######## block 1 ########
File: src/rtl/id_ex_stage.sv
// ID/EX pipeline register with ALU op translation, EX/MEM and MEM/WB operand
// forwarding, and load-use hazard detection feeding the 3-bit-op ALU.
module id_ex_stage #(
    parameter int W  = 32,
    parameter int RA = 5
) (
    input  logic                clk,
    input  logic                rst_n,
    input  logic                stall,
    input  logic                flush,
    input  logic                id_valid,
    input  logic [W-1:0]        id_rs_val,
    input  logic [W-1:0]        id_rt_val,
    input  logic [W-1:0]        id_imm,
    input  logic [RA-1:0]       id_rs,
    input  logic [RA-1:0]       id_rt,
    input  logic [RA-1:0]       id_rd,
    input  logic [4:0]          id_shamt,
    input  logic [5:0]          id_funct,
    input  logic [1:0]          id_alu_class,
    input  logic                id_alu_src,
    input  logic                id_uses_rt,
    input  logic                id_reg_write,
    input  logic                id_mem_read,
    input  logic                id_mem_write,
    input  logic                exmem_reg_write,
    input  logic [RA-1:0]       exmem_rd,
    input  logic [W-1:0]        exmem_result,
    input  logic                memwb_reg_write,
    input  logic [RA-1:0]       memwb_rd,
    input  logic [W-1:0]        memwb_result,
    output logic [2:0]          alu_op,
    output logic signed [W-1:0] alu_in1,
    output logic signed [W-1:0] alu_in2,
    output logic [W-1:0]        ex_store_data,
    output logic [RA-1:0]       ex_dest,
    output logic                ex_valid,
    output logic                ex_reg_write,
    output logic                ex_mem_read,
    output logic                ex_mem_write,
    output logic                load_use_stall,
    output logic                illegal_funct
);

    typedef struct packed {
        logic          valid;
        logic          reg_write;
        logic          mem_read;
        logic          mem_write;
        logic          alu_src;
        logic          shift;
        logic          illegal;
        logic [2:0]    op;
        logic [4:0]    shamt;
        logic [RA-1:0] rs;
        logic [RA-1:0] rt;
        logic [RA-1:0] dest;
        logic [W-1:0]  rs_val;
        logic [W-1:0]  rt_val;
        logic [W-1:0]  imm;
    } ex_t;

    localparam ex_t EX_BUBBLE = '{op: 3'b010, default: '0};

    ex_t        ex_q;
    ex_t        cap;
    logic [2:0] dec_op;
    logic       dec_shift;
    logic       dec_illegal;
    logic [W-1:0] fwd_rs;
    logic [W-1:0] fwd_rt;

    always_comb begin
        dec_op      = 3'b010;
        dec_shift   = 1'b0;
        dec_illegal = 1'b0;
        case (id_alu_class)
            2'b00: dec_op = 3'b010;
            2'b01: dec_op = 3'b110;
            2'b11: dec_op = 3'b001;
            default: begin
                case (id_funct)
                    6'h20, 6'h21: dec_op = 3'b010;
                    6'h22, 6'h23: dec_op = 3'b110;
                    6'h24:        dec_op = 3'b000;
                    6'h25:        dec_op = 3'b001;
                    6'h2A:        dec_op = 3'b111;
                    6'h00: begin
                        dec_op    = 3'b100;
                        dec_shift = 1'b1;
                    end
                    6'h02: begin
                        dec_op    = 3'b101;
                        dec_shift = 1'b1;
                    end
                    default: begin
                        dec_op      = 3'b011;
                        dec_illegal = 1'b1;
                    end
                endcase
            end
        endcase
    end

    always_comb begin
        cap           = EX_BUBBLE;
        cap.valid     = 1'b1;
        cap.reg_write = id_reg_write;
        cap.mem_read  = id_mem_read;
        cap.mem_write = id_mem_write;
        cap.alu_src   = id_alu_src;
        cap.shift     = dec_shift;
        cap.illegal   = dec_illegal;
        cap.op        = dec_op;
        cap.shamt     = id_shamt;
        cap.rs        = id_rs;
        cap.rt        = id_rt;
        cap.dest      = id_rd;
        cap.rs_val    = id_rs_val;
        cap.rt_val    = id_rt_val;
        cap.imm       = id_imm;
    end

    // Hazard check looks at the live ID fields against the registered load.
    always_comb begin
        load_use_stall = 1'b0;
        if (!flush && ex_q.valid && ex_q.mem_read && ex_q.reg_write &&
            (ex_q.dest != '0) && id_valid &&
            ((id_rs == ex_q.dest) || (id_uses_rt && (id_rt == ex_q.dest))))
            load_use_stall = 1'b1;
    end

    always_ff @(posedge clk or negedge rst_n) begin
        if (!rst_n)
            ex_q <= EX_BUBBLE;
        else if (flush)
            ex_q <= EX_BUBBLE;
        else if (stall)
            ex_q <= ex_q;
        else if (load_use_stall || !id_valid)
            ex_q <= EX_BUBBLE;
        else
            ex_q <= cap;
    end

    // EX/MEM is younger than MEM/WB, so it is checked first.
    always_comb begin
        fwd_rs = ex_q.rs_val;
        if (exmem_reg_write && (exmem_rd != '0) && (exmem_rd == ex_q.rs))
            fwd_rs = exmem_result;
        else if (memwb_reg_write && (memwb_rd != '0) && (memwb_rd == ex_q.rs))
            fwd_rs = memwb_result;

        fwd_rt = ex_q.rt_val;
        if (exmem_reg_write && (exmem_rd != '0) && (exmem_rd == ex_q.rt))
            fwd_rt = exmem_result;
        else if (memwb_reg_write && (memwb_rd != '0) && (memwb_rd == ex_q.rt))
            fwd_rt = memwb_result;
    end

    // Shifts move rt through in2 and take the amount from in1.
    assign alu_in1       = ex_q.shift ? {{(W-5){1'b0}}, ex_q.shamt} : fwd_rs;
    assign alu_in2       = ex_q.alu_src ? ex_q.imm : fwd_rt;
    assign alu_op        = ex_q.op;
    assign ex_store_data = fwd_rt;
    assign ex_dest       = ex_q.dest;
    assign ex_valid      = ex_q.valid;
    assign ex_reg_write  = ex_q.reg_write;
    assign ex_mem_read   = ex_q.mem_read;
    assign ex_mem_write  = ex_q.mem_write;
    assign illegal_funct = ex_q.illegal;

endmodule

File: config.mk
export PLATFORM = sky130hd
export DESIGN_NAME = id_ex_stage
export DESIGN_NICKNAME = d
export VERILOG_FILES = /design/src/rtl/id_ex_stage.sv
export SDC_FILE = /design/constraint.sdc
export NUM_CORES = 1
export LEC_CHECK = 0
export ABC_AREA = 1
export CAP_MARGIN = 5
export CORE_UTILIZATION = 41
export CTS_CLUSTER_DIAMETER = 60
export DETAILED_ROUTE_END_ITERATION = 16
export PLACE_DENSITY = 0.76
export SYNTH_ARGS = -nofsm -noshare
export SYNTH_HDL_FRONTEND = slang
export SYNTH_SLANG_ARGS = --single-unit
export TNS_END_PERCENT = 1
File: constraint.sdc
create_clock -name clk -period 1.7 [get_ports clk]
set_input_delay 0.34 -clock clk [delete_from_list [all_inputs] [get_ports clk]]
set_output_delay 0.34 -clock clk [all_outputs]
set_load 0.005 [all_outputs]
==> results.json <==
{
  "run_status": "finished, violations left",
  "violated_checks": "negative setup slack",
  "ys_top_logic_family": "simple AND/OR/NAND/NOR gates",
  "finish_stage_setup_viols": 97,
  "worst_clock_skew_on_the_final_layout_ns": 0.01162,
  "clk_share_pct": 4.603,
  "avgRoutedWirePerCell_microns": 18.64,
  "cp_data_arrival_time_ns": 2.43,
  "final-hold-violation-count": 0,
  "timing.critical_path.to_type": "primary output",
  "worstPathMaxFanout": 22,
  "detailed_place_hpwl_mm": 24.17,
  "placed_cells": 1786,
  "critical_path_depth": 11,
  "synthAdderAreaFrac_pct": 0,
  "grt_use_met1_pct": 39.36,
  "groute.usage.overall_pct": 32.05,
  "worst_ep_required_time_ns": 1.36,
  "syn-cell-area_sq_mm": 0.008477,
  "route.final.wire_length_mm": 34.08,
  "post-route-cell-area_sq_mm": 0.01337,
  "wl_met3_mm": 2.750,
  "detailedPlace.worstSlack_ns": -1.146,
  "final_critical_path_setup_slack_ns": -1.075,
  "floorplan.core_area_sq_mm": 0.02023
}
-- cells by family after synthesis --
| logic type | after synthesis |
|---|---|
| AOI/OAI and AO/OA | 28 |
| xor gates and xnor gates | 21 |
| DFF | 126 |
| buffers and inverters | 180 |
| and+or+nand+nor | 851 |
-- power breakdown --
part / total, uW / internal (uW) / switching (uW)
Sequential: 3190 / 3110 / 78.4
Clock: 3880 / 2390 / 1490
Combinational: 1980 / 1030 / 949
-- repair_timing --
action,CTS,global route
gates resized,203,48
gates cloned,1,0
buffers inserted,5,0
endpoints found under the hold margin,62,0
pin swaps,15,12
setup endpoints to repair,198,182
hold buffers,1,0
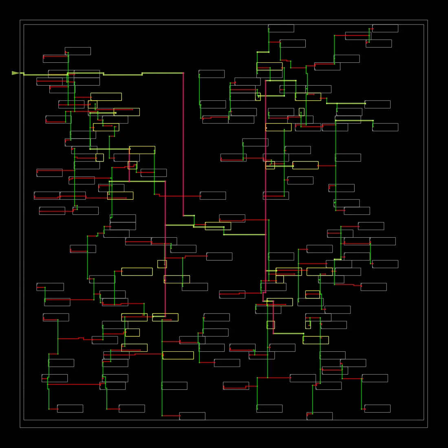
Fig. 1. The clock network (block 1).
clock buffer count from CTS: 17
layout sequential cell count: 126
clock sink total: 126
clock buffer count in the final layout: 19


######## block 2 ########
Fig. 2: block 2, clock distribution
(8 px per micron)
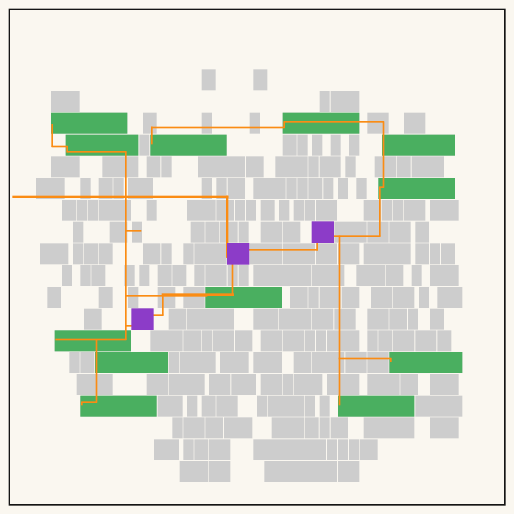
**src/rtl/ascon_pack.sv**
```systemverilog
// ASCON-128 encryption sequencer: shared state/opcode types,
// round bounds and the ASCON-128 IV.
package ascon_pack;

   localparam logic [3:0]  ROUND_P12_START = 4'd0;
   localparam logic [3:0]  ROUND_P6_START  = 4'd6;
   localparam logic [3:0]  ROUND_LAST      = 4'd11;
   localparam logic [63:0] ASCON_128_IV    = 64'h80400c0600000000;

   typedef enum logic [2:0] {
      S_IDLE,
      S_INIT,
      S_AD_WAIT,
      S_AD_PERM,
      S_PT_WAIT,
      S_PT_PERM,
      S_FINAL,
      S_DONE
   } seq_state_t;

   typedef enum logic [1:0] {
      RC_HOLD,
      RC_LOAD_P12,
      RC_LOAD_P6,
      RC_INC
   } rc_op_t;

   typedef enum logic [1:0] {
      BC_HOLD,
      BC_CLEAR,
      BC_INC
   } bc_op_t;

   // The last plaintext block is absorbed at round 0 of the
   // finalisation p12; every other block at round 6 of a p6.
   function automatic rc_op_t pt_entry_op(input logic [3:0] blk,
                                          input logic [3:0] last);
      return (blk == last) ? RC_LOAD_P12 : RC_LOAD_P6;
   endfunction

endpackage

```
**src/rtl/ascon_enc_sequencer_if.sv**
```systemverilog
// Control bundle between the ASCON wrapper (master) and the
// encryption sequencer (slave): start/data handshake + datapath strobes.
interface ascon_enc_sequencer_if;

   logic       start_i;
   logic       data_valid_i;
   logic       data_ready_o;
   logic [3:0] round_o;
   logic       sel_init_o;
   logic       en_state_o;
   logic       xor_data_b_o;
   logic       xor_key_b_o;
   logic       xor_key_e_o;
   logic       xor_lsb_e_o;
   logic       en_cipher_o;
   logic       en_tag_o;
   logic       cipher_valid_o;
   logic [3:0] block_o;
   logic       end_o;

   modport master (
      output start_i, data_valid_i,
      input  data_ready_o, round_o, sel_init_o, en_state_o,
      input  xor_data_b_o, xor_key_b_o, xor_key_e_o, xor_lsb_e_o,
      input  en_cipher_o, en_tag_o, cipher_valid_o, block_o, end_o
   );

   modport slave (
      input  start_i, data_valid_i,
      output data_ready_o, round_o, sel_init_o, en_state_o,
      output xor_data_b_o, xor_key_b_o, xor_key_e_o, xor_lsb_e_o,
      output en_cipher_o, en_tag_o, cipher_valid_o, block_o, end_o
   );

endinterface

```
**src/rtl/ascon_round_counter.sv**
```systemverilog
// 4-bit permutation round counter: hold / load 0 / load 6 / increment.
// Ports: clock_i, resetb_i (async low), op_i, round_o.
module ascon_round_counter
   import ascon_pack::*;
(
   input  logic       clock_i,
   input  logic       resetb_i,
   input  rc_op_t     op_i,
   output logic [3:0] round_o
);

   always_ff @(posedge clock_i or negedge resetb_i) begin
      if (!resetb_i) begin
         round_o <= ROUND_P12_START;
      end else begin
         unique case (op_i)
            RC_HOLD:     round_o <= round_o;
            RC_LOAD_P12: round_o <= ROUND_P12_START;
            RC_LOAD_P6:  round_o <= ROUND_P6_START;
            RC_INC:      round_o <= round_o + 4'd1;
            default:     round_o <= round_o;
         endcase
      end
   end

endmodule

```
**src/rtl/ascon_enc_sequencer.sv**
```systemverilog
// ASCON-128 encryption control FSM: init p12, AD p6 (ASCON_AD_EN),
// PT p6, final p12. Ports: clock_i, resetb_i, bus (slave modport).
module ascon_enc_sequencer
   import ascon_pack::*;
#(
   parameter int NB_AD_BLOCKS = 1,
   parameter int NB_PT_BLOCKS = 4
) (
   input  logic                  clock_i,
   input  logic                  resetb_i,
   ascon_enc_sequencer_if.slave  bus
);

   localparam logic [3:0] AD_LAST = 4'(NB_AD_BLOCKS - 1);
   localparam logic [3:0] PT_LAST = 4'(NB_PT_BLOCKS - 1);

   seq_state_t state_q, state_d;
   rc_op_t     rc_op;
   bc_op_t     bc_op;
   logic [3:0] round_q;
   logic [3:0] blk_q;
   logic [3:0] blk_next;
   logic       blk_last;
   logic       round_last;
   logic       cipher_valid_q;

   logic rdy, sel, en, xdb, xkb, xke, xle, ec, et, fin;

   ascon_round_counter u_round (
      .clock_i  (clock_i),
      .resetb_i (resetb_i),
      .op_i     (rc_op),
      .round_o  (round_q)
   );

   assign blk_next   = blk_q + 4'd1;
   assign round_last = (round_q == ROUND_LAST);
   assign blk_last   = (state_q == S_AD_WAIT || state_q == S_AD_PERM)
                     ? (blk_q == AD_LAST) : (blk_q == PT_LAST);

   always_ff @(posedge clock_i or negedge resetb_i) begin
      if (!resetb_i) begin
         state_q        <= S_IDLE;
         blk_q          <= '0;
         cipher_valid_q <= 1'b0;
      end else begin
         state_q        <= state_d;
         cipher_valid_q <= ec;
         unique case (bc_op)
            BC_HOLD:  blk_q <= blk_q;
            BC_CLEAR: blk_q <= '0;
            BC_INC:   blk_q <= blk_next;
            default:  blk_q <= blk_q;
         endcase
      end
   end

   always_comb begin
      state_d = state_q;
      rc_op   = RC_HOLD;
      bc_op   = BC_HOLD;
      rdy     = 1'b0;
      sel     = 1'b0;
      en      = 1'b0;
      xdb     = 1'b0;
      xkb     = 1'b0;
      xke     = 1'b0;
      xle     = 1'b0;
      ec      = 1'b0;
      et      = 1'b0;
      fin     = 1'b0;
      unique case (state_q)
         S_IDLE, S_DONE: begin
            fin = (state_q == S_DONE);
            if (bus.start_i) begin
               state_d = S_INIT;
               rc_op   = RC_LOAD_P12;
               bc_op   = BC_CLEAR;
            end
         end
         S_INIT: begin
            en    = 1'b1;
            sel   = (round_q == ROUND_P12_START);
            rc_op = RC_INC;
            if (round_last) begin
               xke   = 1'b1;
               bc_op = BC_CLEAR;
`ifdef ASCON_AD_EN
               state_d = S_AD_WAIT;
               rc_op   = RC_LOAD_P6;
`else
               // No AD: the empty-AD domain separation lands here.
               xle     = 1'b1;
               state_d = S_PT_WAIT;
               rc_op   = pt_entry_op(4'd0, PT_LAST);
`endif
            end
         end
         S_AD_WAIT: begin
            rdy = 1'b1;
            if (bus.data_valid_i) begin
               en      = 1'b1;
               xdb     = 1'b1;
               rc_op   = RC_INC;
               state_d = S_AD_PERM;
            end
         end
         S_AD_PERM: begin
            en    = 1'b1;
            rc_op = RC_INC;
            if (round_last) begin
               if (blk_last) begin
                  xle     = 1'b1;
                  bc_op   = BC_CLEAR;
                  state_d = S_PT_WAIT;
                  rc_op   = pt_entry_op(4'd0, PT_LAST);
               end else begin
                  bc_op   = BC_INC;
                  state_d = S_AD_WAIT;
                  rc_op   = RC_LOAD_P6;
               end
            end
         end
         S_PT_WAIT: begin
            rdy = 1'b1;
            xkb = blk_last;
            if (bus.data_valid_i) begin
               en    = 1'b1;
               xdb   = 1'b1;
               ec    = 1'b1;
               rc_op = RC_INC;
               if (blk_last) begin
                  bc_op   = BC_CLEAR;
                  state_d = S_FINAL;
               end else begin
                  state_d = S_PT_PERM;
               end
            end
         end
         S_PT_PERM: begin
            en    = 1'b1;
            rc_op = RC_INC;
            if (round_last) begin
               bc_op   = BC_INC;
               state_d = S_PT_WAIT;
               rc_op   = pt_entry_op(blk_next, PT_LAST);
            end
         end
         S_FINAL: begin
            en    = 1'b1;
            rc_op = RC_INC;
            if (round_last) begin
               xke     = 1'b1;
               et      = 1'b1;
               state_d = S_DONE;
               rc_op   = RC_LOAD_P12;
            end
         end
         default: begin
            state_d = S_IDLE;
         end
      endcase
   end

   assign bus.data_ready_o   = rdy;
   assign bus.round_o        = round_q;
   assign bus.sel_init_o     = sel;
   assign bus.en_state_o     = en;
   assign bus.xor_data_b_o   = xdb;
   assign bus.xor_key_b_o    = xkb;
   assign bus.xor_key_e_o    = xke;
   assign bus.xor_lsb_e_o    = xle;
   assign bus.en_cipher_o    = ec;
   assign bus.en_tag_o       = et;
   assign bus.cipher_valid_o = cipher_valid_q;
   assign bus.block_o        = blk_q;
   assign bus.end_o          = fin;

endmodule

```
**src/flat_wrapper.sv**
```systemverilog
// flat-port wrapper written by rule: the top's interface ports become plain ports
module ascon_enc_sequencer_flat import ascon_pack::*;
#(
   parameter int NB_AD_BLOCKS = 1,
   parameter int NB_PT_BLOCKS = 4
)
  (clock_i, resetb_i, bus_start_i, bus_data_valid_i, bus_data_ready_o, bus_round_o, bus_sel_init_o, bus_en_state_o, bus_xor_data_b_o, bus_xor_key_b_o, bus_xor_key_e_o, bus_xor_lsb_e_o, bus_en_cipher_o, bus_en_tag_o, bus_cipher_valid_o, bus_block_o, bus_end_o);
  ascon_enc_sequencer_if bus_i ();
  input  logic clock_i;
  input  logic resetb_i;
  input wire logic [$bits(bus_i.start_i)-1:0] bus_start_i;
  input wire logic [$bits(bus_i.data_valid_i)-1:0] bus_data_valid_i;
  output wire logic [$bits(bus_i.data_ready_o)-1:0] bus_data_ready_o;
  output wire logic [$bits(bus_i.round_o)-1:0] bus_round_o;
  output wire logic [$bits(bus_i.sel_init_o)-1:0] bus_sel_init_o;
  output wire logic [$bits(bus_i.en_state_o)-1:0] bus_en_state_o;
  output wire logic [$bits(bus_i.xor_data_b_o)-1:0] bus_xor_data_b_o;
  output wire logic [$bits(bus_i.xor_key_b_o)-1:0] bus_xor_key_b_o;
  output wire logic [$bits(bus_i.xor_key_e_o)-1:0] bus_xor_key_e_o;
  output wire logic [$bits(bus_i.xor_lsb_e_o)-1:0] bus_xor_lsb_e_o;
  output wire logic [$bits(bus_i.en_cipher_o)-1:0] bus_en_cipher_o;
  output wire logic [$bits(bus_i.en_tag_o)-1:0] bus_en_tag_o;
  output wire logic [$bits(bus_i.cipher_valid_o)-1:0] bus_cipher_valid_o;
  output wire logic [$bits(bus_i.block_o)-1:0] bus_block_o;
  output wire logic [$bits(bus_i.end_o)-1:0] bus_end_o;
  assign bus_i.start_i = bus_start_i;
  assign bus_i.data_valid_i = bus_data_valid_i;
  assign bus_data_ready_o = bus_i.data_ready_o;
  assign bus_round_o = bus_i.round_o;
  assign bus_sel_init_o = bus_i.sel_init_o;
  assign bus_en_state_o = bus_i.en_state_o;
  assign bus_xor_data_b_o = bus_i.xor_data_b_o;
  assign bus_xor_key_b_o = bus_i.xor_key_b_o;
  assign bus_xor_key_e_o = bus_i.xor_key_e_o;
  assign bus_xor_lsb_e_o = bus_i.xor_lsb_e_o;
  assign bus_en_cipher_o = bus_i.en_cipher_o;
  assign bus_en_tag_o = bus_i.en_tag_o;
  assign bus_cipher_valid_o = bus_i.cipher_valid_o;
  assign bus_block_o = bus_i.block_o;
  assign bus_end_o = bus_i.end_o;
  ascon_enc_sequencer #(.NB_AD_BLOCKS(NB_AD_BLOCKS), .NB_PT_BLOCKS(NB_PT_BLOCKS)) u_core (.clock_i(clock_i), .resetb_i(resetb_i), .bus(bus_i));
endmodule
```
**config.mk**
```make
export PLATFORM = sky130hd
export DESIGN_NAME = ascon_enc_sequencer_flat
export DESIGN_NICKNAME = d
export VERILOG_FILES = /design/src/rtl/ascon_pack.sv /design/src/rtl/ascon_enc_sequencer_if.sv /design/src/rtl/ascon_round_counter.sv /design/src/rtl/ascon_enc_sequencer.sv /design/src/flat_wrapper.sv
export SDC_FILE = /design/constraint.sdc
export NUM_CORES = 1
export LEC_CHECK = 0
export ABC_AREA = 1
export CAP_MARGIN = 10
export CORE_MARGIN = 2
export CORE_UTILIZATION = 30
export CTS_CLUSTER_DIAMETER = 120
export CTS_CLUSTER_SIZE = 40
export DETAILED_ROUTE_END_ITERATION = 10
export GPL_TIMING_DRIVEN = 0
export SYNTH_ARGS = -nofsm -noshare
export SYNTH_HDL_FRONTEND = slang
export SYNTH_HIERARCHICAL = 1
export SYNTH_SLANG_ARGS = --single-unit
```
**constraint.sdc**
```tcl
create_clock -name clock_i -period 1.7 [get_ports clock_i]
set_input_delay 0.255 -clock clock_i [delete_from_list [all_inputs] [get_ports clock_i]]
set_output_delay 0.255 -clock clock_i [all_outputs]
set_load 0.01 [all_outputs]
```
==> results.json <==
{
  "run_status": "finished, violations left",
  "violated_checks": "negative setup slack",
  "logic_gates": 113,
  "first_global_vias": 1216,
  "numPortBuffers": 22,
  "cts-buffers-inserted": 3,
  "finish_stage_setup_viols": 13,
  "cts.root.buffer_cell": "sky130_fd_sc_hd__clkbuf_4",
  "critical_path_depth": 11,
  "met1_routed_wirelength_after_detailed_routing_mm": 1.506,
  "top_reg_cell_synth": "sky130_fd_sc_hd__dfrtp_1",
  "met2_usage_pct": 32.78,
  "tritoncts": "done",
  "cts-resized-gates": 86,
  "final_critical_path_setup_slack_ns": -0.1524,
  "post-synth-top-area-cell": "sky130_fd_sc_hd__dfrtp_1",
  "yosys.area_share.simple_pct": 42.13,
  "path_cells": "inv_2, ha_4, nand2_2, nand2_4, nand3_4, a21oi_4, nor2_1, ha_1, buf_4, nand2_1, o21ai_2",
  "timing_worst_setup_path_type": "reg -> reg",
  "vias_after_detailed_routing": 1237
}
## Picture notes: Fig. 2
[clock wires] orange | length: 219 microns
[cells driving clock nets] purple | count: 3
[flip-flops] green | count: 12
routed clock nets	4
clock group total power: 197 uW
Clk network pwr share: 9.8%

==> through the flow <==
step | util (%) | hold slack, ns | total power [uW] | instances
after floorplan | - | -0.04059 | 1130 | 156
after detailed placement | 41.85 | 0.5421 | 1454 | 222
final | 57.42 | 0.3603 | 2006 | 261
after global placement | 41.85 | 0.5456 | 1434 | 222
after CTS | 54.64 | 0.3635 | 1839 | 258
after global routing | 57.42 | 0.3767 | 2158 | 261
==> state kept, by name, summed over array words and instances, names as in the netlist <==
signal                     flops
u_core/bus.cipher_valid_o      1
u_core/bus.block_o             4
u_core/u_round/round_o         4
u_core/state_q                 3

######## block 3 ########
Fig. 3: block 3, clock distribution
(2 px per micron)
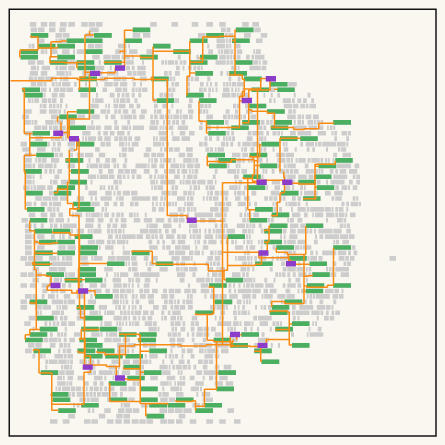
Fig. 4: block 3, wires at chosen ports, followed through buffers
(2 px per micron)
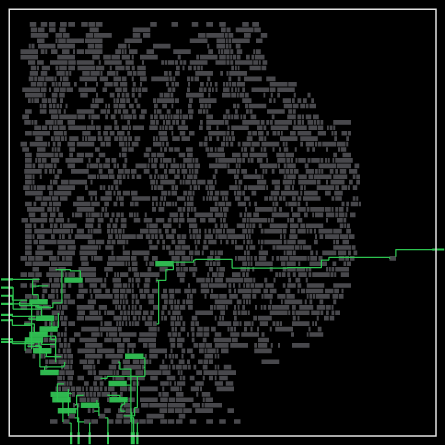
--- src/rtl/gpu_line_pkg.sv ---
// Shared types and helpers for the line rasteriser.
package gpu_line_pkg;

    // Widest coordinate the shared helper supports; modules narrow the result.
    localparam int unsigned ABS_W = 32;

    typedef enum logic [1:0] {
        IDLE,
        SETUP,
        STEP
    } state_e;

    function automatic logic [ABS_W-1:0] abs_diff(input logic [ABS_W-1:0] a,
                                                  input logic [ABS_W-1:0] b);
        return (a >= b) ? (a - b) : (b - a);
    endfunction

endpackage

--- src/rtl/line_setup_calc.sv ---
// Combinational Bresenham setup: deltas, step directions, initial error and pixel count.
module line_setup_calc
    import gpu_line_pkg::*;
#(
    parameter int unsigned COORD_W = 16,
    localparam int unsigned DELTA_W = COORD_W + 1,
    localparam int unsigned ERR_W   = COORD_W + 2
) (
    input  logic [COORD_W-1:0]       x0,
    input  logic [COORD_W-1:0]       y0,
    input  logic [COORD_W-1:0]       x1,
    input  logic [COORD_W-1:0]       y1,
    input  logic                     omit_end,
    output logic [DELTA_W-1:0]       dx,
    output logic signed [DELTA_W-1:0] dy,
    output logic signed [1:0]        sx,
    output logic signed [1:0]        sy,
    output logic signed [ERR_W-1:0]  err0,
    output logic [DELTA_W-1:0]       count
);

    logic [COORD_W-1:0] adx;
    logic [COORD_W-1:0] ady;
    logic [COORD_W-1:0] span;

    assign adx  = COORD_W'(abs_diff(ABS_W'(x1), ABS_W'(x0)));
    assign ady  = COORD_W'(abs_diff(ABS_W'(y1), ABS_W'(y0)));
    assign span = (adx >= ady) ? adx : ady;

    assign dx = DELTA_W'(adx);
    // dy is kept as a non-positive value, matching the classic error-term form.
    assign dy = DELTA_W'(0) - DELTA_W'(ady);

    assign sx = (x1 > x0) ? 2'sb01 : ((x1 < x0) ? 2'sb11 : 2'sb00);
    assign sy = (y1 > y0) ? 2'sb01 : ((y1 < y0) ? 2'sb11 : 2'sb00);

    assign err0  = $signed(ERR_W'(dx)) + ERR_W'(dy);
    assign count = DELTA_W'(span) + DELTA_W'(1) - DELTA_W'(omit_end);

endmodule

--- src/rtl/line_raster_gen.sv ---
// Bresenham line rasteriser: one command in, one pixel per cycle out on a valid/ready stream.
module line_raster_gen
    import gpu_line_pkg::*;
#(
    parameter int unsigned COORD_W = 16
) (
    input  logic               clk,
    input  logic               reset,
    input  logic               start,
    input  logic [COORD_W-1:0] x0,
    input  logic [COORD_W-1:0] y0,
    input  logic [COORD_W-1:0] x1,
    input  logic [COORD_W-1:0] y1,
    input  logic               omit_end,
    input  logic               abort,
    output logic               busy,
    output logic               pix_valid,
    input  logic               pix_ready,
    output logic [COORD_W-1:0] pix_x,
    output logic [COORD_W-1:0] pix_y,
    output logic               pix_last,
    output logic               done
);

    localparam int unsigned DELTA_W = COORD_W + 1;
    localparam int unsigned ERR_W   = COORD_W + 2;
    localparam int unsigned E2_W    = ERR_W + 1;

    state_e state_q, state_d;

    logic [COORD_W-1:0]        x0_q, x0_d, y0_q, y0_d, x1_q, x1_d, y1_q, y1_d;
    logic                      omit_q, omit_d;
    logic [DELTA_W-1:0]        dx_q, dx_d;
    logic signed [DELTA_W-1:0] dy_q, dy_d;
    logic signed [1:0]         sx_q, sx_d, sy_q, sy_d;
    logic signed [ERR_W-1:0]   err_q, err_d;
    logic [DELTA_W-1:0]        rem_q, rem_d;
    logic [COORD_W-1:0]        pix_x_q, pix_x_d, pix_y_q, pix_y_d;
    logic                      pix_valid_q, pix_valid_d;
    logic                      pix_last_q, pix_last_d;
    logic                      busy_q, busy_d;
    logic                      done_q, done_d;

    logic [DELTA_W-1:0]        s_dx;
    logic signed [DELTA_W-1:0] s_dy;
    logic signed [1:0]         s_sx, s_sy;
    logic signed [ERR_W-1:0]   s_err0;
    logic [DELTA_W-1:0]        s_count;

    line_setup_calc #(.COORD_W(COORD_W)) u_setup (
        .x0       (x0_q),
        .y0       (y0_q),
        .x1       (x1_q),
        .y1       (y1_q),
        .omit_end (omit_q),
        .dx       (s_dx),
        .dy       (s_dy),
        .sx       (s_sx),
        .sy       (s_sy),
        .err0     (s_err0),
        .count    (s_count)
    );

    // Error-term step: one extra bit so 2*err never wraps on full-range lines.
    logic signed [E2_W-1:0] e2, dx_e, dy_e, err_acc;
    logic                   step_x, step_y, hs;

    always_comb begin
        e2      = $signed({err_q, 1'b0});
        dx_e    = $signed(E2_W'(dx_q));
        dy_e    = E2_W'(dy_q);
        step_x  = (e2 >= dy_e);
        step_y  = (e2 <= dx_e);
        err_acc = E2_W'(err_q) + (step_x ? dy_e : E2_W'(0)) + (step_y ? dx_e : E2_W'(0));
        hs      = pix_valid_q && pix_ready;
    end

    always_comb begin
        state_d     = state_q;
        x0_d        = x0_q;
        y0_d        = y0_q;
        x1_d        = x1_q;
        y1_d        = y1_q;
        omit_d      = omit_q;
        dx_d        = dx_q;
        dy_d        = dy_q;
        sx_d        = sx_q;
        sy_d        = sy_q;
        err_d       = err_q;
        rem_d       = rem_q;
        pix_x_d     = pix_x_q;
        pix_y_d     = pix_y_q;
        pix_valid_d = pix_valid_q;
        pix_last_d  = pix_last_q;
        busy_d      = busy_q;
        done_d      = 1'b0;

        case (state_q)
            IDLE: begin
                if (start) begin
                    x0_d    = x0;
                    y0_d    = y0;
                    x1_d    = x1;
                    y1_d    = y1;
                    omit_d  = omit_end;
                    busy_d  = 1'b1;
                    state_d = SETUP;
                end
            end
            SETUP: begin
                if (abort) begin
                    busy_d  = 1'b0;
                    state_d = IDLE;
                end else begin
                    dx_d    = s_dx;
                    dy_d    = s_dy;
                    sx_d    = s_sx;
                    sy_d    = s_sy;
                    err_d   = s_err0;
                    rem_d   = s_count;
                    pix_x_d = x0_q;
                    pix_y_d = y0_q;
                    if (s_count == DELTA_W'(0)) begin
                        busy_d  = 1'b0;
                        done_d  = 1'b1;
                        state_d = IDLE;
                    end else begin
                        pix_valid_d = 1'b1;
                        pix_last_d  = (s_count == DELTA_W'(1));
                        state_d     = STEP;
                    end
                end
            end
            STEP: begin
                if (hs) begin
                    err_d      = ERR_W'(err_acc);
                    pix_x_d    = step_x ? pix_x_q + COORD_W'(sx_q) : pix_x_q;
                    pix_y_d    = step_y ? pix_y_q + COORD_W'(sy_q) : pix_y_q;
                    rem_d      = rem_q - DELTA_W'(1);
                    pix_last_d = (rem_q == DELTA_W'(2));
                    if (pix_last_q) begin
                        pix_valid_d = 1'b0;
                        pix_last_d  = 1'b0;
                        busy_d      = 1'b0;
                        done_d      = !abort;
                        state_d     = IDLE;
                    end
                end
                if (abort) begin
                    pix_valid_d = 1'b0;
                    pix_last_d  = 1'b0;
                    busy_d      = 1'b0;
                    state_d     = IDLE;
                end
            end
            default: state_d = IDLE;
        endcase
    end

    always_ff @(posedge clk or negedge reset) begin
        if (!reset) begin
            state_q     <= IDLE;
            x0_q        <= '0;
            y0_q        <= '0;
            x1_q        <= '0;
            y1_q        <= '0;
            omit_q      <= 1'b0;
            dx_q        <= '0;
            dy_q        <= '0;
            sx_q        <= '0;
            sy_q        <= '0;
            err_q       <= '0;
            rem_q       <= '0;
            pix_x_q     <= '0;
            pix_y_q     <= '0;
            pix_valid_q <= 1'b0;
            pix_last_q  <= 1'b0;
            busy_q      <= 1'b0;
            done_q      <= 1'b0;
        end else begin
            state_q     <= state_d;
            x0_q        <= x0_d;
            y0_q        <= y0_d;
            x1_q        <= x1_d;
            y1_q        <= y1_d;
            omit_q      <= omit_d;
            dx_q        <= dx_d;
            dy_q        <= dy_d;
            sx_q        <= sx_d;
            sy_q        <= sy_d;
            err_q       <= err_d;
            rem_q       <= rem_d;
            pix_x_q     <= pix_x_d;
            pix_y_q     <= pix_y_d;
            pix_valid_q <= pix_valid_d;
            pix_last_q  <= pix_last_d;
            busy_q      <= busy_d;
            done_q      <= done_d;
        end
    end

    assign busy      = busy_q;
    assign pix_valid = pix_valid_q;
    assign pix_x     = pix_x_q;
    assign pix_y     = pix_y_q;
    assign pix_last  = pix_last_q;
    assign done      = done_q;

endmodule

--- config.mk ---
export PLATFORM = sky130hd
export DESIGN_NAME = line_raster_gen
export DESIGN_NICKNAME = d
export VERILOG_FILES = /design/src/rtl/gpu_line_pkg.sv /design/src/rtl/line_setup_calc.sv /design/src/rtl/line_raster_gen.sv
export SDC_FILE = /design/constraint.sdc
export NUM_CORES = 1
export LEC_CHECK = 0
export CAP_MARGIN = 25
export CORE_MARGIN = 5
export CORE_UTILIZATION = 40
export CTS_BUF_LIST = sky130_fd_sc_hd__clkbuf_8
export DETAILED_ROUTE_END_ITERATION = 6
export GPL_ROUTABILITY_DRIVEN = 0
export PLACE_DENSITY = 0.66
export SETUP_SLACK_MARGIN = 0.4
export SYNTH_ARGS = -nofsm -noshare
export SYNTH_HDL_FRONTEND = slang
export SYNTH_HIERARCHICAL = 1
export SYNTH_SLANG_ARGS = --single-unit
export TNS_END_PERCENT = 50
--- constraint.sdc ---
create_clock -name clk -period 10.9 [get_ports clk]
set_input_delay 2.18 -clock clk [delete_from_list [all_inputs] [get_ports clk]]
set_output_delay 2.18 -clock clk [all_outputs]
set_load 0.01 [all_outputs]
==> results.json <==
{
  "crit_path_start": "y0_q[13]$_DFFE_PN0P_",
  "largest_net_degree_at_the_start_of_global_routing": 75,
  "critical-path-top-cell-by-count": "sky130_fd_sc_hd__o21ai_0",
  "timing.critical_path.to_type": "flop",
  "std_cell_rows": 74,
  "i_o_pin_count": 106,
  "final_critical_path_setup_slack_ns": 1.229,
  "min_to": "busy$_DFFE_PN0P_",
  "yosys_cells": 1913,
  "top_cell": "sky130_fd_sc_hd__ha_1",
  "clk_transition_reported_paths_ns": 0.10,
  "cts.root.buffer_cell": "sky130_fd_sc_hd__clkbuf_8",
  "post-route-cell-area_sq_mm": 0.01838,
  "worst_slew_pin_slew_ns": 0.9443,
  "maxCapViolCount": 0,
  "cts.htree.levels": 4,
  "r2r_setup_slack_ns": 1.23,
  "met1_routed_wirelength_after_detailed_routing_mm": 20.03,
  "final_layout_size_suffix_gt1_share_pct": 8.384,
  "synth_flops": 176,
  "mostFrequentLayoutCell": "sky130_fd_sc_hd__ha_1",
  "die-width_microns": 212.6,
  "numPortBuffers": 105,
  "met2WireLength_mm": 21.53,
  "met2_usage_pct": 33.63,
  "clock_tree.buffer_depth": 2,
  "drt_first_pass_iters": 5,
  "hp-class": "reg -> reg",
  "cp_num_buf_inv": 5,
  "detailedPlace.worstSlack_ns": 1.463,
  "placedInstanceArea_sq_mm": 0.01798,
  "cts_hold_buf": 0,
  "finish.utilization_pct": 45.12,
  "synthAdderAreaFrac_pct": 17.84,
  "run_status": "finished, final reports clean",
  "relSlewSlack_pct": 36.60,
  "unrepaired_setup_endpoints_after_global_routing": "no",
  "muxShareOfSynthArea_pct": 7.920,
  "top_usage_layer": "met2"
}
About Fig. 3:
[flip-flops] green | count: 176
[cells driving clock nets] purple | count: 17
[clock wires] orange | length: 2,540 microns
routed clock nets	18
Clk Latency, worst-skew pair: 0.53 ns

About Fig. 4:
port	color	bits	direction	end cells	buffers	wire
`pix_x`	green	16	output	16	16	831 microns

state kept, by name, summed over array words and instances, names as in the netlist:
signal,cells
busy,1
done,1
dx_q,17
dy_q,17
err_q,18
omit_q,1
pix_last,1
pix_valid,1
pix_x,16
pix_y,16
rem_q,17
state_q,2
sx_q,2
sy_q,2
x0_q,16
x1_q,16
y0_q,16
y1_q,16
final cells by class:
type                       count  share of cell area [%]
sequential                   176                   23.96
clock inverter                14                  0.8169
tap                          532                   3.622
clock buffer                  18                   1.348
timing repair buffer         123                   6.569
inverter                     176                   3.594
multi-input combinational   1485                   60.09

######## block 4 ########
### config.mk
export PLATFORM = sky130hd
export DESIGN_NAME = os_sort_pipe
export DESIGN_NICKNAME = d
export VERILOG_FILES = /design/src/rtl/os_sort_pipe.sv
export SDC_FILE = /design/constraint.sdc
export NUM_CORES = 2
export LEC_CHECK = 0
export CAP_MARGIN = 10
export CORE_UTILIZATION = 55
export DETAILED_ROUTE_END_ITERATION = 12
export GPL_TIMING_DRIVEN = 0
export PLACE_DENSITY = 0.77
export SETUP_SLACK_MARGIN = 0.3
export SYNTH_ARGS = -nofsm -noshare
export SYNTH_HDL_FRONTEND = slang
export SYNTH_SLANG_ARGS = --single-unit
export TNS_END_PERCENT = 10
### constraint.sdc
create_clock -name clk -period 5.6 [get_ports clk]
set_clock_uncertainty 0.15 [all_clocks]
set_input_delay 0.56 -clock clk [delete_from_list [all_inputs] [get_ports clk]]
set_output_delay 0.56 -clock clk [all_outputs]
set_load 0.1 [all_outputs]
### src/rtl/os_sort_pipe.sv
// os_sort_pipe -- pipelined order-statistic sorter.
//
// Sorts an N-sample window with an odd-even transposition network of N
// registered stages. It returns the full ascending window and the sample
// at a requested rank.
//
// Parameters
//   DATA_WIDTH  bit width of one sample
//   N           samples per window (2..32)
//   RW          width of rank_sel
//
// Ports
//   clk        rising-edge clock
//   arstn      asynchronous active-low reset
//   in_valid   din / rank_sel valid this cycle
//   in_ready   window accepted this cycle when in_valid is high
//   din        window; sample i at [i*DATA_WIDTH +: DATA_WIDTH]
//   rank_sel   requested rank, 0 = minimum; values >= N clamp to N-1
//   out_valid  dout / sorted hold a result
//   out_ready  downstream consumes the result this cycle
//   dout       sample of the selected rank
//   sorted     ascending window; index 0 is the smallest
//
// Build option
//   OS_SORT_SIGNED_EN  defined: samples compare as two's-complement signed.
//                      undefined (default): samples compare as unsigned.

module os_sort_pipe #(
  parameter int DATA_WIDTH = 8,
  parameter int N          = 9,
  parameter int RW         = $clog2(N)
) (
  input  logic                  clk,
  input  logic                  arstn,
  input  logic                  in_valid,
  output logic                  in_ready,
  input  logic [N*DATA_WIDTH-1:0] din,
  input  logic [RW-1:0]         rank_sel,
  output logic                  out_valid,
  input  logic                  out_ready,
  output logic [DATA_WIDTH-1:0] dout,
  output logic [N*DATA_WIDTH-1:0] sorted
);

  typedef logic [N-1:0][DATA_WIDTH-1:0] win_t;

  win_t          stage_q [N];
  win_t          stage_d [N];
  logic [RW-1:0] rank_q  [N];
  logic [N-1:0]  valid_q;
  logic          adv;
  logic [RW-1:0] sel;

  function automatic logic greater(input logic [DATA_WIDTH-1:0] a,
                                   input logic [DATA_WIDTH-1:0] b);
`ifdef OS_SORT_SIGNED_EN
    return $signed(a) > $signed(b);
`else
    return a > b;
`endif
  endfunction

  // A single global advance keeps every stage in lockstep. A stalled output
  // therefore freezes the whole pipe, and no window can be overwritten.
  assign adv       = ~out_valid | out_ready;
  assign in_ready  = adv;
  assign out_valid = valid_q[N-1];
  assign sorted    = stage_q[N-1];

  // Each stage registers its predecessor after one round of compare-exchange.
  // Even stages pair lanes (0,1),(2,3)...; odd stages pair (1,2),(3,4)...
  // The pairs within a stage are disjoint, so swapping in place is safe.
  // The swap is strict, so equal samples keep their lane order.
  always_comb begin
    logic [DATA_WIDTH-1:0] tmp;
    tmp        = '0;
    stage_d[0] = win_t'(din);
    for (int s = 1; s < N; s++) begin
      stage_d[s] = stage_q[s-1];
    end
    for (int s = 0; s < N; s++) begin
      for (int i = 0; i < N - 1; i++) begin
        if (((i % 2) == (s % 2)) && greater(stage_d[s][i], stage_d[s][i+1])) begin
          tmp              = stage_d[s][i];
          stage_d[s][i]    = stage_d[s][i+1];
          stage_d[s][i+1]  = tmp;
        end
      end
    end
  end

  always_ff @(posedge clk or negedge arstn) begin
    if (!arstn) begin
      valid_q <= '0;
      for (int s = 0; s < N; s++) begin
        stage_q[s] <= '0;
        rank_q[s]  <= '0;
      end
    end else if (adv) begin
      valid_q   <= {valid_q[N-2:0], in_valid};
      rank_q[0] <= rank_sel;
      for (int s = 0; s < N; s++) begin
        stage_q[s] <= stage_d[s];
      end
      for (int s = 1; s < N; s++) begin
        rank_q[s] <= rank_q[s-1];
      end
    end
  end

  // Ranks beyond the window select the maximum.
  always_comb begin
    sel = rank_q[N-1];
    if (int'(rank_q[N-1]) > N - 1) begin
      sel = RW'(N - 1);
    end
  end

  assign dout = stage_q[N-1][sel];

endmodule

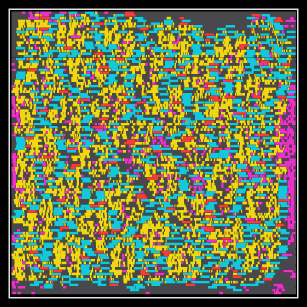
Fig. 5. Placed cells, one color a class (block 4).
(1 px per micron) Fill, decap, tap and diode cells in gray.
class	color	cells	share of their area
flip-flops	cyan	693	35%
other buffers and delay cells	magenta	652	8.7%
clock drivers and dummy loads	red	146	5.8%
all other logic	yellow	4,012	50%

==> results.json <==
{
  "floorplan.core_area_sq_mm": 0.08042,
  "power_frac_clock_pct": 17.3,
  "power-per-cell-area_mw_per_mm2": 647.7,
  "run_status": "finished, final reports clean",
  "insertion_delay_ns": 0.64,
  "worst_slew_pin_slew_ns": 1.461,
  "unrepaired_setup_endpoints_after_global_routing": "no",
  "cp-start-kind": "flop",
  "holdWs_ns": 0.3067,
  "critical_path_depth": 7,
  "final_critical_path_setup_slack_ns": 0.4953,
  "mostFrequentLayoutCell": "sky130_fd_sc_hd__dfrtp_1",
  "fp_util_pct": 55.55,
  "nonClkBufAreaFrac_pct": 8.517,
  "wl_met3_mm": 10.62,
  "p_sw_share_pct": 48.86,
  "worstPathMaxFanout": 10,
  "die-area_sq_mm": 0.08236,
  "syn-cell-area_sq_mm": 0.04467,
  "grt_use_met3_pct": 5.698,
  "die_height_microns": 287.0,
  "tritoncts": "done",
  "max_clock_freq_ghz": 0.1959,
  "cp_data_arrival_time_ns": 4.39,
  "timing.critical_path.to_type": "primary output",
  "power_frac_seq_pct": 25.6
}
## power groups by stage
stage	clock network (uW)	registers, uW	logic [uW]
after floorplan	0	7610	13600
after global placement	0	8420	17900
after detailed placement	0	8420	18300
after CTS	5720	8350	18400
after global routing	5920	8540	20400
final	5670	8420	18800
## registers in the layout, summed over array words and instances, names as in the netlist
name,flops
stage_d,64
sorted,72
stage_q,512
valid_q,9
rank_q,36

######## block 5 ########
Fig. 6: block 5, M2 wires
(2 px per micron)
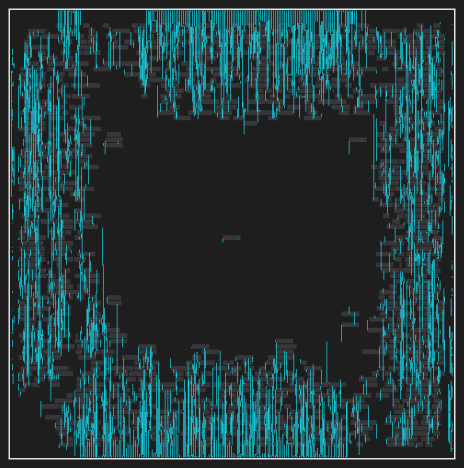
Fig. 7: block 5, placed cells, one color a class
(1.5 px per micron) Fill, decap, tap and diode cells in gray.
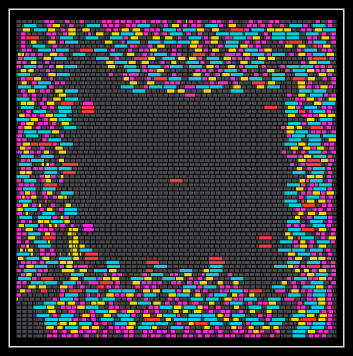
**config.mk**
```make
export PLATFORM = sky130hd
export DESIGN_NAME = vpu_operand_fetch
export DESIGN_NICKNAME = d
export VERILOG_FILES = /design/src/rtl/vpu_operand_fetch.sv
export SDC_FILE = /design/constraint.sdc
export NUM_CORES = 1
export LEC_CHECK = 0
export CAP_MARGIN = 20
export CORE_AREA = 4 4 218 220
export CTS_CLUSTER_SIZE = 30
export DETAILED_ROUTE_END_ITERATION = 8
export DIE_AREA = 0 0 222 224
export PLACE_DENSITY = 0.66
export SKIP_LAST_GASP = 1
export SYNTH_ARGS = -nofsm -noshare
export SYNTH_HDL_FRONTEND = slang
export SYNTH_SLANG_ARGS = --single-unit
```
**constraint.sdc**
```tcl
create_clock -name clk -period 2.7 [get_ports clk]
set_clock_uncertainty 0.1 [all_clocks]
set_input_delay 0.405 -clock clk [delete_from_list [all_inputs] [get_ports clk]]
set_output_delay 0.405 -clock clk [all_outputs]
set_load 0.01 [all_outputs]
```
**src/rtl/vpu_operand_fetch.sv**
```systemverilog
// Single-beat SRAM read engine feeding one VPU source-port operand buffer.
// Optional read timeout is enabled by defining VPU_OPERAND_FETCH_TIMEOUT_EN.
module vpu_operand_fetch #(
  parameter int SRAM_ADDR_WIDTH = 16,
  parameter int SRAM_DATA_WIDTH = 256,
  parameter int RID_WIDTH       = 2,
  parameter int RID_VALUE       = 0,
  parameter int TIMEOUT_CYCLES  = 64
) (
  input  logic                       clk,
  input  logic                       rst_n,
  input  logic                       valid_i,
  input  logic                       rvalid_i,
  input  logic [SRAM_ADDR_WIDTH-1:0] raddr_i,
  input  logic                       start_i,
  output logic                       done_o,
  output logic [SRAM_DATA_WIDTH-1:0] operand_wdata_o,
  output logic                       operand_wren_o,
  output logic                       sram_req_o,
  output logic [RID_WIDTH-1:0]       sram_rid_o,
  output logic [SRAM_ADDR_WIDTH-1:0] sram_addr_o,
  output logic                       sram_reb_o,
  output logic                       sram_rlast_o,
  input  logic                       sram_ack_i,
  input  logic [SRAM_DATA_WIDTH-1:0] sram_rdata_i,
  input  logic                       sram_rvalid_i,
  output logic                       err_o
);

  typedef enum logic [1:0] {
    S_IDLE,
    S_REQ,
    S_WAIT,
    S_DONE
  } state_t;

  state_t                     state_q, state_d;
  logic [SRAM_ADDR_WIDTH-1:0] addr_q;
  logic                       en_q;
  logic                       accept;
  logic                       capture;
  logic                       timeout;
  logic                       wren_q;
  logic [SRAM_DATA_WIDTH-1:0] wdata_q;

  // A new request is only taken when no SRAM transaction is in flight.
  assign accept = valid_i && (state_q == S_IDLE || state_q == S_DONE);

`ifdef VPU_OPERAND_FETCH_TIMEOUT_EN
  localparam int CNT_W = ($clog2(TIMEOUT_CYCLES + 1) > 8) ? $clog2(TIMEOUT_CYCLES + 1) : 8;

  logic [CNT_W-1:0] cnt_q;
  logic             err_q;

  assign timeout = (state_q == S_WAIT) && !sram_rvalid_i &&
                   (cnt_q == CNT_W'(TIMEOUT_CYCLES - 1));

  // Counter sits at zero outside WAIT, so it is cleared on every WAIT entry.
  always_ff @(posedge clk or negedge rst_n) begin
    if (!rst_n) begin
      cnt_q <= '0;
      err_q <= 1'b0;
    end else begin
      cnt_q <= (state_q == S_WAIT) ? cnt_q + 1'b1 : '0;
      if (timeout) begin
        err_q <= 1'b1;
      end
    end
  end

  assign err_o = err_q;
`else
  logic unused_timeout_cfg;

  assign unused_timeout_cfg = (TIMEOUT_CYCLES > 0);
  assign timeout            = 1'b0;
  assign err_o              = 1'b0;
`endif

  // NOTE: every combinational output gets a default before the case, so no
  // path through the block leaves a variable unassigned and no latch is inferred.
  always_comb begin
    state_d = state_q;
    capture = 1'b0;
    unique case (state_q)
      S_IDLE: begin
        if (valid_i) begin
          state_d = S_IDLE;
        end else if (start_i) begin
          state_d = en_q ? S_REQ : S_DONE;
        end
      end
      S_REQ: begin
        if (sram_ack_i) begin
          if (sram_rvalid_i) begin
            capture = 1'b1;
            state_d = S_DONE;
          end else begin
            state_d = S_WAIT;
          end
        end
      end
      S_WAIT: begin
        if (sram_rvalid_i) begin
          capture = 1'b1;
          state_d = S_DONE;
        end else if (timeout) begin
          state_d = S_DONE;
        end
      end
      S_DONE: begin
        if (valid_i) begin
          state_d = S_IDLE;
        end
      end
      default: state_d = S_IDLE;
    endcase
  end

  // NOTE: sequential state is written with non-blocking assignments so every
  // flop samples the pre-edge values, independent of statement order.
  always_ff @(posedge clk or negedge rst_n) begin
    if (!rst_n) begin
      state_q <= S_IDLE;
      addr_q  <= '0;
      en_q    <= 1'b0;
      wren_q  <= 1'b0;
      wdata_q <= '0;
    end else begin
      state_q <= state_d;
      wren_q  <= capture;
      if (accept) begin
        addr_q <= raddr_i;
        en_q   <= rvalid_i;
      end
      if (capture) begin
        wdata_q <= sram_rdata_i;
      end
    end
  end

  // SRAM request signals decode directly from the state register.
  assign sram_req_o      = (state_q == S_REQ);
  assign sram_reb_o      = !sram_req_o;
  assign sram_rlast_o    = sram_req_o;
  assign sram_addr_o     = sram_req_o ? addr_q : '0;
  assign sram_rid_o      = RID_WIDTH'(RID_VALUE);
  assign done_o          = (state_q == S_DONE);
  assign operand_wren_o  = wren_q;
  assign operand_wdata_o = wdata_q;

endmodule

```
==> results.json <==
{
  "die-width_microns": 222,
  "min_period_ns": 2.601,
  "crit_family": "buffers and inverters",
  "power.static_leakage_uw": 0.008124,
  "flip_flop_and_latch_power_uw": 7590,
  "power.share.combinational_pct": 48.7,
  "taps": 600,
  "muxShareOfSynthArea_pct": 33.32,
  "top_layer": "met4",
  "cp_data_arrival_time_ns": 2.10,
  "drt_first_pass_iters": 4,
  "placedInstanceArea_sq_mm": 0.01781,
  "grt_first_pass_wirelength_mm": 53.72,
  "synthDistinctLibCells": 23,
  "antenna_left": 0,
  "cts.root.buffer_cell": "sky130_fd_sc_hd__clkbuf_16",
  "final_layout_size_suffix_gt1_share_pct": 27.98,
  "worstPathMaxFanout": 9,
  "worst_r2r_path_depth": 7,
  "fin_tns_setup_ns": 0,
  "non_clock_inverter_count": 5,
  "met1_routed_wirelength_after_detailed_routing_mm": 13.67,
  "timing.rr.start": "state_q[0]$_DFFE_PN0P_",
  "gr-total-overflow": 0,
  "first_global_vias": 8646,
  "area.growth.synth_to_final_pct": 64.32,
  "post-route-cell-area_sq_mm": 0.01902,
  "filler_cell_count": 4159,
  "timing_worst_setup_path_type": "reg -> out",
  "stage_log_warnings": 32,
  "relSlewSlack_pct": 63.04,
  "grt_use_met1_pct": 15.43,
  "synthAdderAreaFrac_pct": 0.6486,
  "power_frac_seq_pct": 31.8,
  "largest_net_degree_at_the_start_of_global_routing": 72,
  "num_antenna_cells": 0,
  "num-nets-final": 1513,
  "ys_top_logic_family": "multiplexers",
  "run_status": "finished, final reports clean",
  "detailedPlace.worstSlack_ns": 0.06916
}
Notes on Fig. 6 above:
longest straight run	78.5 microns
nets with wire on the layer	1,418
share of all routed wire	50%
wire length on this layer	17,800 microns
Total Routed Length: 35.51 mm
vias after detailed routing: 7,570
GRT met2 Usage: 24.04%

Notes on Fig. 7 above:
class	color	cells	share of their area
all other logic	yellow	316	23%
clock drivers and dummy loads	red	59	6.3%
flip-flops	cyan	276	38%
other buffers and delay cells	magenta	600	33%
area of the placeable core: 0.04528 sq mm
share of the core filled with cells in the final layout: 42.00%

## cell usage after synthesis, drive strengths merged
library cell	count	area, sq um
nor2	2	15.01
nand2	1	3.750
mux2	274	3836
clkbuf	1	3.750
nor2b	1	6.260
dfrtp	276	6907
inv	5	18.77
nand2b	1	6.260
a21oi	3	18.77
buf	34	540.5
conb	1	3.750
o221a	1	11.26
a211oi	1	7.510
mux2i	2	20.02
ha	6	75.07
and2	16	100.1
## flip-flops by register name (all words and copies together) (netlist names)
signal,cells
en_q,1
operand_wren_o,1
operand_wdata_o,256
state_q,2
addr_q,16

######## block 6 ########
<file path="config.mk">
export PLATFORM = sky130hd
export DESIGN_NAME = fir_decimator
export DESIGN_NICKNAME = d
export VERILOG_FILES = /design/src/rtl/fir_decimator.sv
export SDC_FILE = /design/constraint.sdc
export NUM_CORES = 1
export LEC_CHECK = 0
export CELL_PAD_IN_SITES_DETAIL_PLACEMENT = 0
export CELL_PAD_IN_SITES_GLOBAL_PLACEMENT = 2
export CORE_MARGIN = 3
export CORE_UTILIZATION = 39
export CTS_CLUSTER_SIZE = 40
export DETAILED_ROUTE_END_ITERATION = 10
export GPL_TIMING_DRIVEN = 0
export PLACE_DENSITY_LB_ADDON = 0.1
export RECOVER_POWER = 25
export SLEW_MARGIN = 20
export SYNTH_ARGS = -nofsm -noshare
export SYNTH_HDL_FRONTEND = slang
export SYNTH_SLANG_ARGS = --single-unit
</file>
<file path="constraint.sdc">
create_clock -name clk -period 3.05 [get_ports clk]
set_clock_uncertainty 0.2 [all_clocks]
set_input_delay 0.61 -clock clk [delete_from_list [all_inputs] [get_ports clk]]
set_output_delay 0.61 -clock clk [all_outputs]
set_load 0.005 [all_outputs]
</file>
<file path="src/rtl/fir_decimator.sv">
// Decimating requantiser behind the FIR: keeps every DECIM-th sample, then shifts, saturates and queues it.
// Optional build macro FIR_DECIM_ROUND_EN selects round-half-up instead of truncation.
module fir_decimator #(
  parameter int IN_W       = 39,
  parameter int OUT_W      = 16,
  parameter int SHIFT      = 15,
  parameter int DECIM      = 4,
  parameter int FIFO_DEPTH = 4
) (
  input  logic                    clk,
  input  logic                    rst,
  input  logic                    clr,
  input  logic                    in_valid,
  input  logic signed [IN_W-1:0]  in_data,
  output logic                    out_valid,
  input  logic                    out_ready,
  output logic signed [OUT_W-1:0] out_data,
  output logic                    sat_flag,
  output logic                    ovf_flag
);

  localparam int PH_W  = (DECIM > 1) ? $clog2(DECIM) : 1;
  localparam int PTR_W = $clog2(FIFO_DEPTH);
  localparam int CNT_W = PTR_W + 1;
  localparam int EXT_W = IN_W + 1;

  localparam logic signed [EXT_W-1:0] MAX_V = EXT_W'((64'sd1 <<< (OUT_W - 1)) - 64'sd1);
  localparam logic signed [EXT_W-1:0] MIN_V = -MAX_V - EXT_W'(1);

  logic [PH_W-1:0]         phase;
  logic                    keep;
  logic signed [EXT_W-1:0] ext;
  logic signed [EXT_W-1:0] pre;
  logic signed [EXT_W-1:0] s1_data;
  logic                    s1_valid;
  logic signed [OUT_W-1:0] s2_data;
  logic                    s2_valid;
  logic signed [OUT_W-1:0] sat_val;
  logic                    sat_hit;
  logic signed [OUT_W-1:0] mem [FIFO_DEPTH];
  logic [PTR_W-1:0]        wr_ptr;
  logic [PTR_W-1:0]        rd_ptr;
  logic [CNT_W-1:0]        count;
  logic                    full;
  logic                    pop;
  logic                    push;
  logic                    drop;

  assign keep = in_valid && (phase == '0);
  assign ext  = {in_data[IN_W-1], in_data};

`ifdef FIR_DECIM_ROUND_EN
  localparam logic signed [EXT_W-1:0] RND = EXT_W'(1) << (SHIFT - 1);
  assign pre = ext + RND;
`else
  assign pre = ext;
`endif

  always_comb begin
    sat_hit = 1'b0;
    sat_val = s1_data[OUT_W-1:0];
    if (s1_data > MAX_V) begin
      sat_hit = 1'b1;
      sat_val = MAX_V[OUT_W-1:0];
    end else if (s1_data < MIN_V) begin
      sat_hit = 1'b1;
      sat_val = MIN_V[OUT_W-1:0];
    end
  end

  assign full      = (count == CNT_W'(FIFO_DEPTH));
  assign out_valid = (count != '0);
  assign pop       = out_valid && out_ready;
  // When full, a same-cycle pop frees the slot being written (wr_ptr == rd_ptr).
  assign push      = s2_valid && (!full || pop);
  assign drop      = s2_valid && full && !pop;
  assign out_data  = out_valid ? mem[rd_ptr] : '0;

  always_ff @(posedge clk or negedge rst) begin
    if (!rst) begin
      phase    <= '0;
      s1_valid <= 1'b0;
      s1_data  <= '0;
      s2_valid <= 1'b0;
      s2_data  <= '0;
      sat_flag <= 1'b0;
      ovf_flag <= 1'b0;
      wr_ptr   <= '0;
      rd_ptr   <= '0;
      count    <= '0;
    end else if (clr) begin
      phase    <= '0;
      s1_valid <= 1'b0;
      s1_data  <= '0;
      s2_valid <= 1'b0;
      s2_data  <= '0;
      sat_flag <= 1'b0;
      ovf_flag <= 1'b0;
      wr_ptr   <= '0;
      rd_ptr   <= '0;
      count    <= '0;
    end else begin
      if (in_valid)
        phase <= (phase == PH_W'(DECIM - 1)) ? '0 : phase + PH_W'(1);
      s1_valid <= keep;
      if (keep)
        s1_data <= pre >>> SHIFT;
      s2_valid <= s1_valid;
      if (s1_valid) begin
        s2_data <= sat_val;
        if (sat_hit)
          sat_flag <= 1'b1;
      end
      if (drop)
        ovf_flag <= 1'b1;
      if (push)
        wr_ptr <= wr_ptr + PTR_W'(1);
      if (pop)
        rd_ptr <= rd_ptr + PTR_W'(1);
      if (push && !pop)
        count <= count + CNT_W'(1);
      else if (pop && !push)
        count <= count - CNT_W'(1);
    end
  end

  always_ff @(posedge clk) begin
    if (rst && !clr && push)
      mem[wr_ptr] <= s2_data;
  end

endmodule

</file>
==> results.json <==
{
  "crit_path_top_delay_cell": "sky130_fd_sc_hd__mux4_2",
  "post_cts_setup_driven_buffer_insertion_count": 2,
  "flip_flop_and_latch_power_uw": 1790,
  "cp_num_buf_inv": 3,
  "min_period_ns": 2.953,
  "largest_net_degree_at_the_start_of_global_routing": 55,
  "power_leader": "clock",
  "timing_worst_setup_path_type": "reg -> out",
  "yosys_cells": 342,
  "max_stage_delay_ns": 0.53,
  "antenna_left": 0,
  "ys_warn_count": 0,
  "min_period_over_period_pct": 96.83,
  "avgSynthCellArea_sq_um": 14.82,
  "die_height_microns": 120,
  "cp_data_arrival_time_ns": 2.14,
  "vias_after_detailed_routing": 3137,
  "cts.htree.levels": 4,
  "fin_tns_setup_ns": 0,
  "stage_log_warnings": 45,
  "cts_hold_buf": 0,
  "run_status": "finished, final reports clean",
  "critical-path-top-cell-by-count": "sky130_fd_sc_hd__buf_12",
  "internal-power_uw": 3227,
  "sum_of_internal_switching_and_leakage_power_uw": 4293,
  "grt_first_pass_wirelength_mm": 16.97,
  "crit-reg2reg-capture": "mem[1][10]$_DFFE_PP_",
  "detailedPlace.worstSlack_ns": -0.1531,
  "cts-buffers-inserted": 17,
  "placed_cells": 559,
  "gr-total-overflow": 0
}
area by class of cell:
| cell class | instances | area, sq um |
|---|---|---|
| fill | 1099 | 6285 |
| sequential | 117 | 3248 |
| multi-input combinational | 186 | 1609 |
| timing repair buffer | 47 | 475.5 |
| clock buffer | 17 | 425.4 |
| tap | 172 | 215.2 |
| buffer | 29 | 203.9 |
| clock inverter | 15 | 171.4 |
| inverter | 10 | 37.54 |
layer usage:
layer / share of wire, % / GRT usage (%)
met1: 47 / 21.07
met2: 48 / 24.83
met3: 4.0 / 4.571
met4: 1.3 / 5.369
met5: 0 / 0
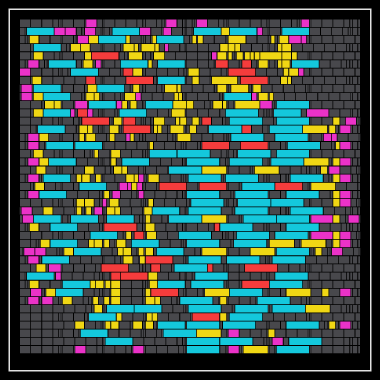
Fig. 8. Placed cells, one color a class (block 6).
(3 px per micron) Fill, decap, tap and diode cells in gray.
class	color	cells	share of their area
clock drivers and dummy loads	red	32	9.7%
all other logic	yellow	196	27%
flip-flops	cyan	117	53%
other buffers and delay cells	magenta	76	11%
area of the placeable core: 0.01267 sq mm
flip-flop and latch share of the layout cell area: 50.86%
number of core rows: 41
Post-Layout Inst Area: 0.006386 sq mm
share of the core filled with cells in the final layout: 50.40%

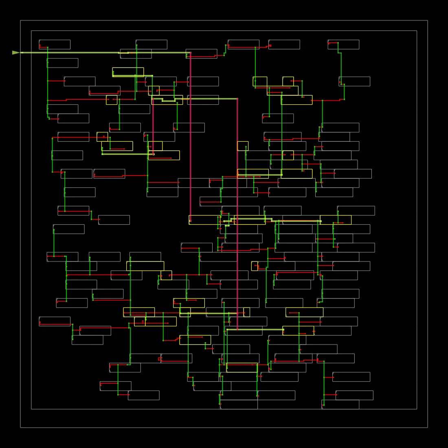
Fig. 9. The clock network (block 6).
Clk Latency, worst-skew pair: 0.41 ns
clock group total power: 1990 uW
clock sink total: 117
layout sequential cell count: 117


######## block 7 ########
Fig. 10: block 7, wires at chosen ports, followed through buffers
(8 px per micron)
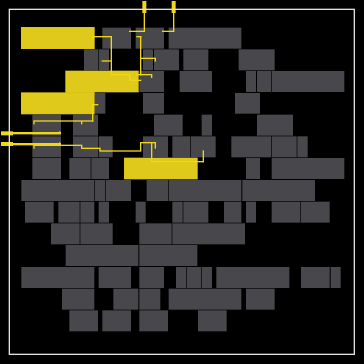
Fig. 11: block 7, M2 wires
(12 px per micron)
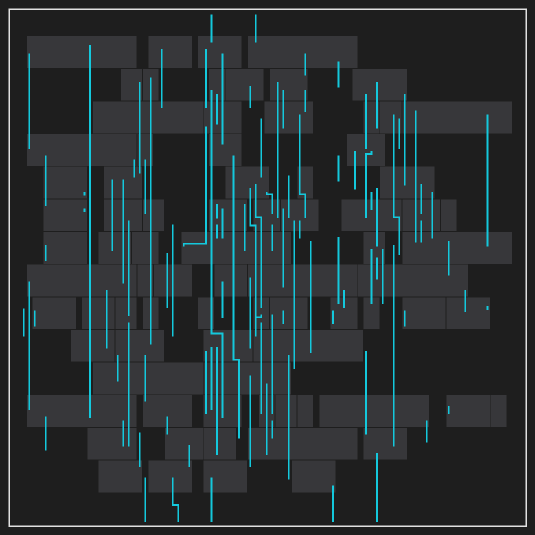
[config.mk]
export PLATFORM = sky130hd
export DESIGN_NAME = serial_stream_adder
export DESIGN_NICKNAME = d
export VERILOG_FILES = /design/src/rtl/serial_stream_adder.sv
export SDC_FILE = /design/constraint.sdc
export NUM_CORES = 1
export LEC_CHECK = 0
export ABC_CLOCK_PERIOD_IN_PS = 3820
export CORE_UTILIZATION = 45
export DETAILED_ROUTE_END_ITERATION = 12
export PLACE_DENSITY = 0.68
export SYNTH_ARGS = -nofsm -noshare
export SYNTH_HDL_FRONTEND = slang
export SYNTH_SLANG_ARGS = --single-unit
[constraint.sdc]
create_clock -name clk -period 3.82 [get_ports clk]
set_clock_uncertainty 0.1 [all_clocks]
set_input_delay 0.573 -clock clk [delete_from_list [all_inputs] [get_ports clk]]
set_output_delay 0.573 -clock clk [all_outputs]
set_load 0.02 [all_outputs]
[src/rtl/serial_stream_adder.sv]
// Bit-serial adder/subtractor: N operand bit pairs arrive LSB first under bit_valid.
// The parallel result is held with valid/ready until the consumer accepts it.
module serial_stream_adder #(
    parameter int N = 4
) (
    input  logic         clk,
    input  logic         rst,
    input  logic         start,
    input  logic         sub,
    input  logic         bit_valid,
    input  logic         a_bit,
    input  logic         b_bit,
    input  logic         out_ready,
    output logic         busy,
    output logic [N-1:0] sum,
    output logic         cout,
    output logic         ovf,
    output logic         out_valid
);

    localparam int CW = $clog2(N + 1);

    typedef enum logic [1:0] {IDLE, RECV, DONE} state_t;

    state_t        state;
    logic          sub_q;
    logic          carry;
    logic [CW-1:0] cnt;

    logic b_eff;
    logic s_bit;
    logic c_next;
    logic last_bit;

    // Subtraction is A + ~B + 1: B is inverted per bit and the carry is preloaded with sub.
    always_comb begin
        b_eff    = b_bit ^ sub_q;
        s_bit    = a_bit ^ b_eff ^ carry;
        c_next   = (a_bit & b_eff) | (a_bit & carry) | (b_eff & carry);
        last_bit = (cnt == CW'(N - 1));
    end

    always_ff @(posedge clk or posedge rst) begin
        if (rst) begin
            state     <= IDLE;
            sub_q     <= 1'b0;
            carry     <= 1'b0;
            cnt       <= '0;
            sum       <= '0;
            cout      <= 1'b0;
            ovf       <= 1'b0;
            out_valid <= 1'b0;
            busy      <= 1'b0;
        end else begin
            case (state)
                IDLE: begin
                    if (start) begin
                        sub_q <= sub;
                        carry <= sub;
                        cnt   <= '0;
                        sum   <= '0;
                        busy  <= 1'b1;
                        state <= RECV;
                    end
                end
                RECV: begin
                    if (bit_valid) begin
                        carry <= c_next;
                        sum   <= {s_bit, sum[N-1:1]};
                        cnt   <= cnt + CW'(1);
                        if (last_bit) begin
                            // carry still holds the carry into the MSB here
                            cout      <= c_next;
                            ovf       <= carry ^ c_next;
                            out_valid <= 1'b1;
                            state     <= DONE;
                        end
                    end
                end
                DONE: begin
                    if (out_ready) begin
                        out_valid <= 1'b0;
                        busy      <= 1'b0;
                        state     <= IDLE;
                    end
                end
                default: begin
                    out_valid <= 1'b0;
                    busy      <= 1'b0;
                    state     <= IDLE;
                end
            endcase
        end
    end

endmodule

==> results.json <==
{
  "postSynthSeqShare_pct": 49.75,
  "grt_use_met3_pct": 2.979,
  "synth-edff-count": 0,
  "wl_met3_microns": 52,
  "detailedPlace.worstSlack_ns": 1.470,
  "tritoncts": "done",
  "top_layer": "met4",
  "min_period_over_period_pct": 53.55,
  "flop-count": 15,
  "synth.yosys.chip_area_sq_um": 754.5,
  "syn-cell-area_sq_um": 754.5,
  "numClockSinks": 15,
  "post_cts_setup_driven_buffer_insertion_count": 0,
  "largest_net_degree_at_the_start_of_global_routing": 17,
  "timing_max_transition_violations_final": 0,
  "finish.utilization_pct": 59.90,
  "timing.critical_path.to_type": "flop",
  "cp_num_buf_inv": 1,
  "grt_first_pass_wirelength_mm": 2.235,
  "antenna_left": 0,
  "die-width_microns": 42.95,
  "final_layout_top_logic_cells": "sky130_fd_sc_hd__dfrtp_1 (15), sky130_fd_sc_hd__clkdlybuf4s50_1 (15), sky130_fd_sc_hd__o21ai_0 (6)",
  "post-route-drc-count": 0,
  "fp_util_pct": 48.94,
  "worst_ep_required_time_ns": 3.89,
  "layout.area.top_class": "registers",
  "fin_tns_setup_ns": 0,
  "power_combinational_uw": 317,
  "insertion_delay_ns": 0.28,
  "yosys.area.top_type_share_pct": 49.75,
  "run_status": "finished, final reports clean",
  "cts-resized-gates": 0,
  "p_sw_share_pct": 36.29,
  "non_clock_inverter_count": 6,
  "cts_hold_buf": 0,
  "taps": 16,
  "max_stage_delay_ns": 0.41,
  "seq-cell-share_pct": 40.65,
  "switching_power_uw": 252.0
}
About Fig. 10:
port	color	bits	direction	end cells	buffers	wire
`sum`	yellow	4	output	4	4	80.7 microns

About Fig. 11:
longest straight run	30.9 microns
share of all routed wire	43%
wire length on this layer	568 microns
nets with wire on the layer	73

[final timing paths]
kind                                   start  depth (start not counted)            endpoint  slack [ns]
min reg2reg                 busy$_DFFE_PP0P_                          1    busy$_DFFE_PP0P_        0.39
max                                    b_bit                          5   carry$_DFFE_PP0P_        1.77
min in group asynchronous                rst                          2  cnt[2]$_DFFE_PP0P_        0.54
max reg2reg                sub_q$_DFFE_PP0P_                          4   carry$_DFFE_PP0P_        2.07
max in group asynchronous                rst                          2   carry$_DFFE_PP0P_        2.71
min                         busy$_DFFE_PP0P_                          1    busy$_DFFE_PP0P_        0.39

######## block 8 ########
`src/rtl/ascii_pkg.sv`:
```
// rtl/ascii_pkg.sv - ASCII control codes shared by the UART receiver and the character buffer.
package ascii_pkg;

  localparam logic [7:0] ASCII_LF  = 8'h0A;
  localparam logic [7:0] ASCII_CR  = 8'h0D;
  localparam logic [7:0] ASCII_BS  = 8'h08;
  localparam logic [7:0] ASCII_DEL = 8'h7F;
  localparam logic [7:0] ASCII_ESC = 8'h1B;

  // Host keys onto the buffer's control codes: Enter gives a newline, Backspace gives delete.
  function automatic logic [7:0] ascii_translate(input logic [7:0] b);
    case (b)
      ASCII_CR: ascii_translate = ASCII_LF;
      ASCII_BS: ascii_translate = ASCII_DEL;
      default:  ascii_translate = b;
    endcase
  endfunction

endpackage

```
`src/rtl/synchronizer.sv`:
```
// rtl/synchronizer.sv - two-flop CDC cell for an asynchronous input pin, reset value selectable.
module synchronizer #(
  parameter logic p_rst_val = 1'b1
) (
  input  logic clk,
  input  logic rst,
  input  logic d,
  output logic q
);

  logic meta;

  always_ff @(posedge clk) begin
    if (!rst) begin
      meta <= p_rst_val;
      q    <= p_rst_val;
    end else begin
      meta <= d;
      q    <= meta;
    end
  end

endmodule

```
`src/rtl/uart_rx.sv`:
```
// rtl/uart_rx.sv - UART receiver producing translated ASCII write strobes for the character buffer.
// Defining UART_RX_PARITY_EN switches the frame from 8N1 to 8E1.
module uart_rx #(
  parameter int p_clk_freq = 25_000_000,
  parameter int p_baud     = 115200
) (
  input  logic       clk,
  input  logic       rst,
  input  logic       rx,
  output logic [7:0] ascii,
  output logic       ascii_val,
  output logic       frame_err
);
  import ascii_pkg::*;

  localparam int N  = p_clk_freq / p_baud;
  localparam int CW = (N < 4) ? 2 : $clog2(N);
  localparam logic [CW-1:0] CNT_HALF = CW'(N / 2 - 1);
  localparam logic [CW-1:0] CNT_LAST = CW'(N - 1);

  if (N < 4) begin : g_bad_rate
    $error("uart_rx: bit period below 4 clock cycles");
  end

  typedef enum logic [2:0] {
    IDLE,
    START,
    DATA,
`ifdef UART_RX_PARITY_EN
    PARITY,
`endif
    STOP,
    WAIT_IDLE
  } state_t;

  state_t          state, state_next;
  logic [CW-1:0]   cnt, cnt_next;
  logic [2:0]      idx, idx_next;
  logic [7:0]      shreg, shreg_next;
  logic [7:0]      ascii_next;
  logic            val_next, err_next;
  logic            perr, perr_next;
  logic            rx_s;

  synchronizer #(.p_rst_val(1'b1)) u_rx_sync (
    .clk (clk),
    .rst (rst),
    .d   (rx),
    .q   (rx_s)
  );

  always_ff @(posedge clk) begin
    if (!rst) begin
      state     <= IDLE;
      cnt       <= '0;
      idx       <= '0;
      shreg     <= '0;
      perr      <= 1'b0;
      ascii     <= 8'h00;
      ascii_val <= 1'b0;
      frame_err <= 1'b0;
    end else begin
      state     <= state_next;
      cnt       <= cnt_next;
      idx       <= idx_next;
      shreg     <= shreg_next;
      perr      <= perr_next;
      ascii     <= ascii_next;
      ascii_val <= val_next;
      frame_err <= err_next;
    end
  end

  always_comb begin
    state_next = state;
    cnt_next   = cnt + CW'(1);
    idx_next   = idx;
    shreg_next = shreg;
    perr_next  = perr;
    ascii_next = ascii;
    val_next   = 1'b0;
    err_next   = 1'b0;

    case (state)
      IDLE: begin
        cnt_next = '0;
        if (!rx_s) state_next = START;
      end

      // A start bit that is high again at mid-bit was only a glitch.
      START: begin
        if (cnt == CNT_HALF) begin
          cnt_next   = '0;
          idx_next   = '0;
          perr_next  = 1'b0;
          state_next = rx_s ? IDLE : DATA;
        end
      end

      DATA: begin
        if (cnt == CNT_LAST) begin
          cnt_next   = '0;
          shreg_next = {rx_s, shreg[7:1]};
          idx_next   = idx + 3'd1;
          if (idx == 3'd7) begin
`ifdef UART_RX_PARITY_EN
            state_next = PARITY;
`else
            state_next = STOP;
`endif
          end
        end
      end

`ifdef UART_RX_PARITY_EN
      PARITY: begin
        if (cnt == CNT_LAST) begin
          cnt_next   = '0;
          perr_next  = ^{shreg, rx_s};
          state_next = STOP;
        end
      end
`endif

      // A low stop bit may be a break; hold off until the line returns high.
      STOP: begin
        if (cnt == CNT_LAST) begin
          cnt_next = '0;
          if (rx_s && !perr) begin
            ascii_next = ascii_translate(shreg);
            val_next   = 1'b1;
          end else begin
            err_next = 1'b1;
          end
          state_next = rx_s ? IDLE : WAIT_IDLE;
        end
      end

      WAIT_IDLE: begin
        cnt_next = '0;
        if (rx_s) state_next = IDLE;
      end

      default: begin
        cnt_next   = '0;
        state_next = IDLE;
      end
    endcase
  end

endmodule

```
`config.mk`:
```
export PLATFORM = sky130hd
export DESIGN_NAME = uart_rx
export DESIGN_NICKNAME = d
export VERILOG_FILES = /design/src/rtl/ascii_pkg.sv /design/src/rtl/synchronizer.sv /design/src/rtl/uart_rx.sv
export SDC_FILE = /design/constraint.sdc
export NUM_CORES = 1
export LEC_CHECK = 0
export CAP_MARGIN = 20
export CORE_MARGIN = 2
export CORE_UTILIZATION = 50
export CTS_CLUSTER_DIAMETER = 80
export DETAILED_ROUTE_END_ITERATION = 12
export PLACE_DENSITY = 0.71
export SETUP_SLACK_MARGIN = 0.05
export SYNTH_ARGS = -nofsm -noshare
export SYNTH_HDL_FRONTEND = slang
export SYNTH_SLANG_ARGS = --single-unit
```
`constraint.sdc`:
```
create_clock -name clk -period 1.75 [get_ports clk]
set_clock_uncertainty 0.15 [all_clocks]
set_input_delay 0.35 -clock clk [delete_from_list [all_inputs] [get_ports clk]]
set_output_delay 0.35 -clock clk [all_outputs]
set_load 0.02 [all_outputs]
```
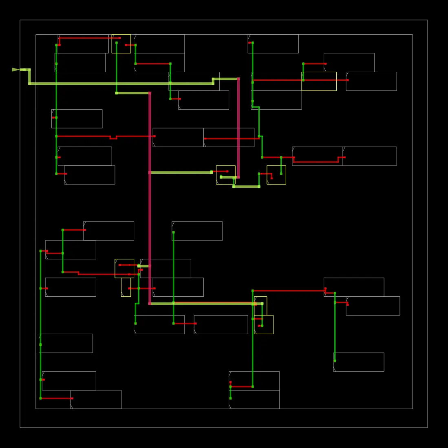
Fig. 12. The clock network (block 8).
clock buffer count from CTS: 5
clock sink total: 34
clock group total power: 446 uW
clock buffer count in the final layout: 7

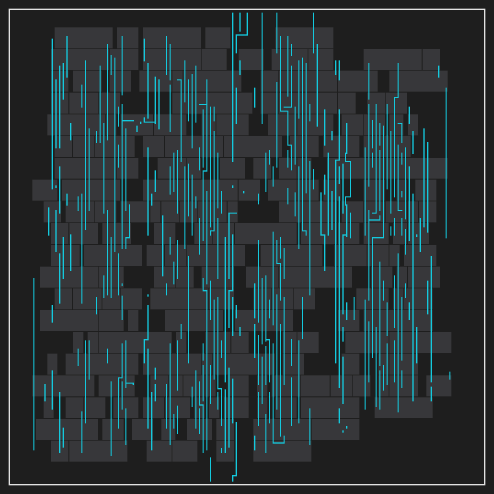
Fig. 13. M2 wires (block 8).
(8 px per micron)
share of all routed wire	52%
nets with wire on the layer	189
GRT met2 Usage: 34.38%
Total Routed Length: 3.429 mm
vias after detailed routing: 1,279

cell type report:
cell class                 instances  area share, %
tap                               33          1.912
clock buffer                       7          2.549
multi-input combinational        111          42.41
clock inverter                     1         0.2317
sequential                        34          32.04
inverter                           5         0.8691
timing repair buffer              49          19.99
worst max-delay path, cell delays in order, from the launching register on:
cell and delay, ns:
sky130_fd_sc_hd__dfxtp_4 0.40, sky130_fd_sc_hd__or3b_4 0.39, sky130_fd_sc_hd__nor4_4 0.38, sky130_fd_sc_hd__clkbuf_16 0.24, sky130_fd_sc_hd__mux2i_1 0.18, sky130_fd_sc_hd__nor2b_1 0.06
==> results.json <==
{
  "postSynthSeqShare_pct": 44.63,
  "final_instance_count_without_filler_cells": 240,
  "crit-reg2reg-capture": "shreg[7]$_SDFFE_PN0P_",
  "muxShareOfSynthArea_pct": 9.188,
  "met1_routed_wirelength_after_detailed_routing_mm": 1.374,
  "power.static_leakage_uw": 0.0008453,
  "post-route-cell-area_sq_mm": 0.002160,
  "drt_first_pass_iters": 4,
  "grt_use_met1_pct": 23.32,
  "power-per-cell-area_mw_per_mm2": 586.6,
  "r2r_setup_slack_ns": -0.16,
  "met2WireLength_mm": 1.785,
  "die-width_microns": 59.23,
  "wl_met3_microns": 165,
  "synth_flops": 34,
  "timing.rr.start": "state[1]$_SDFFE_PN0P_",
  "comb_area_sq_um": 915.9,
  "final_critical_path_setup_slack_ns": -0.1553,
  "min_to": "u_rx_sync.q$_SDFF_PN1_",
  "final-hold-violation-count": 0,
  "final_layout_size_suffix_gt1_share_pct": 39.13,
  "placed_cells": 222,
  "yosys_cells": 158,
  "hp-class": "reg -> reg",
  "clk_transition_reported_paths_ns": 0.10,
  "avgRoutedWirePerCell_microns": 14.29,
  "synth_async_sr_flop_share_pct": 0,
  "num_antenna_cells": 0,
  "synthAdderAreaFrac_pct": 3.281,
  "run_status": "finished, violations left",
  "top_usage_layer": "met2",
  "top_cell": "sky130_fd_sc_hd__dfxtp_1",
  "final_layout_top_logic_cells": "sky130_fd_sc_hd__buf_4 (33), sky130_fd_sc_hd__dfxtp_1 (27), sky130_fd_sc_hd__mux2i_1 (14), sky130_fd_sc_hd__nor2b_1 (14)",
  "floorplan.core_area_sq_mm": 0.002978,
  "whs_path_depth": 1,
  "grt_use_met3_pct": 7.424,
  "detailed_place_hpwl_mm": 2.203,
  "post_cts_setup_driven_buffer_insertion_count": 4,
  "timing.critical_path.to_type": "flop",
  "synthDistinctLibCells": 40,
  "finish_stage_setup_viols": 21,
  "maxCapViolCount": 0,
  "violated_checks": "negative setup slack"
}

######## block 9 ########
File: src/rtl/snn_pkg.sv
// Shared types and defaults for spike-domain blocks (encoder, neurons, future decoder).
package snn_pkg;

  localparam int DEF_MAG_W  = 4;
  localparam int DEF_WINDOW = 16;

  typedef enum logic {
    IDLE = 1'b0,
    RUN  = 1'b1
  } state_e;

  // Spike pair as seen on a neuron's data_in/sign_in inputs
  typedef struct packed {
    logic data;
    logic sign;
  } spike_t;

endpackage

File: src/rtl/spike_accum.sv
// Purpose: one error-accumulation step that spreads mag spikes evenly over WINDOW slots.
// Latency: combinational.
// Backpressure: none, pure function of acc and mag.
module spike_accum #(
  parameter int MAG_W  = 4,
  parameter int WINDOW = 16,
  parameter int AW     = $clog2(WINDOW) + 1
) (
  input  logic [AW-1:0]    acc,
  input  logic [MAG_W-1:0] mag,
  output logic [AW-1:0]    next_acc,
  output logic             spike
);

  logic [AW-1:0] sum;

  // acc < WINDOW and mag < WINDOW, so the sum stays below 2*WINDOW and fits in AW bits
  assign sum      = acc + AW'(mag);
  assign spike    = (sum >= AW'(WINDOW));
  assign next_acc = spike ? (sum - AW'(WINDOW)) : sum;

endmodule

File: src/rtl/spike_encoder.sv
// Purpose: rate-codes one signed-magnitude value into |value| evenly spread spikes over WINDOW slots.
// Latency: slot 1 appears one cycle after the accept edge; done marks slot WINDOW.
// Backpressure: in_ready high only in IDLE; in_valid is ignored for the whole window.
module spike_encoder
  import snn_pkg::*;
#(
  parameter int MAG_W  = DEF_MAG_W,
  parameter int WINDOW = DEF_WINDOW
) (
  input  logic             clk,
  input  logic             rst_n,
  input  logic             in_valid,
  output logic             in_ready,
  input  logic [MAG_W-1:0] in_mag,
  input  logic             in_sign,
  output logic             data_out,
  output logic             sign_out,
  output logic             busy,
  output logic             done
);

  localparam int AW = $clog2(WINDOW) + 1;
  localparam int CW = $clog2(WINDOW);

  state_e           state_q, state_d;
  logic [AW-1:0]    acc_q, acc_d;
  logic [CW-1:0]    cnt_q, cnt_d;
  logic [MAG_W-1:0] mag_q, mag_d;
  logic             sign_q, sign_d;
  spike_t           out_q, out_d;
  logic             done_q, done_d;

  logic [AW-1:0]    step_acc;
  logic             step_spike;

  spike_accum #(
    .MAG_W  (MAG_W),
    .WINDOW (WINDOW),
    .AW     (AW)
  ) u_accum (
    .acc      (acc_q),
    .mag      (mag_q),
    .next_acc (step_acc),
    .spike    (step_spike)
  );

  always_comb begin
    state_d = state_q;
    acc_d   = acc_q;
    cnt_d   = cnt_q;
    mag_d   = mag_q;
    sign_d  = sign_q;
    out_d   = '0;
    done_d  = 1'b0;
    unique case (state_q)
      IDLE: begin
        if (in_valid) begin
          mag_d   = in_mag;
          sign_d  = in_sign;
          acc_d   = '0;
          cnt_d   = '0;
          state_d = RUN;
        end
      end
      RUN: begin
        acc_d      = step_acc;
        out_d.data = step_spike;
        out_d.sign = step_spike & sign_q;
        cnt_d      = cnt_q + CW'(1);
        if (cnt_q == CW'(WINDOW - 1)) begin
          state_d = IDLE;
          done_d  = 1'b1;
        end
      end
      default: state_d = IDLE;
    endcase
  end

  always_ff @(posedge clk or negedge rst_n) begin
    if (!rst_n) begin
      state_q <= IDLE;
      acc_q   <= '0;
      cnt_q   <= '0;
      mag_q   <= '0;
      sign_q  <= 1'b0;
      out_q   <= '0;
      done_q  <= 1'b0;
    end else begin
      state_q <= state_d;
      acc_q   <= acc_d;
      cnt_q   <= cnt_d;
      mag_q   <= mag_d;
      sign_q  <= sign_d;
      out_q   <= out_d;
      done_q  <= done_d;
    end
  end

  assign in_ready = (state_q == IDLE);
  assign busy     = (state_q == RUN);
  assign data_out = out_q.data;
  assign sign_out = out_q.sign;
  assign done     = done_q;

endmodule
File: config.mk
export PLATFORM = sky130hd
export DESIGN_NAME = spike_encoder
export DESIGN_NICKNAME = d
export VERILOG_FILES = /design/src/rtl/snn_pkg.sv /design/src/rtl/spike_accum.sv /design/src/rtl/spike_encoder.sv
export SDC_FILE = /design/constraint.sdc
export NUM_CORES = 1
export LEC_CHECK = 0
export CAP_MARGIN = 40
export CORE_UTILIZATION = 45
export CTS_CLUSTER_SIZE = 8
export DETAILED_ROUTE_END_ITERATION = 12
export GPL_TIMING_DRIVEN = 0
export PLACE_DENSITY = 0.69
export SYNTH_ARGS = -nofsm -noshare
export SYNTH_HDL_FRONTEND = slang
export SYNTH_SLANG_ARGS = --single-unit
File: constraint.sdc
create_clock -name clk -period 1.97 [get_ports clk]
set_clock_uncertainty 0.1 [all_clocks]
set_input_delay 0.394 -clock clk [delete_from_list [all_inputs] [get_ports clk]]
set_output_delay 0.394 -clock clk [all_outputs]
set_load 0.02 [all_outputs]
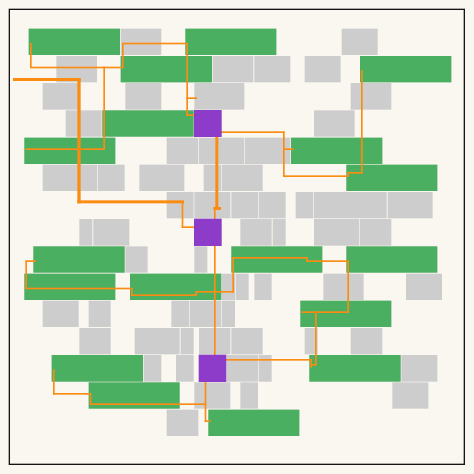
Fig. 14. Clock distribution (block 9).
(10 px per micron)
[cells driving clock nets] purple | count: 3
[flip-flops] green | count: 18
[clock wires] orange | length: 229 microns
routed clock nets	4
Clk network pwr share: 12.9%
Clk Latency, worst-skew pair: 0.29 ns

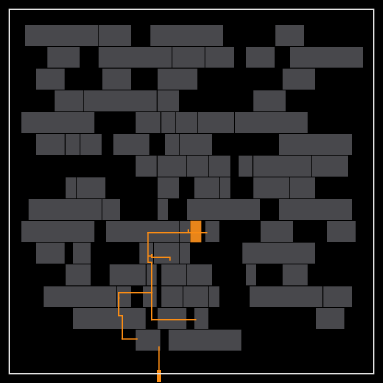
Fig. 15. Wires at chosen ports, followed through buffers (block 9).
(8 px per micron)
port	color	bits	direction	end cells	buffers	wire
`in_ready`	orange	1	output	1	1	43.3 microns
I/O pin count: 13
buffers added on ports: 12

==> results.json <==
{
  "clockBufferCount": 4,
  "cp_data_arrival_time_ns": 1.41,
  "antenna_left": 0,
  "run_status": "finished, final reports clean",
  "layout_top_registers": "acc_q (5), cnt_q (4), mag_q (4)",
  "synthAdderAreaFrac_pct": 9.763,
  "fp_util_pct": 48.46,
  "floorplan.core_area_sq_mm": 0.001745,
  "hp-class": "reg -> reg",
  "std_cell_rows": 15,
  "layout.area.top_class": "registers",
  "yosys.area.top_type_share_pct": 53.25,
  "gr-total-overflow": 0,
  "die-width_microns": 45.36,
  "nonClkBufAreaFrac_pct": 12.56,
  "synth_flops": 18,
  "sequential_cell_area_sq_um": 450.4,
  "timing.critical_path.to_type": "primary output",
  "whs_path_depth": 2,
  "groute.usage.overall_pct": 15.85
}
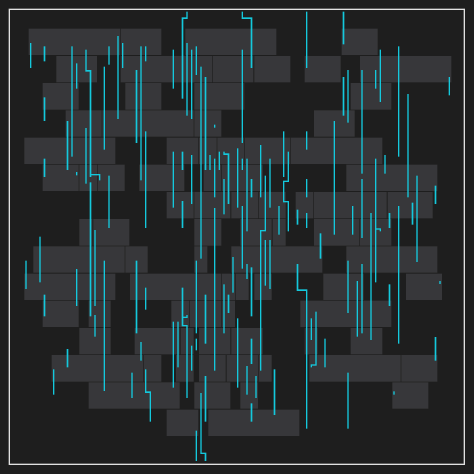
Fig. 16. M2 wires (block 9).
(10 px per micron)
nets with wire on the layer	88
share of all routed wire	46%
GRT met2 Usage: 23.48%
Total Routed Length: 1.430 mm
vias after detailed routing: 568

-- stage by stage --
stage | instances | setup WS [ns] | instance area (sq um)
after global routing | 109 | 0.008607 | 1036
after global placement | 105 | 0.06170 | 997.2
after detailed placement | 105 | 0.04101 | 997.2
after CTS | 109 | 0.04945 | 1032
after floorplan | 68 | 0.2256 | 845.8
final | 109 | 0.06557 | 1036
-- power by group through the flow --
stage / combinational (uW) / clock, uW / sequential (uW)
floorplan: 643 / 0 / 679
global placement: 833 / 0 / 674
detailed placement: 869 / 0 / 681
CTS: 871 / 237 / 672
global route: 962 / 248 / 691
finish: 877 / 229 / 666

######## block 10 ########
File: src/rtl/mem_arbiter.sv
`default_nettype none
// ============================================================================
// Module      : mem_arbiter
// Description : Shares one single-port RAM between the instruction fetch and
//               the data load/store path. Data has priority, with a fetch
//               anti-starvation limit. Also generates byte strobes and aligns
//               sub-word loads.
// Revision    : 1.0 - initial release
// ============================================================================
module mem_arbiter #(
    parameter int ADDR_W       = 32,
    parameter int DATA_W       = 32,
    parameter int LDST_WIDTH_W = 2,
    parameter int STARVE_MAX   = 4
) (
    input  logic                    CLK,
    input  logic                    nRST,
    input  logic                    imem_ren,
    input  logic [ADDR_W-1:0]       imem_addr,
    input  logic                    dmem_ren,
    input  logic                    dmem_wen,
    input  logic [ADDR_W-1:0]       dmem_addr,
    input  logic [DATA_W-1:0]       dmem_store,
    input  logic [LDST_WIDTH_W-1:0] dmem_width,
    output logic [DATA_W-1:0]       imem_load,
    output logic                    ihit,
    output logic [DATA_W-1:0]       dmem_load,
    output logic                    dhit,
    output logic                    dmem_misaligned,
    output logic                    ram_req,
    output logic                    ram_wen,
    output logic [ADDR_W-1:0]       ram_addr,
    output logic [3:0]              ram_wstrb,
    output logic [DATA_W-1:0]       ram_wdata,
    input  logic [DATA_W-1:0]       ram_rdata,
    input  logic                    ram_ready
);

    typedef enum logic [1:0] {
        IDLE = 2'd0,
        DACC = 2'd1,
        IACC = 2'd2,
        RESP = 2'd3
    } state_t;

    localparam logic [3:0] c_starve_max = 4'(STARVE_MAX);
    localparam logic [1:0] c_kind_byte  = 2'd0;
    localparam logic [1:0] c_kind_half  = 2'd1;
    localparam logic [1:0] c_kind_word  = 2'd2;

    state_t              r_state;
    state_t              w_state_nxt;
    logic [3:0]          r_starve;
    logic                w_dreq;
    logic                w_starved;
    logic                w_grant_d;
    logic                w_grant_i;
    logic                w_done;

    logic                r_is_data;
    logic [1:0]          r_kind;
    logic [1:0]          r_off;
    logic                r_misal;

    logic [1:0]          w_kind;
    logic [1:0]          w_off;
    logic [3:0]          w_strb;
    logic [DATA_W-1:0]   w_wdata;
    logic                w_misal;
    logic [DATA_W-1:0]   w_shifted;
    logic [DATA_W-1:0]   w_aligned;
    logic                w_unused;

    // Fetches are always whole words, so the low fetch address bits are dead.
    assign w_unused  = &{1'b0, imem_addr[1:0]};

    assign w_dreq    = dmem_ren | dmem_wen;
    assign w_starved = imem_ren && (r_starve == c_starve_max);

    always_ff @(posedge CLK or negedge nRST) begin
        if (!nRST) begin
            r_state <= IDLE;
        end else begin
            r_state <= w_state_nxt;
        end
    end

    always_comb begin
        w_state_nxt = r_state;
        w_grant_d   = 1'b0;
        w_grant_i   = 1'b0;
        w_done      = 1'b0;
        case (r_state)
            IDLE: begin
                if (w_dreq && !w_starved) begin
                    w_state_nxt = DACC;
                    w_grant_d   = 1'b1;
                end else if (imem_ren) begin
                    w_state_nxt = IACC;
                    w_grant_i   = 1'b1;
                end
            end
            DACC, IACC: begin
                if (ram_ready) begin
                    w_state_nxt = RESP;
                    w_done      = 1'b1;
                end
            end
            RESP:    w_state_nxt = IDLE;
            default: w_state_nxt = IDLE;
        endcase
    end

    // Lane offset is masked to the access width, so misaligned accesses
    // still hit a naturally aligned lane group.
    always_comb begin
        w_kind  = c_kind_word;
        w_off   = 2'd0;
        w_strb  = 4'b1111;
        w_wdata = dmem_store;
        w_misal = |dmem_addr[1:0];
        case (dmem_width)
            LDST_WIDTH_W'(0): begin
                w_kind  = c_kind_byte;
                w_off   = dmem_addr[1:0];
                w_strb  = 4'b0001 << dmem_addr[1:0];
                w_wdata = {4{dmem_store[7:0]}};
                w_misal = 1'b0;
            end
            LDST_WIDTH_W'(1): begin
                w_kind  = c_kind_half;
                w_off   = {dmem_addr[1], 1'b0};
                w_strb  = dmem_addr[1] ? 4'b1100 : 4'b0011;
                w_wdata = {2{dmem_store[15:0]}};
                w_misal = dmem_addr[0];
            end
            default: ;
        endcase
    end

    assign w_shifted = ram_rdata >> {r_off, 3'b000};

    always_comb begin
        w_aligned = ram_rdata;
        case (r_kind)
            c_kind_byte: w_aligned = {24'd0, w_shifted[7:0]};
            c_kind_half: w_aligned = {16'd0, w_shifted[15:0]};
            default:     w_aligned = ram_rdata;
        endcase
    end

    always_ff @(posedge CLK or negedge nRST) begin
        if (!nRST) begin
            r_starve <= 4'd0;
        end else if (r_state == IDLE) begin
            if (!imem_ren || w_grant_i) begin
                r_starve <= 4'd0;
            end else if (w_grant_d && (r_starve != c_starve_max)) begin
                r_starve <= r_starve + 4'd1;
            end
        end
    end

    always_ff @(posedge CLK or negedge nRST) begin
        if (!nRST) begin
            ram_req         <= 1'b0;
            ram_wen         <= 1'b0;
            ram_addr        <= '0;
            ram_wstrb       <= 4'b0000;
            ram_wdata       <= '0;
            imem_load       <= '0;
            dmem_load       <= '0;
            ihit            <= 1'b0;
            dhit            <= 1'b0;
            dmem_misaligned <= 1'b0;
            r_is_data       <= 1'b0;
            r_kind          <= c_kind_word;
            r_off           <= 2'd0;
            r_misal         <= 1'b0;
        end else begin
            ihit            <= 1'b0;
            dhit            <= 1'b0;
            dmem_misaligned <= 1'b0;
            if (w_grant_d) begin
                ram_req   <= 1'b1;
                ram_wen   <= dmem_wen;
                ram_addr  <= {dmem_addr[ADDR_W-1:2], 2'b00};
                ram_wstrb <= dmem_wen ? w_strb : 4'b0000;
                ram_wdata <= w_wdata;
                r_is_data <= 1'b1;
                r_kind    <= w_kind;
                r_off     <= w_off;
                r_misal   <= w_misal;
            end else if (w_grant_i) begin
                ram_req   <= 1'b1;
                ram_wen   <= 1'b0;
                ram_addr  <= {imem_addr[ADDR_W-1:2], 2'b00};
                ram_wstrb <= 4'b0000;
                ram_wdata <= '0;
                r_is_data <= 1'b0;
                r_kind    <= c_kind_word;
                r_off     <= 2'd0;
                r_misal   <= 1'b0;
            end else if (w_done) begin
                ram_req   <= 1'b0;
                ram_wen   <= 1'b0;
                ram_wstrb <= 4'b0000;
                if (r_is_data) begin
                    dmem_load       <= w_aligned;
                    dhit            <= 1'b1;
                    dmem_misaligned <= r_misal;
                end else begin
                    imem_load <= ram_rdata;
                    ihit      <= 1'b1;
                end
            end
        end
    end

endmodule
`default_nettype wire

File: config.mk
export PLATFORM = sky130hd
export DESIGN_NAME = mem_arbiter
export DESIGN_NICKNAME = d
export VERILOG_FILES = /design/src/rtl/mem_arbiter.sv
export SDC_FILE = /design/constraint.sdc
export NUM_CORES = 1
export LEC_CHECK = 0
export CAP_MARGIN = 30
export CORE_MARGIN = 2
export CORE_UTILIZATION = 43
export DETAILED_ROUTE_END_ITERATION = 8
export PLACE_DENSITY = 0.8
export SLEW_MARGIN = 25
export SYNTH_ARGS = -nofsm -noshare
export SYNTH_HDL_FRONTEND = slang
export SYNTH_SLANG_ARGS = --single-unit
File: constraint.sdc
create_clock -name CLK -period 2.6 [get_ports CLK]
set_clock_uncertainty 0.15 [all_clocks]
set_input_delay 0.39 -clock CLK [delete_from_list [all_inputs] [get_ports CLK]]
set_output_delay 0.39 -clock CLK [all_outputs]
set_load 0.005 [all_outputs]
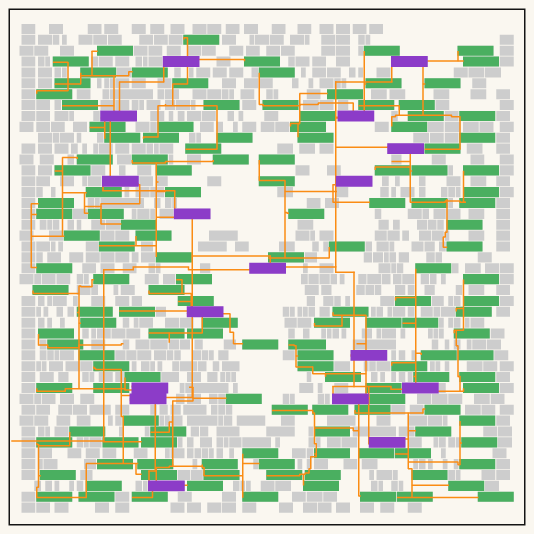
Fig. 17. Clock distribution (block 10).
(4 px per micron)
[clock wires] orange | length: 1,850 microns
[cells driving clock nets] purple | count: 17
[flip-flops] green | count: 147
routed clock nets	18
flops lie	all over the die
clock group total power: 2690 uW
Clk Latency, worst-skew pair: 0.42 ns
Clk network pwr share: 23.0%

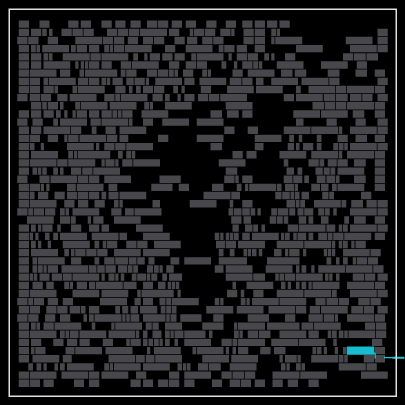
Fig. 18. Wires at chosen ports, followed through buffers (block 10).
(3 px per micron)
port	color	bits	direction	end cells	buffers	wire
`dhit`	cyan	1	output	1	1	5.80 microns

[routing by layer]
| metal | track usage, % | share of wire [%] | vias up |
|---|---|---|---|
| met5 | 0 | 0 | - |
| met1 | 29.65 | 39 | 2704 |
| met3 | 7.526 | 9.2 | 34 |
| met2 | 40.52 | 49 | 252 |
| met4 | 9.463 | 2.5 | 0 |
| li1 | - | - | 2740 |
[metrics by stage]
stage / std cells / area (sq um)
floorplan: 636 / 6668
global placement: 1064 / 9564
detailed placement: 1064 / 9564
CTS: 1096 / 10220
global route: 1096 / 10220
finish: 1096 / 10220
==> results.json <==
{
  "post-route-drc-count": 0,
  "crit_path_start": "r_state[0]$_DFFE_PN0P_",
  "avgSynthCellArea_sq_um": 10.49,
  "worst_ep_required_time_ns": 2.75,
  "std_cell_rows": 45,
  "buffers_excl_clock": 286,
  "synth.yosys.chip_area_sq_mm": 0.006664,
  "power_frac_seq_pct": 34.6,
  "gr-total-overflow": 0,
  "logic_gates": 435,
  "vdd.ir_drop.worst_mv": 0.5505,
  "place_congestion": 0.7961,
  "cts-resized-gates": 0,
  "ys_top_cells_by_area": "sky130_fd_sc_hd__dfrtp_1 (55%), sky130_fd_sc_hd__mux2i_1 (8.6%), sky130_fd_sc_hd__nand2_1 (6.9%)",
  "post-synth-top-area-cell": "sky130_fd_sc_hd__dfrtp_1",
  "post_cts_setup_driven_buffer_insertion_count": 0,
  "route.final.wire_length_mm": 19.54,
  "synth_async_sr_flop_share_pct": 100.0,
  "run_status": "finished, final reports clean",
  "fin_tns_setup_ns": 0,
  "ys_top_logic_family": "AND-OR/OR-AND gates",
  "final_layout_top_logic_cells": "sky130_fd_sc_hd__clkdlybuf4s50_1 (267), sky130_fd_sc_hd__dfrtp_1 (146), sky130_fd_sc_hd__nand2_1 (121)",
  "crit_family": "buffers and inverters",
  "yosys_cells": 635,
  "top_reg_cell_synth": "sky130_fd_sc_hd__dfrtp_1",
  "clk_transition_reported_paths_ns": 0.06,
  "syn-cell-area_sq_mm": 0.006664,
  "min_from": "ram_wdata[23]$_DFFE_PN0P_",
  "timing_max_transition_violations_final": 0,
  "flip_flop_and_latch_power_uw": 4040,
  "crit_path_top_delay_cell": "sky130_fd_sc_hd__ha_1",
  "detailed_place_hpwl_mm": 14.10,
  "via_per_inst": 5.228,
  "power_combinational_uw": 4960,
  "comb_area_sq_mm": 0.002729,
  "ys_warn_count": 0,
  "whs_path_depth": 2,
  "largest_net_degree_at_the_start_of_global_routing": 99,
  "clk_share_pct": 6.329,
  "taps": 188,
  "crit-reg2reg-capture": "imem_load[14]$_DFFE_PN0P_",
  "yosys.area.top_type_share_pct": 54.83
}

######## block 11 ########
$ cat src/rtl/bp_pkg.sv
`default_nettype none
// ============================================================================
// Module      : bp_pkg
// Description : Shared types and constants for the gshare direction predictor.
// Revision    : 1.0
// ============================================================================
package bp_pkg;

    typedef enum logic [1:0] {
        SNT = 2'b00,
        WNT = 2'b01,
        WT  = 2'b10,
        ST  = 2'b11
    } ctr_e;

    localparam ctr_e PHT_INIT = WNT;

    // The index is taken from the PC above the instruction byte offset.
    localparam int C_IDX_LSB   = 2;
    localparam int C_W_PC_DEF  = 8;
    localparam int C_W_IDX_DEF = 4;
    localparam int C_W_GHR_DEF = 4;
    localparam int C_W_CNT_DEF = 16;

endpackage
`default_nettype wire

$ cat src/rtl/branch_direction_predictor_if.sv
`default_nettype none
// ============================================================================
// Module      : branch_direction_predictor_if
// Description : Fetch/execute signal bundle between pipeline and predictor.
// Revision    : 1.0
// ============================================================================
interface branch_direction_predictor_if #(
    parameter int W_PC  = 8,
    parameter int W_GHR = 4,
    parameter int W_CNT = 16
);
    logic [W_PC-1:0]  pcF;
    logic             btbHitF;
    logic             predictTakenF;
    logic [W_GHR-1:0] ghrF;
    logic             branchE;
    logic             stallE;
    logic [W_PC-1:0]  pcE;
    logic [W_GHR-1:0] ghrE;
    logic             branchTakenE;
    logic             branchPredictedE;
    logic             mispredictE;
    logic [W_CNT-1:0] branchCount;
    logic [W_CNT-1:0] mispredictCount;

    modport master (
        output pcF, btbHitF, branchE, stallE, pcE, ghrE, branchTakenE, branchPredictedE,
        input  predictTakenF, ghrF, mispredictE, branchCount, mispredictCount
    );

    modport slave (
        input  pcF, btbHitF, branchE, stallE, pcE, ghrE, branchTakenE, branchPredictedE,
        output predictTakenF, ghrF, mispredictE, branchCount, mispredictCount
    );
endinterface
`default_nettype wire

$ cat src/rtl/sat_counter2.sv
`default_nettype none
// ============================================================================
// Module      : sat_counter2
// Description : Next-state function of a 2-bit saturating direction counter.
// Revision    : 1.0
// ============================================================================
module sat_counter2
    import bp_pkg::*;
(
    input  ctr_e state_i,
    input  logic taken_i,
    output ctr_e next_o
);

    always_comb begin
        next_o = state_i;
        if (taken_i) begin
            if (state_i != ST) next_o = ctr_e'(state_i + 2'd1);
        end else begin
            if (state_i != SNT) next_o = ctr_e'(state_i - 2'd1);
        end
    end

endmodule
`default_nettype wire

$ cat src/rtl/branch_direction_predictor.sv
`default_nettype none
// ============================================================================
// Module      : branch_direction_predictor
// Description : Gshare direction predictor with non-speculative GHR and
//               saturating branch / mispredict performance counters.
// Revision    : 1.0
// ============================================================================
module branch_direction_predictor
    import bp_pkg::*;
#(
    parameter int W_PC  = C_W_PC_DEF,
    parameter int W_IDX = C_W_IDX_DEF,
    parameter int W_GHR = C_W_GHR_DEF,   // must not exceed W_IDX
    parameter int W_CNT = C_W_CNT_DEF
) (
    input  wire logic                   clk,
    input  wire logic                   reset,
    branch_direction_predictor_if.slave bus
);

    localparam int C_PHT_DEPTH = 1 << W_IDX;

    ctr_e             pht_q [C_PHT_DEPTH];
    logic [W_GHR-1:0] ghr_q, ghr_d;
    logic [W_CNT-1:0] bcnt_q, bcnt_d;
    logic [W_CNT-1:0] mcnt_q, mcnt_d;

    logic [W_IDX-1:0] w_idx_f;
    logic [W_IDX-1:0] w_idx_e;
    logic             w_upd_e;
    logic             w_mis_e;
    ctr_e             w_pht_cur;
    ctr_e             w_pht_nxt;
    logic             w_unused;

    assign w_idx_f = bus.pcF[W_IDX+C_IDX_LSB-1:C_IDX_LSB] ^ W_IDX'(ghr_q);
    assign w_idx_e = bus.pcE[W_IDX+C_IDX_LSB-1:C_IDX_LSB] ^ W_IDX'(bus.ghrE);

    // Including reset in the enable keeps outputs quiet while reset is held.
    assign w_upd_e = bus.branchE & ~bus.stallE & reset;
    assign w_mis_e = w_upd_e & (bus.branchTakenE != bus.branchPredictedE);

    assign bus.predictTakenF   = bus.btbHitF & reset & pht_q[w_idx_f][1];
    assign bus.ghrF            = ghr_q;
    assign bus.mispredictE     = w_mis_e;
    assign bus.branchCount     = bcnt_q;
    assign bus.mispredictCount = mcnt_q;

    assign w_pht_cur = pht_q[w_idx_e];

    sat_counter2 u_sat_counter2 (
        .state_i (w_pht_cur),
        .taken_i (bus.branchTakenE),
        .next_o  (w_pht_nxt)
    );

    always_comb begin
        ghr_d  = ghr_q;
        bcnt_d = bcnt_q;
        mcnt_d = mcnt_q;
        if (w_upd_e) begin
            ghr_d = (ghr_q << 1) | W_GHR'(bus.branchTakenE);
            if (~&bcnt_q) bcnt_d = bcnt_q + W_CNT'(1);
            if (w_mis_e && ~&mcnt_q) mcnt_d = mcnt_q + W_CNT'(1);
        end
    end

    // Fetch reads the registered array, so a same-cycle write is seen next cycle.
    always_ff @(posedge clk or negedge reset) begin
        if (!reset) begin
            for (int i = 0; i < C_PHT_DEPTH; i++) pht_q[i] <= PHT_INIT;
            ghr_q  <= '0;
            bcnt_q <= '0;
            mcnt_q <= '0;
        end else begin
            if (w_upd_e) pht_q[w_idx_e] <= w_pht_nxt;
            ghr_q  <= ghr_d;
            bcnt_q <= bcnt_d;
            mcnt_q <= mcnt_d;
        end
    end

    assign w_unused = &{1'b0, bus.pcF[C_IDX_LSB-1:0], bus.pcE[C_IDX_LSB-1:0],
                        bus.pcF[W_PC-1:W_IDX+C_IDX_LSB], bus.pcE[W_PC-1:W_IDX+C_IDX_LSB]};

endmodule
`default_nettype wire

$ cat src/flat_wrapper.sv
// flat-port wrapper written by rule: the top's interface ports become plain ports
module branch_direction_predictor_flat import bp_pkg::*;
#(
    parameter int W_PC  = C_W_PC_DEF,
    parameter int W_IDX = C_W_IDX_DEF,
    parameter int W_GHR = C_W_GHR_DEF,                           
    parameter int W_CNT = C_W_CNT_DEF
)
  (clk, reset, bus_pcF, bus_btbHitF, bus_branchE, bus_stallE, bus_pcE, bus_ghrE, bus_branchTakenE, bus_branchPredictedE, bus_predictTakenF, bus_ghrF, bus_mispredictE, bus_branchCount, bus_mispredictCount);
  branch_direction_predictor_if #(.W_PC(W_PC), .W_GHR(W_GHR), .W_CNT(W_CNT)) bus_i ();
  input  wire logic clk;
  input  wire logic reset;
  input wire logic [$bits(bus_i.pcF)-1:0] bus_pcF;
  input wire logic [$bits(bus_i.btbHitF)-1:0] bus_btbHitF;
  input wire logic [$bits(bus_i.branchE)-1:0] bus_branchE;
  input wire logic [$bits(bus_i.stallE)-1:0] bus_stallE;
  input wire logic [$bits(bus_i.pcE)-1:0] bus_pcE;
  input wire logic [$bits(bus_i.ghrE)-1:0] bus_ghrE;
  input wire logic [$bits(bus_i.branchTakenE)-1:0] bus_branchTakenE;
  input wire logic [$bits(bus_i.branchPredictedE)-1:0] bus_branchPredictedE;
  output wire logic [$bits(bus_i.predictTakenF)-1:0] bus_predictTakenF;
  output wire logic [$bits(bus_i.ghrF)-1:0] bus_ghrF;
  output wire logic [$bits(bus_i.mispredictE)-1:0] bus_mispredictE;
  output wire logic [$bits(bus_i.branchCount)-1:0] bus_branchCount;
  output wire logic [$bits(bus_i.mispredictCount)-1:0] bus_mispredictCount;
  assign bus_i.pcF = bus_pcF;
  assign bus_i.btbHitF = bus_btbHitF;
  assign bus_i.branchE = bus_branchE;
  assign bus_i.stallE = bus_stallE;
  assign bus_i.pcE = bus_pcE;
  assign bus_i.ghrE = bus_ghrE;
  assign bus_i.branchTakenE = bus_branchTakenE;
  assign bus_i.branchPredictedE = bus_branchPredictedE;
  assign bus_predictTakenF = bus_i.predictTakenF;
  assign bus_ghrF = bus_i.ghrF;
  assign bus_mispredictE = bus_i.mispredictE;
  assign bus_branchCount = bus_i.branchCount;
  assign bus_mispredictCount = bus_i.mispredictCount;
  branch_direction_predictor #(.W_PC(W_PC), .W_IDX(W_IDX), .W_GHR(W_GHR), .W_CNT(W_CNT)) u_core (.clk(clk), .reset(reset), .bus(bus_i));
endmodule
$ cat config.mk
export PLATFORM = sky130hd
export DESIGN_NAME = branch_direction_predictor_flat
export DESIGN_NICKNAME = d
export VERILOG_FILES = /design/src/rtl/bp_pkg.sv /design/src/rtl/branch_direction_predictor_if.sv /design/src/rtl/sat_counter2.sv /design/src/rtl/branch_direction_predictor.sv /design/src/flat_wrapper.sv
export SDC_FILE = /design/constraint.sdc
export NUM_CORES = 1
export LEC_CHECK = 0
export ABC_AREA = 1
export CORE_MARGIN = 1
export CORE_UTILIZATION = 40
export CTS_CLUSTER_SIZE = 16
export DETAILED_ROUTE_END_ITERATION = 12
export PLACE_DENSITY = 0.66
export SKIP_CTS_REPAIR_TIMING = 1
export SLEW_MARGIN = 15
export SYNTH_ARGS = -nofsm -noshare
export SYNTH_HDL_FRONTEND = slang
export SYNTH_SLANG_ARGS = --single-unit
$ cat constraint.sdc
create_clock -name clk -period 3.7 [get_ports clk]
set_input_delay 0.74 -clock clk [delete_from_list [all_inputs] [get_ports clk]]
set_output_delay 0.74 -clock clk [all_outputs]
set_load 0.05 [all_outputs]
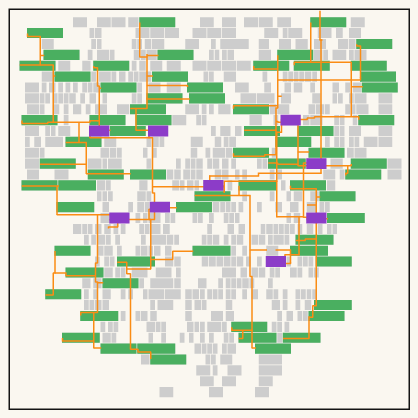
Fig. 19. Clock distribution (block 11).
(4 px per micron)
[clock wires] orange | length: 936 microns
[cells driving clock nets] purple | count: 9
[flip-flops] green | count: 68
flops lie	all over the die

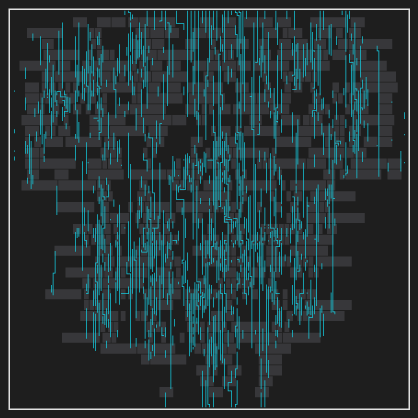
Fig. 20. M2 wires (block 11).
(4 px per micron)
wire length on this layer	4,190 microns
share of all routed wire	47%
nets with wire on the layer	479

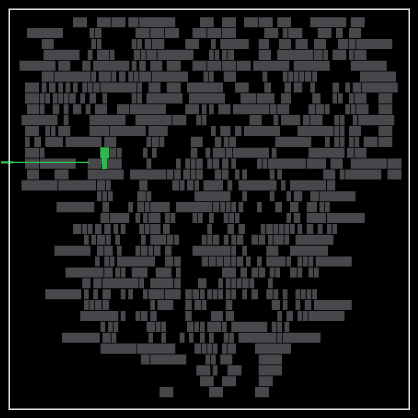
Fig. 21. Wires at chosen ports, followed through buffers (block 11).
(4 px per micron)
port	color	bits	direction	end cells	buffers	wire
`bus_branchPredictedE`	green	1	input	2	1	22.0 microns

==> results.json <==
{
  "run_status": "finished, final reports clean",
  "final_layout_size_suffix_gt1_share_pct": 13.82,
  "sh_comb_area_pct": 39.25,
  "crit_path_top_delay_cell": "sky130_fd_sc_hd__clkdlybuf4s50_1",
  "synthCells": 488,
  "crit_path_start": "bus_pcF[2]",
  "power.static_leakage_uw": 0.002141,
  "flop-count": 68,
  "hp-class": "in -> async",
  "wl_met3_microns": 436,
  "worstPathMaxFanout": 9,
  "largest_net_degree_at_the_start_of_global_routing": 48,
  "sum_of_internal_switching_and_leakage_power_uw": 2292,
  "num_antenna_cells": 0,
  "insertion_delay_ns": 0.35,
  "detailedRoute.firstIterationViolations": 190,
  "power-per-cell-area_mw_per_mm2": 489.4,
  "buffers_excl_clock": 58,
  "numPortBuffers": 56,
  "synth_async_sr_flop_share_pct": 100.0,
  "cts.htree.levels": 3,
  "via_per_inst": 4.864,
  "antenna_found_initial": 0,
  "clk_share_pct": 3.714,
  "power_combinational_uw": 731,
  "synthAdderAreaFrac_pct": 0.6566,
  "synth_flops": 68,
  "ys_top_logic_family": "simple AND/OR/NAND/NOR gates",
  "worst_r2r_path_depth": 10
}
flip-flops by register name (all words and copies together), names as in the netlist:
signal                      flops
u_core.pht_q                   32
u_core.bus.ghrF                 4
u_core.bus.mispredictCount     16
u_core.bus.branchCount         16
per-stage QoR:
stage	worst slack [ns]	hold WS (ns)	std cells
finish	0.3474	0.4092	686
global route	0.1977	0.4396	686
CTS	0.3487	0.4112	686
detailed placement	0.3608	0.4559	670
global placement	0.3821	0.4530	670
floorplan	0.7450	0.4434	488

######## block 12 ########
Fig. 22: block 12, the clock network
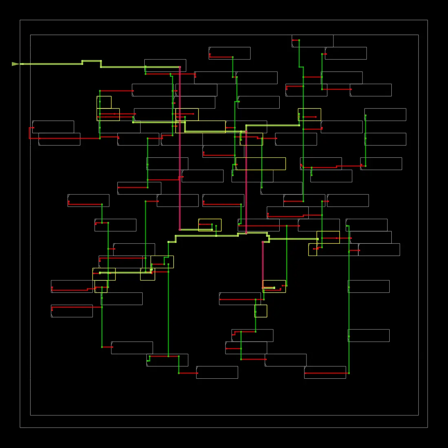
Fig. 23: block 12, wires at chosen ports, followed through buffers
(4 px per micron)
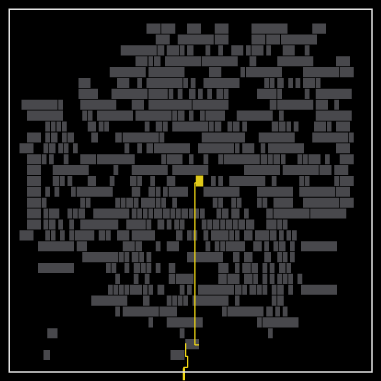
File: config.mk
export PLATFORM = sky130hd
export DESIGN_NAME = ism330_spi_reader
export DESIGN_NICKNAME = d
export VERILOG_FILES = /design/src/rtl/ism330_spi_reader.sv
export SDC_FILE = /design/constraint.sdc
export NUM_CORES = 1
export LEC_CHECK = 0
export ABC_AREA = 1
export CAP_MARGIN = 20
export CORE_MARGIN = 2
export CORE_UTILIZATION = 40
export DETAILED_ROUTE_END_ITERATION = 16
export GPL_ROUTABILITY_DRIVEN = 0
export PLACE_DENSITY = 0.68
export SYNTH_ARGS = -nofsm -noshare
export SYNTH_HDL_FRONTEND = slang
export SYNTH_SLANG_ARGS = --single-unit
File: constraint.sdc
create_clock -name rp2350_clk -period 4.8 [get_ports rp2350_clk]
set_clock_uncertainty 0.2 [all_clocks]
set_input_delay 0.72 -clock rp2350_clk [delete_from_list [all_inputs] [get_ports rp2350_clk]]
set_output_delay 0.72 -clock rp2350_clk [all_outputs]
set_load 0.1 [all_outputs]
File: src/rtl/ism330_spi_reader.sv
// SPI mode-3 read master for the ISM330DHCX: sends one read command and
// collects two auto-incremented bytes, returned as {high byte, low byte}.
//
// state | meaning
// ------+--------------------------------------------------------------
// IDLE  | CS high, waiting for start
// SETUP | CS low, SCK high, CS-to-first-SCK-fall delay
// LOW   | SCK low half-period, MOSI carries the current bit
// HIGH  | SCK high half-period, MISO sampled on entry
// HOLD  | last SCK rise to CS rise delay
// GAP   | CS high, minimum deselect time before busy drops
module ism330_spi_reader #(
    parameter int CLK_DIV  = 4,
    parameter int CS_SETUP = 2,
    parameter int CS_HOLD  = 2,
    parameter int CS_GAP   = 4
) (
    input  logic        rp2350_clk,
    input  logic        rp2350_rst_n,
    input  logic        start,
    input  logic [6:0]  reg_addr,
    output logic        busy,
    output logic        rp2350_sck,
    output logic        rp2350_cs,
    output logic        rp2350_mosi,
    input  logic        rp2350_miso,
    output logic [15:0] rd_data,
    output logic        rd_valid
);

    typedef enum logic [2:0] {IDLE, SETUP, LOW, HIGH, HOLD, GAP} state_t;

    localparam logic [7:0] DIV_M1   = 8'(CLK_DIV - 1);
    localparam logic [7:0] SETUP_M1 = 8'(CS_SETUP - 1);
    localparam logic [7:0] HOLD_M1  = 8'(CS_HOLD - 1);
    localparam logic [7:0] GAP_M1   = 8'(CS_GAP - 1);

    state_t      state_q, state_d;
    logic [7:0]  cnt_q, cnt_d;
    logic [4:0]  bit_q, bit_d;
    logic [23:0] sout_q, sout_d;
    logic [15:0] sin_q, sin_d;
    logic        sck_q, sck_d;
    logic        cs_q, cs_d;
    logic        mosi_q, mosi_d;
    logic        busy_q, busy_d;
    logic [15:0] rd_data_q, rd_data_d;
    logic        rd_valid_q, rd_valid_d;

    // State and every output register; reset drops everything to idle at once.
    always_ff @(posedge rp2350_clk or negedge rp2350_rst_n) begin
        if (!rp2350_rst_n) begin
            state_q    <= IDLE;
            cnt_q      <= '0;
            bit_q      <= '0;
            sout_q     <= '0;
            sin_q      <= '0;
            sck_q      <= 1'b1;
            cs_q       <= 1'b1;
            mosi_q     <= 1'b0;
            busy_q     <= 1'b0;
            rd_data_q  <= '0;
            rd_valid_q <= 1'b0;
        end else begin
            state_q    <= state_d;
            cnt_q      <= cnt_d;
            bit_q      <= bit_d;
            sout_q     <= sout_d;
            sin_q      <= sin_d;
            sck_q      <= sck_d;
            cs_q       <= cs_d;
            mosi_q     <= mosi_d;
            busy_q     <= busy_d;
            rd_data_q  <= rd_data_d;
            rd_valid_q <= rd_valid_d;
        end
    end

    // Next-state and next-output logic; the down-counter ends each phase at zero.
    always_comb begin
        state_d    = state_q;
        cnt_d      = cnt_q;
        bit_d      = bit_q;
        sout_d     = sout_q;
        sin_d      = sin_q;
        sck_d      = sck_q;
        cs_d       = cs_q;
        mosi_d     = mosi_q;
        busy_d     = busy_q;
        rd_data_d  = rd_data_q;
        rd_valid_d = 1'b0;
        case (state_q)
            IDLE: begin
                if (start) begin
                    state_d = SETUP;
                    cnt_d   = SETUP_M1;
                    bit_d   = '0;
                    sout_d  = {1'b1, reg_addr, 16'h0000};
                    cs_d    = 1'b0;
                    busy_d  = 1'b1;
                end
            end
            SETUP: begin
                if (cnt_q == 8'd0) begin
                    state_d = LOW;
                    cnt_d   = DIV_M1;
                    sck_d   = 1'b0;
                    mosi_d  = sout_q[23];
                    sout_d  = {sout_q[22:0], 1'b0};
                end else begin
                    cnt_d = cnt_q - 8'd1;
                end
            end
            LOW: begin
                if (cnt_q == 8'd0) begin
                    state_d = HIGH;
                    cnt_d   = DIV_M1;
                    sck_d   = 1'b1;
                    // The first eight bits are the command; MISO is meaningless there.
                    if (bit_q >= 5'd8) begin
                        sin_d = {sin_q[14:0], rp2350_miso};
                    end
                end else begin
                    cnt_d = cnt_q - 8'd1;
                end
            end
            HIGH: begin
                if (cnt_q == 8'd0) begin
                    if (bit_q == 5'd23) begin
                        state_d = HOLD;
                        cnt_d   = HOLD_M1;
                    end else begin
                        state_d = LOW;
                        cnt_d   = DIV_M1;
                        bit_d   = bit_q + 5'd1;
                        sck_d   = 1'b0;
                        mosi_d  = sout_q[23];
                        sout_d  = {sout_q[22:0], 1'b0};
                    end
                end else begin
                    cnt_d = cnt_q - 8'd1;
                end
            end
            HOLD: begin
                if (cnt_q == 8'd0) begin
                    state_d    = GAP;
                    cnt_d      = GAP_M1;
                    cs_d       = 1'b1;
                    // Sensor sends the low byte first, so it sits in the upper half here.
                    rd_data_d  = {sin_q[7:0], sin_q[15:8]};
                    rd_valid_d = 1'b1;
                end else begin
                    cnt_d = cnt_q - 8'd1;
                end
            end
            GAP: begin
                if (cnt_q == 8'd0) begin
                    state_d = IDLE;
                    busy_d  = 1'b0;
                end else begin
                    cnt_d = cnt_q - 8'd1;
                end
            end
            default: state_d = IDLE;
        endcase
    end

    assign busy        = busy_q;
    assign rp2350_sck  = sck_q;
    assign rp2350_cs   = cs_q;
    assign rp2350_mosi = mosi_q;
    assign rd_data     = rd_data_q;
    assign rd_valid    = rd_valid_q;

endmodule

==> results.json <==
{
  "power.share.combinational_pct": 36.4,
  "top_reg_cell_synth": "sky130_fd_sc_hd__dfrtp_1",
  "synth_async_sr_flop_share_pct": 100.0,
  "timing.critical_path.to_type": "primary output",
  "fp_util_pct": 41.11,
  "holdWs_ns": 0.2704,
  "met2_usage_pct": 24.87,
  "crit-reg2reg-capture": "sin_q[14]$_DFFE_PN0P_",
  "muxShareOfSynthArea_pct": 0,
  "num_antenna_cells": 0,
  "mostFrequentLayoutCell": "sky130_fd_sc_hd__nand2_1",
  "max_stage_delay_ns": 1.13,
  "grt_use_met1_pct": 20.21,
  "top_usage_layer": "met2",
  "power_leader": "combinational logic",
  "unrepaired_setup_endpoints_after_global_routing": "no",
  "layout.area.top_class": "registers",
  "placedInstanceArea_sq_mm": 0.003354,
  "avgSynthCellArea_sq_um": 8.102,
  "min_from": "sout_q[22]$_DFFE_PN0P_",
  "synth.yosys.chip_area_sq_mm": 0.002982,
  "avgRoutedWirePerCell_microns": 11.24,
  "area.growth.synth_to_final_pct": 19.93,
  "route.final.wire_length_mm": 5.697,
  "clk_transition_reported_paths_ns": 0.07,
  "power_frac_clock_pct": 27.7,
  "final-hold-violation-count": 0,
  "max_clock_freq_ghz": 0.3411,
  "min_to": "sout_q[22]$_DFFE_PN0P_",
  "synthDistinctLibCells": 29,
  "relSlewSlack_pct": 35.04,
  "floorplan.core_area_sq_mm": 0.007253,
  "run_status": "finished, final reports clean",
  "power_frac_seq_pct": 35.9
}
Notes on Fig. 22 above:
clock sink total: 61
Clk Latency, worst-skew pair: 0.34 ns
clock buffer count in the final layout: 9
clock group total power: 507 uW
layout sequential cell count: 61

Notes on Fig. 23 above:
port	color	bits	direction	end cells	buffers	wire
`rp2350_miso`	yellow	1	input	1	1	49.9 microns
I/O pin count: 32
buffers added on ports: 31

per-stage QoR:
step           worst slack, ns  total power, uW  std cells
6_report                 1.868             1832        507
3_3_place_gp             2.227             1324        491
2_1_floorplan            2.982             1198        368
4_1_cts                  1.850             1847        507
3_5_place_dp             2.149             1333        491
5_1_grt                  1.818             1986        507
state kept, by name (all words and copies together) (netlist names):
register and cells:
sin_q 16, sout_q 8, state_q 3, busy 1
rp2350_sck 1, rp2350_mosi 1, rd_data 16, bit_q 5
rd_valid 1, rp2350_cs 1, cnt_q 8

######## block 13 ########
Fig. 24: block 13, placed cells, one color a class
(4 px per micron) Fill, decap, tap and diode cells in gray.
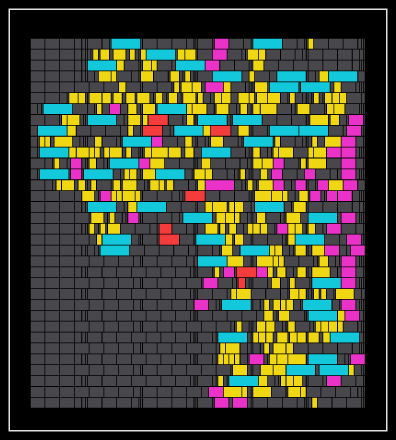
<file path="config.mk">
export PLATFORM = sky130hd
export DESIGN_NAME = hms_counter
export DESIGN_NICKNAME = d
export VERILOG_FILES = /design/src/rtl/hms_pkg.sv /design/src/rtl/blink_gen.sv /design/src/rtl/hms_counter.sv
export SDC_FILE = /design/constraint.sdc
export NUM_CORES = 1
export LEC_CHECK = 0
export CAP_MARGIN = 0
export CORE_AREA = 5 5 89 100
export DETAILED_ROUTE_END_ITERATION = 8
export DIE_AREA = 0 0 94 105
export MAX_ROUTING_LAYER = met4
export SLEW_MARGIN = 15
export SYNTH_ARGS = -nofsm -noshare
export SYNTH_HDL_FRONTEND = slang
export SYNTH_SLANG_ARGS = --single-unit
</file>
<file path="constraint.sdc">
create_clock -name clk -period 2 [get_ports clk]
set_clock_uncertainty 0.05 [all_clocks]
set_input_delay 0.2 -clock clk [delete_from_list [all_inputs] [get_ports clk]]
set_output_delay 0.2 -clock clk [all_outputs]
set_load 0.03 [all_outputs]
</file>
<file path="src/rtl/hms_pkg.sv">
// hms_pkg: mode encoding, BCD digit limits and mode sequencing shared by the clock
package hms_pkg;
   typedef enum logic [1:0] {RUN = 2'd0, SET_H = 2'd1, SET_M = 2'd2} mode_t;
   localparam logic [3:0] ONES_MAX    = 4'd9;
   localparam logic [2:0] TENS_MAX    = 3'd5;
   localparam logic [1:0] HR_TENS_MAX = 2'd2;
   localparam logic [3:0] HR_ONES_MAX = 4'd3;
   function automatic mode_t next_mode(input mode_t m);
      return m == RUN ? SET_H : m == SET_H ? SET_M : RUN;
   endfunction
endpackage

</file>
<file path="src/rtl/blink_gen.sv">
// blink_gen: half-period blink phase timer, restartable to the visible (0) phase
module blink_gen #(
   parameter int CLK_HZ   = 50_000_000,
   parameter int BLINK_HZ = 2
) (
   input  logic clk,
   input  logic rst,
   input  logic restart,
   output logic phase
);
   localparam int HALF = CLK_HZ / (2 * BLINK_HZ);
   localparam int W = HALF > 1 ? $clog2(HALF) : 1;
   localparam logic [W-1:0] LAST = W'(HALF - 1);
   logic [W-1:0] cnt;
   always_ff @(posedge clk) begin
      if (rst || restart) begin
         cnt   <= '0;
         phase <= 1'b0;
      end else if (cnt == LAST) begin
         cnt   <= '0;
         phase <= ~phase;
      end else begin
         cnt <= cnt + W'(1);
      end
   end
endmodule

</file>
<file path="src/rtl/hms_counter.sv">
// hms_counter: BCD hh:mm:ss clock with RUN / SET_H / SET_M editing and digit blink
module hms_counter
   import hms_pkg::*;
#(
   parameter int CLK_HZ   = 50_000_000,
   parameter int BLINK_HZ = 2
) (
   input  logic       clk,
   input  logic       rst,
   input  logic       tick_1hz,
   input  logic       key_mode_p,
   input  logic       key_inc_p,
   output logic [3:0] sec_ones,
   output logic [2:0] sec_tens,
   output logic [3:0] min_ones,
   output logic [2:0] min_tens,
   output logic [3:0] hr_ones,
   output logic [1:0] hr_tens,
   output logic [1:0] mode,
   output logic [5:0] blink_mask,
   output logic       day_p
);
   mode_t      mode_q;
   logic       phase, restart, run_tick, day_w;
   logic       s1_w, s10_w, m1_w, m10_w, h_wrap;
   logic [3:0] sec_ones_t, min_ones_t, min_ones_i, hr_ones_i;
   logic [2:0] sec_tens_t, min_tens_t, min_tens_i;
   logic [1:0] hr_tens_i;
   always_comb begin
      run_tick   = mode_q == RUN && tick_1hz;
      restart    = key_mode_p || (key_inc_p && mode_q != RUN);
      s1_w       = sec_ones == ONES_MAX;
      s10_w      = s1_w && sec_tens == TENS_MAX;
      m1_w       = s10_w && min_ones == ONES_MAX;
      m10_w      = m1_w && min_tens == TENS_MAX;
      h_wrap     = hr_tens == HR_TENS_MAX && hr_ones == HR_ONES_MAX;
      day_w      = m10_w && h_wrap;
      sec_ones_t = s1_w ? 4'd0 : sec_ones + 4'd1;
      sec_tens_t = s10_w ? 3'd0 : s1_w ? sec_tens + 3'd1 : sec_tens;
      min_ones_i = min_ones == ONES_MAX ? 4'd0 : min_ones + 4'd1;
      min_tens_i = min_ones != ONES_MAX ? min_tens : min_tens == TENS_MAX ? 3'd0 : min_tens + 3'd1;
      min_ones_t = s10_w ? min_ones_i : min_ones;
      min_tens_t = s10_w ? min_tens_i : min_tens;
      hr_ones_i  = (h_wrap || hr_ones == ONES_MAX) ? 4'd0 : hr_ones + 4'd1;
      hr_tens_i  = h_wrap ? 2'd0 : hr_ones == ONES_MAX ? hr_tens + 2'd1 : hr_tens;
   end
   // Mode change wins over inc; a RUN tick still lands alongside a mode change.
   always_ff @(posedge clk) begin
      if (rst) begin
         {sec_ones, sec_tens, min_ones, min_tens, hr_ones, hr_tens} <= '0;
         mode_q <= RUN;
         day_p  <= 1'b0;
      end else begin
         day_p <= run_tick && day_w;
         if (run_tick) begin
            sec_ones <= sec_ones_t;
            sec_tens <= sec_tens_t;
            min_ones <= min_ones_t;
            min_tens <= min_tens_t;
            if (m10_w) begin
               hr_ones <= hr_ones_i;
               hr_tens <= hr_tens_i;
            end
         end
         if (key_mode_p) begin
            mode_q <= next_mode(mode_q);
            if (mode_q == SET_M) begin
               sec_ones <= 4'd0;
               sec_tens <= 3'd0;
            end
         end else if (key_inc_p && mode_q == SET_H) begin
            hr_ones <= hr_ones_i;
            hr_tens <= hr_tens_i;
         end else if (key_inc_p && mode_q == SET_M) begin
            min_ones <= min_ones_i;
            min_tens <= min_tens_i;
         end
      end
   end
   blink_gen #(.CLK_HZ(CLK_HZ), .BLINK_HZ(BLINK_HZ)) u_blink (
      .clk(clk), .rst(rst), .restart(restart), .phase(phase)
   );
   assign mode       = mode_q;
   assign blink_mask = !phase ? 6'b000000 : mode_q == SET_H ? 6'b110000 : mode_q == SET_M ? 6'b001100 : 6'b000000;
endmodule
</file>
==> results.json <==
{
  "numPortBuffers": 31,
  "cts-buffers-inserted": 5,
  "met1_routed_wirelength_after_detailed_routing_mm": 2.641,
  "finish_stage_setup_viols": 0,
  "avgRoutedWirePerCell_microns": 12.62,
  "cts.root.buffer_cell": "sky130_fd_sc_hd__clkbuf_8",
  "maxCapViolCount": 0,
  "die_height_microns": 105,
  "synth-edff-count": 0,
  "antenna_left": 0,
  "run_status": "finished, final reports clean",
  "synth.yosys.chip_area_sq_mm": 0.002492,
  "cts-resized-gates": 0,
  "drt_first_pass_iters": 4,
  "min_to": "u_blink.cnt[0]$_SDFF_PP0_",
  "top_usage_layer": "met2",
  "final_layout_top_logic_cells": "sky130_fd_sc_hd__dfxtp_1 (48), sky130_fd_sc_hd__nor2_1 (36), sky130_fd_sc_hd__clkdlybuf4s50_1 (30)",
  "path_cells": "and3b_1, clkdlybuf4s50_1",
  "postSynthSeqShare_pct": 38.55
}
About Fig. 24:
class	color	cells	share of their area
other buffers and delay cells	magenta	50	16%
flip-flops	cyan	48	32%
clock drivers and dummy loads	red	8	3.2%
all other logic	yellow	238	49%

==> layout make-up <==
| class | count | area share [%] |
|---|---|---|
| well taps | 108 | 4.337 |
| clock inverters | 2 | 0.4418 |
| repair buffers | 50 | 15.02 |
| flip-flops and latches | 48 | 30.84 |
| inverters | 11 | 1.325 |
| clock buffers | 6 | 2.651 |
| multi-input cells | 227 | 45.38 |
==> where the power goes <==
group          switching (uW)  total [uW]  internal (uW)  leakage [uW]
clock                     349         633            284     0.0000516
sequential               15.0         981            966      0.000387
combinational            79.4         140           60.2      0.000582
total                     443        1750           1310       0.00102

######## block 14 ########
Fig. 25: block 14, clock distribution
(4 px per micron)
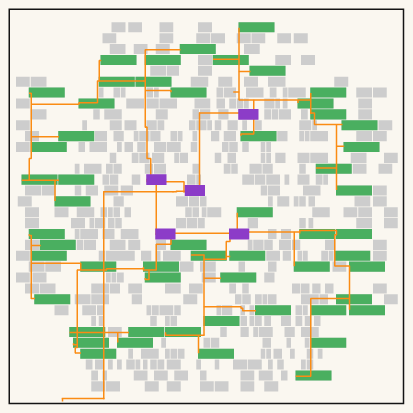
Fig. 26: block 14, placed cells, one color a class
(4 px per micron) Fill, decap, tap and diode cells in gray.
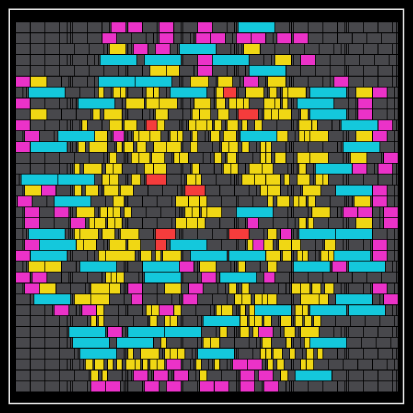
**config.mk**
```make
export PLATFORM = sky130hd
export DESIGN_NAME = ram_stream_reader_flat
export DESIGN_NICKNAME = d
export VERILOG_FILES = /design/src/rtl/ram_stream_reader_if.sv /design/src/rtl/ram_stream_reader.sv /design/src/flat_wrapper.sv
export SDC_FILE = /design/constraint.sdc
export NUM_CORES = 1
export LEC_CHECK = 0
export CAP_MARGIN = 10
export CORE_UTILIZATION = 35
export CTS_CLUSTER_DIAMETER = 80
export DETAILED_ROUTE_END_ITERATION = 7
export SLEW_MARGIN = 20
export SYNTH_ARGS = -nofsm -noshare
export SYNTH_HDL_FRONTEND = slang
export SYNTH_SLANG_ARGS = --single-unit
```
**constraint.sdc**
```tcl
create_clock -name clk -period 3 [get_ports clk]
set_input_delay 0.45 -clock clk [delete_from_list [all_inputs] [get_ports clk]]
set_output_delay 0.45 -clock clk [all_outputs]
set_load 0.05 [all_outputs]
```
**src/rtl/ram_stream_reader_if.sv**
```systemverilog
// Output stream of the RAM stream reader: one word per valid/ready handshake,
// with a marker on the final word of a transfer.
interface ram_stream_reader_if #(
    parameter int D_WIDTH = 19
);

    logic [D_WIDTH-1:0] out_data;
    logic               out_valid;
    logic               out_ready;
    logic               out_last;

    modport master (
        output out_data,
        output out_valid,
        output out_last,
        input  out_ready
    );

    modport slave (
        input  out_data,
        input  out_valid,
        input  out_last,
        output out_ready
    );

endinterface

```
**src/rtl/ram_stream_reader.sv**
```systemverilog
// Read-side engine for the 1R/1W register-file RAM: walks a contiguous (wrapping)
// address range and streams each word out, accumulating a running checksum.
module ram_stream_reader #(
    parameter int D_WIDTH = 19,
    parameter int A_WIDTH = 5,
    parameter int A_MAX   = 32
) (
    input  logic                clk,
    input  logic                reset,
    input  logic                start,
    input  logic [A_WIDTH-1:0]  base_addr,
    input  logic [A_WIDTH:0]    length,
    output logic [A_WIDTH-1:0]  address_read,
    input  logic [D_WIDTH-1:0]  data_read,
    ram_stream_reader_if.master stream,
    output logic                busy,
    output logic                done,
    output logic [D_WIDTH-1:0]  checksum
);

    typedef enum logic [1:0] {
        IDLE  = 2'd0,
        FETCH = 2'd1,
        SEND  = 2'd2,
        DONE  = 2'd3
    } state_t;

    localparam logic [A_WIDTH:0]   MAX_LEN  = (A_WIDTH + 1)'(A_MAX);
    localparam logic [A_WIDTH:0]   LEN_ZERO = {(A_WIDTH + 1){1'b0}};
    localparam logic [A_WIDTH:0]   LEN_ONE  = {{A_WIDTH{1'b0}}, 1'b1};
    localparam logic [A_WIDTH-1:0] ADDR_ONE = {{(A_WIDTH - 1){1'b0}}, 1'b1};

    // Requests longer than the RAM are clamped so every word is read at most once.
    function automatic logic [A_WIDTH:0] clamp_len(input logic [A_WIDTH:0] len);
        logic [A_WIDTH:0] res;
        if (len > MAX_LEN) begin
            res = MAX_LEN;
        end else begin
            res = len;
        end
        return res;
    endfunction

    state_t             state_r;
    state_t             next_state_s;
    logic [A_WIDTH-1:0] ptr_r;
    logic [A_WIDTH:0]   remaining_r;
    logic [D_WIDTH-1:0] out_data_r;
    logic [D_WIDTH-1:0] checksum_r;
    logic               out_valid_r;
    logic               out_last_r;
    logic               busy_r;
    logic               done_r;
    logic               handshake_s;
    logic               last_word_s;
    logic [A_WIDTH:0]   start_len_s;

    // Handshake and length decode shared by the FSM and datapath.
    always_comb begin
        handshake_s = out_valid_r && stream.out_ready;
        last_word_s = (remaining_r == LEN_ONE);
        start_len_s = clamp_len(length);
    end

    // State register.
    always_ff @(posedge clk or posedge reset) begin
        if (reset) begin
            state_r <= IDLE;
        end else begin
            state_r <= next_state_s;
        end
    end

    // Next-state logic.
    always_comb begin
        next_state_s = state_r;
        case (state_r)
            IDLE: begin
                if (start) begin
                    if (start_len_s == LEN_ZERO) begin
                        next_state_s = DONE;
                    end else begin
                        next_state_s = FETCH;
                    end
                end else begin
                    next_state_s = IDLE;
                end
            end
            FETCH: begin
                next_state_s = SEND;
            end
            SEND: begin
                if (handshake_s) begin
                    if (last_word_s) begin
                        next_state_s = DONE;
                    end else begin
                        next_state_s = FETCH;
                    end
                end else begin
                    next_state_s = SEND;
                end
            end
            DONE: begin
                next_state_s = IDLE;
            end
            default: begin
                next_state_s = IDLE;
            end
        endcase
    end

    // Datapath: pointer, word count, captured word and checksum.
    always_ff @(posedge clk or posedge reset) begin
        if (reset) begin
            ptr_r       <= {A_WIDTH{1'b0}};
            remaining_r <= LEN_ZERO;
            out_data_r  <= {D_WIDTH{1'b0}};
            out_valid_r <= 1'b0;
            out_last_r  <= 1'b0;
            checksum_r  <= {D_WIDTH{1'b0}};
        end else begin
            case (state_r)
                IDLE: begin
                    if (start) begin
                        ptr_r       <= base_addr;
                        remaining_r <= start_len_s;
                        checksum_r  <= {D_WIDTH{1'b0}};
                    end
                end
                FETCH: begin
                    // The word is captured here, so later RAM writes cannot alter it.
                    out_data_r  <= data_read;
                    out_valid_r <= 1'b1;
                    out_last_r  <= last_word_s;
                end
                SEND: begin
                    if (handshake_s) begin
                        checksum_r  <= checksum_r + out_data_r;
                        remaining_r <= remaining_r - LEN_ONE;
                        ptr_r       <= ptr_r + ADDR_ONE;
                        out_valid_r <= 1'b0;
                        out_last_r  <= 1'b0;
                    end
                end
                default: begin
                end
            endcase
        end
    end

    // Status flags registered from the upcoming state so they align with it.
    always_ff @(posedge clk or posedge reset) begin
        if (reset) begin
            busy_r <= 1'b0;
            done_r <= 1'b0;
        end else begin
            busy_r <= (next_state_s != IDLE);
            done_r <= (next_state_s == DONE);
        end
    end

    assign address_read     = ptr_r;
    assign stream.out_data  = out_data_r;
    assign stream.out_valid = out_valid_r;
    assign stream.out_last  = out_last_r;
    assign busy             = busy_r;
    assign done             = done_r;
    assign checksum         = checksum_r;

endmodule
```
**src/flat_wrapper.sv**
```systemverilog
// flat-port wrapper written by rule: the top's interface ports become plain ports
module ram_stream_reader_flat 
#(
    parameter int D_WIDTH = 19,
    parameter int A_WIDTH = 5,
    parameter int A_MAX   = 32
)
  (clk, reset, start, base_addr, length, address_read, data_read, busy, done, checksum, stream_out_data, stream_out_valid, stream_out_last, stream_out_ready);
  ram_stream_reader_if #(.D_WIDTH(D_WIDTH)) stream_i ();
  input  logic clk;
  input  logic reset;
  input  logic start;
  input  logic [A_WIDTH-1:0] base_addr;
  input  logic [A_WIDTH:0] length;
  output logic [A_WIDTH-1:0] address_read;
  input  logic [D_WIDTH-1:0] data_read;
  output logic busy;
  output logic done;
  output logic [D_WIDTH-1:0] checksum;
  output wire logic [$bits(stream_i.out_data)-1:0] stream_out_data;
  output wire logic [$bits(stream_i.out_valid)-1:0] stream_out_valid;
  output wire logic [$bits(stream_i.out_last)-1:0] stream_out_last;
  input wire logic [$bits(stream_i.out_ready)-1:0] stream_out_ready;
  assign stream_out_data = stream_i.out_data;
  assign stream_out_valid = stream_i.out_valid;
  assign stream_out_last = stream_i.out_last;
  assign stream_i.out_ready = stream_out_ready;
  ram_stream_reader #(.D_WIDTH(D_WIDTH), .A_WIDTH(A_WIDTH), .A_MAX(A_MAX)) u_core (.clk(clk), .reset(reset), .start(start), .base_addr(base_addr), .length(length), .address_read(address_read), .data_read(data_read), .stream(stream_i), .busy(busy), .done(done), .checksum(checksum));
endmodule
```
==> results.json <==
{
  "run_status": "finished, violations left",
  "violated_checks": "design-rule violations",
  "ys_top_cells_by_area": "sky130_fd_sc_hd__dfrtp_1 (43%), sky130_fd_sc_hd__ha_1 (8.1%), sky130_fd_sc_hd__mux2_2 (6.6%)",
  "grt_first_pass_wirelength_mm": 13.54,
  "post-synth-top-area-cell": "sky130_fd_sc_hd__dfrtp_1",
  "seq-cell-share_pct": 32.31,
  "detailedPlace.worstSlack_ns": 0.4126,
  "vdd.ir_drop.worst_mv": 0.5558,
  "crit_path_start": "u_core.stream.out_data[0]$_DFFE_PP0P_",
  "synth.yosys.chip_area_sq_mm": 0.003237,
  "min_period_ns": 2.581,
  "power_leader": "combinational logic",
  "unrepaired_setup_endpoints_after_global_routing": "no",
  "min_period_over_period_pct": 86.02,
  "fp_util_pct": 36.58,
  "non_clock_inverter_count": 7,
  "place_congestion": 0.8102,
  "final_layout_size_suffix_gt1_share_pct": 11.11,
  "comb_area_sq_mm": 0.001783,
  "first_global_vias": 2817,
  "filler_cell_count": 888,
  "tritoncts": "done",
  "top_cell": "sky130_fd_sc_hd__dfrtp_1",
  "groute.usage.overall_pct": 17.36,
  "postSynthSeqShare_pct": 42.52,
  "syn_nets": 398,
  "synthDistinctLibCells": 53,
  "final_instance_count_without_filler_cells": 531,
  "synthCells": 342,
  "route.final.wire_length_mm": 7.978,
  "timing_max_transition_violations_final": 0,
  "yosys_cells": 342,
  "relSlewSlack_pct": 57.08,
  "drt_first_pass_iters": 6,
  "holdWs_ns": 0.4190,
  "critical_path_depth": 8,
  "clockBufferCount": 5,
  "post-route-drc-count": 3
}
Notes on Fig. 25 above:
[clock wires] orange | length: 676 microns
[cells driving clock nets] purple | count: 5
[flip-flops] green | count: 55
flops lie	all over the die
routed clock nets	6
Clk network pwr share: 8.0%
worst clock skew on the final layout: 0.01381 ns
Clk Latency, worst-skew pair: 0.31 ns
clock group total power: 422 uW

Notes on Fig. 26 above:
class	color	cells	share of their area
all other logic	yellow	274	44%
other buffers and delay cells	magenta	86	21%
clock drivers and dummy loads	red	8	2.2%
flip-flops	cyan	55	33%

## routing by layer
layer	vias up	global-route usage [%]	share of wire, %
met2	60	29.79	48
met1	1374	22.96	47
met4	0	3.789	0.89
met3	4	2.935	3.9
met5	-	0	0
li1	1406	-	-

######## block 15 ########
Fig. 27: block 15, the clock network
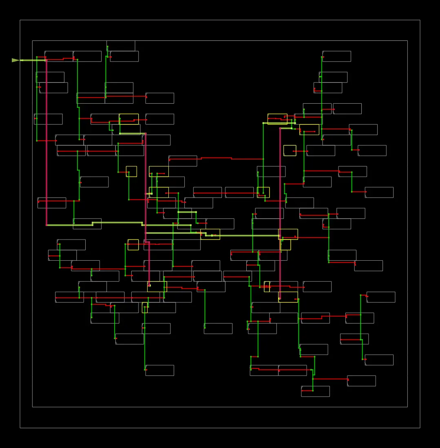
Fig. 28: block 15, wires at chosen ports, followed through buffers
(4 px per micron)
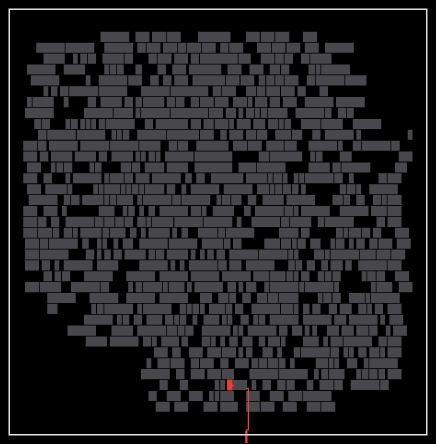
Fig. 29: block 15, clock distribution
(4 px per micron)
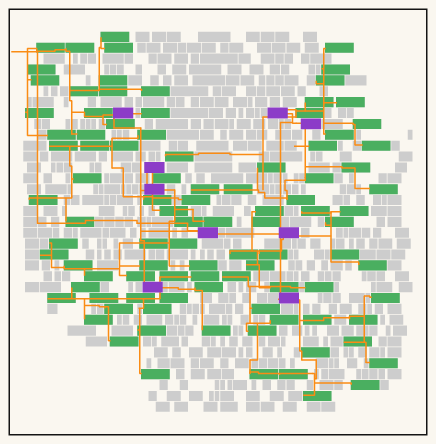
<file path="config.mk">
export PLATFORM = sky130hd
export DESIGN_NAME = hazard_sched
export DESIGN_NICKNAME = d
export VERILOG_FILES = /design/src/rtl/hazard_pkg.sv /design/src/rtl/hazard_sched_sb_entry.sv /design/src/rtl/hazard_sched.sv
export SDC_FILE = /design/constraint.sdc
export NUM_CORES = 1
export LEC_CHECK = 0
export CAP_MARGIN = 15
export CORE_AREA = 3 3 101 103
export CTS_BUF_LIST = sky130_fd_sc_hd__clkbuf_8
export CTS_CLUSTER_SIZE = 16
export DETAILED_ROUTE_END_ITERATION = 8
export DIE_AREA = 0 0 104 106
export GPL_ROUTABILITY_DRIVEN = 0
export HOLD_SLACK_MARGIN = 0.08
export PLACE_DENSITY = 0.82
export SKIP_LAST_GASP = 1
export SLEW_MARGIN = 20
export SYNTH_ARGS = -nofsm -noshare
export SYNTH_HDL_FRONTEND = slang
export SYNTH_HIERARCHICAL = 1
export SYNTH_SLANG_ARGS = --single-unit
export TNS_END_PERCENT = 30
</file>
<file path="constraint.sdc">
create_clock -name i_clk -period 6.2 [get_ports i_clk]
set_input_delay 1.86 -clock i_clk [delete_from_list [all_inputs] [get_ports i_clk]]
set_output_delay 1.86 -clock i_clk [all_outputs]
set_load 0.01 [all_outputs]
</file>
<file path="src/rtl/hazard_pkg.sv">
// Shared constants, types and helpers for the hazard scheduler and its
// scoreboard entries.
package hazard_pkg;

  // Number of architectural registers tracked by the scoreboard.
  localparam int REG_CNT  = 32;
  // Width of each scoreboard down-counter.
  localparam int SB_CNT_W = 2;
  // Number of cycles from issue (leaving ID) to the WB stage.
  localparam int WB_DIST  = 3;

  // Cycles a freshly issued writer keeps its destination busy. With the
  // register file forwarding the WB data on a same-cycle read, the consumer
  // may read during the producer's WB cycle; without it, one more cycle is
  // needed.
  function automatic logic [SB_CNT_W-1:0] cnt_init(input bit rf_bypass);
    return rf_bypass ? SB_CNT_W'(2) : SB_CNT_W'(3);
  endfunction

  // Enable and flush controls for the front-end pipeline registers.
  typedef struct packed {
    logic pc_en;
    logic ifid_en;
    logic ifid_flush;
    logic idex_flush;
  } pipe_ctrl_t;

endpackage

</file>
<file path="src/rtl/hazard_sched_sb_entry.sv">
// One scoreboard entry: a small down-counter that tracks how long the
// register it guards still has a write in flight.
module sb_entry
  import hazard_pkg::*;
#(
  parameter logic [SB_CNT_W-1:0] INIT = SB_CNT_W'(2)
) (
  input  logic i_clk,
  input  logic i_rst,
  input  logic i_load,
  output logic o_busy
);

  logic [SB_CNT_W-1:0] cnt_q;
  logic [SB_CNT_W-1:0] cnt_d;

  // A new writer reloads the counter (the youngest writer wins); otherwise
  // the count drains by one per cycle because downstream stages never stall.
  always_comb begin
    cnt_d = cnt_q;
    if (i_load) begin
      cnt_d = INIT;
    end else if (cnt_q != '0) begin
      cnt_d = cnt_q - 1'b1;
    end
  end

  // Counter register; reset discards any pending write.
  always_ff @(posedge i_clk) begin
    if (i_rst) begin
      cnt_q <= '0;
    end else begin
      cnt_q <= cnt_d;
    end
  end

  assign o_busy = (cnt_q != '0);

endmodule

</file>
<file path="src/rtl/hazard_sched.sv">
// Issue scheduler and hazard controller for a 5-stage non-forwarding
// pipeline. Holds the ID instruction until its sources are written back,
// applies EX redirects, and tracks issued instructions through to WB.
module hazard_sched
  import hazard_pkg::*;
#(
  parameter bit RF_BYPASS = 1'b1,
  parameter int PERF_W    = 32
) (
  input  logic              i_clk,
  input  logic              i_rst,
  input  logic              i_id_vld,
  input  logic [4:0]        i_id_rs1_addr,
  input  logic              i_id_rs1_used,
  input  logic [4:0]        i_id_rs2_addr,
  input  logic              i_id_rs2_used,
  input  logic [4:0]        i_id_rd_addr,
  input  logic              i_id_rd_wren,
  input  logic              i_ex_redirect,
  output logic              o_pc_en,
  output logic              o_ifid_en,
  output logic              o_ifid_flush,
  output logic              o_idex_flush,
  output logic              o_issue,
  output logic              o_stall,
  output logic              o_retire,
  output logic [31:0]       o_busy_mask,
  output logic [PERF_W-1:0] o_stall_cnt
);

  localparam logic [SB_CNT_W-1:0] CNT_INIT = cnt_init(RF_BYPASS);

  logic [REG_CNT-1:0] busy_raw;
  logic [REG_CNT-1:1] load_vec;
  logic               rs1_hit;
  logic               rs2_hit;
  logic               raw;
  logic               issue;
  logic               stall;
  pipe_ctrl_t         ctrl;

  logic [WB_DIST-1:0] retire_q;
  logic [WB_DIST-1:0] retire_d;
  logic [PERF_W-1:0]  stall_cnt_q;
  logic [PERF_W-1:0]  stall_cnt_d;

  // x0 is hard-wired to zero and can never be pending.
  assign busy_raw[0] = 1'b0;

  generate
    for (genvar r = 1; r < REG_CNT; r++) begin : g_sb
      sb_entry #(
        .INIT (CNT_INIT)
      ) u_sb (
        .i_clk  (i_clk),
        .i_rst  (i_rst),
        .i_load (load_vec[r]),
        .o_busy (busy_raw[r])
      );
    end
  endgenerate

  // RAW detection and per-cycle priority: reset, then EX redirect, then
  // RAW stall, then normal flow (an invalid ID slot flows as a bubble).
  always_comb begin
    rs1_hit = i_id_rs1_used && (i_id_rs1_addr != 5'd0) && busy_raw[i_id_rs1_addr];
    rs2_hit = i_id_rs2_used && (i_id_rs2_addr != 5'd0) && busy_raw[i_id_rs2_addr];
    raw     = i_id_vld && (rs1_hit || rs2_hit);
    ctrl    = '{pc_en: 1'b0, ifid_en: 1'b0, ifid_flush: 1'b1, idex_flush: 1'b1};
    issue   = 1'b0;
    stall   = 1'b0;
    if (i_rst) begin
      ctrl = '{pc_en: 1'b0, ifid_en: 1'b0, ifid_flush: 1'b1, idex_flush: 1'b1};
    end else if (i_ex_redirect) begin
      ctrl = '{pc_en: 1'b1, ifid_en: 1'b1, ifid_flush: 1'b1, idex_flush: 1'b1};
    end else if (raw) begin
      ctrl  = '{pc_en: 1'b0, ifid_en: 1'b0, ifid_flush: 1'b0, idex_flush: 1'b1};
      stall = 1'b1;
    end else begin
      ctrl  = '{pc_en: 1'b1, ifid_en: 1'b1, ifid_flush: 1'b0, idex_flush: 1'b0};
      issue = i_id_vld;
    end
  end

  // Scoreboard load strobes: only an instruction that actually issues and
  // writes a real register marks that register pending.
  always_comb begin
    load_vec = '0;
    for (int r = 1; r < REG_CNT; r++) begin
      load_vec[r] = issue && i_id_rd_wren && (i_id_rd_addr == 5'(r));
    end
  end

  // Next-state for the retire pipe and the saturating stall counter.
  always_comb begin
    retire_d    = {retire_q[WB_DIST-2:0], issue};
    stall_cnt_d = stall_cnt_q;
    if (stall && (stall_cnt_q != '1)) begin
      stall_cnt_d = stall_cnt_q + PERF_W'(1);
    end
  end

  // Retire shift register and stall counter; reset drops anything in flight.
  always_ff @(posedge i_clk) begin
    if (i_rst) begin
      retire_q    <= '0;
      stall_cnt_q <= '0;
    end else begin
      retire_q    <= retire_d;
      stall_cnt_q <= stall_cnt_d;
    end
  end

  assign o_pc_en      = ctrl.pc_en;
  assign o_ifid_en    = ctrl.ifid_en;
  assign o_ifid_flush = ctrl.ifid_flush;
  assign o_idex_flush = ctrl.idex_flush;
  assign o_issue      = issue;
  assign o_stall      = stall;
  assign o_retire     = i_rst ? 1'b0 : retire_q[WB_DIST-1];
  assign o_busy_mask  = i_rst ? '0 : busy_raw;
  assign o_stall_cnt  = i_rst ? '0 : stall_cnt_q;

endmodule

</file>
==> results.json <==
{
  "placed_cells": 767,
  "ys_top_logic_family": "simple AND/OR/NAND/NOR gates",
  "power_frac_seq_pct": 57.7,
  "cts_hold_buf": 0,
  "die-area_sq_mm": 0.01102,
  "filler_cell_count": 762,
  "violated_checks": "negative setup slack",
  "cts-resized-gates": 3,
  "timing.rr.start": "g_sb[29].u_sb/cnt_q[1]$_SDFFE_PP0P_",
  "run_status": "finished, violations left",
  "gr-total-overflow": 0,
  "finish_stage_setup_viols": 2,
  "min_from": "retire_q[1]$_SDFF_PP0_",
  "synth_flops": 97,
  "antenna_left": 0,
  "synth.cellmix.compoundShare_pct": 6.151,
  "die-width_microns": 104,
  "flop-count": 97,
  "sh_comb_area_pct": 47.53,
  "largest_net_degree_at_the_start_of_global_routing": 158,
  "final_critical_path_setup_slack_ns": -0.08055,
  "cp_num_buf_inv": 3,
  "crit_path_start": "i_id_rs2_addr[0]",
  "power-per-cell-area_mw_per_mm2": 169.7
}
About Fig. 27:
Clk Latency, worst-skew pair: 0.37 ns
clock buffer count from CTS: 9

About Fig. 28:
port	color	bits	direction	end cells	buffers	wire
`o_ifid_flush`	red	1	output	1	1	12.7 microns

About Fig. 29:
[flip-flops] green | count: 97
[cells driving clock nets] purple | count: 9
[clock wires] orange | length: 1,110 microns
routed clock nets	10

[cells in the mapped netlist (all sizes together) (14+ instances only)]
cell / n / area share (%)
a21oi: 33 / 3.2
clkbuf: 14 / 1.0
dfxtp: 97 / 38
mux2: 14 / 3.1
nand2: 29 / 2.2
nand3: 16 / 1.6
nor2: 92 / 6.7
nor2b: 65 / 7.9
nor4b: 31 / 9.0
or2: 31 / 3.8
[flip-flops by register name, summed over array words and instances (netlist names)]
name and count:
g_sb.u_sb/cnt_q 62, retire_q 3, stall_cnt_q 32

######## block 16 ########
Fig. 30: block 16, wires at chosen ports, followed through buffers
(4 px per micron)
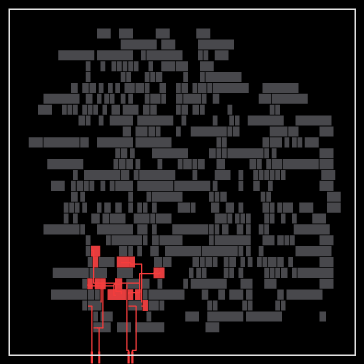
Fig. 31: block 16, M2 wires
(6 px per micron)
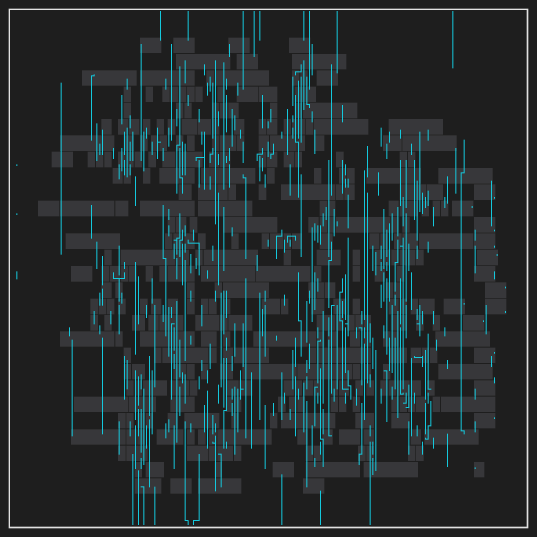
Fig. 32: block 16, the clock network
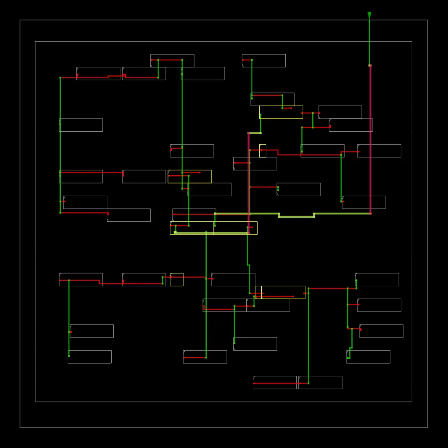
--- src/rtl/counter_mon_pkg.sv ---
// -----------------------------------------------------------------------------
// counter_mon_pkg
// Shared types and default parameter values for the counter sequence monitor.
//   cmon_state_t : monitor FSM state (IDLE -> SYNC -> LOCKED)
//   CMON_*       : default values for the counter_monitor parameters
// -----------------------------------------------------------------------------
package counter_mon_pkg;

  typedef enum logic [1:0] {
    IDLE   = 2'd0,
    SYNC   = 2'd1,
    LOCKED = 2'd2
  } cmon_state_t;

  localparam int CMON_WIDTH      = 4;
  localparam int CMON_LOCK_CNT   = 3;
  localparam int CMON_ERR_CNT_W  = 8;
  localparam int CMON_WRAP_CNT_W = 16;

endpackage

--- src/rtl/sat_counter.sv ---
// -----------------------------------------------------------------------------
// sat_counter
// Parameterised saturating up-counter with asynchronous active-low reset and a
// synchronous clear that takes priority over increment.
//   clk     : clock
//   rst_n   : asynchronous active-low reset (count -> 0)
//   i_clr   : synchronous clear
//   i_inc   : increment by one; holds at all-ones
//   o_count : current count
// -----------------------------------------------------------------------------
module sat_counter #(
  parameter int W = 8
) (
  input  logic         clk,
  input  logic         rst_n,
  input  logic         i_clr,
  input  logic         i_inc,
  output logic [W-1:0] o_count
);

  logic [W-1:0] r_count;

  always_ff @(posedge clk or negedge rst_n) begin
    if (!rst_n) begin
      r_count <= '0;
    end else if (i_clr) begin
      r_count <= '0;
    end else if (i_inc && (r_count != '1)) begin
      r_count <= r_count + W'(1);
    end
  end

  assign o_count = r_count;

endmodule

--- src/rtl/counter_monitor.sv ---
// -----------------------------------------------------------------------------
// counter_monitor
// Sequence checker for a free-running WIDTH-bit counter. Locks onto the
// increment-by-one sequence, pulses err on any break while locked, and keeps
// a saturating error count and a modulo wrap count.
//
// Optional build macro: COUNTER_MON_CAPTURE_EN adds first-error capture of the
// expected and observed values (cap_expected / cap_observed).
//
// Ports:
//   clk          : rising-edge clock (same as the observed counter)
//   clr          : asynchronous active-low reset
//   q            : observed counter value
//   sample_en    : qualifies q on this edge
//   dut_clr      : counter clear in effect; suppresses checking, expected -> 0
//   locked       : sequence tracked for >= LOCK_CNT consecutive increments
//   err          : one-cycle pulse per sequence break while locked
//   err_sticky   : set on first err, cleared only by clr
//   err_count    : saturating count of err pulses
//   wrap_count   : locked all-ones -> 0 transitions, modulo 2^WRAP_CNT_W
//   cap_expected : expected value at first error (macro only)
//   cap_observed : observed value at first error (macro only)
// -----------------------------------------------------------------------------
module counter_monitor
  import counter_mon_pkg::*;
#(
  parameter int WIDTH      = CMON_WIDTH,
  parameter int LOCK_CNT   = CMON_LOCK_CNT,
  parameter int ERR_CNT_W  = CMON_ERR_CNT_W,
  parameter int WRAP_CNT_W = CMON_WRAP_CNT_W
) (
  input  logic                  clk,
  input  logic                  clr,
  input  logic [WIDTH-1:0]      q,
  input  logic                  sample_en,
  input  logic                  dut_clr,
  output logic                  locked,
  output logic                  err,
  output logic                  err_sticky,
  output logic [ERR_CNT_W-1:0]  err_count,
`ifdef COUNTER_MON_CAPTURE_EN
  output logic [WRAP_CNT_W-1:0] wrap_count,
  output logic [WIDTH-1:0]      cap_expected,
  output logic [WIDTH-1:0]      cap_observed
`else
  output logic [WRAP_CNT_W-1:0] wrap_count
`endif
);

  localparam int SYNC_W = $clog2(LOCK_CNT + 1);
  // A match seen while sync_cnt already holds LOCK_CNT-1 is the lock-making one.
  localparam logic [SYNC_W-1:0] LAST_SYNC = SYNC_W'(LOCK_CNT - 1);

  cmon_state_t           r_state;
  logic [WIDTH-1:0]      r_expected;
  logic                  r_prev_max;
  logic                  r_locked;
  logic                  r_err;
  logic                  r_err_sticky;
  logic [WRAP_CNT_W-1:0] r_wrap_count;
  logic [SYNC_W-1:0]     w_sync_cnt;

  logic                  w_check;
  logic                  w_match;
  logic [WIDTH-1:0]      w_q_inc;
  logic                  w_err_event;
  logic                  w_wrap_event;
  logic                  w_sync_inc;
  logic                  w_sync_clr;

  // A qualified, non-cleared sample is the only thing that gets compared.
  assign w_check      = sample_en & ~dut_clr;
  assign w_match      = (q == r_expected);
  assign w_q_inc      = q + WIDTH'(1);
  assign w_err_event  = w_check && (r_state == LOCKED) && !w_match;
  assign w_wrap_event = w_check && (r_state == LOCKED) && w_match &&
                        (q == '0) && r_prev_max;
  assign w_sync_inc   = w_check && (r_state == SYNC) && w_match;
  assign w_sync_clr   = w_check && ((r_state == IDLE) ||
                                    ((r_state == SYNC) && !w_match) ||
                                    w_err_event);

  sat_counter #(.W(SYNC_W)) u_sync_cnt (
    .clk     (clk),
    .rst_n   (clr),
    .i_clr   (w_sync_clr),
    .i_inc   (w_sync_inc),
    .o_count (w_sync_cnt)
  );

  sat_counter #(.W(ERR_CNT_W)) u_err_cnt (
    .clk     (clk),
    .rst_n   (clr),
    .i_clr   (1'b0),
    .i_inc   (w_err_event),
    .o_count (err_count)
  );

  always_ff @(posedge clk or negedge clr) begin
    if (!clr) begin
      r_state      <= IDLE;
      r_expected   <= '0;
      r_prev_max   <= 1'b0;
      r_locked     <= 1'b0;
      r_err        <= 1'b0;
      r_err_sticky <= 1'b0;
      r_wrap_count <= '0;
    end else begin
      // err is a pulse: it falls on the next edge whether or not q is sampled.
      r_err <= w_err_event;
      if (sample_en) begin
        r_prev_max <= (q == '1);
        if (dut_clr) begin
          r_expected <= '0;
        end else begin
          // Every compared sample, match or not, re-seeds the expectation.
          r_expected <= w_q_inc;
          case (r_state)
            IDLE: begin
              r_state <= SYNC;
            end
            SYNC: begin
              if (w_match && (w_sync_cnt == LAST_SYNC)) begin
                r_state  <= LOCKED;
                r_locked <= 1'b1;
              end
            end
            LOCKED: begin
              if (!w_match) begin
                r_state  <= SYNC;
                r_locked <= 1'b0;
              end
            end
            default: begin
              r_state  <= IDLE;
              r_locked <= 1'b0;
            end
          endcase
        end
      end
      if (w_err_event) begin
        r_err_sticky <= 1'b1;
      end
      if (w_wrap_event) begin
        r_wrap_count <= r_wrap_count + WRAP_CNT_W'(1);
      end
    end
  end

`ifdef COUNTER_MON_CAPTURE_EN
  logic [WIDTH-1:0] r_cap_expected;
  logic [WIDTH-1:0] r_cap_observed;

  // err_sticky still low means this is the first error since reset.
  always_ff @(posedge clk or negedge clr) begin
    if (!clr) begin
      r_cap_expected <= '0;
      r_cap_observed <= '0;
    end else if (w_err_event && !r_err_sticky) begin
      r_cap_expected <= r_expected;
      r_cap_observed <= q;
    end
  end

  assign cap_expected = r_cap_expected;
  assign cap_observed = r_cap_observed;
`endif

  assign locked     = r_locked;
  assign err        = r_err;
  assign err_sticky = r_err_sticky;
  assign wrap_count = r_wrap_count;

endmodule

--- config.mk ---
export PLATFORM = sky130hd
export DESIGN_NAME = counter_monitor
export DESIGN_NICKNAME = d
export VERILOG_FILES = /design/src/rtl/counter_mon_pkg.sv /design/src/rtl/sat_counter.sv /design/src/rtl/counter_monitor.sv
export SDC_FILE = /design/constraint.sdc
export NUM_CORES = 1
export LEC_CHECK = 0
export ABC_AREA = 1
export CORE_MARGIN = 3
export CORE_UTILIZATION = 35
export CTS_BUF_LIST = sky130_fd_sc_hd__clkbuf_16
export CTS_CLUSTER_SIZE = 14
export DETAILED_ROUTE_END_ITERATION = 6
export GPL_TIMING_DRIVEN = 0
export SYNTH_ARGS = -nofsm -noshare
export SYNTH_HDL_FRONTEND = slang
export SYNTH_HIERARCHICAL = 1
export SYNTH_SLANG_ARGS = --single-unit
--- constraint.sdc ---
create_clock -name clk -period 2.2 [get_ports clk]
set_input_delay 0.66 -clock clk [delete_from_list [all_inputs] [get_ports clk]]
set_output_delay 0.66 -clock clk [all_outputs]
set_load 0.01 [all_outputs]
==> results.json <==
{
  "r2r_setup_slack_ns": 0.54,
  "max_stage_delay_ns": 0.54,
  "synth_async_sr_flop_share_pct": 100.0,
  "ys_top_cells_by_area": "sky130_fd_sc_hd__dfrtp_1 (40%), sky130_fd_sc_hd__nand2_1 (18%), sky130_fd_sc_hd__nand3_1 (7.3%)",
  "stage_log_warnings": 28,
  "synth.yosys.chip_area_sq_mm": 0.002247,
  "top_usage_layer": "met2",
  "clock_tree.buffer_depth": 2,
  "met1_routed_wirelength_after_detailed_routing_mm": 2.368,
  "cts-buffers-inserted": 5,
  "ys_warn_count": 6,
  "crit_family": "buffers and inverters",
  "mostFrequentLayoutCell": "sky130_fd_sc_hd__nand2_1",
  "synthAdderAreaFrac_pct": 2.784,
  "fp_util_pct": 37.08,
  "crit_path_start": "q[1]",
  "power_frac_clock_pct": 39.1,
  "muxShareOfSynthArea_pct": 0,
  "detailed_place_hpwl_mm": 3.621,
  "filler_cell_count": 609,
  "power_leader": "registers",
  "timing.critical_path.to": "u_err_cnt/o_count[7]$_DFFE_PN0P_",
  "top_cell": "sky130_fd_sc_hd__nand2_1",
  "sh_comb_area_pct": 42.08,
  "p_clk_uw": 683,
  "final_critical_path_setup_slack_ns": 0.1331,
  "avgRoutedWirePerCell_microns": 11.24,
  "timing.critical_path.to_type": "flop",
  "grt_use_met3_pct": 2.402,
  "synthDistinctLibCells": 32,
  "detailedPlace.worstSlack_ns": -0.4355,
  "post-route-drc-count": 0,
  "run_status": "finished, final reports clean"
}
About Fig. 30:
port	color	bits	direction	end cells	buffers	wire
`q`	red	4	input	14	4	133 microns

About Fig. 31:
wire length on this layer	2,300 microns
share of all routed wire	47%
main direction	vertical

About Fig. 32:
layout sequential cell count: 36
clock buffer count in the final layout: 5

-- what timing repair did --
item	in CTS	in global routing
buffers inserted	0	0
setup endpoints to repair	6	6
gates resized	3	3
-- per-stage QoR --
| stage | area [sq um] | TNS (ns) | power [uW] | util (%) |
|---|---|---|---|---|
| floorplan | 2270 | 0 | 941.6 | - |
| detailed placement | 2699 | -3.248 | 1062 | 44.53 |
| finish | 2867 | 0 | 1745 | 47.30 |
| global route | 2867 | -0.03339 | 1832 | 47.30 |
| CTS | 2848 | 0 | 1755 | 46.99 |
| global placement | 2704 | -19.00 | 1059 | 44.61 |

######## block 17 ########
File: config.mk
export PLATFORM = sky130hd
export DESIGN_NAME = instr_fetch_unit
export DESIGN_NICKNAME = d
export VERILOG_FILES = /design/src/rtl/instr_fetch_unit.sv
export SDC_FILE = /design/constraint.sdc
export NUM_CORES = 1
export LEC_CHECK = 0
export ABC_AREA = 1
export CORE_UTILIZATION = 54
export DETAILED_ROUTE_END_ITERATION = 16
export PLACE_DENSITY = 0.87
export SLEW_MARGIN = 25
export SYNTH_ARGS = -nofsm -noshare
export SYNTH_HDL_FRONTEND = slang
export SYNTH_SLANG_ARGS = --single-unit
export TNS_END_PERCENT = 50
File: constraint.sdc
create_clock -name clk -period 13.7 [get_ports clk]
set_input_delay 1.37 -clock clk [delete_from_list [all_inputs] [get_ports clk]]
set_output_delay 1.37 -clock clk [all_outputs]
set_load 0.01 [all_outputs]
File: src/rtl/instr_fetch_unit.sv
// Fetch stage: owns the fetch PC, issues word requests to a variable-latency
// instruction memory and buffers in-order responses for decode.
module instr_fetch_unit #(
  parameter logic [31:0] RESET_PC        = 32'h0000_0000,
  parameter int          FIFO_DEPTH      = 2,
  parameter int          MAX_OUTSTANDING = 2
) (
  input  logic        clk,
  input  logic        reset,
  input  logic        redirect,
  input  logic [31:0] redirect_pc,
  input  logic        StallD,
  output logic        instr_valid,
  output logic [31:0] instr,
  output logic [31:0] instr_pc,
  output logic        imem_req,
  output logic [31:0] imem_addr,
  input  logic        imem_gnt,
  input  logic        imem_rvalid,
  input  logic [31:0] imem_rdata
);
  localparam int PW = $clog2(FIFO_DEPTH);
  localparam int CW = $clog2(FIFO_DEPTH + 1);
  localparam int OW = $clog2(MAX_OUTSTANDING + 1);
  localparam int TW = (MAX_OUTSTANDING > 1) ? $clog2(MAX_OUTSTANDING) : 1;
  localparam logic [TW-1:0] TAG_LAST = TW'(MAX_OUTSTANDING - 1);

  typedef enum logic {S_IDLE = 1'b0, S_REQ = 1'b1} state_t;

  state_t        r_state;
  state_t        w_state_nxt;
  logic [31:0]   r_fetch_pc;
  logic [31:0]   r_redir_pc;
  logic          r_redir_pend;
  logic [OW-1:0] r_out;
  logic [OW-1:0] r_discard;
  logic [CW-1:0] r_count;
  logic [PW-1:0] r_wp;
  logic [PW-1:0] r_rp;
  logic [TW-1:0] r_tag_wp;
  logic [TW-1:0] r_tag_rp;
  logic [31:0]   r_fifo_data [FIFO_DEPTH];
  logic [31:0]   r_fifo_pc   [FIFO_DEPTH];
  logic [31:0]   r_tag       [MAX_OUTSTANDING];

  logic          w_gnt;
  logic          w_hold;
  logic          w_push;
  logic          w_pop;
  logic          w_drop;
  logic          w_tag_push;
  logic          w_credit;
  logic [OW-1:0] w_out_nxt;
  logic [CW-1:0] w_cnt_nxt;
  logic [31:0]   w_target;

  function automatic logic [TW-1:0] tag_inc(input logic [TW-1:0] p);
    return (p == TAG_LAST) ? {TW{1'b0}} : p + TW'(1);
  endfunction

  assign imem_req    = (r_state == S_REQ);
  assign imem_addr   = r_fetch_pc;
  assign instr_valid = (r_count != {CW{1'b0}});
  assign instr       = r_fifo_data[r_rp];
  assign instr_pc    = r_fifo_pc[r_rp];

  // Handshake decode; credit is judged on post-edge occupancy so imem_req never depends on imem_gnt.
  always_comb begin
    w_target   = redirect_pc & 32'hFFFF_FFFC;
    w_gnt      = (r_state == S_REQ) && imem_gnt;
    w_hold     = (r_state == S_REQ) && !imem_gnt;
    w_drop     = imem_rvalid && (r_discard != {OW{1'b0}});
    w_push     = imem_rvalid && !redirect && (r_discard == {OW{1'b0}});
    w_pop      = instr_valid && !StallD && !redirect;
    w_tag_push = w_gnt && !redirect && !r_redir_pend;
    w_out_nxt  = r_out + OW'(w_gnt) - OW'(imem_rvalid);
    if (redirect) begin
      w_cnt_nxt = {CW{1'b0}};
    end else begin
      w_cnt_nxt = r_count + CW'(w_push) - CW'(w_pop);
    end
    w_credit   = ((32'(w_out_nxt) + 32'(w_cnt_nxt)) < 32'(FIFO_DEPTH)) &&
                 (32'(w_out_nxt) < 32'(MAX_OUTSTANDING));
  end

  // Request FSM next state: a pending request is held until granted.
  always_comb begin
    w_state_nxt = r_state;
    case (r_state)
      S_IDLE: w_state_nxt = w_credit ? S_REQ : S_IDLE;
      S_REQ: begin
        if (imem_gnt) begin
          w_state_nxt = w_credit ? S_REQ : S_IDLE;
        end else begin
          w_state_nxt = S_REQ;
        end
      end
      default: w_state_nxt = S_IDLE;
    endcase
  end

  // Request FSM state register.
  always_ff @(posedge clk or posedge reset) begin
    if (reset) begin
      r_state <= S_IDLE;
    end else begin
      r_state <= w_state_nxt;
    end
  end

  // Fetch PC, outstanding/discard counters; a redirect during an ungranted request is parked.
  always_ff @(posedge clk or posedge reset) begin
    if (reset) begin
      r_fetch_pc   <= RESET_PC;
      r_redir_pc   <= RESET_PC;
      r_redir_pend <= 1'b0;
      r_out        <= {OW{1'b0}};
      r_discard    <= {OW{1'b0}};
    end else begin
      r_out <= w_out_nxt;
      if (redirect) begin
        r_discard <= w_out_nxt;
        if (w_hold) begin
          r_redir_pend <= 1'b1;
          r_redir_pc   <= w_target;
        end else begin
          r_redir_pend <= 1'b0;
          r_fetch_pc   <= w_target;
        end
      end else begin
        r_discard <= r_discard - OW'(w_drop) + OW'(w_gnt && r_redir_pend);
        if (w_gnt) begin
          r_redir_pend <= 1'b0;
          r_fetch_pc   <= r_redir_pend ? r_redir_pc : r_fetch_pc + 32'd4;
        end
      end
    end
  end

  // PC tag queue: one entry per live (non-discarded) grant, consumed by its response.
  always_ff @(posedge clk or posedge reset) begin
    if (reset) begin
      for (int i = 0; i < MAX_OUTSTANDING; i++) r_tag[i] <= 32'h0;
      r_tag_wp <= {TW{1'b0}};
      r_tag_rp <= {TW{1'b0}};
    end else if (redirect) begin
      r_tag_wp <= {TW{1'b0}};
      r_tag_rp <= {TW{1'b0}};
    end else begin
      if (w_tag_push) begin
        r_tag[r_tag_wp] <= r_fetch_pc;
        r_tag_wp        <= tag_inc(r_tag_wp);
      end
      if (w_push) r_tag_rp <= tag_inc(r_tag_rp);
    end
  end

  // Instruction FIFO; credit accounting guarantees a push never finds it full without a pop.
  always_ff @(posedge clk or posedge reset) begin
    if (reset) begin
      for (int i = 0; i < FIFO_DEPTH; i++) begin
        r_fifo_data[i] <= 32'h0;
        r_fifo_pc[i]   <= 32'h0;
      end
      r_wp    <= {PW{1'b0}};
      r_rp    <= {PW{1'b0}};
      r_count <= {CW{1'b0}};
    end else if (redirect) begin
      r_wp    <= {PW{1'b0}};
      r_rp    <= {PW{1'b0}};
      r_count <= {CW{1'b0}};
    end else begin
      if (w_push) begin
        r_fifo_data[r_wp] <= imem_rdata;
        r_fifo_pc[r_wp]   <= r_tag[r_tag_rp];
        r_wp              <= r_wp + PW'(1);
      end
      if (w_pop) r_rp <= r_rp + PW'(1);
      r_count <= w_cnt_nxt;
    end
  end
endmodule

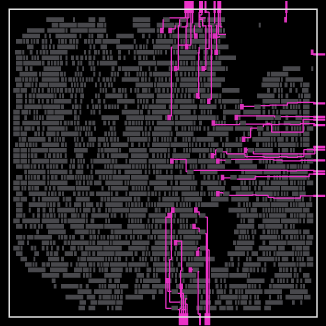
Fig. 33. Wires at chosen ports, followed through buffers (block 17).
(2 px per micron)
port	color	bits	direction	end cells	buffers	wire
`instr_pc`	magenta	32	output	32	30	1,160 microns

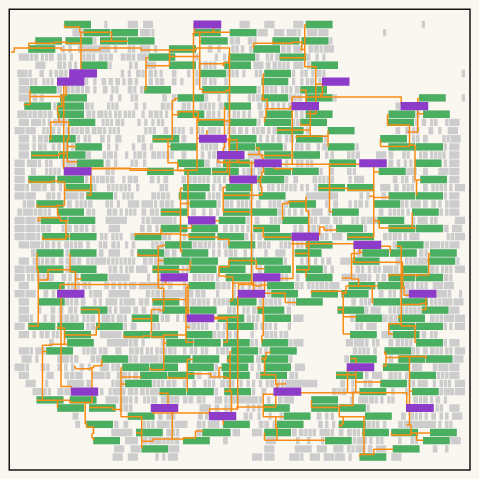
Fig. 34. Clock distribution (block 17).
(3 px per micron)
[flip-flops] green | count: 256
[cells driving clock nets] purple | count: 27
[clock wires] orange | length: 2,890 microns
flops lie	all over the die

==> results.json <==
{
  "run_status": "finished, final reports clean",
  "route.final.wire_length_mm": 29.17,
  "die-width_microns": 153.1,
  "top_register": "r_fifo_data",
  "seq-cell-share_pct": 42.90,
  "power.share.combinational_pct": 36.8,
  "vias_after_detailed_routing": 10690,
  "std_cell_rows": 54,
  "cp_data_arrival_time_ns": 3.12,
  "ys_warn_count": 0,
  "synth-edff-count": 0,
  "whs_path_depth": 2,
  "fp_util_pct": 55.78,
  "final_layout_size_suffix_gt1_share_pct": 5.104,
  "layout_top_registers": "r_fifo_data (64), r_fifo_pc (60), r_tag (60)",
  "sum_of_internal_switching_and_leakage_power_uw": 3243,
  "placed_cells": 1954,
  "antenna_found_initial": 0,
  "post-route-drc-count": 0,
  "met1_routed_wirelength_after_detailed_routing_mm": 12.92,
  "flop-count": 256,
  "sh_comb_area_pct": 33.16,
  "synth.cells.most_frequent": "sky130_fd_sc_hd__nand2_1 (657), sky130_fd_sc_hd__dfrtp_1 (256), sky130_fd_sc_hd__inv_1 (144)",
  "relSlewSlack_pct": 33.41,
  "syn-cell-area_sq_mm": 0.01232,
  "maxCapViolCount": 0,
  "detailedPlace.worstSlack_ns": 9.503,
  "avgRoutedWirePerCell_microns": 14.55,
  "timing_worst_setup_path_type": "reg -> out",
  "taps": 280,
  "floorplan.core_area_sq_mm": 0.02209,
  "sequential_cell_area_sq_mm": 0.006409,
  "buffers_excl_clock": 169
}
-- power groups by stage --
stage          logic [uW]  registers [uW]  clock network, uW
2_1_floorplan         716            1240                  0
3_3_place_gp         1140            1270                  0
3_5_place_dp         1180            1280                  0
4_1_cts              1200            1270                783
5_1_grt              1340            1310                815
6_report             1190            1280                773
-- logic make-up after synthesis --
group	after synthesis	synth area share (%)
xor+xnor	8	0.5686
mux	1	0.09136
simple gates	772	25.91
fa+ha+maj	8	0.8731
other cells	1	0.03043
compound gates	305	12.53
flops	256	51.98
buf+inv	239	8.020

######## block 18 ########
<file path="src/rtl/alu_pkg.sv">
// Shared opcode encoding and default operand width for the ALU slice.
package alu_pkg;

  localparam int DEFAULT_WIDTH = 8;

  typedef enum logic [2:0] {
    OP_ADD = 3'b000,
    OP_SUB = 3'b001,
    OP_AND = 3'b010,
    OP_OR  = 3'b011,
    OP_XOR = 3'b100,
    OP_NOT = 3'b101,
    OP_SHL = 3'b110,
    OP_SHR = 3'b111
  } op_e;

endpackage

</file>
<file path="src/rtl/alu_core.sv">
// Combinational datapath: next result and, with ALU_FLAGS_EN defined, next status flags.
module alu_core
  import alu_pkg::*;
#(
  parameter int WIDTH = DEFAULT_WIDTH
) (
  input  logic [WIDTH-1:0] operand1,
  input  logic [WIDTH-1:0] operand2,
  input  logic [2:0]       operation,
`ifdef ALU_FLAGS_EN
  output logic             carry,
  output logic             zero,
  output logic             negative,
  output logic             overflow,
`endif
  output logic [WIDTH-1:0] result
);

  op_e op;
  assign op = op_e'(operation);

  // NOTE: every output of a combinational block gets a default first so no latch is inferred.
  always_comb begin
    result = '0;
    case (op)
      OP_ADD:  result = operand1 + operand2;
      OP_SUB:  result = operand1 - operand2;
      OP_AND:  result = operand1 & operand2;
      OP_OR:   result = operand1 | operand2;
      OP_XOR:  result = operand1 ^ operand2;
      OP_NOT:  result = ~operand1;
      OP_SHL:  result = {operand1[WIDTH-2:0], 1'b0};
      OP_SHR:  result = {1'b0, operand1[WIDTH-1:1]};
      default: result = '0;
    endcase
  end

`ifdef ALU_FLAGS_EN
  logic a_msb, b_msb, r_msb;
  assign a_msb = operand1[WIDTH-1];
  assign b_msb = operand2[WIDTH-1];
  assign r_msb = result[WIDTH-1];

  // An unsigned add wrapped exactly when the truncated sum is below an addend.
  always_comb begin
    carry    = 1'b0;
    overflow = 1'b0;
    case (op)
      OP_ADD: begin
        carry    = (result < operand1);
        overflow = (a_msb == b_msb) && (r_msb != a_msb);
      end
      OP_SUB: begin
        carry    = (operand1 < operand2);
        overflow = (a_msb != b_msb) && (r_msb != a_msb);
      end
      OP_SHL:  carry = a_msb;
      OP_SHR:  carry = operand1[0];
      default: carry = 1'b0;
    endcase
  end

  assign zero     = (result == '0);
  assign negative = r_msb;
`endif

endmodule

</file>
<file path="src/rtl/alu.sv">
// Registered ALU with one-cycle latency; status flag ports exist only when ALU_FLAGS_EN is defined.
module alu
  import alu_pkg::*;
#(
  parameter int WIDTH = DEFAULT_WIDTH
) (
  input  logic             clk,
  input  logic             reset,
  input  logic             enable,
  input  logic [WIDTH-1:0] operand1,
  input  logic [WIDTH-1:0] operand2,
  input  logic [2:0]       operation,
`ifdef ALU_FLAGS_EN
  output logic             carry,
  output logic             zero,
  output logic             negative,
  output logic             overflow,
`endif
  output logic [WIDTH-1:0] result
);

  logic [WIDTH-1:0] result_next;

`ifdef ALU_FLAGS_EN
  logic carry_next, zero_next, negative_next, overflow_next;
`endif

  alu_core #(.WIDTH(WIDTH)) u_core (
    .operand1  (operand1),
    .operand2  (operand2),
    .operation (operation),
`ifdef ALU_FLAGS_EN
    .carry     (carry_next),
    .zero      (zero_next),
    .negative  (negative_next),
    .overflow  (overflow_next),
`endif
    .result    (result_next)
  );

  // NOTE: registers use non-blocking assignments so every flop samples pre-edge values.
  always_ff @(posedge clk) begin
    if (reset) begin
      result <= '0;
    end else if (enable) begin
      result <= result_next;
    end
  end

`ifdef ALU_FLAGS_EN
  // Reset leaves the flags describing a zero result.
  always_ff @(posedge clk) begin
    if (reset) begin
      carry    <= 1'b0;
      zero     <= 1'b1;
      negative <= 1'b0;
      overflow <= 1'b0;
    end else if (enable) begin
      carry    <= carry_next;
      zero     <= zero_next;
      negative <= negative_next;
      overflow <= overflow_next;
    end
  end
`endif

endmodule

</file>
<file path="config.mk">
export PLATFORM = sky130hd
export DESIGN_NAME = alu
export DESIGN_NICKNAME = d
export VERILOG_FILES = /design/src/rtl/alu_pkg.sv /design/src/rtl/alu_core.sv /design/src/rtl/alu.sv
export SDC_FILE = /design/constraint.sdc
export NUM_CORES = 1
export LEC_CHECK = 0
export CAP_MARGIN = 30
export CORE_MARGIN = 10
export CORE_UTILIZATION = 50
export CTS_CLUSTER_DIAMETER = 120
export CTS_CLUSTER_SIZE = 10
export DETAILED_ROUTE_END_ITERATION = 6
export PLACE_DENSITY = 0.78
export RECOVER_POWER = 25
export SKIP_CTS_REPAIR_TIMING = 1
export SYNTH_ARGS = -nofsm -noshare
export SYNTH_HDL_FRONTEND = slang
export SYNTH_SLANG_ARGS = --single-unit
</file>
<file path="constraint.sdc">
create_clock -name clk -period 4.5 [get_ports clk]
set_input_delay 0.45 -clock clk [delete_from_list [all_inputs] [get_ports clk]]
set_output_delay 0.45 -clock clk [all_outputs]
set_load 0.1 [all_outputs]
</file>
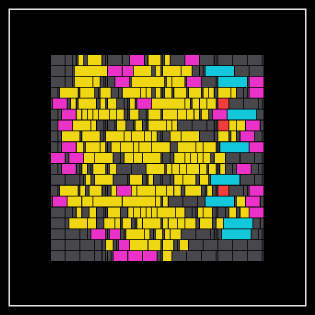
Fig. 35. Placed cells, one color a class (block 18).
(4 px per micron) Fill, decap, tap and diode cells in gray.
class	color	cells	share of their area
other buffers and delay cells	magenta	32	18%
flip-flops	cyan	8	9.4%
all other logic	yellow	168	71%
cells driving clock nets	red	3	1.3%

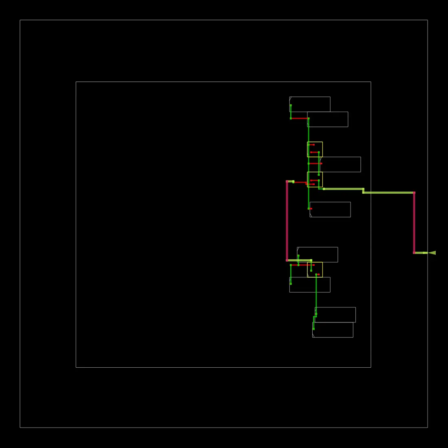
Fig. 36. The clock network (block 18).
clock buffer count in the final layout: 3
worst clock skew on the final layout: 0 ns
clock group total power: 52.9 uW
clock buffer count from CTS: 3

## stage by stage
step	area [sq um]	utilization, %
5_1_grt	1744	63.25
3_5_place_dp	1722	62.43
4_1_cts	1744	63.25
3_3_place_gp	1722	62.43
2_1_floorplan	1444	-
6_report	1744	63.25
## area by class of cell
type	instances	area, sq um
Tap cell	31	38.79
Fill cell	243	1013
Sequential cell	8	160.2
Timing Repair Buffer	32	312.8
Clock buffer	3	22.52
Multi-Input combinational cell	144	1120
Inverter	24	90.09
==> results.json <==
{
  "yosys.area_share.simple_pct": 16.90,
  "groute.usage.overall_pct": 13.53,
  "worst_r2r_path_depth": 4,
  "vdd.ir_drop.worst_mv": 0.1839,
  "met2_usage_pct": 24.15,
  "hp-class": "reg -> reg",
  "whs_path_depth": 2,
  "run_status": "finished, final reports clean",
  "largest_net_degree_at_the_start_of_global_routing": 28,
  "yosys.area.top_type_share_pct": 20.80,
  "postSynthSeqShare_pct": 11.09,
  "ys_top_logic_family": "AND-OR/OR-AND gates",
  "final_layout_size_suffix_gt1_share_pct": 5.213,
  "num-nets-final": 260,
  "top_layer": "met4",
  "synthDistinctLibCells": 41,
  "min_period_ns": 3.149,
  "grt_use_met1_pct": 15.92,
  "power_leader": "combinational logic",
  "final_instance_count_without_filler_cells": 242,
  "final_layout_top_logic_cells": "sky130_fd_sc_hd__clkdlybuf4s50_1 (25), sky130_fd_sc_hd__inv_1 (24), sky130_fd_sc_hd__ha_1 (24)",
  "detailedPlace.worstSlack_ns": 1.099,
  "floorplan.core_area_sq_mm": 0.002758,
  "vias_after_detailed_routing": 1411,
  "synth_async_sr_flop_share_pct": 0,
  "timing.critical_path.to_type": "flop",
  "synthCells": 187,
  "wl_met3_microns": 250
}

######## block 19 ########
`config.mk`:
```
export PLATFORM = sky130hd
export DESIGN_NAME = score_argmax
export DESIGN_NICKNAME = d
export VERILOG_FILES = /design/src/rtl/score_argmax.sv
export SDC_FILE = /design/constraint.sdc
export NUM_CORES = 1
export LEC_CHECK = 0
export ABC_AREA = 1
export CORE_ASPECT_RATIO = 1.4
export CORE_UTILIZATION = 54
export DETAILED_ROUTE_END_ITERATION = 10
export PLACE_DENSITY = 0.86
export SYNTH_ARGS = -nofsm -noshare
export SYNTH_HDL_FRONTEND = slang
export SYNTH_SLANG_ARGS = --single-unit
```
`constraint.sdc`:
```
create_clock -name CLK -period 4.6 [get_ports CLK]
set_input_delay 0.69 -clock CLK [delete_from_list [all_inputs] [get_ports CLK]]
set_output_delay 0.69 -clock CLK [all_outputs]
set_load 0.01 [all_outputs]
```
`src/rtl/score_argmax.sv`:
```
// score_argmax: scans NUM_CLASS signed scores one per cycle through a registered index port and
// reports the winning class. Define ARGMAX_TOP2_EN to also track the runner-up on SEC_IDX/SEC_VAL.
`timescale 1ns/1ps

module score_argmax #(
   parameter int NUM_CLASS = 46,
   parameter int DATA_W    = 32,
   parameter int IDX_W     = 6
) (
   input  logic              CLK,
   input  logic              RESET_X,
   input  logic              START,
   output logic [IDX_W-1:0]  SCORE_IDX,
   input  logic [DATA_W-1:0] SCORE,
   output logic              BUSY,
   output logic              DONE,
   output logic [IDX_W-1:0]  MAX_IDX,
   output logic [DATA_W-1:0] MAX_VAL,
   output logic [IDX_W-1:0]  SEC_IDX,
   output logic [DATA_W-1:0] SEC_VAL
);

   typedef enum logic [1:0] {
      IDLE  = 2'd0,
      RUN   = 2'd1,
      DRAIN = 2'd2
   } state_t;

   // Request index issued in the cycle whose successor is DRAIN.
   localparam logic [IDX_W-1:0] LAST_REQ = IDX_W'(NUM_CLASS - 2);

   state_t              state_q, state_d;
   logic [IDX_W-1:0]    idx_q, idx_d;
   logic                busy_q, busy_d;
   logic                done_q, done_d;
   logic [IDX_W-1:0]    max_idx_q, max_idx_d;
   logic [DATA_W-1:0]   max_val_q, max_val_d;
   logic [IDX_W-1:0]    sec_idx_q, sec_idx_d;
   logic [DATA_W-1:0]   sec_val_q, sec_val_d;
   logic [IDX_W-1:0]    wmax_idx_q, wmax_idx_d;
   logic [DATA_W-1:0]   wmax_val_q, wmax_val_d;
   logic                sample_s;
   logic                first_s;
   logic                gt_max_s;
`ifdef ARGMAX_TOP2_EN
   logic [IDX_W-1:0]    wsec_idx_q, wsec_idx_d;
   logic [DATA_W-1:0]   wsec_val_q, wsec_val_d;
   logic                wsec_vld_q, wsec_vld_d;
   logic                gt_sec_s;
`endif

   // State register.
   always_ff @(posedge CLK or negedge RESET_X) begin
      if (!RESET_X) begin
         state_q <= IDLE;
      end else begin
         state_q <= state_d;
      end
   end

   // Next-state logic.
   always_comb begin
      state_d = state_q;
      case (state_q)
         IDLE: begin
            if (START) begin
               state_d = RUN;
            end else begin
               state_d = IDLE;
            end
         end
         RUN: begin
            if (idx_q == LAST_REQ) begin
               state_d = DRAIN;
            end else begin
               state_d = RUN;
            end
         end
         DRAIN:   state_d = IDLE;
         default: state_d = IDLE;
      endcase
   end

   // Working max: SCORE always belongs to the index currently on SCORE_IDX.
   always_comb begin
      sample_s   = (state_q == RUN) || (state_q == DRAIN);
      first_s    = (idx_q == {IDX_W{1'b0}});
      gt_max_s   = ($signed(SCORE) > $signed(wmax_val_q));
      wmax_idx_d = wmax_idx_q;
      wmax_val_d = wmax_val_q;
      if (sample_s && (first_s || gt_max_s)) begin
         wmax_idx_d = idx_q;
         wmax_val_d = SCORE;
      end else begin
         wmax_idx_d = wmax_idx_q;
         wmax_val_d = wmax_val_q;
      end
   end

`ifdef ARGMAX_TOP2_EN
   // Working runner-up: demoted max, or a score beating the current second.
   always_comb begin
      gt_sec_s   = ($signed(SCORE) > $signed(wsec_val_q));
      wsec_idx_d = wsec_idx_q;
      wsec_val_d = wsec_val_q;
      wsec_vld_d = wsec_vld_q;
      if (!sample_s) begin
         wsec_vld_d = wsec_vld_q;
      end else if (first_s) begin
         wsec_vld_d = 1'b0;
      end else if (gt_max_s) begin
         wsec_idx_d = wmax_idx_q;
         wsec_val_d = wmax_val_q;
         wsec_vld_d = 1'b1;
      end else if (!wsec_vld_q || gt_sec_s) begin
         wsec_idx_d = idx_q;
         wsec_val_d = SCORE;
         wsec_vld_d = 1'b1;
      end else begin
         wsec_vld_d = wsec_vld_q;
      end
   end
`endif

   // FSM outputs: request index, status flags and result load on the final sample.
   always_comb begin
      idx_d     = idx_q;
      busy_d    = (state_d != IDLE);
      done_d    = (state_q == DRAIN);
      max_idx_d = max_idx_q;
      max_val_d = max_val_q;
      sec_idx_d = sec_idx_q;
      sec_val_d = sec_val_q;
      case (state_q)
         IDLE: begin
            if (START) begin
               idx_d = {IDX_W{1'b0}};
            end else begin
               idx_d = idx_q;
            end
         end
         RUN:     idx_d = idx_q + IDX_W'(1'b1);
         DRAIN:   idx_d = idx_q;
         default: idx_d = {IDX_W{1'b0}};
      endcase
      // Results are taken from the next-state working values so the last score is included.
      if (state_q == DRAIN) begin
         max_idx_d = wmax_idx_d;
         max_val_d = wmax_val_d;
`ifdef ARGMAX_TOP2_EN
         sec_idx_d = wsec_idx_d;
         sec_val_d = wsec_val_d;
`else
         sec_idx_d = {IDX_W{1'b0}};
         sec_val_d = {DATA_W{1'b0}};
`endif
      end else begin
         max_idx_d = max_idx_q;
         max_val_d = max_val_q;
      end
   end

   // Datapath and output registers.
   always_ff @(posedge CLK or negedge RESET_X) begin
      if (!RESET_X) begin
         idx_q      <= {IDX_W{1'b0}};
         busy_q     <= 1'b0;
         done_q     <= 1'b0;
         max_idx_q  <= {IDX_W{1'b0}};
         max_val_q  <= {DATA_W{1'b0}};
         sec_idx_q  <= {IDX_W{1'b0}};
         sec_val_q  <= {DATA_W{1'b0}};
         wmax_idx_q <= {IDX_W{1'b0}};
         wmax_val_q <= {DATA_W{1'b0}};
      end else begin
         idx_q      <= idx_d;
         busy_q     <= busy_d;
         done_q     <= done_d;
         max_idx_q  <= max_idx_d;
         max_val_q  <= max_val_d;
         sec_idx_q  <= sec_idx_d;
         sec_val_q  <= sec_val_d;
         wmax_idx_q <= wmax_idx_d;
         wmax_val_q <= wmax_val_d;
      end
   end

`ifdef ARGMAX_TOP2_EN
   // Runner-up working registers.
   always_ff @(posedge CLK or negedge RESET_X) begin
      if (!RESET_X) begin
         wsec_idx_q <= {IDX_W{1'b0}};
         wsec_val_q <= {DATA_W{1'b0}};
         wsec_vld_q <= 1'b0;
      end else begin
         wsec_idx_q <= wsec_idx_d;
         wsec_val_q <= wsec_val_d;
         wsec_vld_q <= wsec_vld_d;
      end
   end
`endif

   assign SCORE_IDX = idx_q;
   assign BUSY      = busy_q;
   assign DONE      = done_q;
   assign MAX_IDX   = max_idx_q;
   assign MAX_VAL   = max_val_q;
   assign SEC_IDX   = sec_idx_q;
   assign SEC_VAL   = sec_val_q;

endmodule

```
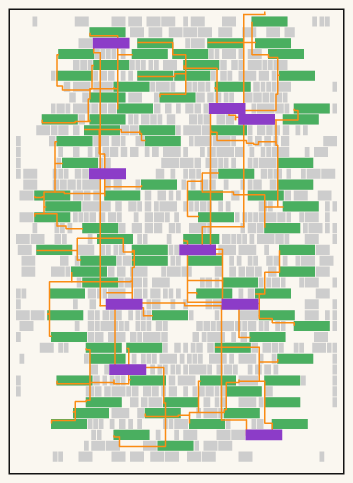
Fig. 37. Clock distribution (block 19).
(4 px per micron)
[flip-flops] green | count: 86
[clock wires] orange | length: 1,110 microns
[cells driving clock nets] purple | count: 9
flops lie	all over the die
routed clock nets	10

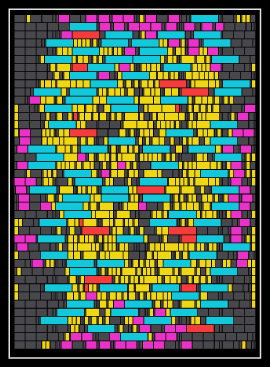
Fig. 38. Placed cells, one color a class (block 19).
(3 px per micron) Fill, decap, tap and diode cells in gray.
class	color	cells	share of their area
flip-flops	cyan	86	37%
clock drivers and dummy loads	red	16	4.8%
all other logic	yellow	508	44%
other buffers and delay cells	magenta	84	14%
flip-flop and latch share of the layout cell area: 36.15%
number of core rows: 41
share of the core filled with cells in the final layout: 66.31%

==> results.json <==
{
  "yosys.area.top_type_share_pct": 43.13,
  "first_global_vias": 4124,
  "worst_r2r_path_depth": 15,
  "power_combinational_uw": 1640,
  "place_congestion": 0.8390,
  "flip_flop_and_latch_power_uw": 1230,
  "power_frac_seq_pct": 34.4,
  "worst_slew_pin_slew_ns": 1.198,
  "worst_ep_required_time_ns": 4.84,
  "final_instance_count_without_filler_cells": 801,
  "worstPathMaxFanout": 20,
  "final_layout_top_logic_cells": "sky130_fd_sc_hd__nand2_1 (139), sky130_fd_sc_hd__inv_1 (99), sky130_fd_sc_hd__dfrtp_1 (86)",
  "detailed_place_hpwl_mm": 7.494,
  "detailedRoute.firstIterationViolations": 259,
  "antenna_left": 0,
  "drt_first_pass_iters": 4,
  "cts-resized-gates": 0,
  "max_stage_delay_ns": 0.47,
  "via_per_inst": 5.091,
  "maxCapViolCount": 0,
  "insertion_delay_ns": 0.35,
  "post-synth-top-area-cell": "sky130_fd_sc_hd__dfrtp_1",
  "ys_top_logic_family": "simple AND/OR/NAND/NOR gates",
  "top_reg_cell_synth": "sky130_fd_sc_hd__dfrtp_1",
  "yosys_cells": 615,
  "run_status": "finished, final reports clean",
  "num-nets-final": 761,
  "num_antenna_cells": 0,
  "vdd.ir_drop.worst_mv": 0.2646,
  "holdWs_ns": 0.4776,
  "sequential_cell_area_sq_mm": 0.002152,
  "finish_stage_setup_viols": 0,
  "timing_worst_setup_path_type": "in -> reg",
  "grt_use_met3_pct": 2.707,
  "final_layout_size_suffix_gt1_share_pct": 6.196,
  "p_clk_uw": 700,
  "detailedPlace.worstSlack_ns": 1.088,
  "met2_usage_pct": 44.10,
  "p_sw_share_pct": 37.57,
  "power.share.combinational_pct": 46.0,
  "critical_path_depth": 16,
  "die_height_microns": 115.7,
  "largest_net_degree_at_the_start_of_global_routing": 87,
  "mostFrequentLayoutCell": "sky130_fd_sc_hd__nand2_1",
  "i_o_pin_count": 119
}
[final cells by class]
type	instances	share of cell area (%)
multi-input combinational	408	36.65
sequential	86	36.15
timing repair buffer	84	13.91
inverter	100	6.305
clock buffer	16	4.729
tap	107	2.249
[state kept, by name, indices dropped and copies added (netlist names)]
name	flops
MAX_VAL	32
wmax_idx_q	6
state_q	2
BUSY	1
wmax_val_q	32
SCORE_IDX	6
MAX_IDX	6
DONE	1
[layer usage]
metal  part of all wire, %  vias up
met2                    53      133
li1                      -     1968
met4                   3.7        0
met5                     0        -
met3                   4.3       30
met1                    39     1947

######## block 20 ########
===== config.mk =====
export PLATFORM = sky130hd
export DESIGN_NAME = roc_output_tx
export DESIGN_NICKNAME = d
export VERILOG_FILES = /design/src/rtl/roc_output_tx.sv
export SDC_FILE = /design/constraint.sdc
export NUM_CORES = 1
export LEC_CHECK = 0
export ABC_AREA = 1
export CORE_AREA = 2 2 86 88
export DETAILED_ROUTE_END_ITERATION = 12
export DIE_AREA = 0 0 88 90
export DONT_BUFFER_PORTS = 1
export MAX_ROUTING_LAYER = met4
export PLACE_DENSITY = 0.61
export SETUP_SLACK_MARGIN = 0.02
export SYNTH_ARGS = -nofsm -noshare
export SYNTH_HDL_FRONTEND = slang
export SYNTH_SLANG_ARGS = --single-unit
export TNS_END_PERCENT = 1

===== constraint.sdc =====
create_clock -name i_clk -period 2.3 [get_ports i_clk]
set_input_delay 0.46 -clock i_clk [delete_from_list [all_inputs] [get_ports i_clk]]
set_output_delay 0.46 -clock i_clk [all_outputs]
set_load 0.05 [all_outputs]

===== src/rtl/roc_output_tx.sv =====
// UART 8N1 framer: on i_send, snapshot i_roc_outputs and send A5, LEN, payload (LSB byte first), optional CHK.
// Optional checksum byte (XOR of LEN and payload) is enabled by defining ROC_TX_CHECKSUM_EN.
module roc_output_tx #(
    parameter int CLK_FREQ         = 50_000_000,
    parameter int BAUD             = 115_200,
    parameter int ROC_OUTPUTS      = 8,
    parameter int ROC_OUTPUT_BYTES = (ROC_OUTPUTS + 7) >> 3
) (
    input  logic                   i_clk,
    input  logic                   i_rst,
    input  logic [ROC_OUTPUTS-1:0] i_roc_outputs,
    input  logic                   i_send,
    output logic                   o_tx,
    output logic                   o_busy,
    output logic                   o_done
);

    localparam int CLKS_PER_BIT = CLK_FREQ / BAUD;
    localparam int CW           = $clog2(CLKS_PER_BIT);
    localparam int SNAP_W       = ROC_OUTPUT_BYTES * 8;

    localparam logic [CW-1:0] CNT_MAX  = CW'(CLKS_PER_BIT - 1);
    localparam logic [7:0]    HDR      = 8'hA5;
    localparam logic [7:0]    LEN      = 8'(ROC_OUTPUT_BYTES);
    localparam logic [8:0]    LAST_PAY = 9'(ROC_OUTPUT_BYTES + 1);
`ifdef ROC_TX_CHECKSUM_EN
    localparam logic [8:0]    LAST_IDX = 9'(ROC_OUTPUT_BYTES + 2);
`else
    localparam logic [8:0]    LAST_IDX = LAST_PAY;
`endif

    typedef enum logic [1:0] {
        S_IDLE,
        S_START,
        S_DATA,
        S_STOP
    } state_t;

    state_t              r_state,    w_state;
    logic [CW-1:0]       r_clk_cnt,  w_clk_cnt;
    logic [2:0]          r_bit_cnt,  w_bit_cnt;
    logic [8:0]          r_byte_idx, w_byte_idx;
    logic [7:0]          r_shift,    w_shift;
    logic [SNAP_W-1:0]   r_snap,     w_snap;
    logic [7:0]          r_chk,      w_chk;
    logic                r_tx,       w_tx;
    logic                r_busy,     w_busy;
    logic                r_done,     w_done;
    logic                r_pend,     w_pend;
    logic                w_load;
    logic                w_bit_end;
    logic [8:0]          w_next_idx;

    always_comb begin
        w_state    = r_state;
        w_clk_cnt  = r_clk_cnt;
        w_bit_cnt  = r_bit_cnt;
        w_byte_idx = r_byte_idx;
        w_shift    = r_shift;
        w_snap     = r_snap;
        w_chk      = r_chk;
        w_tx       = r_tx;
        w_busy     = r_busy;
        w_done     = 1'b0;
        w_pend     = r_pend;
        w_load     = 1'b0;
        w_bit_end  = (r_clk_cnt == CNT_MAX);
        w_next_idx = r_byte_idx + 9'd1;

        // Requests while a frame is in flight coalesce into one pending flag.
        if (i_send && r_busy)
            w_pend = 1'b1;

        case (r_state)
            S_IDLE: begin
                if (i_send)
                    w_load = 1'b1;
            end
            S_START: begin
                if (w_bit_end) begin
                    w_clk_cnt = '0;
                    w_bit_cnt = 3'd0;
                    w_state   = S_DATA;
                    w_tx      = r_shift[0];
                end else begin
                    w_clk_cnt = r_clk_cnt + 1'b1;
                end
            end
            S_DATA: begin
                if (w_bit_end) begin
                    w_clk_cnt = '0;
                    if (r_bit_cnt == 3'd7) begin
                        w_state = S_STOP;
                        w_tx    = 1'b1;
                    end else begin
                        w_bit_cnt = r_bit_cnt + 1'b1;
                        w_shift   = {1'b0, r_shift[7:1]};
                        w_tx      = r_shift[1];
                    end
                end else begin
                    w_clk_cnt = r_clk_cnt + 1'b1;
                end
            end
            S_STOP: begin
                if (w_bit_end) begin
                    w_clk_cnt = '0;
                    if (r_byte_idx == LAST_IDX) begin
                        w_done = 1'b1;
                        if (r_pend || i_send) begin
                            w_load = 1'b1;
                        end else begin
                            w_state = S_IDLE;
                            w_busy  = 1'b0;
                        end
                    end else begin
                        w_byte_idx = w_next_idx;
                        w_state    = S_START;
                        w_tx       = 1'b0;
                        // Payload drains from the snapshot low byte first; checksum accumulates as it goes.
                        if (w_next_idx == 9'd1) begin
                            w_shift = LEN;
                        end else if (w_next_idx <= LAST_PAY) begin
                            w_shift = r_snap[7:0];
                            w_snap  = r_snap >> 8;
                            w_chk   = r_chk ^ r_snap[7:0];
                        end else begin
                            w_shift = r_chk;
                        end
                    end
                end else begin
                    w_clk_cnt = r_clk_cnt + 1'b1;
                end
            end
            default: begin
                w_state = S_IDLE;
                w_tx    = 1'b1;
                w_busy  = 1'b0;
            end
        endcase

        // Frame launch: header start bit goes out the cycle after the request.
        if (w_load) begin
            w_state    = S_START;
            w_tx       = 1'b0;
            w_busy     = 1'b1;
            w_pend     = 1'b0;
            w_clk_cnt  = '0;
            w_bit_cnt  = 3'd0;
            w_byte_idx = 9'd0;
            w_shift    = HDR;
            w_chk      = LEN;
            w_snap     = '0;
            w_snap[ROC_OUTPUTS-1:0] = i_roc_outputs;
        end
    end

    always_ff @(posedge i_clk or posedge i_rst) begin
        if (i_rst) begin
            r_state    <= S_IDLE;
            r_clk_cnt  <= '0;
            r_bit_cnt  <= 3'd0;
            r_byte_idx <= 9'd0;
            r_shift    <= 8'd0;
            r_snap     <= '0;
            r_chk      <= 8'd0;
            r_tx       <= 1'b1;
            r_busy     <= 1'b0;
            r_done     <= 1'b0;
            r_pend     <= 1'b0;
        end else begin
            r_state    <= w_state;
            r_clk_cnt  <= w_clk_cnt;
            r_bit_cnt  <= w_bit_cnt;
            r_byte_idx <= w_byte_idx;
            r_shift    <= w_shift;
            r_snap     <= w_snap;
            r_chk      <= w_chk;
            r_tx       <= w_tx;
            r_busy     <= w_busy;
            r_done     <= w_done;
            r_pend     <= w_pend;
        end
    end

    assign o_tx   = r_tx;
    assign o_busy = r_busy;
    assign o_done = r_done;

endmodule


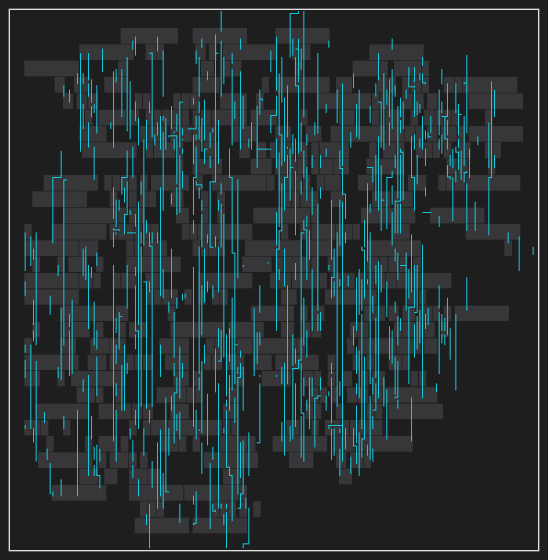
Fig. 39. M2 wires (block 20).
(6 px per micron)
main direction	vertical
share of all routed wire	48%
nets with wire on the layer	333
longest straight run	43.2 microns
wire length on this layer	3,040 microns
vias after detailed routing: 2,554
Total Routed Length: 6.387 mm
GRT met2 Usage: 28.22%

==> results.json <==
{
  "timing.critical_path.to": "r_chk[4]$_DFFE_PP0P_",
  "synthAdderAreaFrac_pct": 4.987,
  "place_congestion": 0.8793,
  "post_cts_setup_driven_buffer_insertion_count": 0,
  "timing_max_transition_violations_final": 0,
  "fin_tns_setup_ns": 0,
  "top_usage_layer": "met2",
  "synth-edff-count": 0,
  "cp_num_buf_inv": 0,
  "worst_ep_required_time_ns": 2.51,
  "post-synth-top-area-cell": "sky130_fd_sc_hd__dfrtp_1",
  "clk_transition_reported_paths_ns": 0.10,
  "ys_top_logic_family": "simple AND/OR/NAND/NOR gates",
  "timing.critical_path.to_type": "flop",
  "cts.root.buffer_cell": "sky130_fd_sc_hd__clkbuf_8",
  "flop-count": 51,
  "yosys.area.top_type_share_pct": 38.36,
  "cp_data_arrival_time_ns": 2.32,
  "synth.cellmix.compoundShare_pct": 9.551,
  "run_status": "finished, final reports clean",
  "numClockSinks": 51,
  "final-hold-violation-count": 0,
  "max_clock_freq_ghz": 0.4738,
  "non_clock_inverter_count": 54,
  "taps": 99,
  "max_stage_delay_ns": 0.44,
  "num_antenna_cells": 0,
  "tritoncts": "done",
  "placed_cells": 518,
  "top_reg_cell_synth": "sky130_fd_sc_hd__dfrtp_1",
  "final_critical_path_setup_slack_ns": 0.1892,
  "final_layout_size_suffix_gt1_share_pct": 17.33,
  "xor_xnor_share_of_the_synthesized_area_pct": 3.222,
  "sh_comb_area_pct": 49.55,
  "muxShareOfSynthArea_pct": 0
}
==> cell usage in the layout (no fill, tap or decap), drive strengths merged, types with 3 or more instances in the layout <==
cell	count
dfrtp	50
buf	9
o21ai	25
nand3b	6
nand3	35
clkbuf	7
o22ai	5
nor3	3
inv	53
a21oi	5
xor2	11
nand4	5
nand2	142
ha	13
nor2	40
o31ai	3
==> power by group <==
group	switching, uW	internal [uW]	leakage [uW]
clock	318	248	0.0000484
sequential	0	896	0.000640
combinational	18.6	2.72	0.00116
total	337	1150	0.00185

######## block 21 ########
Fig. 40: block 21, M2 wires
(6 px per micron)
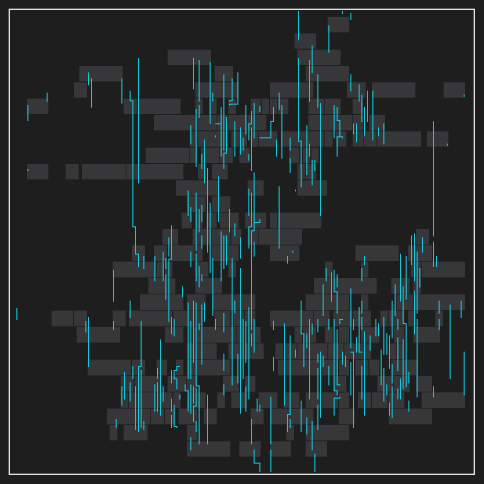
Fig. 41: block 21, placed cells, one color a class
(4 px per micron) Fill, decap, tap and diode cells in gray.
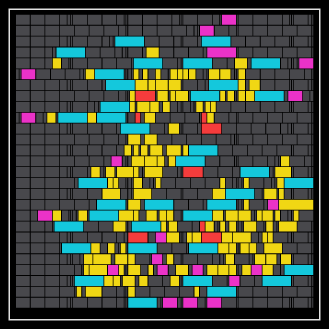
`src/rtl/char_input_ctrl.sv`:
```
// char_input_ctrl
//   Turns three raw, bouncing keys into clean character controls.
//   Every key is synchronized and then debounced on frame boundaries.
//   The two direction keys are resolved to a single move request.
//   The shoot key drives a one-shot FSM that has a cooldown and only
//   re-arms after the key is released.
//
// Ports
//   clk          system clock, all state on rising edge
//   reset        synchronous, active-high
//   startOfFrame one-clk pulse per frame; the debounce and cooldown time base
//   leftKey      raw left key level (async)
//   rightKey     raw right key level (async)
//   shootKey     raw shoot key level (async)
//   shotActive   a player shot is on screen; blocks only new shots from IDLE
//   leftPress    registered move-left request
//   rightPress   registered move-right request (never high together with left)
//   shootPulse   registered one-clk shot request
//   facing       registered facing direction, 1 = right, 0 = left
module char_input_ctrl #(
    parameter int DEBOUNCE_FRAMES      = 2,
    parameter int SHOT_COOLDOWN_FRAMES = 15
) (
    input  logic clk,
    input  logic reset,
    input  logic startOfFrame,
    input  logic leftKey,
    input  logic rightKey,
    input  logic shootKey,
    input  logic shotActive,
    output logic leftPress,
    output logic rightPress,
    output logic shootPulse,
    output logic facing
);

    localparam int KEY_L = 0;
    localparam int KEY_R = 1;
    localparam int KEY_S = 2;

    // The counter never holds DEBOUNCE_FRAMES. Reaching it is the toggle event.
    localparam logic [3:0] CNT_LAST = 4'(DEBOUNCE_FRAMES - 1);
    localparam logic [7:0] CD_LOAD  = 8'(SHOT_COOLDOWN_FRAMES);

    typedef enum logic [1:0] {LAST_NONE, LAST_LEFT, LAST_RIGHT, LAST_TIE} last_t;
    typedef enum logic [1:0] {IDLE, FIRE, COOLDOWN, WAIT_RELEASE} shoot_state_t;

    logic [2:0]      sync1, sync2;
    logic [2:0]      deb, deb_nxt;
    logic [2:0][3:0] cnt, cnt_nxt;
    logic [2:0]      rise;
    last_t           last, last_nxt;
    logic            left_nxt, right_nxt, facing_nxt;
    shoot_state_t    state, state_nxt;
    logic [7:0]      cd_cnt, cd_nxt;

    // ---------------- synchronizers + debounce ----------------
    always_comb begin
        deb_nxt = deb;
        cnt_nxt = cnt;
        if (startOfFrame) begin
            for (int k = 0; k < 3; k++) begin
                if (sync2[k] == deb[k]) begin
                    cnt_nxt[k] = '0;
                end else if (cnt[k] == CNT_LAST) begin
                    deb_nxt[k] = ~deb[k];
                    cnt_nxt[k] = '0;
                end else begin
                    cnt_nxt[k] = cnt[k] + 4'd1;
                end
            end
        end
    end

    // ---------------- direction arbitration ----------------
    // Rising edges are taken from the debounced next state, so last-pressed
    // moves on the same edge as the debounced key it describes.
    assign rise = deb_nxt & ~deb;

    always_comb begin
        last_nxt = last;
        if (rise[KEY_L] && rise[KEY_R]) last_nxt = LAST_TIE;
        else if (rise[KEY_L])           last_nxt = LAST_LEFT;
        else if (rise[KEY_R])           last_nxt = LAST_RIGHT;
    end

    // The requests come from the registered debounced state. They therefore
    // follow a debounced change by one clk. With both keys held, a tie gives
    // no request until one key is released.
    always_comb begin
        left_nxt  = 1'b0;
        right_nxt = 1'b0;
        case ({deb[KEY_R], deb[KEY_L]})
            2'b01:   left_nxt  = 1'b1;
            2'b10:   right_nxt = 1'b1;
            2'b11: begin
                left_nxt  = (last == LAST_LEFT);
                right_nxt = (last == LAST_RIGHT);
            end
            default: ;
        endcase
        // Facing is derived from the same next values, so it changes in the
        // same clk as the request that causes it.
        facing_nxt = facing;
        if (right_nxt)     facing_nxt = 1'b1;
        else if (left_nxt) facing_nxt = 1'b0;
    end

    // ---------------- shoot FSM ----------------
    always_comb begin
        state_nxt = state;
        cd_nxt    = cd_cnt;
        case (state)
            IDLE: begin
                if (startOfFrame && deb[KEY_S] && !shotActive) state_nxt = FIRE;
            end
            FIRE: begin
                state_nxt = COOLDOWN;
                cd_nxt    = CD_LOAD;
            end
            COOLDOWN: begin
                if (startOfFrame) begin
                    // The exit frame is the one that takes the counter to 0.
                    // The <= 1 test also keeps the counter from wrapping.
                    if (cd_cnt <= 8'd1) begin
                        cd_nxt    = '0;
                        state_nxt = deb[KEY_S] ? WAIT_RELEASE : IDLE;
                    end else begin
                        cd_nxt = cd_cnt - 8'd1;
                    end
                end
            end
            WAIT_RELEASE: begin
                if (!deb[KEY_S]) state_nxt = IDLE;
            end
            default: state_nxt = IDLE;
        endcase
    end

    // ---------------- state registers ----------------
    always_ff @(posedge clk) begin
        if (reset) begin
            sync1      <= '0;
            sync2      <= '0;
            deb        <= '0;
            cnt        <= '0;
            last       <= LAST_NONE;
            state      <= IDLE;
            cd_cnt     <= '0;
            leftPress  <= 1'b0;
            rightPress <= 1'b0;
            shootPulse <= 1'b0;
            facing     <= 1'b1;
        end else begin
            sync1      <= {shootKey, rightKey, leftKey};
            sync2      <= sync1;
            deb        <= deb_nxt;
            cnt        <= cnt_nxt;
            last       <= last_nxt;
            state      <= state_nxt;
            cd_cnt     <= cd_nxt;
            leftPress  <= left_nxt;
            rightPress <= right_nxt;
            shootPulse <= (state == FIRE);
            facing     <= facing_nxt;
        end
    end

endmodule

```
`config.mk`:
```
export PLATFORM = sky130hd
export DESIGN_NAME = char_input_ctrl
export DESIGN_NICKNAME = d
export VERILOG_FILES = /design/src/rtl/char_input_ctrl.sv
export SDC_FILE = /design/constraint.sdc
export NUM_CORES = 1
export LEC_CHECK = 0
export ABC_CLOCK_PERIOD_IN_PS = 1850
export CAP_MARGIN = 20
export CORE_UTILIZATION = 30
export DETAILED_ROUTE_END_ITERATION = 10
export HOLD_SLACK_MARGIN = 0.03
export SLEW_MARGIN = 5
export SYNTH_ARGS = -nofsm -noshare
export SYNTH_HDL_FRONTEND = slang
export SYNTH_SLANG_ARGS = --single-unit
```
`constraint.sdc`:
```
create_clock -name clk -period 1.85 [get_ports clk]
set_input_delay 0.4625 -clock clk [delete_from_list [all_inputs] [get_ports clk]]
set_output_delay 0.4625 -clock clk [all_outputs]
set_load 0.01 [all_outputs]
```
==> results.json <==
{
  "run_status": "finished, final reports clean",
  "final_layout_size_suffix_gt1_share_pct": 10.19,
  "syn-cell-area_sq_mm": 0.001699,
  "antenna_found_initial": 0,
  "grt_use_met3_pct": 2.857,
  "finish_stage_setup_viols": 0,
  "synthCells": 185,
  "final_critical_path_setup_slack_ns": 0.1683,
  "drt_first_pass_iters": 5,
  "timing_worst_setup_path_type": "reg -> reg",
  "die-width_microns": 77.26,
  "layout_top_registers": "cnt (12), cd_cnt (8)",
  "floorplan.core_area_sq_mm": 0.005473,
  "avgRoutedWirePerCell_microns": 10.81,
  "synth.cellmix.compoundShare_pct": 16.57
}
Notes on Fig. 40 above:
main direction	vertical
wire length on this layer	1,350 microns
Total Routed Length: 3.005 mm
vias after detailed routing: 1,294
GRT met2 Usage: 18.76%

Notes on Fig. 41 above:
class	color	cells	share of their area
other buffers and delay cells	magenta	20	9.7%
all other logic	yellow	141	48%
clock drivers and dummy loads	red	8	4.1%
flip-flops	cyan	37	38%
Post-Layout Inst Area: 0.002028 sq mm
number of core rows: 27
flip-flop and latch share of the layout cell area: 36.52%

[critical path, stage by stage, from the launching register on]
cell                      delay, ns
sky130_fd_sc_hd__dfxtp_1       0.35
sky130_fd_sc_hd__inv_1         0.11
sky130_fd_sc_hd__ha_1          0.26
sky130_fd_sc_hd__nor2_1        0.09
sky130_fd_sc_hd__nor4b_4       0.45
sky130_fd_sc_hd__a211o_1       0.25
sky130_fd_sc_hd__nor2_1        0.06

######## block 22 ########
Fig. 42: block 22, placed cells, one color a class
(4 px per micron) Fill, decap, tap and diode cells in gray.
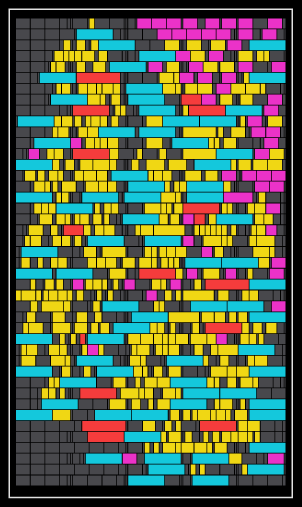
### src/rtl/uart_tx_arbiter.sv
// uart_tx_arbiter: round-robin arbiter that shares one serial transmit line
// between NUM_REQ byte requesters. Frame on the line: idle low, start bit high,
// 8 data bits LSB-first, stop bit low, then a low guard gap.
//
// state | meaning
// ------+------------------------------------------------------------
// IDLE  | line low, scanning req from rr_ptr upward for the next winner
// START | start bit (line high) for BIT_CYCLES cycles
// DATA  | shift[bit_idx] on the line, BIT_CYCLES cycles per bit, 8 bits
// STOP  | stop bit (line low) for BIT_CYCLES cycles
// GAP   | low guard for GAP_CYCLES cycles, done on the final cycle
//
// tx_line is registered from the current state, so the line trails the state
// by one cycle: ack and the first START cycle coincide, and the line rises on
// the cycle after ack.
module uart_tx_arbiter #(
  parameter int NUM_REQ    = 4,
  parameter int BIT_CYCLES = 10_000_000,
  parameter int GAP_CYCLES = 20_000_000
) (
  input  logic                       clk,
  input  logic                       rst_n,
  input  logic [NUM_REQ-1:0]         req,
  input  logic [NUM_REQ*8-1:0]       req_data,
  output logic [NUM_REQ-1:0]         ack,
  output logic                       done,
  output logic                       busy,
  output logic [$clog2(NUM_REQ)-1:0] grant_id,
  output logic                       tx_line
);

  localparam int ID_W = $clog2(NUM_REQ);
  localparam int BC_W = $clog2(BIT_CYCLES);
  localparam int GC_W = (GAP_CYCLES > 1) ? $clog2(GAP_CYCLES) : 1;

  typedef enum logic [2:0] {
    S_IDLE,
    S_START,
    S_DATA,
    S_STOP,
    S_GAP
  } state_t;

  state_t          state;
  logic [ID_W-1:0] rr_ptr;
  logic [7:0]      shift;
  logic [2:0]      bit_idx;
  logic [BC_W-1:0] bit_cnt;
  logic [GC_W-1:0] gap_cnt;

  logic            pick_valid;
  logic [ID_W-1:0] pick_id;
  logic [ID_W-1:0] cand;
  logic [ID_W-1:0] rr_next;
  logic            bit_last;
  logic            gap_last;
  logic            gap_pre_last;
  logic            line_now;

  assign bit_last     = (bit_cnt == BC_W'(BIT_CYCLES - 1));
  assign gap_last     = (gap_cnt == GC_W'(GAP_CYCLES - 1));
  // done is registered, so it is armed one cycle before the final gap cycle
  assign gap_pre_last = (GAP_CYCLES >= 2) && (gap_cnt == GC_W'(GAP_CYCLES - 2));
  assign rr_next      = (int'(pick_id) == NUM_REQ - 1) ? '0 : pick_id + 1'b1;

  // Round-robin pick: first set req scanning upward from rr_ptr with wrap.
  // The loop runs from the farthest candidate down so the nearest one wins.
  always_comb begin
    pick_valid = 1'b0;
    pick_id    = '0;
    cand       = '0;
    for (int k = NUM_REQ - 1; k >= 0; k--) begin
      cand = ID_W'((int'(rr_ptr) + k) % NUM_REQ);
      if (req[cand]) begin
        pick_valid = 1'b1;
        pick_id    = cand;
      end
    end
  end

  // Line level implied by the current state; registered below.
  always_comb begin
    line_now = 1'b0;
    case (state)
      S_START: line_now = 1'b1;
      S_DATA:  line_now = shift[bit_idx];
      default: line_now = 1'b0;
    endcase
  end

  // Frame sequencer with registered outputs.
  always_ff @(posedge clk or negedge rst_n) begin
    if (!rst_n) begin
      state    <= S_IDLE;
      rr_ptr   <= '0;
      shift    <= '0;
      bit_idx  <= '0;
      bit_cnt  <= '0;
      gap_cnt  <= '0;
      ack      <= '0;
      done     <= 1'b0;
      busy     <= 1'b0;
      grant_id <= '0;
      tx_line  <= 1'b0;
    end else begin
      ack     <= '0;
      done    <= 1'b0;
      tx_line <= line_now;
      case (state)
        S_IDLE: begin
          if (pick_valid) begin
            ack      <= NUM_REQ'(1) << pick_id;
            shift    <= req_data[{pick_id, 3'b000} +: 8];
            grant_id <= pick_id;
            rr_ptr   <= rr_next;
            bit_cnt  <= '0;
            busy     <= 1'b1;
            state    <= S_START;
          end
        end
        S_START: begin
          if (bit_last) begin
            bit_cnt <= '0;
            bit_idx <= '0;
            state   <= S_DATA;
          end else begin
            bit_cnt <= bit_cnt + 1'b1;
          end
        end
        S_DATA: begin
          if (bit_last) begin
            bit_cnt <= '0;
            if (bit_idx == 3'd7) begin
              state <= S_STOP;
            end else begin
              bit_idx <= bit_idx + 1'b1;
            end
          end else begin
            bit_cnt <= bit_cnt + 1'b1;
          end
        end
        S_STOP: begin
          if (bit_last) begin
            bit_cnt <= '0;
            gap_cnt <= '0;
            state   <= S_GAP;
            // a one-cycle gap is its own final cycle
            if (GAP_CYCLES == 1) begin
              done <= 1'b1;
            end
          end else begin
            bit_cnt <= bit_cnt + 1'b1;
          end
        end
        S_GAP: begin
          if (gap_last) begin
            gap_cnt <= '0;
            busy    <= 1'b0;
            state   <= S_IDLE;
          end else begin
            gap_cnt <= gap_cnt + 1'b1;
            if (gap_pre_last) begin
              done <= 1'b1;
            end
          end
        end
        default: begin
          busy  <= 1'b0;
          state <= S_IDLE;
        end
      endcase
    end
  end

endmodule

### config.mk
export PLATFORM = sky130hd
export DESIGN_NAME = uart_tx_arbiter
export DESIGN_NICKNAME = d
export VERILOG_FILES = /design/src/rtl/uart_tx_arbiter.sv
export SDC_FILE = /design/constraint.sdc
export NUM_CORES = 1
export LEC_CHECK = 0
export CORE_ASPECT_RATIO = 1.75
export CORE_UTILIZATION = 52
export DETAILED_ROUTE_END_ITERATION = 8
export HOLD_SLACK_MARGIN = 0.05
export PLACE_DENSITY = 0.75
export SLEW_MARGIN = 30
export SYNTH_ARGS = -nofsm -noshare
export SYNTH_HDL_FRONTEND = slang
export SYNTH_SLANG_ARGS = --single-unit
### constraint.sdc
create_clock -name clk -period 2.55 [get_ports clk]
set_input_delay 0.3825 -clock clk [delete_from_list [all_inputs] [get_ports clk]]
set_output_delay 0.3825 -clock clk [all_outputs]
set_load 0.05 [all_outputs]
==> results.json <==
{
  "p_clk_uw": 1500,
  "max_clock_freq_ghz": 0.4301,
  "muxShareOfSynthArea_pct": 6.614,
  "min_period_ns": 2.325,
  "post-route-cell-area_sq_mm": 0.005241,
  "power.static_leakage_uw": 0.002233,
  "internal-power_uw": 2490,
  "fin_tns_setup_ns": 0,
  "top_cell": "sky130_fd_sc_hd__dfrtp_1",
  "placed_cells": 588,
  "groute.usage.overall_pct": 25.58,
  "relSlewSlack_pct": 37.87,
  "finish_stage_setup_viols": 0,
  "die-area_sq_mm": 0.008565,
  "vdd.ir_drop.worst_mv": 0.4549,
  "cp_data_arrival_time_ns": 2.60,
  "hp-class": "in -> async",
  "avgSynthCellArea_sq_um": 9.335,
  "cts-buffers-inserted": 9,
  "gr-total-overflow": 0,
  "via_per_inst": 6.194,
  "synth_async_sr_flop_share_pct": 100.0,
  "route.final.wire_length_mm": 10.34,
  "antenna_found_initial": 0,
  "detailed_place_hpwl_mm": 7.417,
  "power.share.combinational_pct": 12.5,
  "met2WireLength_mm": 5.780,
  "max_stage_delay_ns": 0.76,
  "detailedRoute.firstIterationViolations": 178,
  "unrepaired_setup_endpoints_after_global_routing": "no",
  "run_status": "finished, final reports clean",
  "crit-reg2reg-capture": "gap_cnt[4]$_DFFE_PN0P_",
  "synthCells": 456,
  "crit_family": "simple AND/OR/NAND/NOR gates",
  "sum_of_internal_switching_and_leakage_power_uw": 3256,
  "cts_hold_buf": 0,
  "final_layout_top_logic_cells": "sky130_fd_sc_hd__dfrtp_1 (74), sky130_fd_sc_hd__nand2_1 (65), sky130_fd_sc_hd__clkdlybuf4s50_1 (45)",
  "power_frac_seq_pct": 41.6,
  "timing_worst_setup_path_type": "reg -> reg"
}
## Picture notes: Fig. 42
class	color	cells	share of their area
other buffers and delay cells	magenta	61	11%
clock drivers and dummy loads	red	16	6.9%
flip-flops	cyan	74	36%
all other logic	yellow	363	46%

==> layout make-up <==
cell class / instances / area, sq um / share of cell area, %
clock buffers: 12 / 256.5 / 4.894
clock inverters: 4 / 97.59 / 1.862
inverters: 13 / 48.80 / 0.9310
multi-input cells: 350 / 2287 / 43.64
flip-flops and latches: 74 / 1852 / 35.33
well taps: 90 / 112.6 / 2.148
repair buffers: 61 / 586.8 / 11.20
==> state kept, by name, summed over array words and instances, names as in the netlist <==
signal	count
shift	8
done	1
ack	4
bit_cnt	24
tx_line	1
gap_cnt	25
busy	1
rr_ptr	2
grant_id	2
state	3
bit_idx	3

######## block 23 ########
Fig. 43: block 23, the clock network
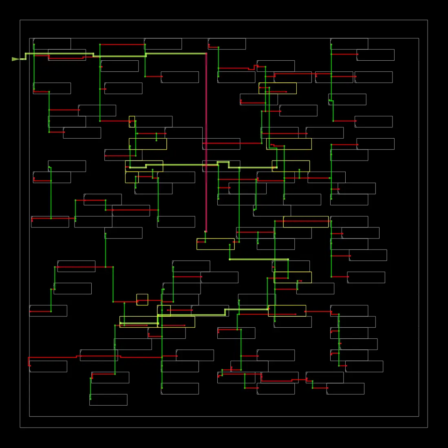
Fig. 44: block 23, wires at chosen ports, followed through buffers
(4 px per micron)
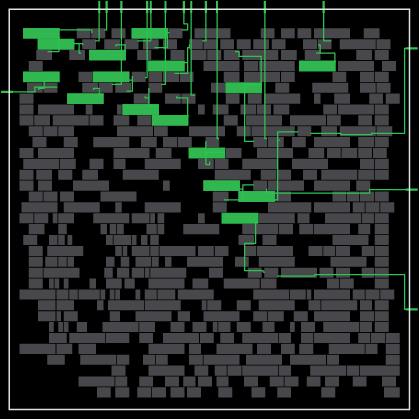
File: src/rtl/apb_pkg.sv
// Shared definitions for the APB master: state encoding and default bus widths.
package apb_pkg;

  localparam int APB_ADDR_WIDTH = 16;
  localparam int APB_DATA_WIDTH = 32;

  // Transfer state encoding, kept as plain constants so older blocks can reuse it.
  typedef logic [1:0] apb_state_t;

  localparam apb_state_t ST_IDLE   = 2'd0;
  localparam apb_state_t ST_SETUP  = 2'd1;
  localparam apb_state_t ST_ACCESS = 2'd2;
  localparam apb_state_t ST_RESP   = 2'd3;

endpackage

File: src/rtl/apb_wait_timer.sv
// Counts ACCESS cycles spent waiting on PREADY and flags the cycle on which
// the transfer has to be abandoned. A TIMEOUT of 0 means wait forever.
module apb_wait_timer #(
  parameter int TIMEOUT = 16
) (
  input  logic PCLK,
  input  logic PRESETn,
  input  logic clear,
  input  logic enable,
  output logic expired
);

  localparam int CW = (TIMEOUT > 0) ? $clog2(TIMEOUT + 1) : 1;
  localparam logic [CW-1:0] SAT  = CW'((TIMEOUT > 0) ? TIMEOUT : (2 ** CW) - 1);
  localparam logic [CW-1:0] LAST = CW'((TIMEOUT > 0) ? TIMEOUT - 1 : 0);

  logic [CW-1:0] count;

  // Saturating wait counter, restarted whenever a new ACCESS phase begins.
  always_ff @(posedge PCLK or negedge PRESETn) begin
    if (!PRESETn) begin
      count <= '0;
    end else if (clear) begin
      count <= '0;
    end else if (enable && (count != SAT)) begin
      count <= count + CW'(1);
    end
  end

  // Fires while waiting when this increment would bring the count to TIMEOUT,
  // so the abort happens after exactly TIMEOUT stalled ACCESS cycles.
  assign expired = (TIMEOUT != 0) && enable && (count >= LAST);

endmodule

File: src/rtl/apb_master.sv
// Single-outstanding APB master: takes one command, runs SETUP/ACCESS on the
// bus, and holds the response until the requester consumes it.
module apb_master
  import apb_pkg::*;
#(
  parameter int ADDR_WIDTH = APB_ADDR_WIDTH,
  parameter int DATA_WIDTH = APB_DATA_WIDTH,
  parameter int TIMEOUT    = 16
) (
  input  logic                  PCLK,
  input  logic                  PRESETn,
  input  logic                  cmd_valid,
  output logic                  cmd_ready,
  input  logic                  cmd_write,
  input  logic [ADDR_WIDTH-1:0] cmd_addr,
  input  logic [DATA_WIDTH-1:0] cmd_wdata,
  output logic                  rsp_valid,
  input  logic                  rsp_ready,
  output logic [DATA_WIDTH-1:0] rsp_rdata,
  output logic                  rsp_err,
  output logic                  PSEL,
  output logic                  PENABLE,
  output logic                  PWRITE,
  output logic [ADDR_WIDTH-1:0] PADDR,
  output logic [DATA_WIDTH-1:0] PWDATA,
  input  logic [DATA_WIDTH-1:0] PRDATA,
  input  logic                  PREADY
);

  apb_state_t state;
  logic       timer_clear;
  logic       timer_enable;
  logic       timer_expired;

  // Commands are only taken when nothing is in flight.
  assign cmd_ready = (state == ST_IDLE);

  // The counter restarts in SETUP so every ACCESS phase sees a fresh budget.
  assign timer_clear  = (state == ST_SETUP);
  assign timer_enable = (state == ST_ACCESS) && !PREADY;

  apb_wait_timer #(
    .TIMEOUT (TIMEOUT)
  ) u_wait_timer (
    .PCLK    (PCLK),
    .PRESETn (PRESETn),
    .clear   (timer_clear),
    .enable  (timer_enable),
    .expired (timer_expired)
  );

  // Transfer sequencer; all bus and response outputs are registered here.
  always_ff @(posedge PCLK or negedge PRESETn) begin
    if (!PRESETn) begin
      state     <= ST_IDLE;
      PSEL      <= 1'b0;
      PENABLE   <= 1'b0;
      PWRITE    <= 1'b0;
      PADDR     <= '0;
      PWDATA    <= '0;
      rsp_valid <= 1'b0;
      rsp_rdata <= '0;
      rsp_err   <= 1'b0;
    end else begin
      case (state)
        ST_IDLE: begin
          if (cmd_valid) begin
            PWRITE <= cmd_write;
            PADDR  <= cmd_addr;
            PWDATA <= cmd_wdata;
            PSEL   <= 1'b1;
            state  <= ST_SETUP;
          end
        end
        ST_SETUP: begin
          PENABLE <= 1'b1;
          state   <= ST_ACCESS;
        end
        ST_ACCESS: begin
          if (PREADY) begin
            PSEL      <= 1'b0;
            PENABLE   <= 1'b0;
            rsp_valid <= 1'b1;
            rsp_err   <= 1'b0;
            rsp_rdata <= PWRITE ? '0 : PRDATA;
            state     <= ST_RESP;
          end else if (timer_expired) begin
            PSEL      <= 1'b0;
            PENABLE   <= 1'b0;
            rsp_valid <= 1'b1;
            rsp_err   <= 1'b1;
            rsp_rdata <= '0;
            state     <= ST_RESP;
          end
        end
        ST_RESP: begin
          if (rsp_ready) begin
            rsp_valid <= 1'b0;
            state     <= ST_IDLE;
          end
        end
        default: begin
          PSEL      <= 1'b0;
          PENABLE   <= 1'b0;
          rsp_valid <= 1'b0;
          state     <= ST_IDLE;
        end
      endcase
    end
  end

endmodule

File: config.mk
export PLATFORM = sky130hd
export DESIGN_NAME = apb_master
export DESIGN_NICKNAME = d
export VERILOG_FILES = /design/src/rtl/apb_pkg.sv /design/src/rtl/apb_wait_timer.sv /design/src/rtl/apb_master.sv
export SDC_FILE = /design/constraint.sdc
export NUM_CORES = 1
export LEC_CHECK = 0
export CAP_MARGIN = 0
export CORE_MARGIN = 2
export CORE_UTILIZATION = 40
export CTS_BUF_LIST = sky130_fd_sc_hd__clkbuf_16
export DETAILED_ROUTE_END_ITERATION = 8
export GPL_ROUTABILITY_DRIVEN = 1
export GPL_TIMING_DRIVEN = 0
export PLACE_DENSITY_LB_ADDON = 0.05
export SKIP_LAST_GASP = 1
export SLEW_MARGIN = 20
export SYNTH_ARGS = -nofsm -noshare
export SYNTH_HDL_FRONTEND = slang
export SYNTH_SLANG_ARGS = --single-unit
File: constraint.sdc
create_clock -name PCLK -period 5.6 [get_ports PCLK]
set_input_delay 1.4 -clock PCLK [delete_from_list [all_inputs] [get_ports PCLK]]
set_output_delay 1.4 -clock PCLK [all_outputs]
set_load 0.01 [all_outputs]
==> results.json <==
{
  "first_global_vias": 2776,
  "crit-reg2reg-capture": "rsp_rdata[19]$_DFFE_PN0P_",
  "worstPathMaxFanout": 4,
  "clk_share_pct": 5.368,
  "power.share.combinational_pct": 44.0,
  "timing.rr.start": "u_wait_timer.count[0]$_DFFE_PN0P_",
  "grt_first_pass_wirelength_mm": 14.17,
  "power_leader": "combinational logic",
  "gr-total-overflow": 0,
  "run_status": "finished, final reports clean",
  "timing_max_transition_violations_final": 0,
  "muxShareOfSynthArea_pct": 15.65,
  "synth_flops": 92,
  "non_clock_inverter_count": 8,
  "hp-class": "reg -> reg",
  "synthDistinctLibCells": 35,
  "final_layout_top_logic_cells": "sky130_fd_sc_hd__clkdlybuf4s50_1 (170), sky130_fd_sc_hd__dfrtp_1 (92), sky130_fd_sc_hd__mux2_2 (41)",
  "yosys.area_share.simple_pct": 4.751,
  "vias_after_detailed_routing": 2750
}
## Picture notes: Fig. 43
clock sink total: 92
clock buffer count in the final layout: 9
clock buffer count from CTS: 9
worst clock skew on the final layout: 0.007904 ns

## Picture notes: Fig. 44
port	color	bits	direction	end cells	buffers	wire
`PADDR`	green	16	output	16	16	519 microns
I/O pin count: 172
buffers added on ports: 171

per-layer routing:
layer | track usage [%] | vias up
met1 | 24.51 | 1356
met4 | 5.058 | 0
met2 | 29.42 | 115
met3 | 5.552 | 2
li1 | - | 1277
met5 | 0 | -
flip-flops by register name, summed over array words and instances (netlist names):
| register | count |
|---|---|
| PWDATA | 32 |
| rsp_rdata | 32 |
| PADDR | 16 |
| u_wait_timer.count | 5 |
| state | 2 |
| PENABLE | 1 |
| PSEL | 1 |
| PWRITE | 1 |
| rsp_err | 1 |
| rsp_valid | 1 |

######## block 24 ########
Fig. 45: block 24, clock distribution
(10 px per micron)
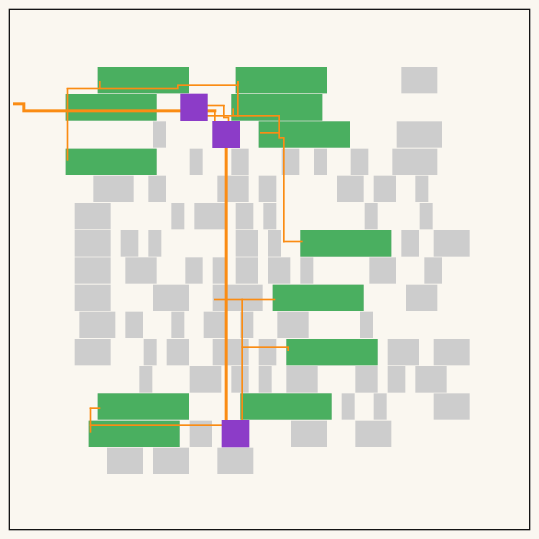
--- config.mk ---
export PLATFORM = sky130hd
export DESIGN_NAME = down_counter_parload
export DESIGN_NICKNAME = d
export VERILOG_FILES = /design/src/rtl/down_counter_parload.sv
export SDC_FILE = /design/constraint.sdc
export NUM_CORES = 1
export LEC_CHECK = 0
export CAP_MARGIN = 40
export CELL_PAD_IN_SITES_DETAIL_PLACEMENT = 1
export CELL_PAD_IN_SITES_GLOBAL_PLACEMENT = 1
export CORE_MARGIN = 5
export CORE_UTILIZATION = 37
export CTS_CLUSTER_DIAMETER = 120
export DETAILED_ROUTE_END_ITERATION = 12
export PLACE_DENSITY_LB_ADDON = 0.1
export SLEW_MARGIN = 15
export SYNTH_ARGS = -nofsm -noshare
export SYNTH_HDL_FRONTEND = slang
export SYNTH_SLANG_ARGS = --single-unit
--- constraint.sdc ---
create_clock -name clock -period 4.81 [get_ports clock]
set_input_delay 0.481 -clock clock [delete_from_list [all_inputs] [get_ports clock]]
set_output_delay 0.481 -clock clock [all_outputs]
set_load 0.02 [all_outputs]
--- src/rtl/down_counter_parload.sv ---
// Loadable down-counter rate divider: emits a one-cycle tick every N enabled clocks,
// in periodic (auto-reload) or one-shot mode.
module down_counter_parload #(
  parameter int WIDTH = 4
) (
  input  logic             clock,
  input  logic             clear_b,
  input  logic             enable,
  input  logic             load,
  input  logic [WIDTH-1:0] d_in,
  input  logic             mode,
  output logic [WIDTH-1:0] q_out,
  output logic             tick,
  output logic             busy,
  output logic             done
);

  typedef enum logic [1:0] {
    IDLE = 2'd0,
    RUN  = 2'd1,
    HALT = 2'd2
  } state_t;

  state_t           state_q, state_d;
  logic [WIDTH-1:0] count_q, count_d;
  logic [WIDTH-1:0] reload_q, reload_d;
  logic             mode_q, mode_d;
  logic             tick_q, tick_d;

  localparam logic [WIDTH-1:0] ONE = {{(WIDTH-1){1'b0}}, 1'b1};

  always_ff @(posedge clock or negedge clear_b) begin
    if (!clear_b) begin
      state_q  <= IDLE;
      count_q  <= '0;
      reload_q <= '0;
      mode_q   <= 1'b0;
      tick_q   <= 1'b0;
    end else begin
      state_q  <= state_d;
      count_q  <= count_d;
      reload_q <= reload_d;
      mode_q   <= mode_d;
      tick_q   <= tick_d;
    end
  end

  always_comb begin
    state_d  = state_q;
    count_d  = count_q;
    reload_d = reload_q;
    mode_d   = mode_q;
    tick_d   = 1'b0;
    if (load) begin
      // Load wins over enable: a pending terminal count is discarded, no tick.
      reload_d = d_in;
      count_d  = d_in;
      mode_d   = mode;
      state_d  = (d_in != '0) ? RUN : IDLE;
    end else begin
      case (state_q)
        RUN: begin
          if (enable) begin
            if (count_q > ONE) begin
              count_d = count_q - ONE;
            end else if (count_q == ONE) begin
              tick_d = 1'b1;
              if (mode_q) begin
                count_d = '0;
                state_d = HALT;
              end else begin
                count_d = reload_q;
              end
            end
          end
        end
        HALT:    count_d = '0;
        default: ;
      endcase
    end
  end

  assign q_out = count_q;
  assign tick  = tick_q;
  assign busy  = (state_q == RUN);
  assign done  = (state_q == HALT);

endmodule

==> results.json <==
{
  "die-width_microns": 51.90,
  "max_stage_delay_ns": 0.52,
  "grt_use_met1_pct": 17.03,
  "final-hold-violation-count": 0,
  "avgRoutedWirePerCell_microns": 15.35,
  "antenna_left": 0,
  "run_status": "finished, final reports clean",
  "ys_top_cells_by_area": "sky130_fd_sc_hd__dfrtp_1 (46%), sky130_fd_sc_hd__o21ai_0 (6.2%), sky130_fd_sc_hd__inv_1 (4.6%)",
  "yosys.area.top_type_share_pct": 46.24,
  "ys_top_logic_family": "simple AND/OR/NAND/NOR gates",
  "relSlewSlack_pct": 65.01,
  "post_cts_setup_driven_buffer_insertion_count": 0,
  "timing_worst_setup_path_type": "reg -> reg",
  "synth_flops": 12,
  "gr-total-overflow": 0,
  "met2WireLength_microns": 794,
  "min_period_over_period_pct": 42.47,
  "detailedRoute.firstIterationViolations": 5,
  "fp_util_pct": 38.44,
  "clockBufferCount": 4,
  "power_leader": "registers",
  "sh_comb_area_pct": 36.95,
  "route.final.wire_length_mm": 1.627,
  "vdd.ir_drop.worst_mv": 0.2172,
  "post-route-drc-count": 0,
  "buffers_excl_clock": 15,
  "finish_stage_setup_viols": 0,
  "crit_path_start": "q_out[0]$_DFFE_PN0P_",
  "worstPathMaxFanout": 8,
  "maxCapViolCount": 0,
  "numClockSinks": 12,
  "power.static_leakage_uw": 0.0003687,
  "num-nets-final": 101,
  "clock_tree.buffer_depth": 2,
  "place_congestion": 0.7228,
  "power-per-cell-area_mw_per_mm2": 374.7
}
## Picture notes: Fig. 45
[flip-flops] green | count: 12
[clock wires] orange | length: 157 microns
[cells driving clock nets] purple | count: 3
routed clock nets	4
Clk network pwr share: 25.4%
clock group total power: 81.3 uW
Clk Latency, worst-skew pair: 0.28 ns
worst clock skew on the final layout: 0.0008259 ns

==> flip-flops by register name (all words and copies together), names as in the netlist <==
register  cells
q_out         4
reload_q      4
state_q       2
mode_q        1
tick          1
==> metrics by stage <==
| step | hold slack (ns) | setup slack, ns | instances |
|---|---|---|---|
| 2_1_floorplan | 0.1854 | 2.842 | 71 |
| 3_3_place_gp | 0.5347 | 2.814 | 102 |
| 3_5_place_dp | 0.5408 | 2.789 | 102 |
| 4_1_cts | 0.5524 | 2.761 | 106 |
| 5_1_grt | 0.5866 | 2.661 | 106 |
| 6_report | 0.5428 | 2.767 | 106 |

######## block 25 ########
Fig. 46: block 25, placed cells, one color a class
(1 px per micron) Fill, decap, tap and diode cells in gray.
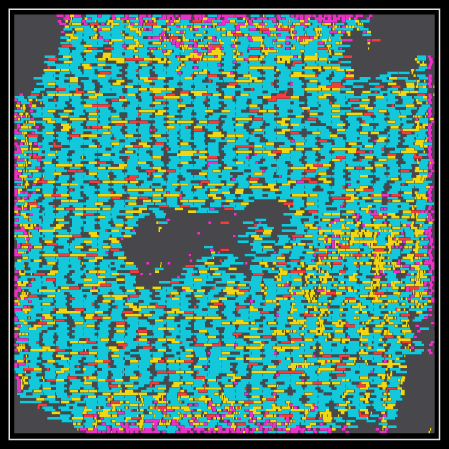
$ cat config.mk
export PLATFORM = sky130hd
export DESIGN_NAME = l3_cache_responder
export DESIGN_NICKNAME = d
export VERILOG_FILES = /design/src/rtl/l3_cache_responder.sv
export SDC_FILE = /design/constraint.sdc
export NUM_CORES = 2
export LEC_CHECK = 0
export CAP_MARGIN = 20
export CORE_MARGIN = 4
export CORE_UTILIZATION = 64
export CTS_CLUSTER_DIAMETER = 150
export CTS_CLUSTER_SIZE = 16
export DETAILED_ROUTE_END_ITERATION = 8
export MAX_ROUTING_LAYER = met4
export PLACE_DENSITY = 0.84
export REMOVE_ABC_BUFFERS = 1
export SYNTH_ARGS = -nofsm -noshare
export SYNTH_HDL_FRONTEND = slang
export SYNTH_SLANG_ARGS = --single-unit
$ cat constraint.sdc
create_clock -name clk -period 47.1 [get_ports clk]
set_input_delay 11.775 -clock clk [delete_from_list [all_inputs] [get_ports clk]]
set_output_delay 11.775 -clock clk [all_outputs]
set_load 0.02 [all_outputs]
$ cat src/rtl/l3_cache_responder.sv
// Direct-mapped write-back L3 line store answering L2 reads and write-backs, backed by main memory.
// Hits pulse L3_ready/verified two cycles after the IDLE sample; misses stall on mem_ready handshakes.
module l3_cache_responder #(
    parameter int ADDRESS_WIDTH = 32,
    parameter int LINE_WIDTH    = 128,
    parameter int INDEX_BITS    = 4,
    parameter int OFFSET_BITS   = 4
) (
    input  logic                     clk,
    input  logic                     reset,
    input  logic                     read_from_L3_request,
    input  logic                     write_back_to_L3_request,
    input  logic [ADDRESS_WIDTH-1:0] cache_L3_memory_address,
    input  logic [LINE_WIDTH-1:0]    write_back_to_L3_data,
    output logic                     L3_ready,
    output logic [LINE_WIDTH-1:0]    write_data_to_L2_from_L3,
    output logic                     write_back_to_L3_verified,
    output logic                     mem_read_request,
    output logic                     mem_write_request,
    output logic [ADDRESS_WIDTH-1:0] mem_address,
    output logic [LINE_WIDTH-1:0]    mem_write_data,
    input  logic [LINE_WIDTH-1:0]    mem_read_data,
    input  logic                     mem_ready,
    output logic [15:0]              L3_hit_count,
    output logic [15:0]              L3_miss_count
);

    localparam int TAG_BITS = ADDRESS_WIDTH - INDEX_BITS - OFFSET_BITS;
    localparam int LINES    = 1 << INDEX_BITS;

    typedef enum logic [2:0] {IDLE, LOOKUP, EVICT, FILL, RESPOND} state_t;

    state_t state_q, state_d;

    logic [ADDRESS_WIDTH-1:OFFSET_BITS] line_addr_q;
    logic [LINE_WIDTH-1:0]              wdata_q;
    logic                               is_wb_q;

    logic [LINES-1:0]      valid_q, dirty_q;
    logic [TAG_BITS-1:0]   tag_q  [LINES];
    logic [LINE_WIDTH-1:0] line_q [LINES];

    logic [INDEX_BITS-1:0] idx;
    logic [TAG_BITS-1:0]   req_tag;
    logic                  hit, victim_dirty, take_req;
    logic                  line_we;
    logic [LINE_WIDTH-1:0] line_wdat;

    logic                     l3_ready_q, l3_ready_d;
    logic [LINE_WIDTH-1:0]    rd_data_q, rd_data_d;
    logic                     verified_q, verified_d;
    logic                     mem_rd_q, mem_rd_d;
    logic                     mem_wr_q, mem_wr_d;
    logic [ADDRESS_WIDTH-1:0] mem_addr_q, mem_addr_d;
    logic [LINE_WIDTH-1:0]    mem_wdata_q, mem_wdata_d;
    logic [15:0]              hit_cnt_q, hit_cnt_d;
    logic [15:0]              miss_cnt_q, miss_cnt_d;

    // Byte offset within a line never influences behaviour.
    logic unused_offset;
    assign unused_offset = ^cache_L3_memory_address[OFFSET_BITS-1:0];

    assign idx          = line_addr_q[OFFSET_BITS +: INDEX_BITS];
    assign req_tag      = line_addr_q[ADDRESS_WIDTH-1 -: TAG_BITS];
    assign hit          = valid_q[idx] && (tag_q[idx] == req_tag);
    assign victim_dirty = valid_q[idx] && dirty_q[idx];
    assign take_req     = (state_q == IDLE) && (read_from_L3_request || write_back_to_L3_request);

    always_ff @(posedge clk or posedge reset) begin
        if (reset) begin
            state_q <= IDLE;
        end else begin
            state_q <= state_d;
        end
    end

    always_comb begin
        state_d = state_q;
        case (state_q)
            IDLE:    if (take_req) state_d = LOOKUP;
            LOOKUP: begin
                if (hit)               state_d = RESPOND;
                else if (victim_dirty) state_d = EVICT;
                else if (is_wb_q)      state_d = RESPOND;
                else                   state_d = FILL;
            end
            EVICT:   if (mem_ready) state_d = is_wb_q ? RESPOND : FILL;
            FILL:    if (mem_ready) state_d = RESPOND;
            RESPOND: state_d = IDLE;
            default: state_d = IDLE;
        endcase
    end

    // Outputs are registered, so their next values are derived from the upcoming state.
    always_comb begin
        l3_ready_d  = (state_d == RESPOND) && !is_wb_q;
        verified_d  = (state_d == RESPOND) && is_wb_q;
        rd_data_d   = '0;
        if (l3_ready_d) begin
            rd_data_d = (state_q == FILL) ? mem_read_data : line_q[idx];
        end
        mem_rd_d    = (state_d == FILL);
        mem_wr_d    = (state_d == EVICT);
        mem_addr_d  = '0;
        mem_wdata_d = '0;
        if (mem_wr_d) begin
            mem_addr_d  = {tag_q[idx], idx, {OFFSET_BITS{1'b0}}};
            mem_wdata_d = line_q[idx];
        end else if (mem_rd_d) begin
            mem_addr_d  = {req_tag, idx, {OFFSET_BITS{1'b0}}};
        end
        hit_cnt_d  = hit_cnt_q;
        miss_cnt_d = miss_cnt_q;
        if (state_q == LOOKUP) begin
            if (hit && (hit_cnt_q != 16'hFFFF))    hit_cnt_d  = hit_cnt_q + 16'd1;
            if (!hit && (miss_cnt_q != 16'hFFFF))  miss_cnt_d = miss_cnt_q + 16'd1;
        end
    end

    always_ff @(posedge clk or posedge reset) begin
        if (reset) begin
            l3_ready_q  <= 1'b0;
            rd_data_q   <= '0;
            verified_q  <= 1'b0;
            mem_rd_q    <= 1'b0;
            mem_wr_q    <= 1'b0;
            mem_addr_q  <= '0;
            mem_wdata_q <= '0;
            hit_cnt_q   <= '0;
            miss_cnt_q  <= '0;
        end else begin
            l3_ready_q  <= l3_ready_d;
            rd_data_q   <= rd_data_d;
            verified_q  <= verified_d;
            mem_rd_q    <= mem_rd_d;
            mem_wr_q    <= mem_wr_d;
            mem_addr_q  <= mem_addr_d;
            mem_wdata_q <= mem_wdata_d;
            hit_cnt_q   <= hit_cnt_d;
            miss_cnt_q  <= miss_cnt_d;
        end
    end

    always_ff @(posedge clk or posedge reset) begin
        if (reset) begin
            line_addr_q <= '0;
            wdata_q     <= '0;
            is_wb_q     <= 1'b0;
        end else if (take_req) begin
            line_addr_q <= cache_L3_memory_address[ADDRESS_WIDTH-1:OFFSET_BITS];
            wdata_q     <= write_back_to_L3_data;
            is_wb_q     <= write_back_to_L3_request;
        end
    end

    // A write-back writes the whole line, so it installs without a fill once any dirty victim is gone.
    always_comb begin
        line_we   = 1'b0;
        line_wdat = wdata_q;
        case (state_q)
            LOOKUP:  line_we = is_wb_q && (hit || !victim_dirty);
            EVICT:   line_we = is_wb_q && mem_ready;
            FILL: begin
                line_we   = mem_ready;
                line_wdat = mem_read_data;
            end
            default: line_we = 1'b0;
        endcase
    end

    always_ff @(posedge clk) begin
        if (line_we) begin
            line_q[idx] <= line_wdat;
            tag_q[idx]  <= req_tag;
        end
    end

    always_ff @(posedge clk or posedge reset) begin
        if (reset) begin
            valid_q <= '0;
            dirty_q <= '0;
        end else if (line_we) begin
            valid_q[idx] <= 1'b1;
            dirty_q[idx] <= is_wb_q;
        end else if ((state_q == EVICT) && mem_ready) begin
            dirty_q[idx] <= 1'b0;
        end
    end

    assign L3_ready                  = l3_ready_q;
    assign write_data_to_L2_from_L3  = rd_data_q;
    assign write_back_to_L3_verified = verified_q;
    assign mem_read_request          = mem_rd_q;
    assign mem_write_request         = mem_wr_q;
    assign mem_address               = mem_addr_q;
    assign mem_write_data            = mem_wdata_q;
    assign L3_hit_count              = hit_cnt_q;
    assign L3_miss_count             = miss_cnt_q;

endmodule

==> results.json <==
{
  "run_status": "finished, final reports clean",
  "crit_path_start": "mem_ready",
  "detailedPlace.worstSlack_ns": 31.14,
  "synthDistinctLibCells": 76,
  "antenna_left": 0,
  "max_clock_freq_ghz": 0.06586,
  "met2WireLength_mm": 147.2,
  "crit-reg2reg-capture": "line_q[14][104]$_DFFE_PP_",
  "yosys.area.top_type_share_pct": 64.44,
  "cts-buffers-inserted": 201,
  "clk_transition_reported_paths_ns": 0.07,
  "first_global_vias": 61350,
  "final_layout_size_suffix_gt1_share_pct": 21.35,
  "cts-resized-gates": 0,
  "synth_async_sr_flop_share_pct": 17.39,
  "top_register": "line_q"
}
About Fig. 46:
class	color	cells	share of their area
other buffers and delay cells	magenta	722	5.6%
all other logic	yellow	2,293	21%
flip-flops	cyan	2,944	69%
clock drivers and dummy loads	red	373	4.8%
number of core rows: 154
flip-flop and latch share of the layout cell area: 67.10%
Post-Layout Inst Area: 0.1279 sq mm
share of the core filled with cells in the final layout: 72.65%
area of the placeable core: 0.1761 sq mm

final cells by class:
class | instances | area (sq um)
sequential | 2944 | 85860
fill | 9636 | 48160
multi-input combinational | 2277 | 26100
timing repair buffer | 722 | 7044
clock buffer | 359 | 5644
tap | 2340 | 2928
clock inverter | 14 | 296.5
inverter | 16 | 75.07
antenna | 3 | 7.507
power by group:
group / total [uW] / internal (uW) / switching (uW)
clock network: 1670 / 817 / 856
logic: 2590 / 1030 / 1560
registers: 3700 / 3500 / 199
total: 7960 / 5350 / 2620

######## block 26 ########
## src/rtl/uart_tx_if.sv

```systemverilog
// uart_tx_if: character request handshake between a producer and the UART transmitter.
interface uart_tx_if;
    logic [7:0] data;
    logic       valid;
    logic       ready;

    modport master (output data, output valid, input ready);
    modport slave  (input data, input valid, output ready);
endinterface

```

## src/rtl/uart_tx.sv

```systemverilog
// uart_tx: configurable 5-8 bit UART transmitter with optional parity, 1/2 stop bits and run-time baud select.
// Define UART_TX_HANDSHAKE_EN to gate each frame's start bit on cts when controls[4] is set.
module uart_tx #(
    parameter int CLK_FREQ = 50_000_000
) (
    input  logic       clk,
    input  logic       rst,
    uart_tx_if.slave   bus,
    input  logic [7:0] controls,
    input  logic       cts,
    output logic       tx,
    output logic       done
);
    localparam int CW = $clog2(CLK_FREQ / 7200 + 1);

    typedef enum logic [2:0] {
        IDLE,
`ifdef UART_TX_HANDSHAKE_EN
        WAIT_CTS,
`endif
        START,
        DATA,
        PARITY,
        STOP
    } state_t;

    state_t        state, state_n;
    logic [CW-1:0] cnt, cnt_n, reload;
    logic [2:0]    idx, idx_n;
    logic          stp, stp_n, tx_n, done_n, accept, last, par;
    logic [7:0]    dat, ctl;
    logic          unused_ok;

    // Divider reload value (DIV-1) for a baud select field.
    function automatic logic [CW-1:0] div_m1(input logic [1:0] b);
        return b == 2'd0 ? CW'(CLK_FREQ / 7200 - 1) :
               b == 2'd1 ? CW'(CLK_FREQ / 9600 - 1) :
               b == 2'd2 ? CW'(CLK_FREQ / 19200 - 1) : CW'(CLK_FREQ / 115200 - 1);
    endfunction

    assign bus.ready = state == IDLE;
    assign accept    = bus.valid & bus.ready;
    assign reload    = div_m1(ctl[7:6]);
    assign last      = cnt == '0;
    assign par       = ^dat ^ ~ctl[1];
    assign unused_ok = ctl[4] ^ cts ^ controls[4];

    always_comb begin
        state_n = state;
        cnt_n   = last ? reload : cnt - CW'(1);
        idx_n   = idx;
        stp_n   = stp;
        done_n  = 1'b0;
        case (state)
            IDLE: begin
                cnt_n = accept ? div_m1(controls[7:6]) : '0;
                idx_n = 3'd0;
                stp_n = 1'b0;
`ifdef UART_TX_HANDSHAKE_EN
                if (accept) state_n = controls[4] ? WAIT_CTS : START;
            end
            WAIT_CTS: begin
                cnt_n = reload;
                if (cts) state_n = START;
`else
                if (accept) state_n = START;
`endif
            end
            START:  if (last) state_n = DATA;
            DATA: begin
                if (last && idx == 3'd4 + {1'b0, ctl[3:2]}) state_n = ctl[0] ? PARITY : STOP;
                else if (last) idx_n = idx + 3'd1;
            end
            PARITY: if (last) state_n = STOP;
            STOP: begin
                if (last && ctl[5] && !stp) stp_n = 1'b1;
                else if (last) begin
                    state_n = IDLE;
                    done_n  = 1'b1;
                end
            end
            default: state_n = IDLE;
        endcase
        tx_n = state_n == START  ? 1'b0 :
               state_n == DATA   ? dat[idx_n] :
               state_n == PARITY ? par : 1'b1;
    end

    always_ff @(posedge clk) begin
        if (rst) begin
            state <= IDLE;
            cnt   <= '0;
            idx   <= 3'd0;
            stp   <= 1'b0;
            tx    <= 1'b1;
            done  <= 1'b0;
            dat   <= 8'd0;
            ctl   <= 8'd0;
        end else begin
            state <= state_n;
            cnt   <= cnt_n;
            idx   <= idx_n;
            stp   <= stp_n;
            tx    <= tx_n;
            done  <= done_n;
            if (accept) begin
                dat <= bus.data & (8'hFF >> (2'd3 - controls[3:2]));
                ctl <= controls;
            end
        end
    end
endmodule

```

## src/flat_wrapper.sv

```systemverilog
// flat-port wrapper written by rule: the top's interface ports become plain ports
module uart_tx_flat 
#(
    parameter int CLK_FREQ = 50_000_000
)
  (clk, rst, controls, cts, tx, done, bus_data, bus_valid, bus_ready);
  uart_tx_if bus_i ();
  input  logic clk;
  input  logic rst;
  input  logic [7:0] controls;
  input  logic cts;
  output logic tx;
  output logic done;
  input wire logic [$bits(bus_i.data)-1:0] bus_data;
  input wire logic [$bits(bus_i.valid)-1:0] bus_valid;
  output wire logic [$bits(bus_i.ready)-1:0] bus_ready;
  assign bus_i.data = bus_data;
  assign bus_i.valid = bus_valid;
  assign bus_ready = bus_i.ready;
  uart_tx #(.CLK_FREQ(CLK_FREQ)) u_core (.clk(clk), .rst(rst), .bus(bus_i), .controls(controls), .cts(cts), .tx(tx), .done(done));
endmodule
```

## config.mk

```make
export PLATFORM = sky130hd
export DESIGN_NAME = uart_tx_flat
export DESIGN_NICKNAME = d
export VERILOG_FILES = /design/src/rtl/uart_tx_if.sv /design/src/rtl/uart_tx.sv /design/src/flat_wrapper.sv
export SDC_FILE = /design/constraint.sdc
export NUM_CORES = 1
export LEC_CHECK = 0
export CAP_MARGIN = 30
export CORE_AREA = 2 2 66 68
export DETAILED_ROUTE_END_ITERATION = 10
export DIE_AREA = 0 0 68 70
export MAX_ROUTING_LAYER = met4
export PLACE_DENSITY = 0.76
export SYNTH_ARGS = -nofsm -noshare
export SYNTH_HDL_FRONTEND = slang
export SYNTH_SLANG_ARGS = --single-unit
```

## constraint.sdc

```tcl
create_clock -name clk -period 3.03 [get_ports clk]
set_clock_uncertainty 0.15 [all_clocks]
set_input_delay 0.909 -clock clk [delete_from_list [all_inputs] [get_ports clk]]
set_output_delay 0.909 -clock clk [all_outputs]
set_load 0.01 [all_outputs]
```

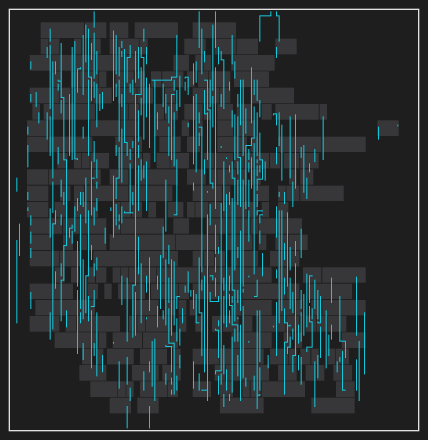
Fig. 47. M2 wires (block 26).
(6 px per micron)
share of all routed wire	47%
wire length on this layer	2,090 microns

==> results.json <==
{
  "crit_path_start": "u_core.state[2]$_SDFF_PP0_",
  "postSynthSeqShare_pct": 36.59,
  "p_clk_uw": 456,
  "via_per_inst": 5.541,
  "clk_transition_reported_paths_ns": 0.07,
  "detailedPlace.worstSlack_ns": 0.3536,
  "final_instance_count_without_filler_cells": 327,
  "yosys.area_share.simple_pct": 23.49,
  "clock_tree.buffer_depth": 2,
  "timing_max_transition_violations_final": 0,
  "layout_top_registers": "u_core.cnt (13), u_core.dat (8), u_core.ctl (7)",
  "run_status": "finished, final reports clean",
  "area.growth.synth_to_final_pct": 19.96,
  "top_cell": "sky130_fd_sc_hd__nand2_1",
  "nonClkBufAreaFrac_pct": 10.10
}
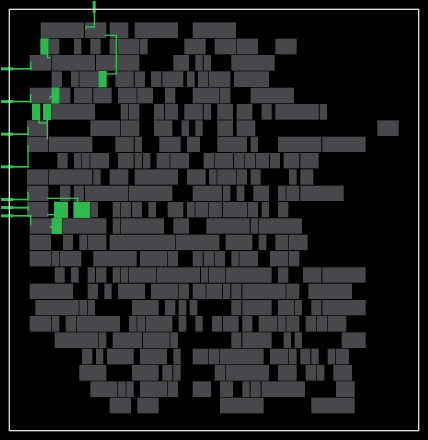
Fig. 48. Wires at chosen ports, followed through buffers (block 26).
(6 px per micron)
port	color	bits	direction	end cells	buffers	wire
`bus_data`	green	8	input	8	8	68.7 microns
buffers added on ports: 20
I/O pin count: 23

[worst max-delay path: stages, from the launching register on]
cell                              delay [ns]
sky130_fd_sc_hd__dfxtp_1                0.38
sky130_fd_sc_hd__or3_4                  0.45
sky130_fd_sc_hd__inv_1                  0.16
sky130_fd_sc_hd__clkdlybuf4s50_1        0.56
[layer usage]
| layer | up-vias | share of wire [%] |
|---|---|---|
| met2 | 43 | 47 |
| met1 | 837 | 46 |
| met5 | - | 0 |
| met4 | 0 | 2.3 |
| li1 | 923 | - |
| met3 | 9 | 4.7 |


==> layout pictures side by side <==
M2 wires.
shot_01.png
(4 px per micron)
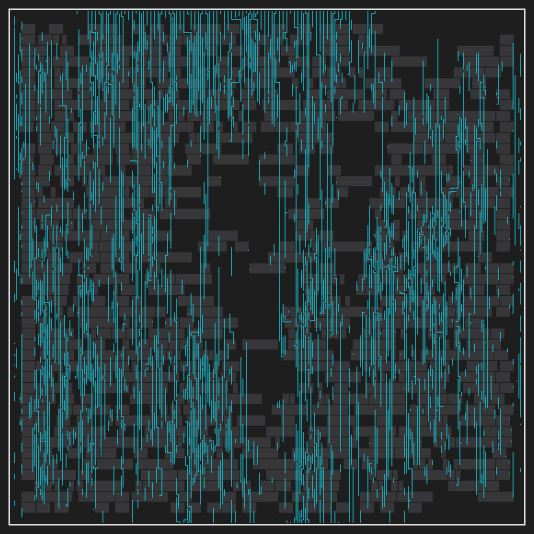
shot_02.png
(4 px per micron)
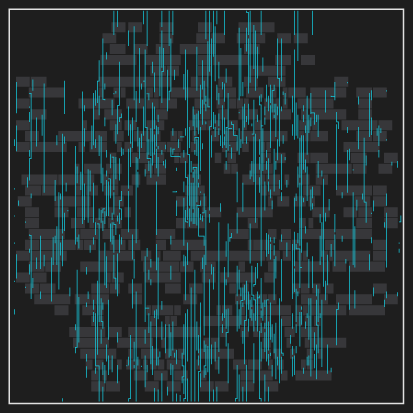
shot_03.png
(4 px per micron)
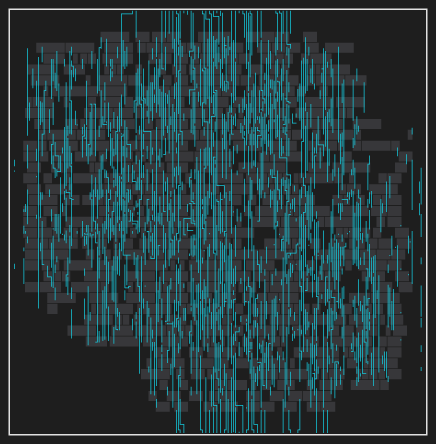
shot_04.png
(2 px per micron)
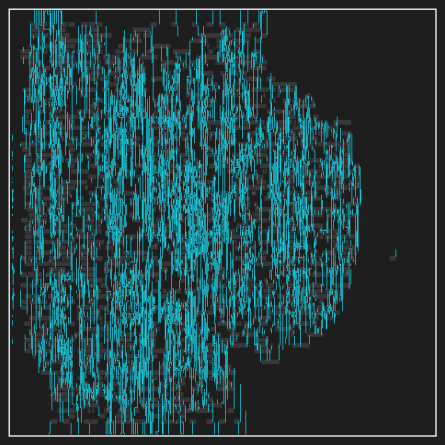
shot_05.png
(4 px per micron)
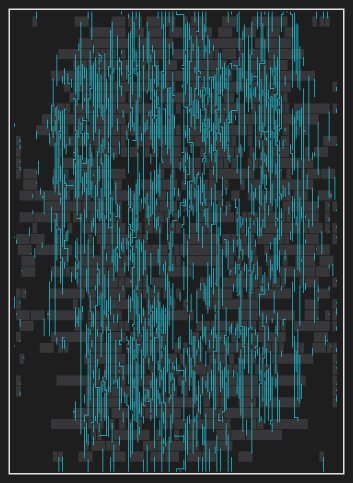
shot_06.png
(4 px per micron)
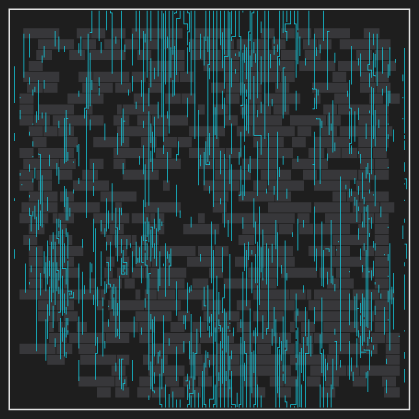
shot_01.png is block 10.
shot_02.png is block 14.
shot_05.png is block 19.
shot_06.png is block 23.
shot_03.png is block 15.
shot_04.png is block 3.

Key to shot_02.png:
wire length on this layer	3,800 microns
longest straight run	40.3 microns
main direction	vertical


==> layout pictures side by side <==
The clock network.
Plate I
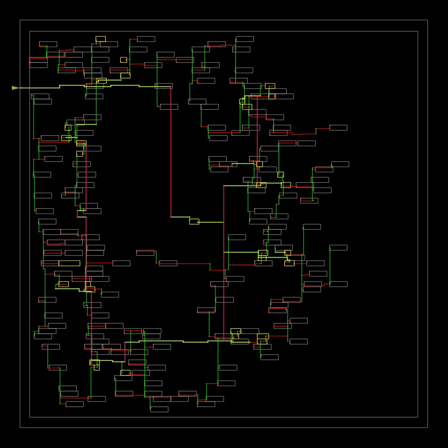
Plate II
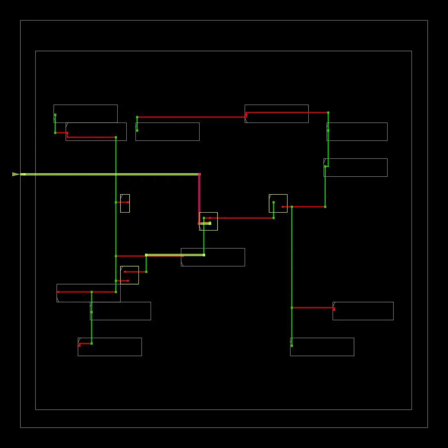
Plate III
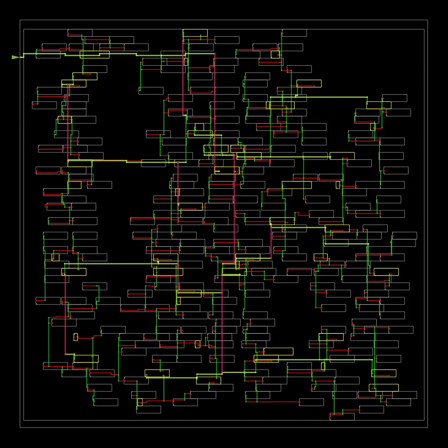
Plate IV
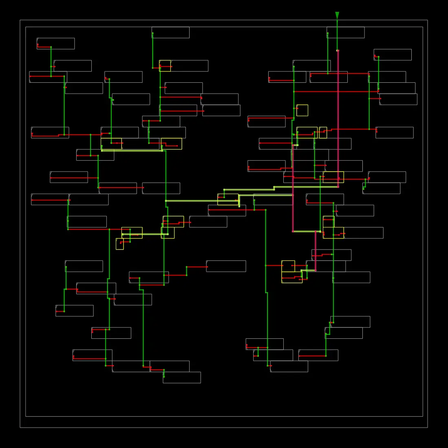
Plate V
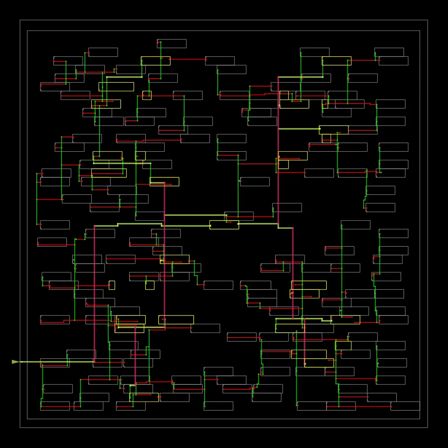
Plate VI
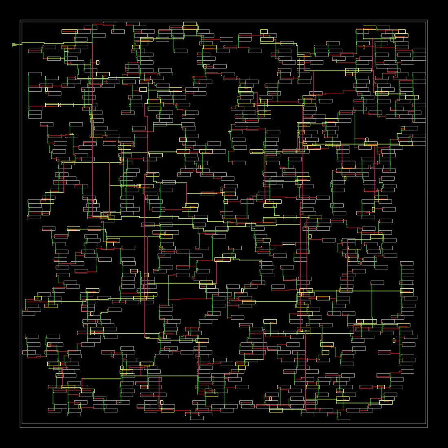
block 17: Plate III
block 11: Plate IV
block 3: Plate I
block 2: Plate II
block 10: Plate V
block 4: Plate VI
The one with the fewest sequential cells is Plate II.

Power and IR drop assume default switching activity.
